==================== block 1
Fig. 1: block 1, layout detail
Region (33, 14) to (63, 44) µm. Cells in gray, sequential cells in the stronger gray; small squares are vias.
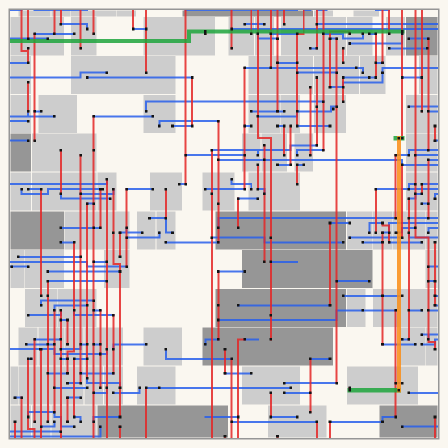

--- src/rtl/bcd_stopwatch_pkg.sv ---
// Shared types and constants for the BCD stopwatch: digit geometry, digit limits,
// control-state encoding and the packed four-digit display word.
package bcd_stopwatch_pkg;

  localparam int unsigned DIGIT_W      = 4;
  localparam int unsigned NUM_DIGITS   = 4;
  localparam int unsigned WORD_W       = DIGIT_W * NUM_DIGITS;
  localparam int unsigned DIGIT_MAX_LO = 9;
  localparam int unsigned DIGIT_MAX_HI = 5;

  typedef enum logic [1:0] {
    ST_IDLE  = 2'd0,
    ST_RUN   = 2'd1,
    ST_LAP   = 2'd2,
    ST_PAUSE = 2'd3
  } state_e;

  typedef struct packed {
    logic [DIGIT_W-1:0] sec_tens;
    logic [DIGIT_W-1:0] sec_ones;
    logic [DIGIT_W-1:0] tenths;
    logic [DIGIT_W-1:0] hundredths;
  } bcd_word_t;

endpackage

--- src/rtl/bcd_stopwatch_if.sv ---
// Button inputs and display/status outputs of the stopwatch, grouped as one bundle.
interface bcd_stopwatch_if;
  import bcd_stopwatch_pkg::*;

  logic              startStop;
  logic              clear;
  logic              lap;
  logic [WORD_W-1:0] digits;
  logic              running;
  logic              lapActive;
  logic              overflow;

  modport master (
    output startStop, clear, lap,
    input  digits, running, lapActive, overflow
  );

  modport slave (
    input  startStop, clear, lap,
    output digits, running, lapActive, overflow
  );

endinterface

--- src/rtl/bcd_digit_ctr.sv ---
// Single BCD digit counter wrapping MAX -> 0; carry flags the wrapping increment.
module bcd_digit_ctr
  import bcd_stopwatch_pkg::*;
#(
  parameter int unsigned MAX = DIGIT_MAX_LO
) (
  input  logic               clk,
  input  logic               resetn,
  input  logic               clr,
  input  logic               inc,
  output logic [DIGIT_W-1:0] q,
  output logic               carry
);

  logic at_max;

  assign at_max = (q == DIGIT_W'(MAX));
  assign carry  = inc & at_max;

  always_ff @(posedge clk or negedge resetn) begin
    if (!resetn) begin
      q <= '0;
    end else if (clr) begin
      q <= '0;
    end else if (inc) begin
      q <= at_max ? '0 : q + DIGIT_W'(1);
    end
  end

endmodule

--- src/rtl/bcd_stopwatch.sv ---
// Seconds/hundredths stopwatch: button sync + edge detect, run/lap/pause control,
// prescaled BCD count 00.00..59.99 with sticky wrap flag and registered display.
module bcd_stopwatch
  import bcd_stopwatch_pkg::*;
#(
  parameter int unsigned CLK_DIV = 500000
) (
  input  logic                  clk,
  input  logic                  resetn,
  bcd_stopwatch_if.slave        bus
);

  localparam int unsigned DIV_W = (CLK_DIV > 2) ? $clog2(CLK_DIV) : 1;
  localparam int unsigned NBTN  = 3;

  // Button index order: 0 startStop, 1 clear, 2 lap
  logic [NBTN-1:0] btn_raw;
  logic [NBTN-1:0] btn_s1;
  logic [NBTN-1:0] btn_s2;
  logic [NBTN-1:0] btn_dly;
  logic [NBTN-1:0] btn_ev;
  logic            ss_ev;
  logic            clr_ev;
  logic            lap_ev;

  state_e state_q;
  state_e state_d;
  logic   lap_load;
  logic   clr_go;

  logic [DIV_W-1:0] div_q;
  logic             counting;
  logic             tick;

  logic [DIGIT_W-1:0] hund_q;
  logic [DIGIT_W-1:0] tenth_q;
  logic [DIGIT_W-1:0] ones_q;
  logic [DIGIT_W-1:0] tens_q;
  logic               hund_cy;
  logic               tenth_cy;
  logic               ones_cy;
  logic               wrap;
  bcd_word_t          cnt;
  bcd_word_t          lap_q;

  logic [WORD_W-1:0] digits_q;
  logic              running_q;
  logic              lap_active_q;
  logic              overflow_q;

  assign btn_raw = {bus.lap, bus.clear, bus.startStop};

  // Two-stage synchroniser plus delay flop per button
  always_ff @(posedge clk or negedge resetn) begin
    if (!resetn) begin
      btn_s1  <= '0;
      btn_s2  <= '0;
      btn_dly <= '0;
    end else begin
      btn_s1  <= btn_raw;
      btn_s2  <= btn_s1;
      btn_dly <= btn_s2;
    end
  end

  assign btn_ev = btn_s2 & ~btn_dly;
  assign ss_ev  = btn_ev[0];
  assign clr_ev = btn_ev[1];
  assign lap_ev = btn_ev[2];

  always_ff @(posedge clk or negedge resetn) begin
    if (!resetn) state_q <= ST_IDLE;
    else         state_q <= state_d;
  end

  // Only the highest-priority event legal in the current state acts (clear > startStop > lap)
  always_comb begin
    state_d  = state_q;
    lap_load = 1'b0;
    clr_go   = 1'b0;
    case (state_q)
      ST_IDLE: begin
        if (ss_ev) state_d = ST_RUN;
      end
      ST_RUN: begin
        if (ss_ev) begin
          state_d = ST_PAUSE;
        end else if (lap_ev) begin
          state_d  = ST_LAP;
          lap_load = 1'b1;
        end
      end
      ST_LAP: begin
        if (ss_ev)       state_d = ST_PAUSE;
        else if (lap_ev) state_d = ST_RUN;
      end
      ST_PAUSE: begin
        if (clr_ev) begin
          state_d = ST_IDLE;
          clr_go  = 1'b1;
        end else if (ss_ev) begin
          state_d = ST_RUN;
        end
      end
      default: state_d = ST_IDLE;
    endcase
  end

  assign counting = (state_q == ST_RUN) || (state_q == ST_LAP);
  assign tick     = counting && (div_q == DIV_W'(CLK_DIV - 1));

  // Prescaler: frozen in PAUSE so a partial tick survives a pause/resume
  always_ff @(posedge clk or negedge resetn) begin
    if (!resetn) begin
      div_q <= '0;
    end else if (clr_go || (state_q == ST_IDLE) || tick) begin
      div_q <= '0;
    end else if (counting) begin
      div_q <= div_q + DIV_W'(1);
    end
  end

  bcd_digit_ctr #(.MAX(DIGIT_MAX_LO)) u_hund (
    .clk(clk), .resetn(resetn), .clr(clr_go), .inc(tick),
    .q(hund_q), .carry(hund_cy)
  );

  bcd_digit_ctr #(.MAX(DIGIT_MAX_LO)) u_tenth (
    .clk(clk), .resetn(resetn), .clr(clr_go), .inc(hund_cy),
    .q(tenth_q), .carry(tenth_cy)
  );

  bcd_digit_ctr #(.MAX(DIGIT_MAX_LO)) u_ones (
    .clk(clk), .resetn(resetn), .clr(clr_go), .inc(tenth_cy),
    .q(ones_q), .carry(ones_cy)
  );

  bcd_digit_ctr #(.MAX(DIGIT_MAX_HI)) u_tens (
    .clk(clk), .resetn(resetn), .clr(clr_go), .inc(ones_cy),
    .q(tens_q), .carry(wrap)
  );

  assign cnt = {tens_q, ones_q, tenth_q, hund_q};

  always_ff @(posedge clk or negedge resetn) begin
    if (!resetn) begin
      lap_q        <= '0;
      digits_q     <= '0;
      running_q    <= 1'b0;
      lap_active_q <= 1'b0;
      overflow_q   <= 1'b0;
    end else begin
      if (lap_load) lap_q <= cnt;
      digits_q     <= (state_q == ST_LAP) ? lap_q : cnt;
      running_q    <= (state_d == ST_RUN) || (state_d == ST_LAP);
      lap_active_q <= (state_d == ST_LAP);
      if (clr_go)    overflow_q <= 1'b0;
      else if (wrap) overflow_q <= 1'b1;
    end
  end

  assign bus.digits    = digits_q;
  assign bus.running   = running_q;
  assign bus.lapActive = lap_active_q;
  assign bus.overflow  = overflow_q;

endmodule
--- src/flat_wrapper.sv ---
// flat-port wrapper written by rule: the top's interface ports become plain ports
module bcd_stopwatch_flat import bcd_stopwatch_pkg::*;
#(
  parameter int unsigned CLK_DIV = 500000
)
  (clk, resetn, bus_startStop, bus_clear, bus_lap, bus_digits, bus_running, bus_lapActive, bus_overflow);
  bcd_stopwatch_if bus_i ();
  input  logic clk;
  input  logic resetn;
  input wire logic [$bits(bus_i.startStop)-1:0] bus_startStop;
  input wire logic [$bits(bus_i.clear)-1:0] bus_clear;
  input wire logic [$bits(bus_i.lap)-1:0] bus_lap;
  output wire logic [$bits(bus_i.digits)-1:0] bus_digits;
  output wire logic [$bits(bus_i.running)-1:0] bus_running;
  output wire logic [$bits(bus_i.lapActive)-1:0] bus_lapActive;
  output wire logic [$bits(bus_i.overflow)-1:0] bus_overflow;
  assign bus_i.startStop = bus_startStop;
  assign bus_i.clear = bus_clear;
  assign bus_i.lap = bus_lap;
  assign bus_digits = bus_i.digits;
  assign bus_running = bus_i.running;
  assign bus_lapActive = bus_i.lapActive;
  assign bus_overflow = bus_i.overflow;
  bcd_stopwatch #(.CLK_DIV(CLK_DIV)) u_core (.clk(clk), .resetn(resetn), .bus(bus_i));
endmodule
--- config.mk ---
export PLATFORM = sky130hd
export DESIGN_NAME = bcd_stopwatch_flat
export DESIGN_NICKNAME = d
export VERILOG_FILES = /design/src/rtl/bcd_stopwatch_pkg.sv /design/src/rtl/bcd_stopwatch_if.sv /design/src/rtl/bcd_digit_ctr.sv /design/src/rtl/bcd_stopwatch.sv /design/src/flat_wrapper.sv
export SDC_FILE = /design/constraint.sdc
export NUM_CORES = 1
export LEC_CHECK = 0
export CAP_MARGIN = 0
export CORE_MARGIN = 3
export CORE_UTILIZATION = 45
export CTS_CLUSTER_DIAMETER = 50
export DETAILED_ROUTE_END_ITERATION = 7
export PLACE_DENSITY = 0.69
export SLEW_MARGIN = 20
export SYNTH_ARGS = -nofsm -noshare
export SYNTH_HDL_FRONTEND = slang
export SYNTH_SLANG_ARGS = --single-unit
--- constraint.sdc ---
create_clock -name clk -period 2.3 [get_ports clk]
set_input_delay 0.69 -clock clk [delete_from_list [all_inputs] [get_ports clk]]
set_output_delay 0.69 -clock clk [all_outputs]
set_load 0.1 [all_outputs]
==================== block 2
**src/rtl/ocp_pkg.sv**
```systemverilog
// ocp_pkg: shared types and constants for the OCP memory target.
//   mem_tgt_state_e  - target FSM state encoding (IDLE, WAIT, DONE)
//   MEM_TGT_MAX_WAIT - largest supported WAIT_STATES value
//   wait_cnt_t       - wait-state counter type, wide enough for MEM_TGT_MAX_WAIT
package ocp_pkg;

    typedef enum logic [1:0] {
        IDLE = 2'd0,
        WAIT = 2'd1,
        DONE = 2'd2
    } mem_tgt_state_e;

    localparam int unsigned MEM_TGT_MAX_WAIT = 15;
    localparam int unsigned MEM_TGT_CNT_W    = 4;

    typedef logic [MEM_TGT_CNT_W-1:0] wait_cnt_t;

endpackage

```
**src/rtl/ocp_mem_target_if.sv**
```systemverilog
// ocp_mem_target_if: memory-access request bus between the OCP bridge
// (master) and the memory target (slave).
//   mem_access_request/type/address/write_data - request from bridge
//   mem_read_data/access_complete/busy         - response from target
//   parity_inject/parity_error                 - only with OCP_MEM_PARITY_EN
interface ocp_mem_target_if #(
    parameter int unsigned DATA_WIDTH = 32,
    parameter int unsigned ADDR_WIDTH = 5
);
    logic                  mem_access_request;
    logic                  mem_access_type;
    logic [ADDR_WIDTH-1:0] mem_address;
    logic [DATA_WIDTH-1:0] mem_write_data;
    logic [DATA_WIDTH-1:0] mem_read_data;
    logic                  mem_access_complete;
    logic                  mem_busy;
`ifdef OCP_MEM_PARITY_EN
    logic                  parity_inject;
    logic                  parity_error;
`endif

    modport master (
        output mem_access_request,
        output mem_access_type,
        output mem_address,
        output mem_write_data,
`ifdef OCP_MEM_PARITY_EN
        output parity_inject,
        input  parity_error,
`endif
        input  mem_read_data,
        input  mem_access_complete,
        input  mem_busy
    );

    modport slave (
        input  mem_access_request,
        input  mem_access_type,
        input  mem_address,
        input  mem_write_data,
`ifdef OCP_MEM_PARITY_EN
        input  parity_inject,
        output parity_error,
`endif
        output mem_read_data,
        output mem_access_complete,
        output mem_busy
    );

endinterface

```
**src/rtl/ocp_mem_array.sv**
```systemverilog
// ocp_mem_array: 2^ADDR_WIDTH x DATA_WIDTH storage, synchronous write,
// registered read, synchronous clear on reset.
// Optional macro OCP_MEM_PARITY_EN adds one stored parity bit per word and a
// registered parity-mismatch flag that pulses with each read.
//   clk, reset          - clock, synchronous active-high clear
//   we_i/waddr_i/wdata_i - write port (commits at the clock edge)
//   wpar_i              - parity bit stored with the write (parity build)
//   re_i/raddr_i        - read port; rdata_o loads on the edge, else holds
//   perr_o              - read parity mismatch, one cycle (parity build)
module ocp_mem_array #(
    parameter int unsigned DATA_WIDTH = 32,
    parameter int unsigned ADDR_WIDTH = 5
) (
    input  logic                  clk,
    input  logic                  reset,
    input  logic                  we_i,
    input  logic [ADDR_WIDTH-1:0] waddr_i,
    input  logic [DATA_WIDTH-1:0] wdata_i,
`ifdef OCP_MEM_PARITY_EN
    input  logic                  wpar_i,
    output logic                  perr_o,
`endif
    input  logic                  re_i,
    input  logic [ADDR_WIDTH-1:0] raddr_i,
    output logic [DATA_WIDTH-1:0] rdata_o
);

    localparam int unsigned DEPTH = 1 << ADDR_WIDTH;

    logic [DATA_WIDTH-1:0] mem_q [DEPTH];
    logic [DATA_WIDTH-1:0] rdata_q;

    // Storage and read register; reset wipes the whole array.
    always_ff @(posedge clk) begin
        if (reset) begin
            for (int unsigned i = 0; i < DEPTH; i++) begin
                mem_q[i] <= '0;
            end
            rdata_q <= '0;
        end else begin
            if (we_i) begin
                mem_q[waddr_i] <= wdata_i;
            end
            if (re_i) begin
                rdata_q <= mem_q[raddr_i];
            end
        end
    end

    assign rdata_o = rdata_q;

`ifdef OCP_MEM_PARITY_EN
    logic [DEPTH-1:0] par_q;
    logic             perr_q;

    // Parity store; the error flag is a pulse, cleared on any non-read cycle.
    always_ff @(posedge clk) begin
        if (reset) begin
            par_q  <= '0;
            perr_q <= 1'b0;
        end else begin
            if (we_i) begin
                par_q[waddr_i] <= wpar_i;
            end
            perr_q <= re_i && ((^mem_q[raddr_i]) != par_q[raddr_i]);
        end
    end

    assign perr_o = perr_q;
`endif

endmodule

```
**src/rtl/ocp_mem_target.sv**
```systemverilog
// ocp_mem_target: terminal memory target of the OCP slave datapath.
// Accepts one access at a time from the bridge, inserts WAIT_STATES wait
// cycles, then completes with a one-cycle mem_access_complete pulse.
// Optional macro OCP_MEM_PARITY_EN enables per-word parity with error
// injection (parity_inject) and read-time checking (parity_error).
//   clk   - clock, rising edge
//   reset - synchronous active-high reset
//   bus   - ocp_mem_target_if.slave request/response bus
module ocp_mem_target
    import ocp_pkg::*;
#(
    parameter int unsigned DATA_WIDTH  = 32,
    parameter int unsigned ADDR_WIDTH  = 5,
    parameter int unsigned WAIT_STATES = 2
) (
    input  logic             clk,
    input  logic             reset,
    ocp_mem_target_if.slave  bus
);

    localparam bit NO_WAIT = (WAIT_STATES == 0);

    mem_tgt_state_e        state_q;
    wait_cnt_t             cnt_q;
    logic                  type_q;
    logic [ADDR_WIDTH-1:0] addr_q;
    logic [DATA_WIDTH-1:0] wdata_q;
    logic                  complete_q;
    logic                  busy_q;

    logic                  accept_c;
    logic                  enter_done_c;
    logic                  rd_type_c;
    logic                  rd_en_c;
    logic [ADDR_WIDTH-1:0] rd_addr_c;
    logic                  wr_en_c;

    assign accept_c     = (state_q == IDLE) && bus.mem_access_request;
    assign enter_done_c = (accept_c && NO_WAIT) ||
                          ((state_q == WAIT) && (cnt_q == wait_cnt_t'(1)));

    // With no wait states the read happens on the accept edge, so the live
    // request fields are used; otherwise the latched copies are.
    assign rd_type_c = (state_q == IDLE) ? bus.mem_access_type : type_q;
    assign rd_addr_c = (state_q == IDLE) ? bus.mem_address     : addr_q;
    assign rd_en_c   = enter_done_c && !rd_type_c;

    // Write commits on the edge that ends DONE.
    assign wr_en_c = (state_q == DONE) && type_q;

`ifdef OCP_MEM_PARITY_EN
    logic inj_q;
    logic wr_par_c;

    assign wr_par_c = (^wdata_q) ^ inj_q;

    // Injection flag is captured alongside the rest of the request.
    always_ff @(posedge clk) begin
        if (reset) begin
            inj_q <= 1'b0;
        end else if (accept_c) begin
            inj_q <= bus.parity_inject;
        end
    end
`endif

    // Access sequencer: request latch, wait counter, completion and busy.
    always_ff @(posedge clk) begin
        if (reset) begin
            state_q    <= IDLE;
            cnt_q      <= '0;
            type_q     <= 1'b0;
            addr_q     <= '0;
            wdata_q    <= '0;
            complete_q <= 1'b0;
            busy_q     <= 1'b0;
        end else begin
            complete_q <= 1'b0;
            case (state_q)
                IDLE: begin
                    if (bus.mem_access_request) begin
                        type_q  <= bus.mem_access_type;
                        addr_q  <= bus.mem_address;
                        wdata_q <= bus.mem_write_data;
                        cnt_q   <= wait_cnt_t'(WAIT_STATES);
                        busy_q  <= 1'b1;
                        if (NO_WAIT) begin
                            state_q    <= DONE;
                            complete_q <= 1'b1;
                        end else begin
                            state_q <= WAIT;
                        end
                    end
                end
                WAIT: begin
                    cnt_q <= cnt_q - wait_cnt_t'(1);
                    if (cnt_q == wait_cnt_t'(1)) begin
                        state_q    <= DONE;
                        complete_q <= 1'b1;
                    end
                end
                DONE: begin
                    state_q <= IDLE;
                    busy_q  <= 1'b0;
                end
                default: begin
                    state_q <= IDLE;
                    busy_q  <= 1'b0;
                end
            endcase
        end
    end

    assign bus.mem_access_complete = complete_q;
    assign bus.mem_busy            = busy_q;

    ocp_mem_array #(
        .DATA_WIDTH (DATA_WIDTH),
        .ADDR_WIDTH (ADDR_WIDTH)
    ) u_array (
        .clk     (clk),
        .reset   (reset),
        .we_i    (wr_en_c),
        .waddr_i (addr_q),
        .wdata_i (wdata_q),
`ifdef OCP_MEM_PARITY_EN
        .wpar_i  (wr_par_c),
        .perr_o  (bus.parity_error),
`endif
        .re_i    (rd_en_c),
        .raddr_i (rd_addr_c),
        .rdata_o (bus.mem_read_data)
    );

endmodule

```
**src/flat_wrapper.sv**
```systemverilog
// flat-port wrapper written by rule: the top's interface ports become plain ports
module ocp_mem_target_flat import ocp_pkg::*;
#(
    parameter int unsigned DATA_WIDTH  = 32,
    parameter int unsigned ADDR_WIDTH  = 5,
    parameter int unsigned WAIT_STATES = 2
)
  (clk, reset, bus_mem_access_request, bus_mem_access_type, bus_mem_address, bus_mem_write_data, bus_mem_read_data, bus_mem_access_complete, bus_mem_busy);
  ocp_mem_target_if #(.DATA_WIDTH(DATA_WIDTH), .ADDR_WIDTH(ADDR_WIDTH)) bus_i ();
  input  logic clk;
  input  logic reset;
  input wire logic [$bits(bus_i.mem_access_request)-1:0] bus_mem_access_request;
  input wire logic [$bits(bus_i.mem_access_type)-1:0] bus_mem_access_type;
  input wire logic [$bits(bus_i.mem_address)-1:0] bus_mem_address;
  input wire logic [$bits(bus_i.mem_write_data)-1:0] bus_mem_write_data;
  output wire logic [$bits(bus_i.mem_read_data)-1:0] bus_mem_read_data;
  output wire logic [$bits(bus_i.mem_access_complete)-1:0] bus_mem_access_complete;
  output wire logic [$bits(bus_i.mem_busy)-1:0] bus_mem_busy;
  assign bus_i.mem_access_request = bus_mem_access_request;
  assign bus_i.mem_access_type = bus_mem_access_type;
  assign bus_i.mem_address = bus_mem_address;
  assign bus_i.mem_write_data = bus_mem_write_data;
  assign bus_mem_read_data = bus_i.mem_read_data;
  assign bus_mem_access_complete = bus_i.mem_access_complete;
  assign bus_mem_busy = bus_i.mem_busy;
  ocp_mem_target #(.DATA_WIDTH(DATA_WIDTH), .ADDR_WIDTH(ADDR_WIDTH), .WAIT_STATES(WAIT_STATES)) u_core (.clk(clk), .reset(reset), .bus(bus_i));
endmodule
```
**config.mk**
```make
export PLATFORM = sky130hd
export DESIGN_NAME = ocp_mem_target_flat
export DESIGN_NICKNAME = d
export VERILOG_FILES = /design/src/rtl/ocp_pkg.sv /design/src/rtl/ocp_mem_target_if.sv /design/src/rtl/ocp_mem_array.sv /design/src/rtl/ocp_mem_target.sv /design/src/flat_wrapper.sv
export SDC_FILE = /design/constraint.sdc
export NUM_CORES = 2
export LEC_CHECK = 0
export CORE_MARGIN = 3
export CORE_UTILIZATION = 40
export CTS_CLUSTER_DIAMETER = 30
export CTS_CLUSTER_SIZE = 14
export DETAILED_ROUTE_END_ITERATION = 6
export DONT_BUFFER_PORTS = 1
export PLACE_DENSITY = 0.58
export SLEW_MARGIN = 20
export SYNTH_ARGS = -nofsm -noshare
export SYNTH_HDL_FRONTEND = slang
export SYNTH_HIERARCHICAL = 1
export SYNTH_SLANG_ARGS = --single-unit
```
**constraint.sdc**
```tcl
create_clock -name clk -period 4.2 [get_ports clk]
set_input_delay 1.05 -clock clk [delete_from_list [all_inputs] [get_ports clk]]
set_output_delay 1.05 -clock clk [all_outputs]
set_load 0.01 [all_outputs]
```
==================== block 3
==> src/rtl/pipelined_adder.sv <==
// Pipelined two's-complement adder/subtractor: a WIDTH-bit carry chain split into STAGES
// registered slices under a single global-advance valid/ready handshake.
// Optional output clamping on signed overflow: define PIPELINED_ADDER_SATURATE_EN.
module pipelined_adder #(
    parameter int WIDTH  = 32,
    parameter int STAGES = 4
) (
    input  logic             clk,
    input  logic             rst_n,
    input  logic             in_valid,
    output logic             in_ready,
    input  logic [WIDTH-1:0] in_a,
    input  logic [WIDTH-1:0] in_b,
    input  logic             in_sub,
    input  logic             in_carry,
    output logic             out_valid,
    input  logic             out_ready,
    output logic [WIDTH-1:0] out_sum,
    output logic             out_carry,
    output logic             out_overflow
);

    localparam int CW = WIDTH / STAGES;

    if ((STAGES < 1) || (STAGES > WIDTH) || ((WIDTH % STAGES) != 0)) begin : g_param_check
        $error("pipelined_adder: WIDTH must be a multiple of STAGES and 1 <= STAGES <= WIDTH");
    end

`ifdef PIPELINED_ADDER_SATURATE_EN
    function automatic logic signed [WIDTH-1:0] sat_fn(
        input logic signed [WIDTH-1:0] s,
        input logic                    ovf,
        input logic                    a_neg
    );
        logic signed [WIDTH-1:0] lim;
        lim = a_neg ? {1'b1, {(WIDTH-1){1'b0}}} : {1'b0, {(WIDTH-1){1'b1}}};
        return ovf ? lim : s;
    endfunction
`endif

    logic             adv;
    logic [WIDTH-1:0] eff_b;
    logic             eff_cin;

    // The whole pipeline moves together: it advances whenever the last stage is empty or drained.
    assign adv      = !out_valid || out_ready;
    assign in_ready = adv;
    assign eff_b    = in_sub ? ~in_b : in_b;
    assign eff_cin  = in_sub ? 1'b1 : in_carry;

    for (genvar k = 0; k < STAGES; k++) begin : g_stage
        logic             v_in;
        logic             c_in;
        logic             sa_in;
        logic             sb_in;
        logic [WIDTH-1:0] a_in;
        logic [WIDTH-1:0] b_in;
        logic [WIDTH-1:0] s_in;
        logic [WIDTH-1:0] s_nxt;
        logic [CW:0]      res;

        logic             vld_p;
        logic             cy_p;
        logic             sa_p;
        logic             sb_p;
        logic [WIDTH-1:0] a_p;
        logic [WIDTH-1:0] b_p;
        logic [WIDTH-1:0] sum_p;

        if (k == 0) begin : g_src
            assign v_in  = in_valid;
            assign c_in  = eff_cin;
            assign a_in  = in_a;
            assign b_in  = eff_b;
            assign s_in  = '0;
            assign sa_in = in_a[WIDTH-1];
            assign sb_in = eff_b[WIDTH-1];
        end else begin : g_src
            assign v_in  = g_stage[k-1].vld_p;
            assign c_in  = g_stage[k-1].cy_p;
            assign a_in  = g_stage[k-1].a_p;
            assign b_in  = g_stage[k-1].b_p;
            assign s_in  = g_stage[k-1].sum_p;
            assign sa_in = g_stage[k-1].sa_p;
            assign sb_in = g_stage[k-1].sb_p;
        end

        assign res = {1'b0, a_in[k*CW +: CW]} + {1'b0, b_in[k*CW +: CW]} + {{CW{1'b0}}, c_in};

        always_comb begin
            s_nxt               = s_in;
            s_nxt[k*CW +: CW]   = res[CW-1:0];
        end

        // ---- stage k register boundary ----
        always_ff @(posedge clk or negedge rst_n) begin
            if (!rst_n) begin
                vld_p <= 1'b0;
                cy_p  <= 1'b0;
                sa_p  <= 1'b0;
                sb_p  <= 1'b0;
                a_p   <= '0;
                b_p   <= '0;
                sum_p <= '0;
            end else if (adv) begin
                vld_p <= v_in;
                cy_p  <= res[CW];
                sa_p  <= sa_in;
                sb_p  <= sb_in;
                a_p   <= a_in;
                b_p   <= b_in;
                sum_p <= s_nxt;
            end
        end

        if (k == STAGES - 1) begin : g_tail
            // Operands are fully consumed by the last slice; synthesis trims these registers.
            logic unused_ops;
            assign unused_ops = ^{a_p, b_p};
        end
    end

    logic signed [WIDTH-1:0] wrap_sum_p;
    logic                    ovf_p;

    assign wrap_sum_p   = g_stage[STAGES-1].sum_p;
    assign ovf_p        = (g_stage[STAGES-1].sa_p == g_stage[STAGES-1].sb_p)
                          && (wrap_sum_p[WIDTH-1] != g_stage[STAGES-1].sa_p);
    assign out_valid    = g_stage[STAGES-1].vld_p;
    assign out_carry    = g_stage[STAGES-1].cy_p;
    assign out_overflow = ovf_p;

`ifdef PIPELINED_ADDER_SATURATE_EN
    assign out_sum = sat_fn(wrap_sum_p, ovf_p, g_stage[STAGES-1].sa_p);
`else
    assign out_sum = wrap_sum_p;
`endif

endmodule

==> config.mk <==
export PLATFORM = sky130hd
export DESIGN_NAME = pipelined_adder
export DESIGN_NICKNAME = d
export VERILOG_FILES = /design/src/rtl/pipelined_adder.sv
export SDC_FILE = /design/constraint.sdc
export NUM_CORES = 1
export LEC_CHECK = 0
export CAP_MARGIN = 40
export CORE_ASPECT_RATIO = 0.7
export CORE_UTILIZATION = 41
export CTS_CLUSTER_SIZE = 8
export DETAILED_ROUTE_END_ITERATION = 12
export GPL_TIMING_DRIVEN = 0
export RECOVER_POWER = 25
export SLEW_MARGIN = 25
export SYNTH_ARGS = -nofsm -noshare
export SYNTH_HDL_FRONTEND = slang
export SYNTH_SLANG_ARGS = --single-unit
==> constraint.sdc <==
create_clock -name clk -period 1.95 [get_ports clk]
set_input_delay 0.2925 -clock clk [delete_from_list [all_inputs] [get_ports clk]]
set_output_delay 0.2925 -clock clk [all_outputs]
set_load 0.01 [all_outputs]
Fig. 2: block 3, wiring heat map
Scale: 2 px per µm. The die is cut into 35 by 24 equal tiles; white is low, dark blue is high, scaled to the fullest tile. Values are wire area over tile area, all layers added.
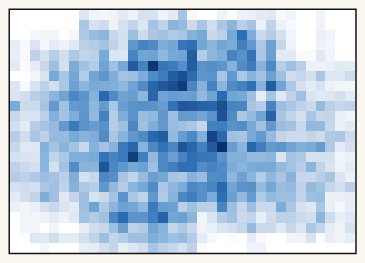
The mean over all tiles is 0.15. The fullest tile reaches 0.44. The densest ninth of the die: center.

Fig. 3: block 3, logic cells by family
Scale: 3 px per µm.
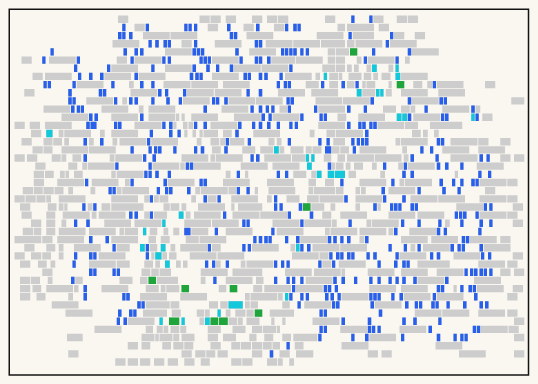
Key: cyan = NOR gates [cells 32]; green = AND-OR and OR-AND gates [cells 10]; blue = NAND gates [cells 451, where spread over the die]

==> notes.md, block 3 <==
Implementation numbers.

- Final hold analysis gives a worst-case slack of 0.247 ns.
- The number of inverters outside the clock class in the layout reads 10.
- The clock arrives with 0.0112 ns of skew.
- The sum of overflow across all layers after global routing reads 0.
- Traced cell by cell, the critical path runs through fa_2, fa_2, a21oi_2, o211ai_1, a21oi_2, xor2_1, o21ai_1.
- The count of nets left with antenna violations once routing finished came out at 0.
- The share of cell area taken by multi-input logic gates is 0.335.
- After layout, the worst setup slack is -0.183 ns.
- The power share of the clock group reads 0.210.
- The number of DRC violations after detailed-routing iteration 0 is 480.
- The total track usage reads 0.212.
- The tightest min-delay check is of the in2async type.
- The area fraction in compound gates reads 0.0773.
- The slowest stage of the critical path belongs to the cell sky130_fd_sc_hd__fa_2.
- The flow ran to the end, but the final reports show violations.
- In this run the power density over the cells is 1630 mW/mm².
- The final reports fail on setup timing.
- Setup violations remaining at the end of the flow were counted as 9.
- By area the synthesized netlist is led by sky130_fd_sc_hd__dfrtp_1 (56%), sky130_fd_sc_hd__nand2_1 (20%), sky130_fd_sc_hd__ha_1 (4.2%), sky130_fd_sc_hd__o21ai_0 (3.7%), sky130_fd_sc_hd__xnor2_1 (2.9%).
- The most common cell in the netlist reads sky130_fd_sc_hd__nand2_1.
- The number of clock-tree buffers in the layout is 18.
- The top cell type's share of synthesized area is 0.557.
- The register with the highest flop count is g_stage.sum_p.
- The cell class with the largest area share is sequential cells.
- The final timing report derives a shortest allowable period of 2.13 ns.
- The total via count in the routed design reads 6425.
- During I/O placement, the number of pins put on the boundary was 106.
block 3: power by group through the flow:
stage	Sequential, mW	Clock (mW)	Combinational, mW
floorplan	6.56	0	4.09
global placement	6.74	0	6.39
detailed placement	6.77	0	6.53
CTS	6.70	3.72	6.86
global route	6.93	3.90	8.01
finish	6.71	3.68	7.10
block 3: metal layers:
layer,vias to the layer above,global-route usage,part of all wire
li1,3240,-,-
met1,3043,0.331,0.55
met2,134,0.296,0.40
met3,8,0.0464,0.046
met4,0,0.0452,0.0060
met5,-,0,0
Fig. 4: block 1, clock distribution
Scale: 4 px per µm.
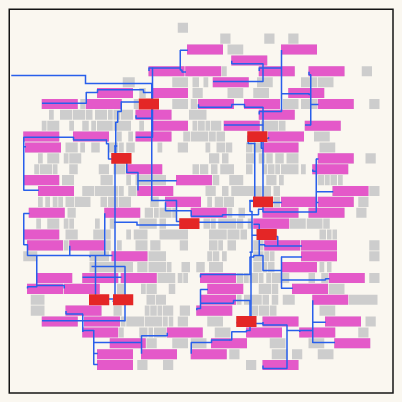
Key: red = cells driving clock nets [count 9]; blue = clock wires [length 948 µm]; magenta = flip-flops [count 81]
Position of the flops: spread over the die. There are 10 routed clock nets.

Fig. 5: block 1, wiring heat map
Scale: 4 px per µm. The die is cut into 19 by 19 equal tiles; white is low, dark blue is high, scaled to the fullest tile. Values are wire area over tile area, all layers added.
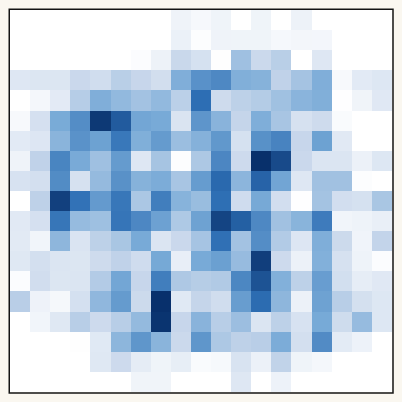
The fullest tile reaches 0.38. 22% of the tiles are nearly empty. The densest ninth of the die: center.
vias post-DR: 2338
total wire length after detailed routing: 5890 µm
Wirelength per Cell: 12.8 µm
global-route usage over all layers: 0.146

## Picture notes: Fig. 1
Key: orange = met4; blue = met1; green = met3; red = met2
65 logic cells have their middle in the window. Most frequent: ha_1 (8), nand2_1 (7). Sequential cells in the window: 5. Netlist names of flops here include `u_core.lap_q` (2), `u_core.u_hund.q` (2).

==> notes.md, block 1 <==
Implementation numbers.

- The count of nets left with antenna violations once routing finished came out at 0.
- Across the routed clock network, the largest skew measured is 0.0103 ns.
- The most instantiated logic cell after routing is sky130_fd_sc_hd__dfrtp_1.
- The area inside the core boundary reads 0.00777 mm².
- The signed area change from the synthesized netlist to the final layout reads 15.6%.
- The clock root buffer master is sky130_fd_sc_hd__clkbuf_8.
- The reg2reg setup slack is 0.11 ns.
- The horizontal die dimension is 95.6 µm.
- The run finished with clean final reports.
- Global routing finished with a remaining overflow of 0.
- The hold violation total from the final report is 0.
- The met2 usage in global routing reads 0.243.
- The routability congestion estimate is 0.757.
- The row count reads 32.
- The start point of the critical path is u_core.div_q[5]$_DFFE_PN0P_.
- The most common cell in the netlist is sky130_fd_sc_hd__dfrtp_1.
- After synthesis, the chip area reported by Yosys is 0.00361 mm².
- The biggest area contributor in the post-synthesis netlist is sky130_fd_sc_hd__dfrtp_1.
- The final worst slack is 0.114 ns.
- The number of standard cells after synthesis is 321.
- The part of the Yosys area used for sequential elements reads 0.562.
- After detailed placement, the total cell area comes to 0.00397 mm².
- For this configuration, the core starts out at a cell density of 0.465.
[block 1: critical path: cells and delay by family, from the launching register on]
kind	cells	cell delay, ns
compound gates	1	0.12
flops	1	0.43
simple gates	4	1.55
[block 1: layout make-up]
type	count	area, µm²	area share
Inverter	16	60.1	0.0144
Tap cell	102	128	0.0306
Timing Repair Buffer	32	273	0.0653
Clock inverter	5	55.1	0.0132
Sequential cell	81	2030	0.486
Clock buffer	11	141	0.0339
Multi-Input combinational cell	213	1490	0.357
[block 1: per-layer routing]
layer  part of all wire  routed length, µm
met1               0.47               2780
met2               0.48               2840
met3              0.028                162
met4              0.017                 99
met5                  0                  0
Fig. 6: block 2, metal 4
Scale: 1.5 px per µm. Supply wires on this layer in gray.
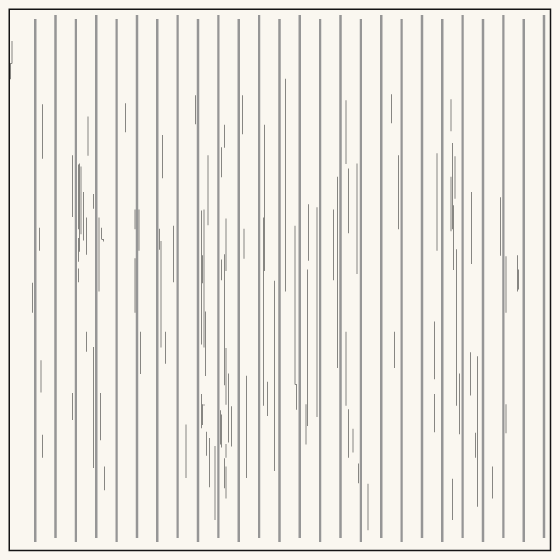
The layer carries 4250 µm of wire. The wires run mostly vertical. The longest straight run is 141 µm.
vias post-DR: 30228
total wire length after detailed routing: 144000 µm

==> notes.md, block 2 <==
Implementation numbers.

- The OpenROAD warning count reads 32.
- The run finished with clean final reports.
- The worst slew margin relative to its limit is 0.248.
- The power drawn by the combinational cells reads 2.49 mW.
- The routability congestion estimate reads 0.830.
- The wire length per cell is 25.8 µm.
- The reg2reg setup slack is 0.55 ns.
- The top cell type's share of synthesized area is 0.614.
- The master of the slowest instance on the critical path is sky130_fd_sc_hd__nor2b_4.
- The number of nets with antenna violations after detailed routing is 0.
- The area taken by multi-input combinational cells is reported as 0.0162 mm².
- Yosys printed 6 warnings.
- The setup-violating endpoint count in the final report reads 0.
- The area share of buffers outside the clock network is 0.0286.
- The minimum clock period after layout is 3.65 ns.
- The signed area change from the synthesized netlist to the final layout reads 20.6%.
- The number of buffers inserted during clock tree synthesis is 222.
- 75 I/O pins were placed.
- The endpoint arrival time on the critical path is 4.27 ns.
- For reference, the clock transition at the flip-flops on the worst setup and hold paths is 0.05 ns.
==> block 2: cells by family after synthesis <==
| group | after synthesis | share of synthesized area |
|---|---|---|
| AND-OR/OR-AND | 462 | 0.0627 |
| adder cells (fa/ha/maj) | 2 | 0.000500 |
| buffers and inverters | 350 | 0.0333 |
| flip-flops | 1102 | 0.645 |
| multiplexers | 518 | 0.104 |
| AND/OR/NAND/NOR | 1272 | 0.155 |
==> block 2: layer usage <==
metal  vias to the layer above  part of all wire  GRT usage
met1                     15402              0.43      0.295
met4                         0             0.029     0.0744
li1                      13573                 -          -
met2                       998              0.48      0.358
met5                         -                 0          0
met3                       255             0.063     0.0431

==> gallery <==
Congestion heat map.
shot_01.png
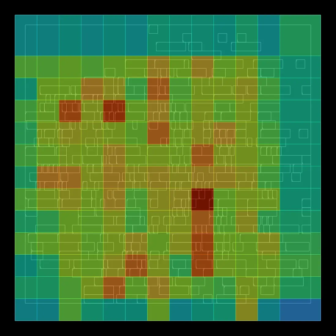
shot_02.png
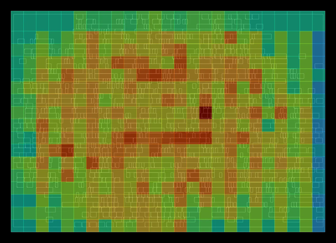
shot_03.png
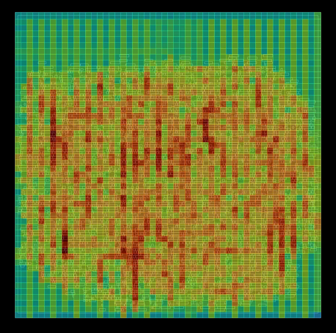
shot_01.png comes from block 1.
shot_03.png comes from block 2.
shot_02.png comes from block 3.


==================== block 4
--- src/rtl/ldpc_cyc_shift_pipe.sv ---
// rtl/ldpc_cyc_shift_pipe.sv - pipelined cyclic lane rotator for the LDPC message network
module ldpc_cyc_shift_pipe #(
    parameter int                LANE_W    = 11,
    parameter int                D         = 5,
    parameter int                MTX_W     = 8,
    parameter int                TAG_W     = 4,
    parameter logic [LANE_W-1:0] NULL_FILL = {1'b0, {(LANE_W-1){1'b1}}}
) (
    input  logic                  clk,
    input  logic                  rst_n,
    input  logic                  in_valid,
    output logic                  in_ready,
    input  logic [LANE_W*D-1:0]   in_data,
    input  logic [MTX_W-1:0]      in_shift,
    input  logic                  in_dir,
    input  logic [TAG_W-1:0]      in_tag,
    output logic                  out_valid,
    input  logic                  out_ready,
    output logic [LANE_W*D-1:0]   out_data,
    output logic [TAG_W-1:0]      out_tag,
    output logic                  out_null,
    output logic                  out_err
);
    localparam int                  S        = $clog2(D);
    localparam int                  DW       = LANE_W * D;
    localparam logic [MTX_W-1:0]    D_LIM    = MTX_W'(D);
    localparam logic [DW-1:0]       NULL_BLK = {D{NULL_FILL}};

    logic         en;
    logic         in_null;
    logic         in_err;
    logic [S-1:0] in_s;

    // Flags are only meaningful for real beats, so bubbles never carry them
    assign in_null = in_valid & (&in_shift);
    assign in_err  = in_valid & ~(&in_shift) & (in_shift >= D_LIM);
    assign in_s    = (in_null | in_err) ? '0 : in_shift[S-1:0];

    assign en       = out_ready | ~out_valid;
    assign in_ready = en;

    for (genvar k = 0; k < S; k++) begin : g_stage
        localparam int AMT = (2 ** k) % D;

        logic             src_v;
        logic [DW-1:0]    src_dat;
        logic [S-1:0]     src_s;
        logic             src_dir;
        logic             src_null;
        logic             src_err;
        logic [TAG_W-1:0] src_tag;
        logic [DW-1:0]    rot;
        logic [DW-1:0]    nxt;

        logic             r_v;
        logic [DW-1:0]    r_dat;
        logic [TAG_W-1:0] r_tag;
        logic             r_null;
        logic             r_err;

        if (k == 0) begin : g_src
            assign src_v    = in_valid;
            assign src_dat  = in_data;
            assign src_s    = in_s;
            assign src_dir  = in_dir;
            assign src_null = in_null;
            assign src_err  = in_err;
            assign src_tag  = in_tag;
        end else begin : g_src
            assign src_v    = g_stage[k-1].r_v;
            assign src_dat  = g_stage[k-1].r_dat;
            assign src_s    = g_stage[k-1].g_ctl.r_s;
            assign src_dir  = g_stage[k-1].g_ctl.r_dir;
            assign src_null = g_stage[k-1].r_null;
            assign src_err  = g_stage[k-1].r_err;
            assign src_tag  = g_stage[k-1].r_tag;
        end

        // Indices wrap modulo D, not modulo 2^S, so partial circulants rotate correctly
        always_comb begin
            rot = src_dat;
            if (src_s[k]) begin
                for (int i = 0; i < D; i++) begin
                    if (src_dir) begin
                        rot[i*LANE_W +: LANE_W] = src_dat[((i + D - AMT) % D)*LANE_W +: LANE_W];
                    end else begin
                        rot[i*LANE_W +: LANE_W] = src_dat[((i + AMT) % D)*LANE_W +: LANE_W];
                    end
                end
            end
        end

        if (k == S - 1) begin : g_fill
            always_comb begin
                nxt = rot;
                if (src_null) begin
                    nxt = NULL_BLK;
                end else if (src_err) begin
                    nxt = '0;
                end
            end
        end else begin : g_fill
            assign nxt = rot;
        end

        always_ff @(posedge clk or negedge rst_n) begin
            if (!rst_n) begin
                r_v    <= 1'b0;
                r_dat  <= '0;
                r_tag  <= '0;
                r_null <= 1'b0;
                r_err  <= 1'b0;
            end else if (en) begin
                r_v    <= src_v;
                r_dat  <= nxt;
                r_tag  <= src_tag;
                r_null <= src_null;
                r_err  <= src_err;
            end
        end

        // Shift and direction are consumed by later stages only
        if (k < S - 1) begin : g_ctl
            logic [S-1:0] r_s;
            logic         r_dir;

            always_ff @(posedge clk or negedge rst_n) begin
                if (!rst_n) begin
                    r_s   <= '0;
                    r_dir <= 1'b0;
                end else if (en) begin
                    r_s   <= src_s;
                    r_dir <= src_dir;
                end
            end
        end
    end

    assign out_valid = g_stage[S-1].r_v;
    assign out_data  = g_stage[S-1].r_dat;
    assign out_tag   = g_stage[S-1].r_tag;
    assign out_null  = g_stage[S-1].r_null;
    assign out_err   = g_stage[S-1].r_err;

endmodule

--- config.mk ---
export PLATFORM = sky130hd
export DESIGN_NAME = ldpc_cyc_shift_pipe
export DESIGN_NICKNAME = d
export VERILOG_FILES = /design/src/rtl/ldpc_cyc_shift_pipe.sv
export SDC_FILE = /design/constraint.sdc
export NUM_CORES = 1
export LEC_CHECK = 0
export CORE_MARGIN = 2
export CORE_UTILIZATION = 42
export CTS_CLUSTER_SIZE = 24
export DETAILED_ROUTE_END_ITERATION = 8
export GPL_TIMING_DRIVEN = 0
export PLACE_DENSITY_LB_ADDON = 0.2
export SLEW_MARGIN = 20
export SYNTH_ARGS = -nofsm -noshare
export SYNTH_HDL_FRONTEND = slang
export SYNTH_SLANG_ARGS = --single-unit
--- constraint.sdc ---
create_clock -name clk -period 1.5 [get_ports clk]
set_input_delay 0.15 -clock clk [delete_from_list [all_inputs] [get_ports clk]]
set_output_delay 0.15 -clock clk [all_outputs]
set_load 0.05 [all_outputs]
==================== block 5
===== config.mk =====
export PLATFORM = sky130hd
export DESIGN_NAME = assertion_timer_bank
export DESIGN_NICKNAME = d
export VERILOG_FILES = /design/src/rtl/assertion_timer_bank_pkg.sv /design/src/rtl/assertion_timer_bank_channel.sv /design/src/rtl/assertion_timer_bank.sv
export SDC_FILE = /design/constraint.sdc
export NUM_CORES = 1
export LEC_CHECK = 0
export ABC_CLOCK_PERIOD_IN_PS = 2700
export CORE_MARGIN = 5
export CORE_UTILIZATION = 57
export CTS_CLUSTER_SIZE = 14
export DETAILED_ROUTE_END_ITERATION = 7
export PLACE_DENSITY = 0.84
export SLEW_MARGIN = 20
export SYNTH_ARGS = -nofsm -noshare
export SYNTH_HDL_FRONTEND = slang
export SYNTH_HIERARCHICAL = 1
export SYNTH_SLANG_ARGS = --single-unit

===== constraint.sdc =====
create_clock -name clk -period 2.7 [get_ports clk]
set_clock_uncertainty 0.05 [all_clocks]
set_input_delay 0.27 -clock clk [delete_from_list [all_inputs] [get_ports clk]]
set_output_delay 0.27 -clock clk [all_outputs]
set_load 0.1 [all_outputs]

===== src/rtl/assertion_timer_bank_pkg.sv =====
// Shared types and default sizing for the assertion timer bank.
// Channels stretch (echo) or delay (trip) single-cycle trigger pulses.
package assertion_timer_bank_pkg;

  typedef enum logic [1:0] {
    AMODE_OFF      = 2'b00,
    AMODE_ECHO_IMM = 2'b01,
    AMODE_ECHO_DLY = 2'b10,
    AMODE_TRIP     = 2'b11
  } amode_t;

  localparam int DEF_CH      = 4;
  localparam int DEF_LAT_W   = 3;
  localparam int DEF_MAX_LAT = 7;

  function automatic logic isEcho(input amode_t m);
    return (m == AMODE_ECHO_IMM) || (m == AMODE_ECHO_DLY);
  endfunction

endpackage


===== src/rtl/assertion_timer_bank_channel.sv =====
// One channel of the bank: a hold-for-N down-counter (echo modes) and a
// delay-by-N shift register (trip mode), with flush taking priority over both.
module assertion_timer_channel
  import assertion_timer_bank_pkg::*;
#(
  parameter int LAT_W   = DEF_LAT_W,
  parameter int MAX_LAT = DEF_MAX_LAT
) (
  input  logic             clk,
  input  logic             rstn,
  input  logic             trigger,
  input  logic             flush,
  input  amode_t           mode,
  input  logic [LAT_W-1:0] latency,
  output logic             assertion,
  output logic             busy
);

  localparam logic [LAT_W-1:0] MAX_L = LAT_W'(MAX_LAT);

  logic [LAT_W-1:0]   r_timer;
  logic [MAX_LAT-1:0] r_tripsr;
  logic [LAT_W-1:0]   w_timerNext;
  logic [MAX_LAT-1:0] w_tripNext;
  logic [LAT_W-1:0]   w_effLat;
  logic               w_timerOn;
  logic               w_trig;
  logic               w_tripTap;

  assign w_effLat  = (latency > MAX_L) ? MAX_L : latency;
  assign w_timerOn = (r_timer != '0);
  assign w_trig    = trigger & ~flush;
  assign busy      = w_timerOn | (|r_tripsr);

  // Tap selection by explicit compare keeps the index in range for any L.
  always_comb begin
    w_tripTap = w_trig;
    for (int k = 1; k <= MAX_LAT; k++) begin
      if (w_effLat == LAT_W'(k)) begin
        w_tripTap = r_tripsr[k-1];
      end
    end
  end

  always_comb begin
    w_timerNext = '0;
    w_tripNext  = '0;
    assertion   = 1'b0;
    if (!flush) begin
      case (mode)
        AMODE_ECHO_IMM, AMODE_ECHO_DLY: begin
          if (trigger) begin
            w_timerNext = w_effLat;
          end else if (w_timerOn) begin
            w_timerNext = r_timer - 1'b1;
          end
          assertion = w_timerOn | (trigger & (mode == AMODE_ECHO_IMM));
        end
        AMODE_TRIP: begin
          w_tripNext[0] = trigger;
          for (int k = 1; k < MAX_LAT; k++) begin
            w_tripNext[k] = r_tripsr[k-1];
          end
          assertion = w_tripTap;
        end
        default: ;
      endcase
    end
  end

  always_ff @(posedge clk or negedge rstn) begin
    if (!rstn) begin
      r_timer  <= '0;
      r_tripsr <= '0;
    end else begin
      r_timer  <= w_timerNext;
      r_tripsr <= w_tripNext;
    end
  end

endmodule


===== src/rtl/assertion_timer_bank.sv =====
// Bank of independent assertion timer channels sharing one clock and reset.
// Mode and latency arrive as packed per-channel buses and are sliced here.
module assertion_timer_bank
  import assertion_timer_bank_pkg::*;
#(
  parameter int CH      = DEF_CH,
  parameter int LAT_W   = DEF_LAT_W,
  parameter int MAX_LAT = DEF_MAX_LAT
) (
  input  logic                clk,
  input  logic                rstn,
  input  logic [CH-1:0]       trigger,
  input  logic [CH-1:0]       flush,
  input  logic [2*CH-1:0]     mode,
  input  logic [LAT_W*CH-1:0] latency,
  output logic [CH-1:0]       assertion,
  output logic [CH-1:0]       busy
);

  for (genvar i = 0; i < CH; i++) begin : g_ch
    amode_t w_mode;
    assign w_mode = amode_t'(mode[2*i +: 2]);

    assertion_timer_channel #(
      .LAT_W   (LAT_W),
      .MAX_LAT (MAX_LAT)
    ) u_channel (
      .clk       (clk),
      .rstn      (rstn),
      .trigger   (trigger[i]),
      .flush     (flush[i]),
      .mode      (w_mode),
      .latency   (latency[LAT_W*i +: LAT_W]),
      .assertion (assertion[i]),
      .busy      (busy[i])
    );
  end

endmodule


==> gallery <==
Wiring heat map.
(a)
Scale: 2 px per µm. The die is cut into 34 by 34 equal tiles; white is low, dark blue is high, scaled to the fullest tile. Values are wire area over tile area, all layers added.
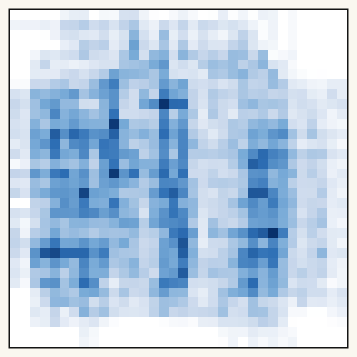
(b)
Scale: 4 px per µm. The die is cut into 14 by 14 equal tiles; white is low, dark blue is high, scaled to the fullest tile. Values are wire area over tile area, all layers added.
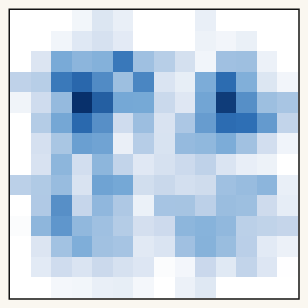
(a) -> block 4
(b) -> block 5
- largest die: (a)

Fig. 7: block 5, clock distribution
Scale: 4 px per µm.
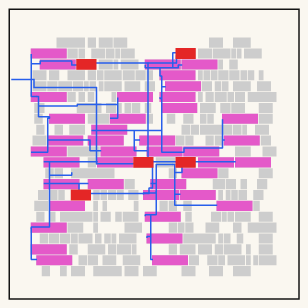
Key: magenta = flip-flops [count 40]; blue = clock wires [length 471 µm]; red = cells driving clock nets [count 5]
There are 6 routed clock nets.

Fig. 8: block 5, logic cells by family
Scale: 8 px per µm.
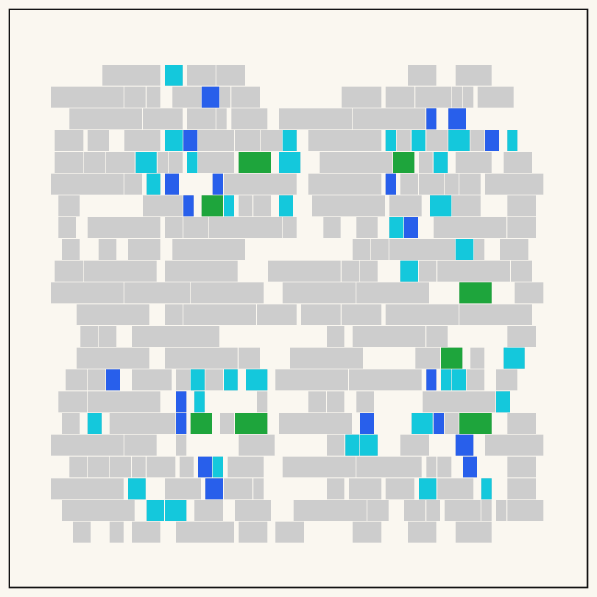
Key: blue = NAND gates [cells 20]; green = AND-OR and OR-AND gates [cells 8]; cyan = NOR gates [cells 36]
leading cell type in the layout, fill and taps excluded: sky130_fd_sc_hd__dfrtp_1
multi-input gate share of the layout cell area: 0.408
final cell count without fillers: 298

==> notes.md, block 5 <==
Implementation numbers.

- The transition at the pin with the smallest max-transition slack is 0.830 ns.
- The clock latency at the later pin of the worst-skew pair reads 0.29 ns.
- The sum of overflow across all layers after global routing is 0.
- The startpoint type of the worst setup path reads an input pin.
- The total cells reported by yosys after synthesis reads 208.
- The run finished with clean final reports.
- The largest family of logic cells by area is simple AND/OR/NAND/NOR gates.
- The global routing met1 resource utilization reads 0.229.
- The number of warnings issued by yosys is 6.
- The hold slack is 0.0290 ns.
- The top cell type's share of synthesized area reads 0.456.
- The worst path required time reads 2.38 ns.
- The design draws 1.43 mW.
- Among all stages on the critical path, the largest delay is contributed by sky130_fd_sc_hd__clkdlybuf4s50_1.
- The row count is 22.
- The placed cell count is 290.
- The count of buffers from port buffering reads 37.
- The number of nets in the layout reads 291.
- The floorplan step set the die width to 72.1 µm.
- The number of buffers inserted during clock tree synthesis is 5.
- Post-route period utilization is reported as 0.803.
- The routed length on met2 is 2090 µm.
- The critical path contains buffers and inverters numbering 2 combined.
- The power density over cell area reads 518 mW/mm².
- Setup repair after global routing left no endpoint under its margin.
-- block 5: layout make-up --
type                            instances  area share
Timing Repair Buffer                   38       0.146
Clock inverter                          1      0.0109
Clock buffer                            7      0.0349
Inverter                               12      0.0163
Tap cell                               48      0.0217
Sequential cell                        40       0.362
Multi-Input combinational cell        152       0.408
-- block 5: flip-flops by register name (all words and copies together) (netlist names) --
register                 cells
g_ch.u_channel/r_tripsr     28
g_ch.u_channel/r_timer      12
-- block 5: worst register-to-register path, delay by kind of cell (launching register included) --
family             cells  cell delay, ns
AOI/OAI and AO/OA      1            0.17
DFF                    1            0.44
and+or+nand+nor        2            0.40
Fig. 9: block 4, metal 4
Scale: 3 px per µm. Supply wires on this layer in gray.
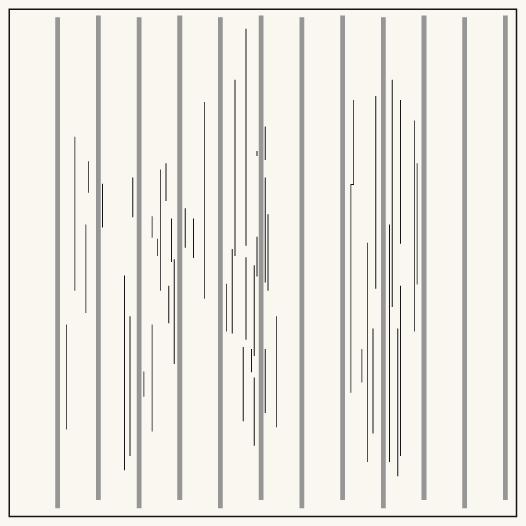
The layer carries 1650 µm of wire. The wires run mostly vertical. 44 nets have wire on it. The longest straight run is 78.9 µm.

==> notes.md, block 4 <==
Implementation numbers.

- The flow ran to the end, but the final reports show violations.
- The final reports fail on setup timing.
- In the layout the commonest cells are sky130_fd_sc_hd__dfrtp_1 (189), sky130_fd_sc_hd__nand2_1 (122), sky130_fd_sc_hd__nor2_1 (110).
- The via count of the first global-routing pass came to 10328.
- Sorting the synthesized cells by area gives the leading types as sky130_fd_sc_hd__dfrtp_1 (42%), sky130_fd_sc_hd__mux2i_1 (9.7%), sky130_fd_sc_hd__a211oi_1 (6.9%), sky130_fd_sc_hd__o211ai_2 (5.5%), sky130_fd_sc_hd__nand2_1 (4.1%).
- Adding up every negative setup slack in the final design gives -0.265 ns.
- The tap cell count reads 341.
- Yosys mapped a number of flops with a built-in enable equal to 0.
- Leaving out filler cells and counting taps, the final layout contains 1655.
- The number of clock-tree buffers in the layout reads 21.
- The critical path in the final layout is reported with a setup slack of -0.121 ns.
- The number of nets in the layout reads 1373.
- The switching part of the total power reads 0.465.
- The maximum buffer depth of the clock tree is 2.
- The power drawn by the clock network is 4.64 mW.
- The final timing report counts setup violations totalling 7.
- The initial core utilization is 0.424.
- The number of distinct library cells after synthesis reads 35.
- For this design the total switching power over the nets is 13.7 mW.
- The CTS clock-pin slew for the worst setup and hold paths is 0.06 ns.
- The yosys-reported design area after synthesis reads 0.0114 mm².
- The flip-flop count of the largest register, all copies and words added reads 110.
- The part of the Yosys area used for sequential elements reads 0.420.
[block 4: worst min-delay path: cells and delay by family]
family	cells	cell delay (ns)
buffers and inverters	1	0.29
and+or+nand+nor	1	0.08
AOI/OAI and AO/OA	1	0.05
[block 4: timing repair]
action,in CTS,in global routing
gates cloned,0,9
pin swaps,10,23
gates resized,249,229
hold buffers,1,0
endpoints found under the setup margin,254,195
hold endpoints to repair,50,0
setup buffers,14,9

==================== block 6
Fig. 10: block 6, congestion heat map
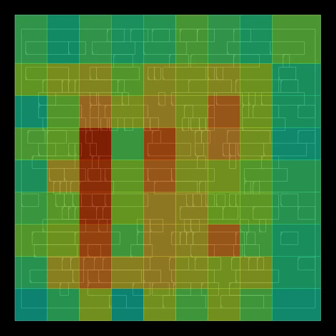

`src/rtl/crc_code_encoder.sv`:
```
// Serial CRC-4 encoder: latches a data word, runs it MSB-first through an LFSR
// one bit per clock, and presents the codeword {data, crc} with valid/ready.
module crc_code_encoder #(
  parameter int unsigned          DATA_W = 8,
  parameter int unsigned          CRC_W  = 4,
  parameter logic [CRC_W-1:0]     POLY   = 4'b0011
) (
  input  logic                      clk,
  input  logic                      rst,
  input  logic [DATA_W-1:0]         in_data,
  input  logic                      in_valid,
  output logic                      in_ready,
  output logic [DATA_W+CRC_W-1:0]   out_code,
  output logic                      out_valid,
  input  logic                      out_ready,
  output logic                      busy
);

  localparam int unsigned CODE_W = DATA_W + CRC_W;
  localparam int unsigned CNT_W  = (DATA_W > 1) ? $clog2(DATA_W) : 1;
  localparam logic [CNT_W-1:0] LAST_BIT = CNT_W'(DATA_W - 1);

  typedef enum logic [1:0] {
    IDLE  = 2'd0,
    SHIFT = 2'd1,
    DONE  = 2'd2
  } state_t;

  state_t              state, state_nx;
  logic [CRC_W-1:0]    lfsr, lfsr_nx, lfsr_step_c;
  logic [DATA_W-1:0]   data_sr, data_sr_nx;
  logic [DATA_W-1:0]   data_hold, data_hold_nx;
  logic [CNT_W-1:0]    bit_cnt, bit_cnt_nx;
  logic [CODE_W-1:0]   out_code_nx;
  logic                out_valid_nx;
  logic                fb_c;

  // One LFSR step: shift left, fold feedback into the generator taps
  always_comb begin
    fb_c        = lfsr[CRC_W-1] ^ data_sr[DATA_W-1];
    lfsr_step_c = {lfsr[CRC_W-2:0], 1'b0} ^ (fb_c ? POLY : '0);
  end

  // State register
  always_ff @(posedge clk or posedge rst) begin
    if (rst) state <= IDLE;
    else     state <= state_nx;
  end

  // Next-state logic; unused encodings fall back to IDLE
  always_comb begin
    state_nx = state;
    case (state)
      IDLE:    if (in_valid && in_ready) state_nx = SHIFT;
      SHIFT:   if (bit_cnt == LAST_BIT)  state_nx = DONE;
      DONE:    if (out_ready)            state_nx = IDLE;
      default:                           state_nx = IDLE;
    endcase
  end

  // Datapath and output next values per state
  always_comb begin
    lfsr_nx      = lfsr;
    data_sr_nx   = data_sr;
    data_hold_nx = data_hold;
    bit_cnt_nx   = bit_cnt;
    out_code_nx  = out_code;
    out_valid_nx = out_valid;
    case (state)
      IDLE: begin
        out_valid_nx = 1'b0;
        if (in_valid && in_ready) begin
          data_hold_nx = in_data;
          data_sr_nx   = in_data;
          lfsr_nx      = '0;
          bit_cnt_nx   = '0;
        end
      end
      SHIFT: begin
        lfsr_nx    = lfsr_step_c;
        data_sr_nx = {data_sr[DATA_W-2:0], 1'b0};
        bit_cnt_nx = bit_cnt + CNT_W'(1);
        if (bit_cnt == LAST_BIT) begin
          out_code_nx  = {data_hold, lfsr_step_c};
          out_valid_nx = 1'b1;
        end
      end
      DONE: begin
        if (out_ready) out_valid_nx = 1'b0;
      end
      default: begin
        out_valid_nx = 1'b0;
      end
    endcase
  end

  // Datapath and output registers
  always_ff @(posedge clk or posedge rst) begin
    if (rst) begin
      lfsr      <= '0;
      data_sr   <= '0;
      data_hold <= '0;
      bit_cnt   <= '0;
      out_code  <= '0;
      out_valid <= 1'b0;
      busy      <= 1'b0;
      in_ready  <= 1'b1;
    end else begin
      lfsr      <= lfsr_nx;
      data_sr   <= data_sr_nx;
      data_hold <= data_hold_nx;
      bit_cnt   <= bit_cnt_nx;
      out_code  <= out_code_nx;
      out_valid <= out_valid_nx;
      busy      <= (state_nx != IDLE);
      in_ready  <= (state_nx == IDLE);
    end
  end

endmodule
```
`config.mk`:
```
export PLATFORM = sky130hd
export DESIGN_NAME = crc_code_encoder
export DESIGN_NICKNAME = d
export VERILOG_FILES = /design/src/rtl/crc_code_encoder.sv
export SDC_FILE = /design/constraint.sdc
export NUM_CORES = 1
export LEC_CHECK = 0
export CELL_PAD_IN_SITES_DETAIL_PLACEMENT = 0
export CELL_PAD_IN_SITES_GLOBAL_PLACEMENT = 1
export CORE_UTILIZATION = 41
export DETAILED_ROUTE_END_ITERATION = 8
export HOLD_SLACK_MARGIN = 0.02
export PLACE_DENSITY_LB_ADDON = 0.1
export SLEW_MARGIN = 20
export SYNTH_ARGS = -nofsm -noshare
export SYNTH_HDL_FRONTEND = slang
export SYNTH_SLANG_ARGS = --single-unit
```
`constraint.sdc`:
```
create_clock -name clk -period 1.95 [get_ports clk]
set_clock_uncertainty 0.05 [all_clocks]
set_input_delay 0.39 -clock clk [delete_from_list [all_inputs] [get_ports clk]]
set_output_delay 0.39 -clock clk [all_outputs]
set_load 0.02 [all_outputs]
```
==================== block 7
File: config.mk
export PLATFORM = sky130hd
export DESIGN_NAME = voice_alloc_flat
export DESIGN_NICKNAME = d
export VERILOG_FILES = /design/src/rtl/voice_alloc_pkg.sv /design/src/rtl/voice_alloc_if.sv /design/src/rtl/voice_alloc_lru.sv /design/src/rtl/voice_alloc.sv /design/src/flat_wrapper.sv
export SDC_FILE = /design/constraint.sdc
export NUM_CORES = 1
export LEC_CHECK = 0
export ABC_AREA = 1
export CORE_MARGIN = 10
export CORE_UTILIZATION = 39
export CTS_CLUSTER_DIAMETER = 30
export DETAILED_ROUTE_END_ITERATION = 16
export GPL_ROUTABILITY_DRIVEN = 0
export GPL_TIMING_DRIVEN = 0
export PLACE_DENSITY = 0.7
export SLEW_MARGIN = 20
export SYNTH_ARGS = -nofsm -noshare
export SYNTH_HDL_FRONTEND = slang
export SYNTH_SLANG_ARGS = --single-unit
File: constraint.sdc
create_clock -name clk_i -period 3.1 [get_ports clk_i]
set_input_delay 0.465 -clock clk_i [delete_from_list [all_inputs] [get_ports clk_i]]
set_output_delay 0.465 -clock clk_i [all_outputs]
set_load 0.01 [all_outputs]
File: src/rtl/voice_alloc_pkg.sv
// Shared constants and types for the polyphonic voice allocator.
//   OSC_VOICES / MIDI_PAYLOAD_BITS : default voice count and note width
//   STEAL_OLDEST / STEAL_NONE      : STEAL_MODE parameter encodings
//   ev_e                           : the single event handled in a cycle
package voice_alloc_pkg;

  localparam int unsigned OSC_VOICES        = 4;
  localparam int unsigned MIDI_PAYLOAD_BITS = 7;

  localparam int unsigned STEAL_OLDEST = 1;
  localparam int unsigned STEAL_NONE   = 0;

  // Winning event after priority resolution (panic > off > on).
  typedef enum logic [1:0] {
    EV_NONE  = 2'd0,
    EV_PANIC = 2'd1,
    EV_OFF   = 2'd2,
    EV_ON    = 2'd3
  } ev_e;

endpackage

File: src/rtl/voice_alloc_if.sv
// Note-event / voice-bank bus between the MIDI decoder and the oscillators.
//   note_i, noteOnStrb_i, noteOffStrb_i, panic_i : note events (master -> slave)
//   voiceNote_o, voiceGate_o, voiceLoadStrb_o,
//   activeCount_o, droppedStrb_o                 : voice state (slave -> master)
interface voice_alloc_if
  import voice_alloc_pkg::*;
#(
  parameter int unsigned VOICES = OSC_VOICES,
  parameter int unsigned NOTE_W = MIDI_PAYLOAD_BITS
);
  localparam int unsigned CNT_W = $clog2(VOICES + 1);

  logic [NOTE_W-1:0]        note_i;
  logic                     noteOnStrb_i;
  logic                     noteOffStrb_i;
  logic                     panic_i;
  logic [VOICES*NOTE_W-1:0] voiceNote_o;
  logic [VOICES-1:0]        voiceGate_o;
  logic [VOICES-1:0]        voiceLoadStrb_o;
  logic [CNT_W-1:0]         activeCount_o;
  logic                     droppedStrb_o;

  modport master (
    output note_i, noteOnStrb_i, noteOffStrb_i, panic_i,
    input  voiceNote_o, voiceGate_o, voiceLoadStrb_o, activeCount_o, droppedStrb_o
  );

  modport slave (
    input  note_i, noteOnStrb_i, noteOffStrb_i, panic_i,
    output voiceNote_o, voiceGate_o, voiceLoadStrb_o, activeCount_o, droppedStrb_o
  );
endinterface

File: src/rtl/voice_alloc_lru.sv
// Least-recently-allocated rank tracker. rank 0 = newest, VOICES-1 = oldest.
//   clk_i, nrst_i   : clock, async active-low reset (rank[i] = i)
//   i_touch_vld     : move voice i_touch_idx to rank 0 this cycle
//   i_touch_idx     : voice being allocated
//   o_oldest_idx_c  : voice currently holding rank VOICES-1
//   o_rank_c        : rank of voice i at [i*IDX_W +: IDX_W]
module voice_alloc_lru #(
  parameter int unsigned VOICES = 4,
  localparam int unsigned IDX_W = $clog2(VOICES)
) (
  input  logic                     clk_i,
  input  logic                     nrst_i,
  input  logic                     i_touch_vld,
  input  logic [IDX_W-1:0]         i_touch_idx,
  output logic [IDX_W-1:0]         o_oldest_idx_c,
  output logic [VOICES*IDX_W-1:0]  o_rank_c
);

  logic [IDX_W-1:0] r_rank     [VOICES];
  logic [IDX_W-1:0] w_rank_nxt [VOICES];
  logic [IDX_W-1:0] w_touch_rank;

  // Voices newer than the touched one age by one; the touched one becomes newest.
  always_comb begin
    w_touch_rank = r_rank[i_touch_idx];
    for (int i = 0; i < VOICES; i++) begin
      w_rank_nxt[i] = r_rank[i];
      if (i_touch_vld) begin
        if (IDX_W'(i) == i_touch_idx) begin
          w_rank_nxt[i] = '0;
        end else if (r_rank[i] < w_touch_rank) begin
          w_rank_nxt[i] = r_rank[i] + IDX_W'(1);
        end
      end
    end
  end

  always_ff @(posedge clk_i or negedge nrst_i) begin
    if (!nrst_i) begin
      for (int i = 0; i < VOICES; i++) begin
        r_rank[i] <= IDX_W'(i);
      end
    end else begin
      for (int i = 0; i < VOICES; i++) begin
        r_rank[i] <= w_rank_nxt[i];
      end
    end
  end

  // Oldest lookup and flattened rank view.
  always_comb begin
    o_oldest_idx_c = '0;
    o_rank_c       = '0;
    for (int i = 0; i < VOICES; i++) begin
      if (r_rank[i] == IDX_W'(VOICES - 1)) begin
        o_oldest_idx_c = IDX_W'(i);
      end
      o_rank_c[i*IDX_W +: IDX_W] = r_rank[i];
    end
  end

endmodule

File: src/rtl/voice_alloc.sv
// Polyphonic voice allocator: maps note events onto VOICES oscillator voices.
//   clk_i, nrst_i : clock, async active-low reset
//   bus (slave)   : note events in; per-voice note/gate/load strobe, active
//                   count and drop strobe out (all registered)
module voice_alloc
  import voice_alloc_pkg::*;
#(
  parameter int unsigned VOICES     = OSC_VOICES,
  parameter int unsigned NOTE_W     = MIDI_PAYLOAD_BITS,
  parameter int unsigned STEAL_MODE = STEAL_OLDEST
) (
  input  logic         clk_i,
  input  logic         nrst_i,
  voice_alloc_if.slave bus
);

  localparam int unsigned IDX_W = $clog2(VOICES);
  localparam int unsigned CNT_W = $clog2(VOICES + 1);

  logic [VOICES-1:0][NOTE_W-1:0] r_note, w_note_nxt;
  logic [VOICES-1:0]             r_gate, w_gate_nxt;
  logic [VOICES-1:0]             r_load, w_load_nxt;
  logic [CNT_W-1:0]              r_count, w_count_nxt;
  logic                          r_drop, w_drop_nxt;

  ev_e                    w_ev;
  logic                   w_match_hit, w_free_hit;
  logic [IDX_W-1:0]       w_match_idx, w_free_idx, w_oldest_idx;
  logic                   w_touch;
  logic [IDX_W-1:0]       w_touch_idx;
  logic [VOICES*IDX_W-1:0] w_rank;
  logic [VOICES-1:0]      w_rank_seen;
  logic                   w_rank_ok;

  voice_alloc_lru #(.VOICES(VOICES)) u_lru (
    .clk_i          (clk_i),
    .nrst_i         (nrst_i),
    .i_touch_vld    (w_touch),
    .i_touch_idx    (w_touch_idx),
    .o_oldest_idx_c (w_oldest_idx),
    .o_rank_c       (w_rank)
  );

  // Only the highest-priority strobe survives.
  always_comb begin
    w_ev = EV_NONE;
    if (bus.panic_i)            w_ev = EV_PANIC;
    else if (bus.noteOffStrb_i) w_ev = EV_OFF;
    else if (bus.noteOnStrb_i)  w_ev = EV_ON;
  end

  // Lowest-index gated match and lowest-index free voice (descending loop, last hit wins).
  always_comb begin
    w_match_hit = 1'b0;
    w_match_idx = '0;
    w_free_hit  = 1'b0;
    w_free_idx  = '0;
    for (int i = VOICES - 1; i >= 0; i--) begin
      if (r_gate[i] && (r_note[i] == bus.note_i)) begin
        w_match_hit = 1'b1;
        w_match_idx = IDX_W'(i);
      end
      if (!r_gate[i]) begin
        w_free_hit = 1'b1;
        w_free_idx = IDX_W'(i);
      end
    end
  end

  // Next voice state for the winning event.
  always_comb begin
    w_note_nxt  = r_note;
    w_gate_nxt  = r_gate;
    w_load_nxt  = '0;
    w_drop_nxt  = 1'b0;
    w_touch     = 1'b0;
    w_touch_idx = '0;
    unique case (w_ev)
      EV_PANIC: w_gate_nxt = '0;
      EV_OFF: begin
        if (w_match_hit) w_gate_nxt[w_match_idx] = 1'b0;
      end
      EV_ON: begin
        if (w_match_hit) begin
          w_touch     = 1'b1;
          w_touch_idx = w_match_idx;
        end else if (w_free_hit) begin
          w_touch     = 1'b1;
          w_touch_idx = w_free_idx;
        end else if (STEAL_MODE == STEAL_OLDEST) begin
          w_touch     = 1'b1;
          w_touch_idx = w_oldest_idx;
        end else begin
          w_drop_nxt  = 1'b1;
        end
        if (w_touch) begin
          w_note_nxt[w_touch_idx] = bus.note_i;
          w_gate_nxt[w_touch_idx] = 1'b1;
          w_load_nxt[w_touch_idx] = 1'b1;
        end
      end
      default: ;
    endcase
    w_count_nxt = '0;
    for (int i = 0; i < VOICES; i++) begin
      w_count_nxt = w_count_nxt + CNT_W'(w_gate_nxt[i]);
    end
  end

  always_ff @(posedge clk_i or negedge nrst_i) begin
    if (!nrst_i) begin
      r_note  <= '0;
      r_gate  <= '0;
      r_load  <= '0;
      r_count <= '0;
      r_drop  <= 1'b0;
    end else begin
      r_note  <= w_note_nxt;
      r_gate  <= w_gate_nxt;
      r_load  <= w_load_nxt;
      r_count <= w_count_nxt;
      r_drop  <= w_drop_nxt;
    end
  end

  assign bus.voiceNote_o     = r_note;
  assign bus.voiceGate_o     = r_gate;
  assign bus.voiceLoadStrb_o = r_load;
  assign bus.activeCount_o   = r_count;
  assign bus.droppedStrb_o   = r_drop;

  // Ranks must stay a permutation: every rank value owned by some voice.
  always_comb begin
    w_rank_seen = '0;
    for (int i = 0; i < VOICES; i++) begin
      w_rank_seen[w_rank[i*IDX_W +: IDX_W]] = 1'b1;
    end
    w_rank_ok = &w_rank_seen;
  end

  a_rank_perm: assert property (@(posedge clk_i) disable iff (!nrst_i) w_rank_ok);
  a_count_max: assert property (@(posedge clk_i) disable iff (!nrst_i) r_count <= CNT_W'(VOICES));

endmodule
File: src/flat_wrapper.sv
// flat-port wrapper written by rule: the top's interface ports become plain ports
module voice_alloc_flat import voice_alloc_pkg::*;
#(
  parameter int unsigned VOICES     = OSC_VOICES,
  parameter int unsigned NOTE_W     = MIDI_PAYLOAD_BITS,
  parameter int unsigned STEAL_MODE = STEAL_OLDEST
)
  (clk_i, nrst_i, bus_note_i, bus_noteOnStrb_i, bus_noteOffStrb_i, bus_panic_i, bus_voiceNote_o, bus_voiceGate_o, bus_voiceLoadStrb_o, bus_activeCount_o, bus_droppedStrb_o);
  voice_alloc_if #(.VOICES(VOICES), .NOTE_W(NOTE_W)) bus_i ();
  input  logic clk_i;
  input  logic nrst_i;
  input wire logic [$bits(bus_i.note_i)-1:0] bus_note_i;
  input wire logic [$bits(bus_i.noteOnStrb_i)-1:0] bus_noteOnStrb_i;
  input wire logic [$bits(bus_i.noteOffStrb_i)-1:0] bus_noteOffStrb_i;
  input wire logic [$bits(bus_i.panic_i)-1:0] bus_panic_i;
  output wire logic [$bits(bus_i.voiceNote_o)-1:0] bus_voiceNote_o;
  output wire logic [$bits(bus_i.voiceGate_o)-1:0] bus_voiceGate_o;
  output wire logic [$bits(bus_i.voiceLoadStrb_o)-1:0] bus_voiceLoadStrb_o;
  output wire logic [$bits(bus_i.activeCount_o)-1:0] bus_activeCount_o;
  output wire logic [$bits(bus_i.droppedStrb_o)-1:0] bus_droppedStrb_o;
  assign bus_i.note_i = bus_note_i;
  assign bus_i.noteOnStrb_i = bus_noteOnStrb_i;
  assign bus_i.noteOffStrb_i = bus_noteOffStrb_i;
  assign bus_i.panic_i = bus_panic_i;
  assign bus_voiceNote_o = bus_i.voiceNote_o;
  assign bus_voiceGate_o = bus_i.voiceGate_o;
  assign bus_voiceLoadStrb_o = bus_i.voiceLoadStrb_o;
  assign bus_activeCount_o = bus_i.activeCount_o;
  assign bus_droppedStrb_o = bus_i.droppedStrb_o;
  voice_alloc #(.VOICES(VOICES), .NOTE_W(NOTE_W), .STEAL_MODE(STEAL_MODE)) u_core (.clk_i(clk_i), .nrst_i(nrst_i), .bus(bus_i));
endmodule
==================== block 8
## src/rtl/cpu_pkg.sv

```systemverilog
// Shared constants and small types for the 16-bit pipelined processor decode stage.
package cpu_pkg;

    // Datapath, register index and raw immediate widths
    localparam int DATA_W   = 16;
    localparam int ADDR_W   = 3;
    localparam int IMM_W    = 8;
    localparam int NUM_REGS = 2 ** ADDR_W;

    // Architecturally special registers: R0 is hardwired zero, R7 holds the link address
    localparam logic [ADDR_W-1:0] REG_ZERO = 3'd0;
    localparam logic [ADDR_W-1:0] REG_LINK = 3'd7;

    // Where the raw immediate lands inside the extended word
    typedef enum logic {
        PLACE_LOW  = 1'b0,
        PLACE_HIGH = 1'b1
    } ext_place_e;

    // Signed three-way compare result; exactly one flag is set
    typedef struct packed {
        logic gt;
        logic lt;
        logic eq;
    } cmp_flags_t;

endpackage

```

## src/rtl/op_regfile.sv

```systemverilog
// 8x16 register file: synchronous active-low clear, one write port, two combinational
// read ports and a dedicated tap on the link register.
module op_regfile
    import cpu_pkg::*;
(
    input  logic              clk,
    input  logic              rst_n,
    input  logic [ADDR_W-1:0] ra,
    input  logic [ADDR_W-1:0] rb,
    input  logic [ADDR_W-1:0] rw,
    input  logic              we,
    input  logic [DATA_W-1:0] wdata,
    output logic [DATA_W-1:0] rdata_a,
    output logic [DATA_W-1:0] rdata_b,
    output logic [DATA_W-1:0] rdata_link
);

    logic [DATA_W-1:0] regs [NUM_REGS];

    // Clear every register on reset; otherwise commit the WB write, never touching R0
    always_ff @(posedge clk) begin
        if (!rst_n) begin
            for (int i = 0; i < NUM_REGS; i++) begin
                regs[i] <= '0;
            end
        end else if (we && (rw != REG_ZERO)) begin
            regs[rw] <= wdata;
        end
    end

    // Reads see the array as it stands; a same-cycle write is covered by external forwarding
    always_comb begin
        rdata_a    = regs[ra];
        rdata_b    = regs[rb];
        rdata_link = regs[REG_LINK];
    end

endmodule

```

## src/rtl/id_operand_core.sv

```systemverilog
// Decode-stage operand core: register file, immediate extender and signed comparator
// used for branch resolution on forwarded operands.
module id_operand_core
    import cpu_pkg::*;
(
    input  logic              clk,
    input  logic              rst_n,
    input  logic [ADDR_W-1:0] RA,
    input  logic [ADDR_W-1:0] RB,
    input  logic [ADDR_W-1:0] RW,
    input  logic              enableWrite,
    input  logic [DATA_W-1:0] BusW,
    output logic [DATA_W-1:0] BusA,
    output logic [DATA_W-1:0] BusB,
    output logic [DATA_W-1:0] R7,
    input  logic [IMM_W-1:0]  imm_in,
    input  logic              ExtOp,
    input  logic              ExtPlace,
    output logic [DATA_W-1:0] ext_out,
    input  logic [DATA_W-1:0] cmp_a,
    input  logic [DATA_W-1:0] cmp_b,
    output logic              gt,
    output logic              lt,
    output logic              eq
);

    localparam int PAD_W = DATA_W - IMM_W;

    ext_place_e place;
    cmp_flags_t flags;

    op_regfile u_regfile (
        .clk        (clk),
        .rst_n      (rst_n),
        .ra         (RA),
        .rb         (RB),
        .rw         (RW),
        .we         (enableWrite),
        .wdata      (BusW),
        .rdata_a    (BusA),
        .rdata_b    (BusB),
        .rdata_link (R7)
    );

    assign place = ext_place_e'(ExtPlace);

    // Low placement sign- or zero-extends; high placement shifts the byte up for LUI-style loads
    always_comb begin
        ext_out = '0;
        case (place)
            PLACE_HIGH: ext_out = {imm_in, {PAD_W{1'b0}}};
            default:    ext_out = {{PAD_W{ExtOp & imm_in[IMM_W-1]}}, imm_in};
        endcase
    end

    // Two's-complement compare; gt is derived so the three flags are always mutually exclusive
    always_comb begin
        flags    = '0;
        flags.eq = (cmp_a == cmp_b);
        flags.lt = ($signed(cmp_a) < $signed(cmp_b));
        flags.gt = !flags.eq && !flags.lt;
    end

    assign gt = flags.gt;
    assign lt = flags.lt;
    assign eq = flags.eq;

endmodule

```

## config.mk

```make
export PLATFORM = sky130hd
export DESIGN_NAME = id_operand_core
export DESIGN_NICKNAME = d
export VERILOG_FILES = /design/src/rtl/cpu_pkg.sv /design/src/rtl/op_regfile.sv /design/src/rtl/id_operand_core.sv
export SDC_FILE = /design/constraint.sdc
export NUM_CORES = 1
export LEC_CHECK = 0
export ABC_AREA = 1
export ABC_CLOCK_PERIOD_IN_PS = 2300
export CAP_MARGIN = 10
export CELL_PAD_IN_SITES_DETAIL_PLACEMENT = 1
export CELL_PAD_IN_SITES_GLOBAL_PLACEMENT = 2
export CORE_MARGIN = 10
export CORE_UTILIZATION = 32
export CTS_CLUSTER_DIAMETER = 80
export DETAILED_ROUTE_END_ITERATION = 8
export HOLD_SLACK_MARGIN = 0.06
export PLACE_DENSITY_LB_ADDON = 0.1
export SETUP_SLACK_MARGIN = 0.02
export SLEW_MARGIN = 25
export SYNTH_ARGS = -nofsm -noshare
export SYNTH_HDL_FRONTEND = slang
export SYNTH_SLANG_ARGS = --single-unit
```

## constraint.sdc

```tcl
create_clock -name clk -period 2.3 [get_ports clk]
set_input_delay 0.345 -clock clk [delete_from_list [all_inputs] [get_ports clk]]
set_output_delay 0.345 -clock clk [all_outputs]
set_load 0.03 [all_outputs]
```

==================== block 9
`src/rtl/sparc_muldiv_seq.sv`:
```
// Iterative SPARC multiply/divide sequencer: radix-2 shift-add multiply and restoring divide,
// with sign fix-up, divide saturation, and one-cycle Y/icc write strobes on completion.
module sparc_muldiv_seq #(
  parameter int WIDTH     = 32,
  parameter int MUL_ITERS = 32,
  parameter int DIV_ITERS = 64
) (
  input  logic             clk,
  input  logic             reset,
  input  logic             start,
  input  logic [1:0]       op,
  input  logic             set_cc,
  input  logic [WIDTH-1:0] rs1,
  input  logic [WIDTH-1:0] rs2,
  input  logic [WIDTH-1:0] y_in,
  input  logic             flush,
  output logic             busy,
  output logic             done,
  output logic [WIDTH-1:0] result,
  output logic [WIDTH-1:0] y_out,
  output logic             y_we,
  output logic [3:0]       icc_out,
  output logic             icc_we,
  output logic             div_zero
);

  localparam int DW = 2 * WIDTH;
  localparam int CW = $clog2(DIV_ITERS + 1);

  typedef enum logic [2:0] {
    S_IDLE = 3'd0,
    S_PREP = 3'd1,
    S_ITER = 3'd2,
    S_FIX  = 3'd3,
    S_DONE = 3'd4
  } state_t;

  function automatic logic [WIDTH-1:0] neg_w(input logic [WIDTH-1:0] v, input logic n);
    return n ? ((~v) + {{(WIDTH-1){1'b0}}, 1'b1}) : v;
  endfunction

  function automatic logic [DW-1:0] neg_dw(input logic [DW-1:0] v, input logic n);
    return n ? ((~v) + {{(DW-1){1'b0}}, 1'b1}) : v;
  endfunction

  state_t           state_q, state_d;
  logic [1:0]       op_q, op_d;
  logic             set_cc_q, set_cc_d;
  logic [WIDTH-1:0] a_q, a_d;
  logic [WIDTH-1:0] b_q, b_d;
  logic [WIDTH-1:0] y_q, y_d;
  logic             neg_q, neg_d;
  logic [CW-1:0]    cnt_q, cnt_d;
  logic [DW-1:0]    acc_q, acc_d;
  logic [WIDTH:0]   rem_q, rem_d;
  logic             busy_q, busy_d;
  logic             done_q, done_d;
  logic [WIDTH-1:0] result_q, result_d;
  logic [WIDTH-1:0] y_out_q, y_out_d;
  logic             y_we_q, y_we_d;
  logic [3:0]       icc_q, icc_d;
  logic             icc_we_q, icc_we_d;
  logic             div_zero_q, div_zero_d;

  logic             is_div_s, is_sgn_s;
  logic             a_neg_s, b_neg_s, dvd_neg_s;
  logic [WIDTH-1:0] a_mag_s, b_mag_s;
  logic [DW-1:0]    dvd_mag_s;
  logic [WIDTH:0]   mul_sum_s, rem_sh_s, rem_sub_s;
  logic [DW-1:0]    fix_s;
  logic [WIDTH-1:0] div_res_s;
  logic             div_v_s;

  assign busy     = busy_q;
  assign done     = done_q;
  assign result   = result_q;
  assign y_out    = y_out_q;
  assign y_we     = y_we_q;
  assign icc_out  = icc_q;
  assign icc_we   = icc_we_q;
  assign div_zero = div_zero_q;

  // Next-state, datapath step and completion values.
  always_comb begin
    state_d    = state_q;
    op_d       = op_q;
    set_cc_d   = set_cc_q;
    a_d        = a_q;
    b_d        = b_q;
    y_d        = y_q;
    neg_d      = neg_q;
    cnt_d      = cnt_q;
    acc_d      = acc_q;
    rem_d      = rem_q;
    result_d   = result_q;
    y_out_d    = y_out_q;
    icc_d      = icc_q;
    done_d     = 1'b0;
    y_we_d     = 1'b0;
    icc_we_d   = 1'b0;
    div_zero_d = 1'b0;

    is_div_s  = op_q[1];
    is_sgn_s  = op_q[0];
    a_neg_s   = is_sgn_s & a_q[WIDTH-1];
    b_neg_s   = is_sgn_s & b_q[WIDTH-1];
    dvd_neg_s = is_sgn_s & y_q[WIDTH-1];
    a_mag_s   = neg_w(a_q, a_neg_s);
    b_mag_s   = neg_w(b_q, b_neg_s);
    dvd_mag_s = neg_dw({y_q, a_q}, dvd_neg_s);
    mul_sum_s = {1'b0, acc_q[DW-1:WIDTH]} + {1'b0, a_q};
    rem_sh_s  = {rem_q[WIDTH-1:0], acc_q[DW-1]};
    rem_sub_s = rem_sh_s - {1'b0, b_q};
    fix_s     = neg_dw(acc_q, neg_q);

    // Saturation works on the unsigned quotient magnitude held in acc_q.
    if (!is_sgn_s) begin
      if (|acc_q[DW-1:WIDTH]) begin
        div_res_s = {WIDTH{1'b1}};
        div_v_s   = 1'b1;
      end else begin
        div_res_s = acc_q[WIDTH-1:0];
        div_v_s   = 1'b0;
      end
    end else if (!neg_q && (|acc_q[DW-1:WIDTH-1])) begin
      div_res_s = {1'b0, {(WIDTH-1){1'b1}}};
      div_v_s   = 1'b1;
    end else if (neg_q && ((|acc_q[DW-1:WIDTH]) || (acc_q[WIDTH-1] && (|acc_q[WIDTH-2:0])))) begin
      div_res_s = {1'b1, {(WIDTH-1){1'b0}}};
      div_v_s   = 1'b1;
    end else begin
      div_res_s = fix_s[WIDTH-1:0];
      div_v_s   = 1'b0;
    end

    if (flush && (state_q != S_IDLE)) begin
      state_d = S_IDLE;
    end else begin
      case (state_q)
        S_IDLE: begin
          if (start && !flush) begin
            op_d     = op;
            set_cc_d = set_cc;
            a_d      = rs1;
            b_d      = rs2;
            y_d      = y_in;
            state_d  = S_PREP;
          end else begin
            state_d = S_IDLE;
          end
        end
        S_PREP: begin
          if (is_div_s && (b_q == {WIDTH{1'b0}})) begin
            result_d   = {WIDTH{1'b0}};
            done_d     = 1'b1;
            div_zero_d = 1'b1;
            state_d    = S_DONE;
          end else if (is_div_s) begin
            acc_d   = dvd_mag_s;
            rem_d   = {(WIDTH+1){1'b0}};
            b_d     = b_mag_s;
            neg_d   = dvd_neg_s ^ b_neg_s;
            cnt_d   = CW'(DIV_ITERS);
            state_d = S_ITER;
          end else begin
            acc_d   = {{WIDTH{1'b0}}, b_mag_s};
            a_d     = a_mag_s;
            neg_d   = a_neg_s ^ b_neg_s;
            cnt_d   = CW'(MUL_ITERS);
            state_d = S_ITER;
          end
        end
        S_ITER: begin
          if (is_div_s) begin
            if (!rem_sub_s[WIDTH]) begin
              rem_d = rem_sub_s;
              acc_d = {acc_q[DW-2:0], 1'b1};
            end else begin
              rem_d = rem_sh_s;
              acc_d = {acc_q[DW-2:0], 1'b0};
            end
          end else begin
            if (acc_q[0]) begin
              acc_d = {mul_sum_s, acc_q[WIDTH-1:1]};
            end else begin
              acc_d = {1'b0, acc_q[DW-1:1]};
            end
          end
          cnt_d = cnt_q - CW'(1);
          if (cnt_q == CW'(1)) begin
            state_d = S_FIX;
          end else begin
            state_d = S_ITER;
          end
        end
        S_FIX: begin
          if (is_div_s) begin
            result_d = div_res_s;
            icc_d    = {div_res_s[WIDTH-1], (div_res_s == {WIDTH{1'b0}}), div_v_s, 1'b0};
          end else begin
            result_d = fix_s[WIDTH-1:0];
            y_out_d  = fix_s[DW-1:WIDTH];
            y_we_d   = 1'b1;
            icc_d    = {fix_s[WIDTH-1], (fix_s[WIDTH-1:0] == {WIDTH{1'b0}}), 2'b00};
          end
          done_d   = 1'b1;
          icc_we_d = set_cc_q;
          state_d  = S_DONE;
        end
        S_DONE: begin
          state_d = S_IDLE;
        end
        default: begin
          state_d = S_IDLE;
        end
      endcase
    end

    busy_d = (state_d == S_PREP) || (state_d == S_ITER) || (state_d == S_FIX);
  end

  // State, datapath and registered outputs.
  always_ff @(posedge clk or posedge reset) begin
    if (reset) begin
      state_q    <= S_IDLE;
      op_q       <= 2'b00;
      set_cc_q   <= 1'b0;
      a_q        <= {WIDTH{1'b0}};
      b_q        <= {WIDTH{1'b0}};
      y_q        <= {WIDTH{1'b0}};
      neg_q      <= 1'b0;
      cnt_q      <= {CW{1'b0}};
      acc_q      <= {DW{1'b0}};
      rem_q      <= {(WIDTH+1){1'b0}};
      busy_q     <= 1'b0;
      done_q     <= 1'b0;
      result_q   <= {WIDTH{1'b0}};
      y_out_q    <= {WIDTH{1'b0}};
      y_we_q     <= 1'b0;
      icc_q      <= 4'b0000;
      icc_we_q   <= 1'b0;
      div_zero_q <= 1'b0;
    end else begin
      state_q    <= state_d;
      op_q       <= op_d;
      set_cc_q   <= set_cc_d;
      a_q        <= a_d;
      b_q        <= b_d;
      y_q        <= y_d;
      neg_q      <= neg_d;
      cnt_q      <= cnt_d;
      acc_q      <= acc_d;
      rem_q      <= rem_d;
      busy_q     <= busy_d;
      done_q     <= done_d;
      result_q   <= result_d;
      y_out_q    <= y_out_d;
      y_we_q     <= y_we_d;
      icc_q      <= icc_d;
      icc_we_q   <= icc_we_d;
      div_zero_q <= div_zero_d;
    end
  end

endmodule
```
`config.mk`:
```
export PLATFORM = sky130hd
export DESIGN_NAME = sparc_muldiv_seq
export DESIGN_NICKNAME = d
export VERILOG_FILES = /design/src/rtl/sparc_muldiv_seq.sv
export SDC_FILE = /design/constraint.sdc
export NUM_CORES = 1
export LEC_CHECK = 0
export CAP_MARGIN = 20
export CORE_UTILIZATION = 50
export DETAILED_ROUTE_END_ITERATION = 10
export PLACE_DENSITY = 0.71
export RECOVER_POWER = 25
export REMOVE_ABC_BUFFERS = 1
export SLEW_MARGIN = 30
export SYNTH_ARGS = -nofsm -noshare
export SYNTH_HDL_FRONTEND = slang
export SYNTH_SLANG_ARGS = --single-unit
```
`constraint.sdc`:
```
create_clock -name clk -period 16.9 [get_ports clk]
set_clock_uncertainty 0.15 [all_clocks]
set_input_delay 2.535 -clock clk [delete_from_list [all_inputs] [get_ports clk]]
set_output_delay 2.535 -clock clk [all_outputs]
set_load 0.02 [all_outputs]
```

==> notes/layouts.md <==
Pictures saved along the way, in no particular order.

Layout detail.
image #1
Region (18, 5) to (48, 35) µm. Cells in gray, sequential cells in the stronger gray; small squares are vias.
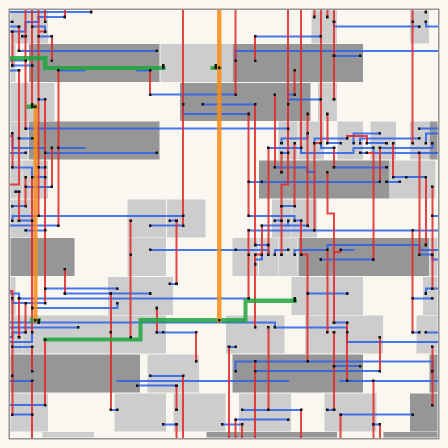
image #2
Region (89, 47) to (119, 77) µm. Cells in gray, sequential cells in the stronger gray; small squares are vias.
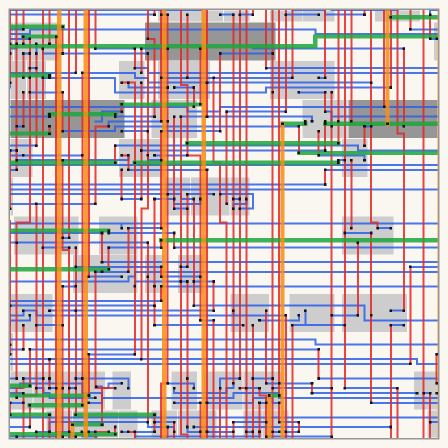
image #3
Region (71, 36) to (101, 66) µm. Cells in gray, sequential cells in the stronger gray; small squares are vias.
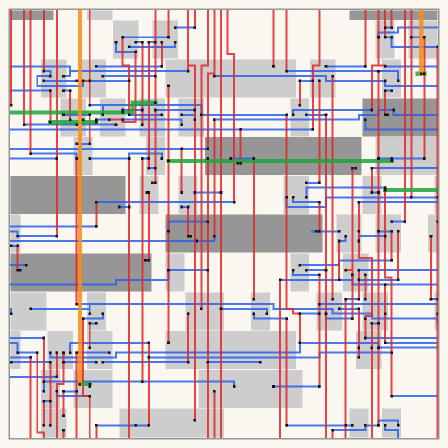
image #4
Region (37, 16) to (67, 46) µm. Cells in gray, sequential cells in the stronger gray; small squares are vias.
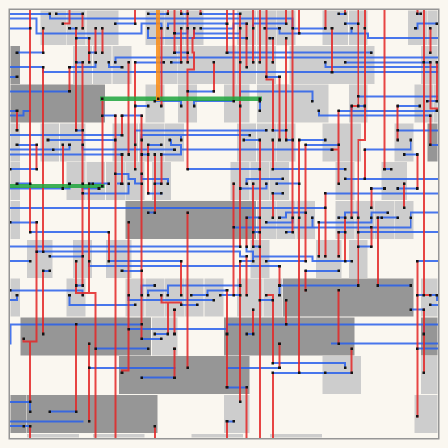
block 7: image #4
block 8: image #3
block 6: image #1
block 9: image #2

Fig. 11: block 8, logic cells by family
Scale: 3 px per µm.
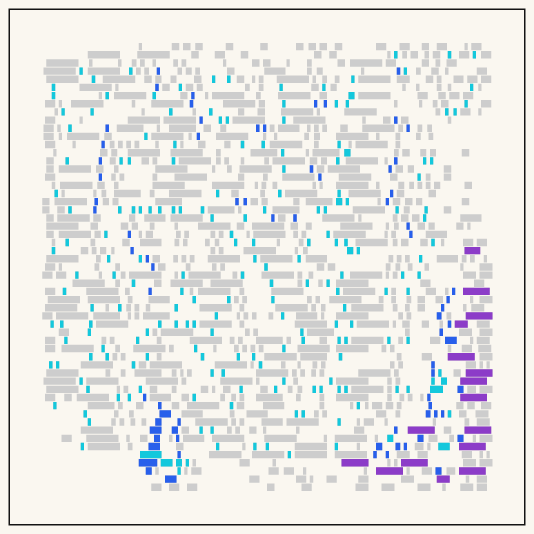
Key: purple = adder and majority cells [cells 16, where south-east]; blue = NAND gates [cells 74]; cyan = NOR gates [cells 196, where spread over the die]

==> notes.md, block 8 <==
Implementation numbers.

- The run finished with clean final reports.
- The cell type with the largest total area reads sky130_fd_sc_hd__edfxtp_1.
- The mean area per synthesized cell reads 8.66 µm².
- The number of cells upsized or downsized after cts is 13.
- According to the timing report, the data required time at the worst endpoint equals 1.96 ns.
- The signed area change from the synthesized netlist to the final layout is 37.3%.
- The placed cell count is 1279.
- The power density over cell area reads 654 mW/mm².
- The largest registers in the layout are u_regfile.regs: 128 flops.
- The met2 usage in global routing is 0.340.
- Summed over all layers, the routed wires come to 26600 µm.
- The horizontal die dimension reads 171 µm.
- The register with the highest flop count reads u_regfile.regs.
- The setup-violating endpoint count in the final report reads 0.
- The number of antenna repair diodes reads 0.
- The type of the worst setup path reads in2out.
## block 8: kinds of logic (layout without fill, tap and decap cells)
| logic type | count (synthesis) | in the layout |
|---|---|---|
| other | 1 | 16 |
| adders and majority gates | 16 | 16 |
| buffers and inverters | 159 | 322 |
| and+or+nand+nor | 270 | 270 |
| AOI/OAI and AO/OA | 272 | 272 |
| DFF | 128 | 128 |
## block 8: area by class of cell
cell class                 count  area, µm²
multi-input combinational    574       3070
clock inverter                 9       70.1
fill                        2632      12500
clock buffer                  21        440
timing repair buffer         188       1890
inverter                     104        390
tap                          285        357
sequential                   128       3840
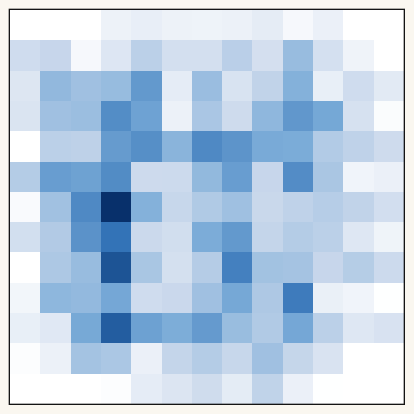
Fig. 12. Wiring heat map (block 6).
Scale: 6 px per µm. The die is cut into 13 by 13 equal tiles; white is low, dark blue is high, scaled to the fullest tile. Values are wire area over tile area, all layers added.
The densest ninth of the die: west. 17% of the tiles are over half the peak. The fullest tile reaches 0.39. The emptiest ninth of the die: south-east. 11% of the tiles are nearly empty. The mean over all tiles is 0.11.

About Fig. 10:
global routing's busiest layer: met2
met2 track demand over resource in global routing: 0.272

==> notes.md, block 6 <==
Implementation numbers.

- Ranking logic cells in the layout by count gives the top entries sky130_fd_sc_hd__nand2_1 (41), sky130_fd_sc_hd__dfrtp_1 (39), sky130_fd_sc_hd__clkdlybuf4s50_1 (26).
- The power density over cell area reads 1530 mW/mm².
- 0 antenna diodes ended up in the layout.
- The horizontal die dimension is 65.6 µm.
- The pin count of the biggest net entering global routing reads 41.
- The proportion of layout cells with a drive suffix above 1 reads 0.141.
- The clock latency at the later pin of the worst-skew pair reads 0.29 ns.
- The number of cells upsized or downsized after cts is 0.
- The type of the worst setup path is reg2out.
- Yosys mapped a number of flops with a built-in enable equal to 0.
- The portion of netlist area occupied by mux cells reads 0.0792.
- The part of the Yosys area used for sequential elements is 0.605.
- The total number of sequential cells is 40.
- The total count of max-transition violations in the final report reads 0.
- The maximum buffer depth of the clock tree reads 2.
- The number of antenna violations at the first check in global routing is 0.
- The flow ran to the end, and the final reports show no timing, DRC or antenna violations.
- The number of distinct library cells after synthesis reads 25.
- The group that draws the most power in this run is registers.
- The total cells reported by yosys after synthesis reads 147.
- The first global-routing pass estimated 5320 µm of wire.
- The path class of the tightest hold or removal check is in2async.
- The number of buffers added for setup after CTS reads 0.
- The number of sinks on the clock net reads 40.
- Looking at the reg2reg group, the worst path ends at out_code[3]$_DFFE_PP0P_.
- The worst-case reg-to-reg setup slack stands at 0.32 ns.
- The tap cell count reads 48.
## block 6: routing by layer
layer  GRT usage  wire length (µm)  vias to the layer above
met2       0.272              1410                       21
li1            -                 -                      552
met1       0.205              1390                      558
met5           0                 0                        -
met4      0.0842                70                        0
met3      0.0608               139                        7
## block 6: state kept, by name (all words and copies together), names as in the netlist
register	cells
busy	1
state	2
out_code	12
data_sr	8
lfsr	4
data_hold	8
out_valid	1
bit_cnt	3
in_ready	1
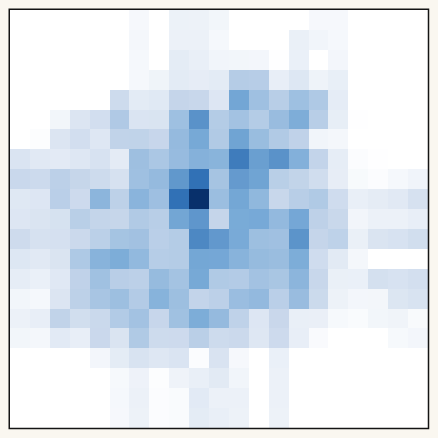
Fig. 13. Wiring heat map (block 7).
Scale: 4 px per µm. The die is cut into 21 by 21 equal tiles; white is low, dark blue is high, scaled to the fullest tile. Values are wire area over tile area, all layers added.
The mean over all tiles is 0.11. 32% of the tiles are nearly empty. The emptiest ninth of the die: south-east. The densest ninth of the die: center.

==> notes.md, block 7 <==
Implementation numbers.

- The total via count in the routed design reads 2526.
- The worst slew margin relative to its limit reads 0.629.
- The pin count of the biggest net entering global routing reads 25.
- Registers represent a cell area share of 0.335.
- The post-synthesis share of cell area spent on and, or, nand and nor gates reads 0.305.
- The post-synthesis sequential element count is 47.
- The endpoint arrival time on the critical path is 3.14 ns.
- The uppermost signal routing layer after detailed routing is met4.
- The top-level port count is 52.
- The multi-input logic area reads 0.00138 mm².
- The final worst slack is 0.153 ns.
- The number of logic gates reads 263.
- The post-synth tally of flip-flops with integrated enable is 0.
- The horizontal die dimension is 104 µm.
- The path class of the tightest hold or removal check is in2async.
- The number of distinct library cells after synthesis is 34.
- The flow ran to the end, and the final reports show no timing, DRC or antenna violations.
- The worst supply voltage drop on vdd is 218 µV.
- The count of max-cap constraint violations is 0.
- Power attributed to sequential cells is 806 µW.
- The maximum clock frequency is 339 MHz.
- The category of cells accounting for the largest share of critical-path delay reads adder cells.
==> block 7: state kept, by name (all words and copies together), names as in the netlist <==
name and flops:
u_core.u_lru.o_rank_c 8, u_core.bus.voiceGate_o 4, u_core.bus.voiceNote_o 28, u_core.bus.activeCount_o 3, u_core.bus.voiceLoadStrb_o 4
==> block 7: repair_timing <==
action                                  in CTS  in global routing
pin swaps                                    1                  0
endpoints found under the setup margin      11                  4
setup buffers                                2                  2
resized                                      9                  7
Fig. 14: block 9, metal 4
Scale: 2 px per µm. Supply wires on this layer in gray.
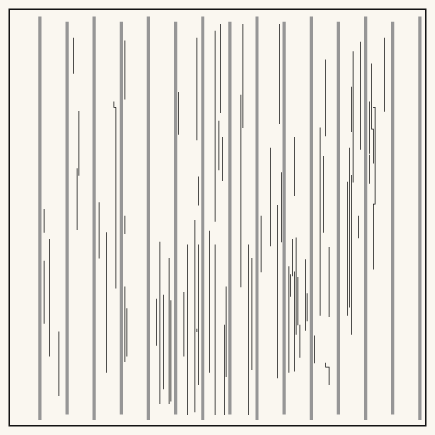
The wires run mostly vertical. The layer carries 3230 µm of wire.

Fig. 15: block 9, logic cells by family
Scale: 3 px per µm.
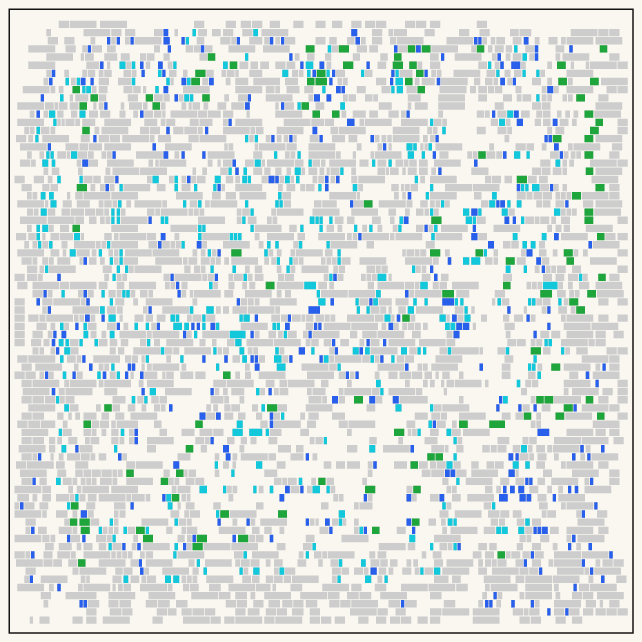
Key: cyan = NOR gates [cells 377, where spread over the die]; green = AND-OR and OR-AND gates [cells 111, where spread over the die]; blue = NAND gates [cells 329, where spread over the die]

==> notes.md, block 9 <==
Implementation numbers.

- The flow ran to the end, but the final reports show violations.
- The checks that failed: capacitance limit, slew limit.
- In this run, CTS created clock tree buffers numbering 35.
- TritonCTS built the clock tree.
- The post-placement cell area is 0.0231 mm².
- The total count of max-transition violations in the final report is 272.
- The area fraction of the largest cell type after synthesis is 0.330.
- The final standard cell utilization of the core reads 0.586.
- Looking at the hold checks, the worst path lands on icc_we$_DFF_PP0_.
- The category of cells accounting for the largest share of critical-path delay is buffers and inverters.
- Once synthesis finished, the tally of register bits stood at 278.
- The clock latency at the later pin of the worst-skew pair is 0.56 ns.
- The vertical extent of the die is 207 µm.
- The pre-CTS setup slack is 11.28 ns.
- The non-filler instance count after layout is 3261.
- Of the total power, combinational logic draws 0.497.
- The placed cell count is 3198.
- The proportion of layout cells with a drive suffix above 1 is 0.0605.
- The number of nets in the layout is 2878.
- Per the OpenROAD power report, switching power amounts to 1.88 mW.
- For this block, the initial DRC count from the detailed router was 2127.
- The master of the slowest instance on the critical path is sky130_fd_sc_hd__clkinvlp_2.
- The total track usage reads 0.349.
- The count of max-cap constraint violations is 5.
- Looking at the clock tree report, the maximum root-to-sink buffer count equals 3.
- The worst-case reg-to-reg setup slack stands at 11.85 ns.
- For this run, the register share of the synthesized area comes to 0.330.
- The post-route total power is 4.00 mW.
- The number of buffers inserted for hold repair after clock tree synthesis reads 0.
- The critical path is of the in2async type.
- The cell type that accounts for the most area after synthesis is sky130_fd_sc_hd__dfrtp_1.
- Before any placement, the netlist area is recorded as 0.0211 mm².
- The number of cells upsized or downsized after cts is 0.
==> block 9: cells by family (layout without fill, tap and decap cells) <==
family,after synthesis,in the layout,synth area share
AND-OR/OR-AND,945,945,0.278
AND/OR/NAND/NOR,821,821,0.183
flip-flops,278,278,0.330
adder cells (fa/ha/maj),71,71,0.0428
multiplexers,70,70,0.0352
buffers and inverters,275,346,0.0503
other,1,2,0.000178
XOR/XNOR,196,196,0.0813
==> block 9: layer usage <==
layer,part of all wire,up-vias,global-route usage
li1,-,9787,-
met4,0.043,0,0.155
met5,0,-,0
met2,0.45,1020,0.550
met3,0.087,163,0.0436
met1,0.42,10107,0.481

==================== block 10
Fig. 16: block 10, congestion heat map
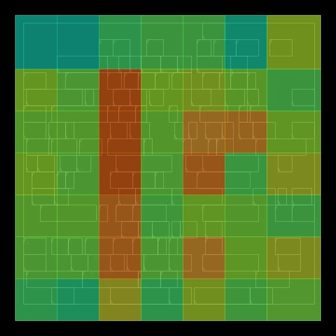

===== src/rtl/cond_flag_if.sv =====
// Bundle between the issue/ALU side and the NZCV flag unit: flag writes,
// pending-writer scoreboard and the condition request/result handshake.
interface cond_flag_if #(
  parameter int unsigned CW = 2
);
  logic          flag_we;
  logic [3:0]    flag_mask;
  logic [3:0]    flag_in;
  logic          pend_inc;
  logic          pend_full;
  logic          cond_valid;
  logic          cond_ready;
  logic [3:0]    cond;
  logic          res_valid;
  logic          res_ready;
  logic          res_pass;
  logic [3:0]    nzcv;
  logic [CW-1:0] pend_cnt;
  logic          err_ovf;
  logic          err_unf;

  modport master (
    output flag_we, flag_mask, flag_in, pend_inc, cond_valid, cond, res_ready,
    input  pend_full, cond_ready, res_valid, res_pass, nzcv, pend_cnt,
           err_ovf, err_unf
  );

  modport slave (
    input  flag_we, flag_mask, flag_in, pend_inc, cond_valid, cond, res_ready,
    output pend_full, cond_ready, res_valid, res_pass, nzcv, pend_cnt,
           err_ovf, err_unf
  );
endinterface


===== src/rtl/cond_flag_unit.sv =====
// Architectural NZCV register with an in-flight flag-writer scoreboard and a
// one-cycle condition-code evaluator behind a valid/ready handshake.
module cond_flag_unit #(
  parameter int unsigned MAX_PEND = 3,
  parameter int unsigned CW       = 2
) (
  input logic        clk,
  input logic        rst_n,
  cond_flag_if.slave bus
);
  localparam logic [CW-1:0] FULL_CNT = CW'(MAX_PEND);

  logic [3:0]    nzcv_q, nzcv_d;
  logic [CW-1:0] cnt_q, cnt_d;
  logic          full_q, full_d;
  logic          rv_q, rv_d;
  logic          rp_q, rp_d;
  logic          ovf_q, ovf_d;
  logic          unf_q, unf_d;

  logic [3:0]    merged;
  logic          dec_eff;
  logic          inc_eff;
  logic [CW-1:0] eff_pend;
  logic          hazard_free;
  logic          ready;
  logic          accept;

  // ARM condition evaluation on {N,Z,C,V}
  function automatic logic cond_pass(input logic [3:0] c, input logic [3:0] f);
    logic n, z, cf, v;
    logic r;
    n  = f[3];
    z  = f[2];
    cf = f[1];
    v  = f[0];
    case (c)
      4'h0:    r = z;
      4'h1:    r = ~z;
      4'h2:    r = cf;
      4'h3:    r = ~cf;
      4'h4:    r = n;
      4'h5:    r = ~n;
      4'h6:    r = v;
      4'h7:    r = ~v;
      4'h8:    r = cf & ~z;
      4'h9:    r = ~cf | z;
      4'hA:    r = (n == v);
      4'hB:    r = (n != v);
      4'hC:    r = ~z & (n == v);
      4'hD:    r = z | (n != v);
      4'hE:    r = 1'b1;
      default: r = 1'b0;
    endcase
    return r;
  endfunction

  // Forwarded flags and scoreboard bookkeeping for this cycle
  always_comb begin
    merged      = bus.flag_we ? ((bus.flag_in & bus.flag_mask) | (nzcv_q & ~bus.flag_mask))
                              : nzcv_q;
    dec_eff     = bus.flag_we & (cnt_q != '0);
    inc_eff     = bus.pend_inc & ((cnt_q != FULL_CNT) | dec_eff);
    eff_pend    = cnt_q - CW'(dec_eff);
    hazard_free = (bus.cond >= 4'hE) | (eff_pend == '0);
    ready       = rst_n & (~rv_q | bus.res_ready) & hazard_free;
    accept      = bus.cond_valid & ready;
  end

  always_comb begin
    nzcv_d = merged;
    cnt_d  = cnt_q + CW'(inc_eff) - CW'(dec_eff);
    full_d = (cnt_d == FULL_CNT);
    rv_d   = rv_q;
    rp_d   = rp_q;
    ovf_d  = ovf_q | (bus.pend_inc & ~inc_eff);
    unf_d  = unf_q | (bus.flag_we & (cnt_q == '0));
    if (accept) begin
      rv_d = 1'b1;
      rp_d = cond_pass(bus.cond, merged);
    end else if (bus.res_ready) begin
      rv_d = 1'b0;
    end
  end

  always_ff @(posedge clk or negedge rst_n) begin
    if (!rst_n) begin
      nzcv_q <= '0;
      cnt_q  <= '0;
      full_q <= 1'b0;
      rv_q   <= 1'b0;
      rp_q   <= 1'b0;
      ovf_q  <= 1'b0;
      unf_q  <= 1'b0;
    end else begin
      nzcv_q <= nzcv_d;
      cnt_q  <= cnt_d;
      full_q <= full_d;
      rv_q   <= rv_d;
      rp_q   <= rp_d;
      ovf_q  <= ovf_d;
      unf_q  <= unf_d;
    end
  end

  assign bus.cond_ready = ready;
  assign bus.nzcv       = nzcv_q;
  assign bus.pend_cnt   = cnt_q;
  assign bus.pend_full  = full_q;
  assign bus.res_valid  = rv_q;
  assign bus.res_pass   = rp_q;
  assign bus.err_ovf    = ovf_q;
  assign bus.err_unf    = unf_q;
endmodule

===== src/flat_wrapper.sv =====
// flat-port wrapper written by rule: the top's interface ports become plain ports
module cond_flag_unit_flat 
#(
  parameter int unsigned MAX_PEND = 3,
  parameter int unsigned CW       = 2
)
  (clk, rst_n, bus_flag_we, bus_flag_mask, bus_flag_in, bus_pend_inc, bus_cond_valid, bus_cond, bus_res_ready, bus_pend_full, bus_cond_ready, bus_res_valid, bus_res_pass, bus_nzcv, bus_pend_cnt, bus_err_ovf, bus_err_unf);
  cond_flag_if #(.CW(CW)) bus_i ();
  input logic clk;
  input logic rst_n;
  input wire logic [$bits(bus_i.flag_we)-1:0] bus_flag_we;
  input wire logic [$bits(bus_i.flag_mask)-1:0] bus_flag_mask;
  input wire logic [$bits(bus_i.flag_in)-1:0] bus_flag_in;
  input wire logic [$bits(bus_i.pend_inc)-1:0] bus_pend_inc;
  input wire logic [$bits(bus_i.cond_valid)-1:0] bus_cond_valid;
  input wire logic [$bits(bus_i.cond)-1:0] bus_cond;
  input wire logic [$bits(bus_i.res_ready)-1:0] bus_res_ready;
  output wire logic [$bits(bus_i.pend_full)-1:0] bus_pend_full;
  output wire logic [$bits(bus_i.cond_ready)-1:0] bus_cond_ready;
  output wire logic [$bits(bus_i.res_valid)-1:0] bus_res_valid;
  output wire logic [$bits(bus_i.res_pass)-1:0] bus_res_pass;
  output wire logic [$bits(bus_i.nzcv)-1:0] bus_nzcv;
  output wire logic [$bits(bus_i.pend_cnt)-1:0] bus_pend_cnt;
  output wire logic [$bits(bus_i.err_ovf)-1:0] bus_err_ovf;
  output wire logic [$bits(bus_i.err_unf)-1:0] bus_err_unf;
  assign bus_i.flag_we = bus_flag_we;
  assign bus_i.flag_mask = bus_flag_mask;
  assign bus_i.flag_in = bus_flag_in;
  assign bus_i.pend_inc = bus_pend_inc;
  assign bus_i.cond_valid = bus_cond_valid;
  assign bus_i.cond = bus_cond;
  assign bus_i.res_ready = bus_res_ready;
  assign bus_pend_full = bus_i.pend_full;
  assign bus_cond_ready = bus_i.cond_ready;
  assign bus_res_valid = bus_i.res_valid;
  assign bus_res_pass = bus_i.res_pass;
  assign bus_nzcv = bus_i.nzcv;
  assign bus_pend_cnt = bus_i.pend_cnt;
  assign bus_err_ovf = bus_i.err_ovf;
  assign bus_err_unf = bus_i.err_unf;
  cond_flag_unit #(.MAX_PEND(MAX_PEND), .CW(CW)) u_core (.clk(clk), .rst_n(rst_n), .bus(bus_i));
endmodule

===== config.mk =====
export PLATFORM = sky130hd
export DESIGN_NAME = cond_flag_unit_flat
export DESIGN_NICKNAME = d
export VERILOG_FILES = /design/src/rtl/cond_flag_if.sv /design/src/rtl/cond_flag_unit.sv /design/src/flat_wrapper.sv
export SDC_FILE = /design/constraint.sdc
export NUM_CORES = 1
export LEC_CHECK = 0
export CORE_MARGIN = 1
export CORE_UTILIZATION = 30
export CTS_CLUSTER_SIZE = 40
export DETAILED_ROUTE_END_ITERATION = 10
export PLACE_DENSITY_LB_ADDON = 0.1
export SETUP_SLACK_MARGIN = 0.15
export SYNTH_ARGS = -nofsm -noshare
export SYNTH_HDL_FRONTEND = slang
export SYNTH_SLANG_ARGS = --single-unit

===== constraint.sdc =====
create_clock -name clk -period 1.9 [get_ports clk]
set_clock_uncertainty 0.15 [all_clocks]
set_input_delay 0.19 -clock clk [delete_from_list [all_inputs] [get_ports clk]]
set_output_delay 0.19 -clock clk [all_outputs]
set_load 0.01 [all_outputs]

==================== block 11
File: config.mk
export PLATFORM = sky130hd
export DESIGN_NAME = alu_mdu_sequencer_flat
export DESIGN_NICKNAME = d
export VERILOG_FILES = /design/src/rtl/alu_mdu_sequencer_if.sv /design/src/rtl/alu_mdu_sequencer.sv /design/src/flat_wrapper.sv
export SDC_FILE = /design/constraint.sdc
export NUM_CORES = 1
export LEC_CHECK = 0
export CORE_MARGIN = 5
export CORE_UTILIZATION = 52
export DETAILED_ROUTE_END_ITERATION = 7
export PLACE_DENSITY = 0.86
export SYNTH_ARGS = -nofsm -noshare
export SYNTH_HDL_FRONTEND = slang
export SYNTH_SLANG_ARGS = --single-unit
File: constraint.sdc
create_clock -name clk -period 4.4 [get_ports clk]
set_input_delay 0.44 -clock clk [delete_from_list [all_inputs] [get_ports clk]]
set_output_delay 0.44 -clock clk [all_outputs]
set_load 0.01 [all_outputs]
File: src/rtl/alu_mdu_sequencer_if.sv
// Request/response handshake and shared-ALU hookup between the EX stage and the
// multi-cycle MUL/DIVU/REMU sequencer.
interface alu_mdu_sequencer_if #(
  parameter int XLEN = 32
);
  logic            ReqValid;
  logic            ReqReady;
  logic [1:0]      ReqOp;
  logic [XLEN-1:0] ReqA;
  logic [XLEN-1:0] ReqB;
  logic            Flush;
  logic            RespValid;
  logic            RespReady;
  logic [XLEN-1:0] RespData;
  logic [XLEN-1:0] AluOperand1;
  logic [XLEN-1:0] AluOperand2;
  logic [3:0]      AluContrlOut;
  logic [XLEN-1:0] AluResult;

  // The pipeline side issues requests and owns the ALU; the sequencer borrows it.
  modport master (
    output ReqValid, ReqOp, ReqA, ReqB, Flush, RespReady, AluResult,
    input  ReqReady, RespValid, RespData, AluOperand1, AluOperand2, AluContrlOut
  );

  modport slave (
    input  ReqValid, ReqOp, ReqA, ReqB, Flush, RespReady, AluResult,
    output ReqReady, RespValid, RespData, AluOperand1, AluOperand2, AluContrlOut
  );
endinterface

File: src/rtl/alu_mdu_sequencer.sv
// Multi-cycle unsigned MUL (low word), DIVU and REMU built on the shared EX-stage
// ALU: shift-add multiply and restoring divide, one ALU operation per cycle.
module alu_mdu_sequencer #(
  parameter int         XLEN     = 32,
  parameter int         CNT_W    = 5,
  parameter logic [3:0] ALU_ADD  = 4'd3,
  parameter logic [3:0] ALU_SUB  = 4'd4,
  parameter logic [3:0] ALU_SLTU = 4'd9
) (
  input  logic                clk,
  input  logic                rst_n,
  alu_mdu_sequencer_if.slave  seq
);

  typedef enum logic [2:0] {IDLE, MUL_STEP, DIV_CMP, DIV_SUB, DONE} state_t;
  typedef enum logic [1:0] {OP_MUL = 2'b00, OP_DIVU = 2'b01, OP_REMU = 2'b10, OP_RSVD = 2'b11} op_t;

  state_t          state;
  op_t             op_q;
  logic [CNT_W-1:0] cnt;
  // a_q: multiplicand (MUL) or dividend shifting out / quotient shifting in (DIV)
  // b_q: multiplier (MUL) or divisor (DIV); acc_q: product (MUL) or remainder (DIV)
  logic [XLEN-1:0] a_q;
  logic [XLEN-1:0] b_q;
  logic [XLEN-1:0] acc_q;
  logic            ge_q;
  logic            req_ready;
  logic            resp_valid;
  logic [XLEN-1:0] resp_data;

  logic [XLEN-1:0] shifted;
  logic            quot_bit;
  logic            last_step;
  logic [XLEN-1:0] alu_op1;
  logic [XLEN-1:0] alu_op2;
  logic [3:0]      alu_ctrl;

  // Partial remainder with the next dividend bit brought in; its carry-out is acc_q[XLEN-1].
  assign shifted   = {acc_q[XLEN-2:0], a_q[XLEN-1]};
  assign quot_bit  = acc_q[XLEN-1] | ~seq.AluResult[0];
  assign last_step = &cnt;

  always_comb begin
    // NOTE: every output gets a default first so no path through the case infers a latch.
    alu_op1  = '0;
    alu_op2  = '0;
    alu_ctrl = ALU_ADD;
    case (state)
      MUL_STEP: begin
        alu_op1 = acc_q;
        alu_op2 = b_q[0] ? a_q : '0;
      end
      DIV_CMP: begin
        alu_op1  = shifted;
        alu_op2  = b_q;
        alu_ctrl = ALU_SLTU;
      end
      DIV_SUB: begin
        alu_op1  = acc_q;
        alu_op2  = ge_q ? b_q : '0;
        alu_ctrl = ALU_SUB;
      end
      default: ;
    endcase
  end

  always_ff @(posedge clk or negedge rst_n) begin
    // NOTE: datapath registers are reset along with the FSM so an aborted operation leaves nothing stale.
    if (!rst_n) begin
      state      <= IDLE;
      op_q       <= OP_MUL;
      cnt        <= '0;
      a_q        <= '0;
      b_q        <= '0;
      acc_q      <= '0;
      ge_q       <= 1'b0;
      req_ready  <= 1'b1;
      resp_valid <= 1'b0;
      resp_data  <= '0;
    end else if (seq.Flush) begin
      state      <= IDLE;
      req_ready  <= 1'b1;
      resp_valid <= 1'b0;
    end else begin
      // NOTE: non-blocking updates so every register sees pre-edge values of the others.
      case (state)
        IDLE: begin
          if (seq.ReqValid) begin
            a_q       <= seq.ReqA;
            b_q       <= seq.ReqB;
            op_q      <= op_t'(seq.ReqOp);
            cnt       <= '0;
            acc_q     <= '0;
            ge_q      <= 1'b0;
            req_ready <= 1'b0;
            case (op_t'(seq.ReqOp))
              OP_MUL:           state <= MUL_STEP;
              OP_DIVU, OP_REMU: state <= DIV_CMP;
              default: begin
                state     <= DONE;
                resp_data <= '0;
              end
            endcase
          end
        end
        MUL_STEP: begin
          acc_q <= seq.AluResult;
          a_q   <= a_q << 1;
          b_q   <= b_q >> 1;
          cnt   <= cnt + 1'b1;
          if (last_step) begin
            state     <= DONE;
            resp_data <= seq.AluResult;
          end
        end
        DIV_CMP: begin
          ge_q  <= quot_bit;
          acc_q <= shifted;
          a_q   <= {a_q[XLEN-2:0], quot_bit};
          state <= DIV_SUB;
        end
        DIV_SUB: begin
          acc_q <= seq.AluResult;
          cnt   <= cnt + 1'b1;
          if (last_step) begin
            state     <= DONE;
            resp_data <= (op_q == OP_REMU) ? seq.AluResult : a_q;
          end else begin
            state <= DIV_CMP;
          end
        end
        DONE: begin
          // First DONE cycle only raises RespValid; the handshake is taken from then on.
          if (!resp_valid) begin
            resp_valid <= 1'b1;
          end else if (seq.RespReady) begin
            resp_valid <= 1'b0;
            req_ready  <= 1'b1;
            state      <= IDLE;
          end
        end
        default: state <= IDLE;
      endcase
    end
  end

  assign seq.ReqReady     = req_ready;
  assign seq.RespValid    = resp_valid;
  assign seq.RespData     = resp_data;
  assign seq.AluOperand1  = alu_op1;
  assign seq.AluOperand2  = alu_op2;
  assign seq.AluContrlOut = alu_ctrl;

endmodule

File: src/flat_wrapper.sv
// flat-port wrapper written by rule: the top's interface ports become plain ports
module alu_mdu_sequencer_flat 
#(
  parameter int         XLEN     = 32,
  parameter int         CNT_W    = 5,
  parameter logic [3:0] ALU_ADD  = 4'd3,
  parameter logic [3:0] ALU_SUB  = 4'd4,
  parameter logic [3:0] ALU_SLTU = 4'd9
)
  (clk, rst_n, seq_ReqValid, seq_ReqOp, seq_ReqA, seq_ReqB, seq_Flush, seq_RespReady, seq_AluResult, seq_ReqReady, seq_RespValid, seq_RespData, seq_AluOperand1, seq_AluOperand2, seq_AluContrlOut);
  alu_mdu_sequencer_if #(.XLEN(XLEN)) seq_i ();
  input  logic clk;
  input  logic rst_n;
  input wire logic [$bits(seq_i.ReqValid)-1:0] seq_ReqValid;
  input wire logic [$bits(seq_i.ReqOp)-1:0] seq_ReqOp;
  input wire logic [$bits(seq_i.ReqA)-1:0] seq_ReqA;
  input wire logic [$bits(seq_i.ReqB)-1:0] seq_ReqB;
  input wire logic [$bits(seq_i.Flush)-1:0] seq_Flush;
  input wire logic [$bits(seq_i.RespReady)-1:0] seq_RespReady;
  input wire logic [$bits(seq_i.AluResult)-1:0] seq_AluResult;
  output wire logic [$bits(seq_i.ReqReady)-1:0] seq_ReqReady;
  output wire logic [$bits(seq_i.RespValid)-1:0] seq_RespValid;
  output wire logic [$bits(seq_i.RespData)-1:0] seq_RespData;
  output wire logic [$bits(seq_i.AluOperand1)-1:0] seq_AluOperand1;
  output wire logic [$bits(seq_i.AluOperand2)-1:0] seq_AluOperand2;
  output wire logic [$bits(seq_i.AluContrlOut)-1:0] seq_AluContrlOut;
  assign seq_i.ReqValid = seq_ReqValid;
  assign seq_i.ReqOp = seq_ReqOp;
  assign seq_i.ReqA = seq_ReqA;
  assign seq_i.ReqB = seq_ReqB;
  assign seq_i.Flush = seq_Flush;
  assign seq_i.RespReady = seq_RespReady;
  assign seq_i.AluResult = seq_AluResult;
  assign seq_ReqReady = seq_i.ReqReady;
  assign seq_RespValid = seq_i.RespValid;
  assign seq_RespData = seq_i.RespData;
  assign seq_AluOperand1 = seq_i.AluOperand1;
  assign seq_AluOperand2 = seq_i.AluOperand2;
  assign seq_AluContrlOut = seq_i.AluContrlOut;
  alu_mdu_sequencer #(.XLEN(XLEN), .CNT_W(CNT_W), .ALU_ADD(ALU_ADD), .ALU_SUB(ALU_SUB), .ALU_SLTU(ALU_SLTU)) u_core (.clk(clk), .rst_n(rst_n), .seq(seq_i));
endmodule
==================== block 12
## src/rtl/pixel_pkg.sv

```systemverilog
// pixel_pkg: shared packing constants and the FIFO word layout for the RGB stream packer.
package pixel_pkg;
  localparam int BYTES_PER_PIXEL = 3;
  localparam int WORD_BYTES = 4;
  localparam int PIXELS_PER_GROUP = 4;
  localparam logic [3:0] KEEP_FULL = 4'hF;
  localparam logic [3:0] KEEP_3 = 4'h7;
  localparam logic [3:0] KEEP_2 = 4'h3;
  localparam logic [3:0] KEEP_1 = 4'h1;
  typedef logic [$clog2(PIXELS_PER_GROUP)-1:0] phase_t;
  typedef logic [8*BYTES_PER_PIXEL-1:0] pixel_t;
  typedef struct packed {
    logic tuser;
    logic tlast;
    logic [WORD_BYTES-1:0] tkeep;
    logic [8*WORD_BYTES-1:0] tdata;
  } word_t;
endpackage

```

## src/rtl/stream_word_fifo.sv

```systemverilog
// stream_word_fifo: first-word-fall-through FIFO with two push ports (push1 implies push0) and one pop port.
module stream_word_fifo
  import pixel_pkg::*;
#(
  parameter int DEPTH = 4
) (
  input  logic                   clk,
  input  logic                   rst_n,
  input  logic                   push0_i,
  input  logic                   push1_i,
  input  word_t                  din0_i,
  input  word_t                  din1_i,
  input  logic                   pop_i,
  output word_t                  dout_o,
  output logic                   valid_o,
  output logic [$clog2(DEPTH):0] count_o
);
  localparam int AW = $clog2(DEPTH);
  localparam int CW = AW + 1;
  word_t mem [DEPTH];
  logic [AW-1:0] wr_q, rd_q;
  logic [CW-1:0] cnt_q;
  logic do_pop;
  always_comb begin
    valid_o = cnt_q != '0;
    do_pop = pop_i && valid_o;
    dout_o = valid_o ? mem[rd_q] : '0;
    count_o = cnt_q;
  end
  always_ff @(posedge clk) begin
    if (push0_i) mem[wr_q] <= din0_i;
    if (push1_i) mem[wr_q + AW'(1)] <= din1_i;
  end
  always_ff @(posedge clk or negedge rst_n) begin
    if (!rst_n) begin
      wr_q <= '0;
      rd_q <= '0;
      cnt_q <= '0;
    end else begin
      wr_q <= wr_q + AW'(push0_i) + AW'(push1_i);
      rd_q <= rd_q + AW'(do_pop);
      cnt_q <= cnt_q + CW'(push0_i) + CW'(push1_i) - CW'(do_pop);
    end
  end
endmodule

```

## src/rtl/rgb_stream_packer.sv

```systemverilog
// rgb_stream_packer: packs RGB888 pixels four-into-three 32-bit AXI4-Stream words with tuser/tlast/tkeep.
module rgb_stream_packer
  import pixel_pkg::*;
#(
  parameter int FIFO_DEPTH = 4
) (
  input  logic        aclk,
  input  logic        aresetn,
  input  logic [7:0]  r,
  input  logic [7:0]  g,
  input  logic [7:0]  b,
  input  logic        valid,
  input  logic        sof,
  input  logic        eol,
  output logic        in_stream_ready,
  output logic [31:0] out_stream_tdata,
  output logic [3:0]  out_stream_tkeep,
  output logic        out_stream_tlast,
  output logic        out_stream_tvalid,
  input  logic        out_stream_tready,
  output logic        out_stream_tuser,
  output logic        sync_err
);
  localparam int FIFO_AWIDTH = $clog2(FIFO_DEPTH);
  localparam int CW = FIFO_AWIDTH + 1;
  phase_t phase_q, phase_d, ph;
  pixel_t stage_q, stage_d, px;
  logic tu_pend_q, tu_pend_d, err_q, err_d, rdy_q, rdy_d;
  logic acc, tu, push0, push1, pop;
  word_t w0, w1, head;
  logic [CW-1:0] fifo_cnt, cnt_nx;
  // a sof pixel always restarts the group, so it is packed as if the phase were 0
  always_comb begin
    acc = valid && rdy_q;
    ph = sof ? phase_t'(0) : phase_q;
    tu = sof || tu_pend_q;
    px = {r, g, b};
    push0 = acc && (ph != 2'd0 || eol);
    push1 = acc && eol && (ph == 2'd1 || ph == 2'd2);
    w0.tdata = ph == 2'd0 ? {8'h00, px} :
               ph == 2'd1 ? {px[7:0], stage_q} :
               ph == 2'd2 ? {px[15:0], stage_q[15:0]} : {px, stage_q[7:0]};
    w0.tkeep = ph == 2'd0 ? KEEP_3 : KEEP_FULL;
    w0.tlast = eol && (ph == 2'd0 || ph == 2'd3);
    w0.tuser = tu;
    w1.tdata = ph == 2'd1 ? {16'h0000, px[23:8]} : {24'h000000, px[23:16]};
    w1.tkeep = ph == 2'd1 ? KEEP_2 : KEEP_1;
    w1.tlast = 1'b1;
    w1.tuser = 1'b0;
    phase_d = !acc ? phase_q : eol ? phase_t'(0) : ph + phase_t'(1);
    stage_d = !acc ? stage_q :
              eol ? '0 :
              ph == 2'd0 ? px :
              ph == 2'd1 ? {8'h00, px[23:8]} :
              ph == 2'd2 ? {16'h0000, px[23:16]} : '0;
    tu_pend_d = acc ? (ph == 2'd0 && !eol && tu) : tu_pend_q;
    err_d = err_q || (acc && sof && phase_q != 2'd0);
    pop = out_stream_tvalid && out_stream_tready;
    cnt_nx = fifo_cnt + CW'(push0) + CW'(push1) - CW'(pop);
    rdy_d = cnt_nx <= CW'(FIFO_DEPTH - 2);
  end
  always_ff @(posedge aclk or negedge aresetn) begin
    if (!aresetn) begin
      phase_q <= '0;
      stage_q <= '0;
      tu_pend_q <= 1'b0;
      err_q <= 1'b0;
      rdy_q <= 1'b0;
    end else begin
      phase_q <= phase_d;
      stage_q <= stage_d;
      tu_pend_q <= tu_pend_d;
      err_q <= err_d;
      rdy_q <= rdy_d;
    end
  end
  stream_word_fifo #(.DEPTH(FIFO_DEPTH)) u_fifo (
    .clk    (aclk),
    .rst_n  (aresetn),
    .push0_i(push0),
    .push1_i(push1),
    .din0_i (w0),
    .din1_i (w1),
    .pop_i  (out_stream_tready),
    .dout_o (head),
    .valid_o(out_stream_tvalid),
    .count_o(fifo_cnt)
  );
  always_comb begin
    out_stream_tdata = head.tdata;
    out_stream_tkeep = head.tkeep;
    out_stream_tlast = head.tlast;
    out_stream_tuser = head.tuser;
    in_stream_ready = rdy_q;
    sync_err = err_q;
  end
endmodule

```

## config.mk

```make
export PLATFORM = sky130hd
export DESIGN_NAME = rgb_stream_packer
export DESIGN_NICKNAME = d
export VERILOG_FILES = /design/src/rtl/pixel_pkg.sv /design/src/rtl/stream_word_fifo.sv /design/src/rtl/rgb_stream_packer.sv
export SDC_FILE = /design/constraint.sdc
export NUM_CORES = 1
export LEC_CHECK = 0
export CORE_MARGIN = 8
export CORE_UTILIZATION = 45
export DETAILED_ROUTE_END_ITERATION = 12
export HOLD_SLACK_MARGIN = 0.08
export PLACE_DENSITY = 0.67
export SYNTH_ARGS = -nofsm -noshare
export SYNTH_HDL_FRONTEND = slang
export SYNTH_SLANG_ARGS = --single-unit
```

## constraint.sdc

```tcl
create_clock -name aclk -period 3.2 [get_ports aclk]
set_clock_uncertainty 0.2 [all_clocks]
set_input_delay 0.64 -clock aclk [delete_from_list [all_inputs] [get_ports aclk]]
set_output_delay 0.64 -clock aclk [all_outputs]
set_load 0.005 [all_outputs]
```

==================== block 13
**src/rtl/sbox_layer_iter.sv**
```systemverilog
// Iterative ASCON 5-bit S-box layer: substitutes NSBOX columns of the 320-bit
// state per cycle, forward or inverse, with valid/ready handshakes on both sides.
module sbox_layer_iter #(
  parameter int NSBOX  = 8,
  parameter bit INV_EN = 1'b1
) (
  input  logic         clock_i,
  input  logic         resetb_i,
  input  logic         in_valid_i,
  output logic         in_ready_o,
  input  logic [319:0] state_i,
  input  logic         inv_i,
  output logic         out_valid_o,
  input  logic         out_ready_i,
  output logic [319:0] state_o,
  output logic         busy_o
);

  localparam int NSTEP = 64 / NSBOX;
  localparam int CW    = (NSTEP > 1) ? $clog2(NSTEP) : 1;
  localparam logic [CW-1:0] CNT_LAST = CW'(NSTEP - 1);

  typedef enum logic [1:0] {IDLE, RUN, DONE} fsm_t;

  fsm_t              fsm_q;
  logic [CW-1:0]     cnt_q;
  logic [4:0][63:0]  st_q;
  logic [4:0][63:0]  st_nxt;
  logic              inv_q;
  logic [5:0]        col;
  logic [4:0]        cin;
  logic [4:0]        cout;

  function automatic logic [4:0] sbox_fwd(input logic [4:0] v);
    case (v)
      5'h00: return 5'h04;  5'h01: return 5'h0B;  5'h02: return 5'h1F;  5'h03: return 5'h14;
      5'h04: return 5'h1A;  5'h05: return 5'h15;  5'h06: return 5'h09;  5'h07: return 5'h02;
      5'h08: return 5'h1B;  5'h09: return 5'h05;  5'h0A: return 5'h08;  5'h0B: return 5'h12;
      5'h0C: return 5'h1D;  5'h0D: return 5'h03;  5'h0E: return 5'h06;  5'h0F: return 5'h1C;
      5'h10: return 5'h1E;  5'h11: return 5'h13;  5'h12: return 5'h07;  5'h13: return 5'h0E;
      5'h14: return 5'h00;  5'h15: return 5'h0D;  5'h16: return 5'h11;  5'h17: return 5'h18;
      5'h18: return 5'h10;  5'h19: return 5'h0C;  5'h1A: return 5'h01;  5'h1B: return 5'h19;
      5'h1C: return 5'h16;  5'h1D: return 5'h0A;  5'h1E: return 5'h0F;  default: return 5'h17;
    endcase
  endfunction

  function automatic logic [4:0] sbox_inv(input logic [4:0] v);
    case (v)
      5'h00: return 5'h14;  5'h01: return 5'h1A;  5'h02: return 5'h07;  5'h03: return 5'h0D;
      5'h04: return 5'h00;  5'h05: return 5'h09;  5'h06: return 5'h0E;  5'h07: return 5'h12;
      5'h08: return 5'h0A;  5'h09: return 5'h06;  5'h0A: return 5'h1D;  5'h0B: return 5'h01;
      5'h0C: return 5'h19;  5'h0D: return 5'h15;  5'h0E: return 5'h13;  5'h0F: return 5'h1E;
      5'h10: return 5'h18;  5'h11: return 5'h16;  5'h12: return 5'h0B;  5'h13: return 5'h11;
      5'h14: return 5'h03;  5'h15: return 5'h05;  5'h16: return 5'h1C;  5'h17: return 5'h1F;
      5'h18: return 5'h17;  5'h19: return 5'h1B;  5'h1A: return 5'h04;  5'h1B: return 5'h08;
      5'h1C: return 5'h0F;  5'h1D: return 5'h0C;  5'h1E: return 5'h10;  default: return 5'h02;
    endcase
  endfunction

  // Plane 4 is x0 (column MSB), plane 0 is x4; only the cnt-selected slice changes.
  always_comb begin
    st_nxt = st_q;
    col    = '0;
    cin    = '0;
    cout   = '0;
    for (int k = 0; k < NSBOX; k++) begin
      col  = 6'(int'(cnt_q) * NSBOX + k);
      cin  = {st_q[4][col], st_q[3][col], st_q[2][col], st_q[1][col], st_q[0][col]};
      cout = inv_q ? sbox_inv(cin) : sbox_fwd(cin);
      st_nxt[4][col] = cout[4];
      st_nxt[3][col] = cout[3];
      st_nxt[2][col] = cout[2];
      st_nxt[1][col] = cout[1];
      st_nxt[0][col] = cout[0];
    end
  end

  always_ff @(posedge clock_i or negedge resetb_i) begin
    if (!resetb_i) begin
      fsm_q       <= IDLE;
      cnt_q       <= '0;
      st_q        <= '0;
      inv_q       <= 1'b0;
      in_ready_o  <= 1'b1;
      busy_o      <= 1'b0;
      out_valid_o <= 1'b0;
    end else begin
      case (fsm_q)
        IDLE: begin
          if (in_valid_i) begin
            st_q       <= state_i;
            inv_q      <= INV_EN & inv_i;
            cnt_q      <= '0;
            fsm_q      <= RUN;
            in_ready_o <= 1'b0;
            busy_o     <= 1'b1;
          end
        end
        RUN: begin
          st_q  <= st_nxt;
          cnt_q <= cnt_q + 1'b1;
          if (cnt_q == CNT_LAST) begin
            fsm_q       <= DONE;
            busy_o      <= 1'b0;
            out_valid_o <= 1'b1;
          end
        end
        DONE: begin
          // A pending input is not taken here; in_ready_o only rises back in IDLE.
          if (out_ready_i) begin
            fsm_q       <= IDLE;
            out_valid_o <= 1'b0;
            in_ready_o  <= 1'b1;
          end
        end
        default: fsm_q <= IDLE;
      endcase
    end
  end

  assign state_o = st_q;

endmodule

```
**config.mk**
```make
export PLATFORM = sky130hd
export DESIGN_NAME = sbox_layer_iter
export DESIGN_NICKNAME = d
export VERILOG_FILES = /design/src/rtl/sbox_layer_iter.sv
export SDC_FILE = /design/constraint.sdc
export NUM_CORES = 1
export LEC_CHECK = 0
export CORE_AREA = 3 3 254 256
export DETAILED_ROUTE_END_ITERATION = 12
export DIE_AREA = 0 0 257 259
export GPL_TIMING_DRIVEN = 0
export PLACE_DENSITY = 0.72
export REMOVE_ABC_BUFFERS = 1
export SETUP_SLACK_MARGIN = 0.1
export SLEW_MARGIN = 10
export SYNTH_ARGS = -nofsm -noshare
export SYNTH_HDL_FRONTEND = slang
export SYNTH_SLANG_ARGS = --single-unit
```
**constraint.sdc**
```tcl
create_clock -name clock_i -period 3.2 [get_ports clock_i]
set_clock_uncertainty 0.1 [all_clocks]
set_input_delay 0.64 -clock clock_i [delete_from_list [all_inputs] [get_ports clock_i]]
set_output_delay 0.64 -clock clock_i [all_outputs]
set_load 0.02 [all_outputs]
```
Fig. 17: block 13, metal 4
Scale: 2 px per µm. Supply wires on this layer in gray.
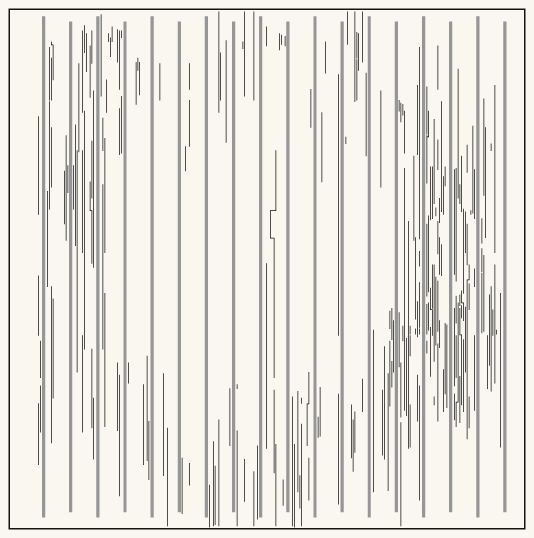
169 nets have wire on it. The wires run mostly vertical. The longest straight run is 131 µm. The layer carries 7320 µm of wire.
total wire length after detailed routing: 119000 µm
vias post-DR: 25441

==> notes.md, block 13 <==
Implementation numbers.

- The mean area per synthesized cell is 9.67 µm².
- Detailed routing placed a total of 14200 µm of wire on met3.
- The proportion of layout cells with a drive suffix above 1 is 0.292.
- For this run, the final setup violation count is recorded as 40.
- After floorplanning, the core was sized to cover 0.0627 mm².
- The global routing met1 resource utilization reads 0.415.
- In the synthesis report, Yosys lists the chip area as 0.0217 mm².
- The half-perimeter wire length of the detailed placement result is 72000 µm.
- The final worst slack reads -0.122 ns.
- The number of buffers added for setup after CTS is 179.
- Of the total synthesized cell area, the portion taken by AND, OR, NAND and NOR gates is 0.112.
- The number of buffers inserted during clock tree synthesis reads 40.
- The flow ran to the end, but the final reports show violations.
- On the worst setup and hold paths after CTS, the clock-pin slew comes to 0.06 ns.
- The checks that failed: setup timing.
- The final cell area excluding filler cells is 0.0365 mm².
- The vertical extent of the die reads 259 µm.
[block 13: area by class of cell]
class                           count  share of cell area
Inverter                           42             0.00723
Tap cell                          846              0.0290
Clock inverter                     11             0.00442
Sequential cell                   329               0.226
Multi-Input combinational cell   1663               0.410
Antenna cell                        3            0.000206
Timing Repair inverter              1            0.000240
Timing Repair Buffer              976               0.290
Clock buffer                       59              0.0330
[block 13: through the flow]
stage / hold slack, ns / TNS [ns]
final: 0.404 / -1.42
after global placement: 0.394 / -
after detailed placement: 0.392 / -330.08
after floorplan: 0.244 / -2236.74
after global routing: 0.460 / -5.73
after CTS: 0.404 / 0
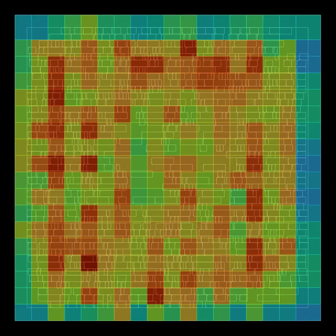
Fig. 18. Congestion heat map (block 11).
global routing's busiest layer: met2
Wirelength per Cell: 19.5 µm

==> notes.md, block 11 <==
Implementation numbers.

- The longest individual stage delay on the worst path reads 1.05 ns.
- The number of nets with antenna violations after detailed routing reads 0.
- In the global route stage, overall resource usage came out at 0.271.
- The cell sitting at the root of the clock tree is a sky130_fd_sc_hd__clkbuf_16.
- The yosys-reported design area after synthesis reads 0.00720 mm².
- The most instantiated logic cell after routing is sky130_fd_sc_hd__clkdlybuf4s50_1.
- The cell area that synthesis handed to floorplanning was 0.00720 mm².
- Clock latency on the worst-skew pair, taken at its later pin, is 0.42 ns.
- The worst register-to-register path has a setup slack of 1.85 ns.
- The count of buffers from port buffering reads 204.
- The post-synthesis share of cell area spent on and, or, nand and nor gates is 0.156.
- The clock buffers instantiated in the layout total 21.
- Per the OpenROAD floorplan log, the area of the core is 0.0137 mm².
- The number of DRC violations after detailed-routing iteration 0 reads 797.
- The flow ran to the end, and the final reports show no timing, DRC or antenna violations.
- The number of inserted filler cells in the final layout is 1039.
- The startpoint type of the worst setup path reads a register.
- Per the post-synthesis report, the number of cells in the design is 780.
- The initial utilization of the core area, before any placement, comes to 0.524.
- The hold violation total from the final report reads 0.
- Of the synthesized area, sequential elements account for 0.491.
- The horizontal die dimension is 128 µm.
- The tool flagged a number of max-cap violations equal to 0.
- The path type of the worst min-delay path reads in2async.
block 11: flip-flops by register name (all words and copies together) (netlist names):
name	flops
u_core.seq.ReqReady	1
u_core.acc_q	32
u_core.seq.RespValid	1
u_core.seq.RespData	32
u_core.b_q	32
u_core.ge_q	1
u_core.a_q	32
u_core.cnt	5
u_core.state	3
u_core.op_q	2
block 11: per-layer routing:
metal / wire (µm) / vias up / track usage
met5: 0 / - / 0
met4: 394 / 0 / 0.0855
met3: 1970 / 31 / 0.0686
met2: 10200 / 323 / 0.411
met1: 9660 / 3440 / 0.384
li1: - / 3171 / -
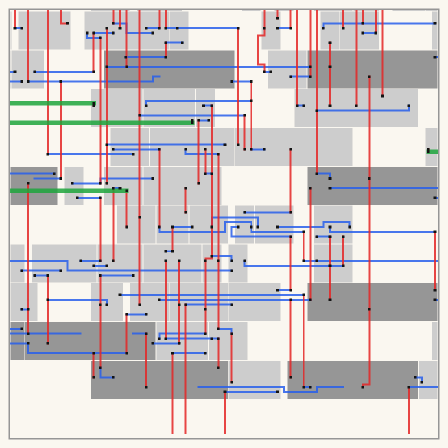
Fig. 19. Layout detail (block 10).
Region (10, 0) to (40, 30) µm. Cells in gray, sequential cells in the stronger gray; small squares are vias.
Key: red = met2; green = met3; blue = met1
Sequential cells in the window: 7. Netlist names of flops here include `u_core.bus.nzcv` (3), `u_core.bus.pend_cnt` (2). 45 logic cells have their middle in the window. Most frequent: buf_4 (9), clkdlybuf4s50_1 (6), dfrtp_1 (6).

About Fig. 16:
met1 usage: 0.192
final core utilization: 0.589
global-route usage over all layers: 0.166
routing usage on met3: 0.0424
met2 track demand over resource in global routing: 0.284

==> notes.md, block 10 <==
Implementation numbers.

- The flow ran to the end, and the final reports show no timing, DRC or antenna violations.
- The number of buffers added for setup after CTS is 3.
- Following the worst setup path forward leads to its endpoint at u_core.bus.res_pass$_DFFE_PN0P_.
- The maximum clock frequency reads 534 MHz.
- The final timing report lists a hold violation count of 0.
- The busiest layer in global routing is met2.
- After floorplanning, the core was divided into 17 placement rows.
- The setup-violating endpoint count in the final report reads 0.
- The vertical extent of the die reads 50.2 µm.
- The number of cells on the critical path is 9.
- The number of cells upsized or downsized after cts reads 12.
- The most common logic cell in the final layout is sky130_fd_sc_hd__clkdlybuf4s50_1.
- By count the netlist is led by sky130_fd_sc_hd__dfrtp_1 (11), sky130_fd_sc_hd__nand2_1 (9), sky130_fd_sc_hd__inv_1 (6), sky130_fd_sc_hd__nor2_1 (6), sky130_fd_sc_hd__nor2b_1 (6).
- The number of antenna violations at the first check in global routing was 0.
- Per the detail_route report, vias per standard cell equal 4.70.
- Setup repair after global routing could not meet its margin everywhere.
- The post-route DRC violation count reads 0.
- The CTS tree is built.
- The count of buffers from port buffering reads 29.
-- block 10: final cells by class --
class                      instances  area, µm²  area share
multi-input combinational         57        477       0.366
timing repair buffer              52        465       0.357
sequential                        11        277       0.212
tap                               28       35.0      0.0269
clock buffer                       3       22.5      0.0173
inverter                           6       22.5      0.0173
clock inverter                     1       5.00     0.00384
-- block 10: kinds of logic (layout without fill, tap and decap cells) --
logic type	after synthesis	in the layout	share of synthesized area
xor+xnor	3	3	0.0376
mux	5	5	0.104
compound gates	12	12	0.127
buf+inv	7	62	0.0394
fa+ha+maj	2	2	0.0358
simple gates	35	35	0.262
flops	11	11	0.394
Fig. 20: block 12, logic cells by family
Scale: 4 px per µm.
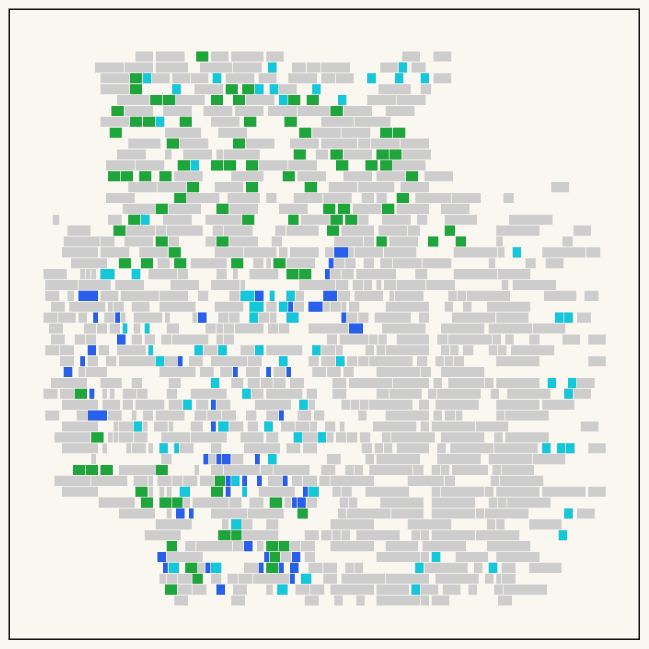
Key: blue = NAND gates [cells 51]; cyan = NOR gates [cells 71, where spread over the die]; green = AND-OR and OR-AND gates [cells 96]

==> notes.md, block 12 <==
Implementation numbers.

- The area share of buffers outside the clock network reads 0.141.
- According to the timing report, the data required time at the worst endpoint equals 2.36 ns.
- The routed wirelength on the met1 layer is recorded as 10900 µm.
- Per the detail_route log, met3 wirelength is 1900 µm.
- The number of cells upsized or downsized after cts is 3.
- The transition at the pin with the smallest max-transition slack is 0.926 ns.
- The OpenROAD warning count reads 28.
- The post-synthesis sequential element count reads 184.
- There are 184 flip-flops and latches.
- The cell type with the largest total area reads sky130_fd_sc_hd__edfxtp_1.
- Before any placement, the netlist area is recorded as 0.00897 mm².
- In the final layout, excluding clock inverters the inverter count is 34.
- The busiest layer in global routing is met2.
- The horizontal die dimension is 157 µm.
- Per the layout area report, the sequential fraction of cell area is 0.409.
- Summing all non-filler instances in the final layout gives an area of 0.0111 mm².
- The total negative slack for setup checks is 0 ns.
- The floorplan step set the die height to 157 µm.
- The flow ran to the end, and the final reports show no timing, DRC or antenna violations.
- The portion of netlist area occupied by mux cells reads 0.129.
- The endpoint of the most critical register-to-register path is in_stream_ready$_DFF_PN0_.
- The endpoint arrival time on the critical path reads 2.27 ns.
- The number of buffers inserted during clock tree synthesis is 17.
- Per the final report, the share of cell area in clock cells is 0.0514.
- Setup repair after global routing left no endpoint under its margin.
- The proportion of layout cells with a drive suffix above 1 reads 0.199.
- The maximum buffer depth of the clock tree is 2.
- The root buffer cell chosen for the clock tree is sky130_fd_sc_hd__clkbuf_16.
- The maximum fanout along the worst path is 17.
- The placed standard-cell area is 0.0104 mm².
- The share of async-settable or async-resettable flops after synthesis is 0.196.
- Headroom to the max-slew limit came out at 0.379.
- The number of buffers inserted for hold repair after clock tree synthesis is 0.
- The most instantiated flip-flop cell in the synthesis netlist reads sky130_fd_sc_hd__dfxtp_1.
- Once detail routing completed, the nets flagged for antenna violations numbered 0.
- The reg2reg setup slack reads 0.37 ns.
- The minimum clock period after layout reads 3.11 ns.
==> block 12: stage by stage <==
stage	instances	hold slack, ns	utilization
floorplan	737	0.144	-
global placement	1084	0.233	0.532
detailed placement	1084	0.240	0.532
CTS	1118	0.137	0.563
global route	1119	0.162	0.569
finish	1119	0.104	0.569
==> block 12: registers in the layout (all words and copies together), names as in the netlist <==
signal           flops
in_stream_ready      1
phase_q              2
stage_q             24
sync_err             1
tu_pend_q            1
u_fifo.count_o       3
u_fifo.mem         148
u_fifo.rd_q          2
u_fifo.wr_q          2

==> notes/layouts.md <==
Pictures saved along the way, in no particular order.

Wiring heat map.
picture 1
Scale: 3 px per µm. The die is cut into 26 by 26 equal tiles; white is low, dark blue is high, scaled to the fullest tile. Values are wire area over tile area, all layers added.
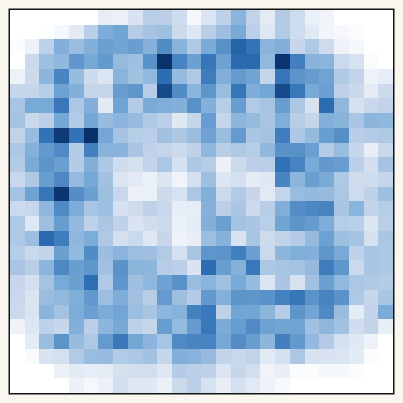
picture 2
Scale: 1.5 px per µm. The die is cut into 26 by 26 equal tiles; white is low, dark blue is high, scaled to the fullest tile. Values are wire area over tile area, all layers added.
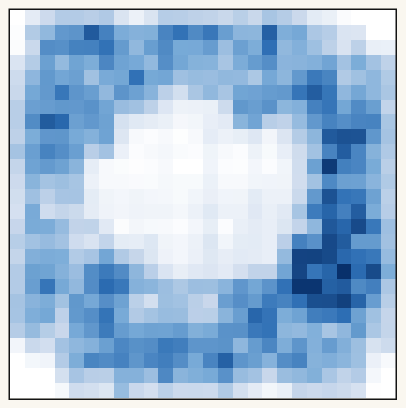
picture 3
Scale: 2 px per µm. The die is cut into 31 by 31 equal tiles; white is low, dark blue is high, scaled to the fullest tile. Values are wire area over tile area, all layers added.
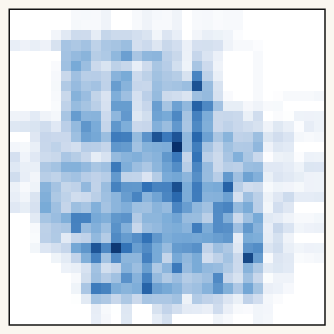
picture 4
Scale: 8 px per µm. The die is cut into 10 by 10 equal tiles; white is low, dark blue is high, scaled to the fullest tile. Values are wire area over tile area, all layers added.
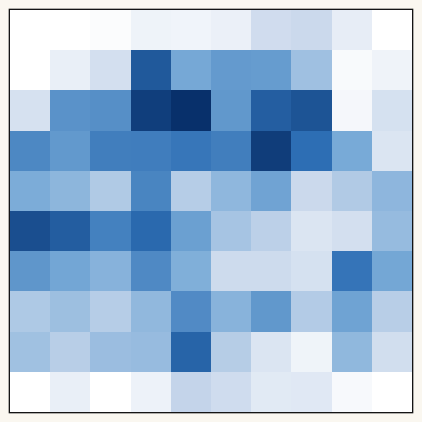
- block 12 = picture 3
- block 11 = picture 1
- block 10 = picture 4
- block 13 = picture 2
The one with the smallest die is picture 4.
The one with the largest die is picture 2.



==> screenshots <==
Logic cells by family.
Plate I
Scale: 6 px per µm.
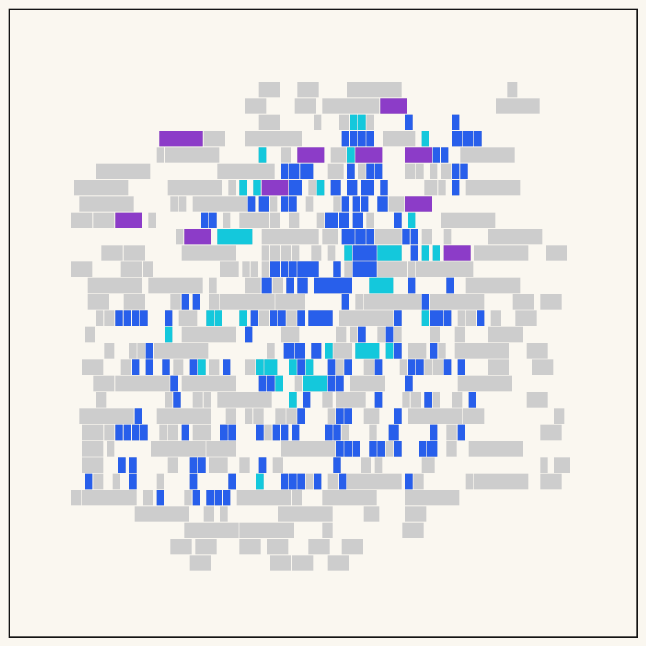
Plate II
Scale: 6 px per µm.
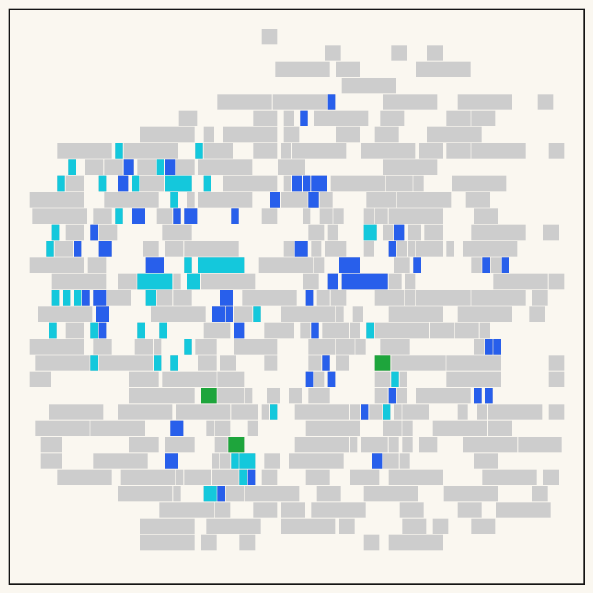
Plate III
Scale: 1.5 px per µm.
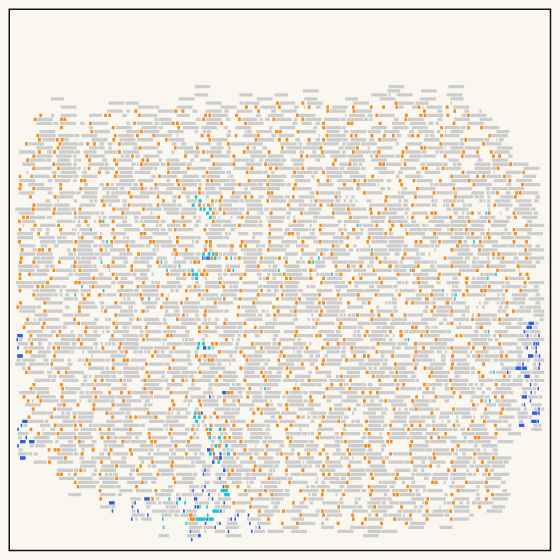
Plate IV
Scale: 12 px per µm.
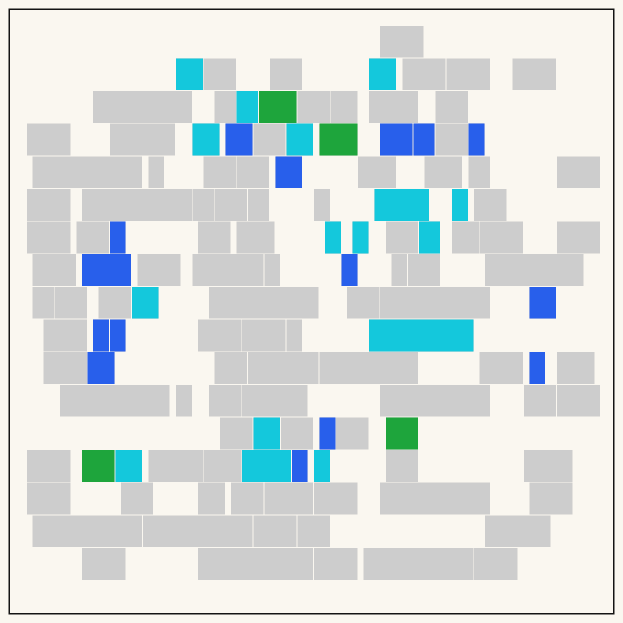
Plate V
Scale: 3 px per µm.
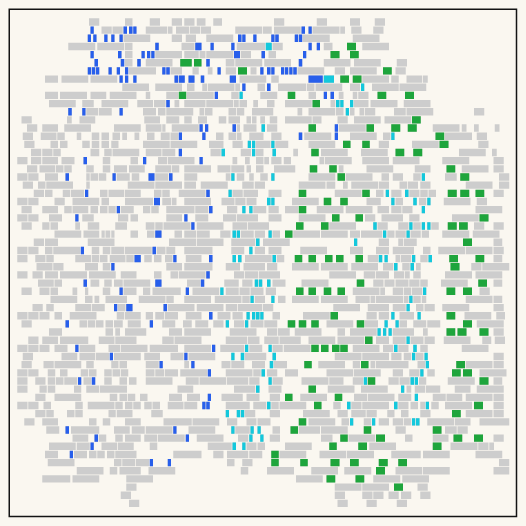
Plate VI
Scale: 4 px per µm.
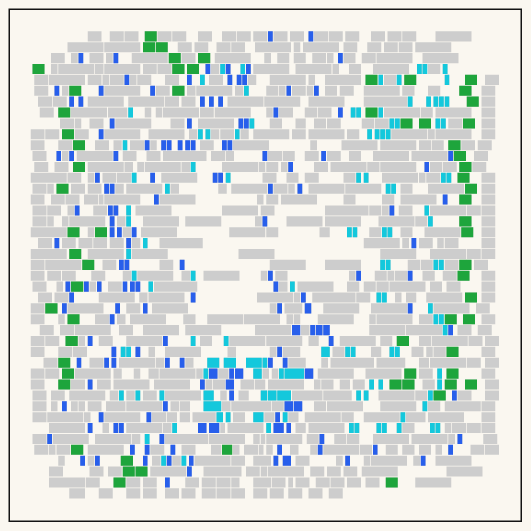
Of these, most cells: Plate III
Plate I comes from block 7.
Plate II comes from block 1.
Plate V comes from block 4.
Plate III comes from block 2.
Plate VI comes from block 11.
Plate IV comes from block 10.

Key to Plate I:
Key: purple = adder and majority cells [cells 10, where north]; cyan = NOR gates [cells 32, where center]; blue = NAND gates [cells 159]


==> gallery <==
Clock distribution.
panel A
Scale: 2 px per µm.
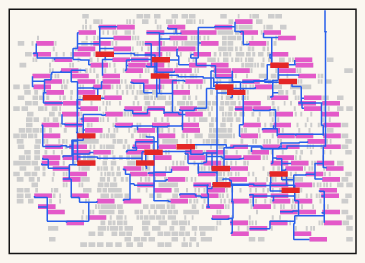
panel B
Scale: 6 px per µm.
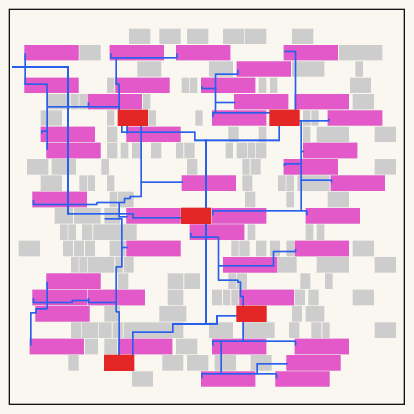
panel C
Scale: 8 px per µm.
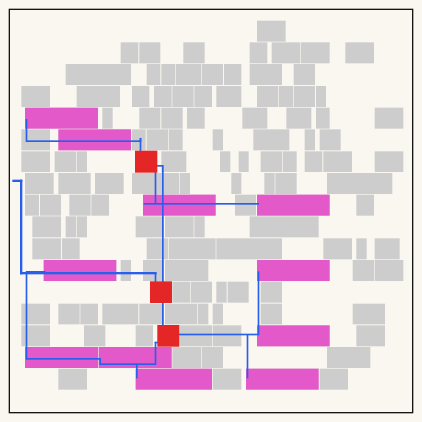
panel D
Scale: 4 px per µm.
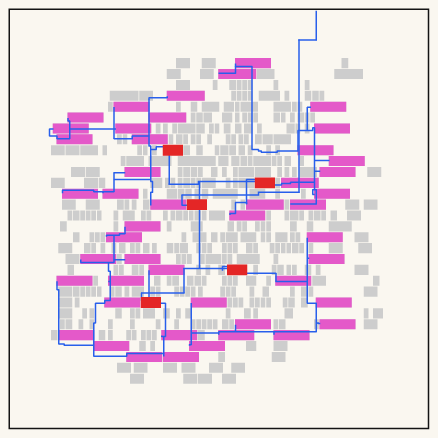
For block 6, see panel B.
For block 3, see panel A.
For block 7, see panel D.
For block 10, see panel C.
Of these, most sequential cells: panel A
Of these, fewest sequential cells: panel C

Key to panel A:
Key: magenta = flip-flops [count 186]; red = cells driving clock nets [count 17]; blue = clock wires [length 2260 µm]
There are 18 routed clock nets.

No activity file was given, so power comes from the tool's default toggle rates.
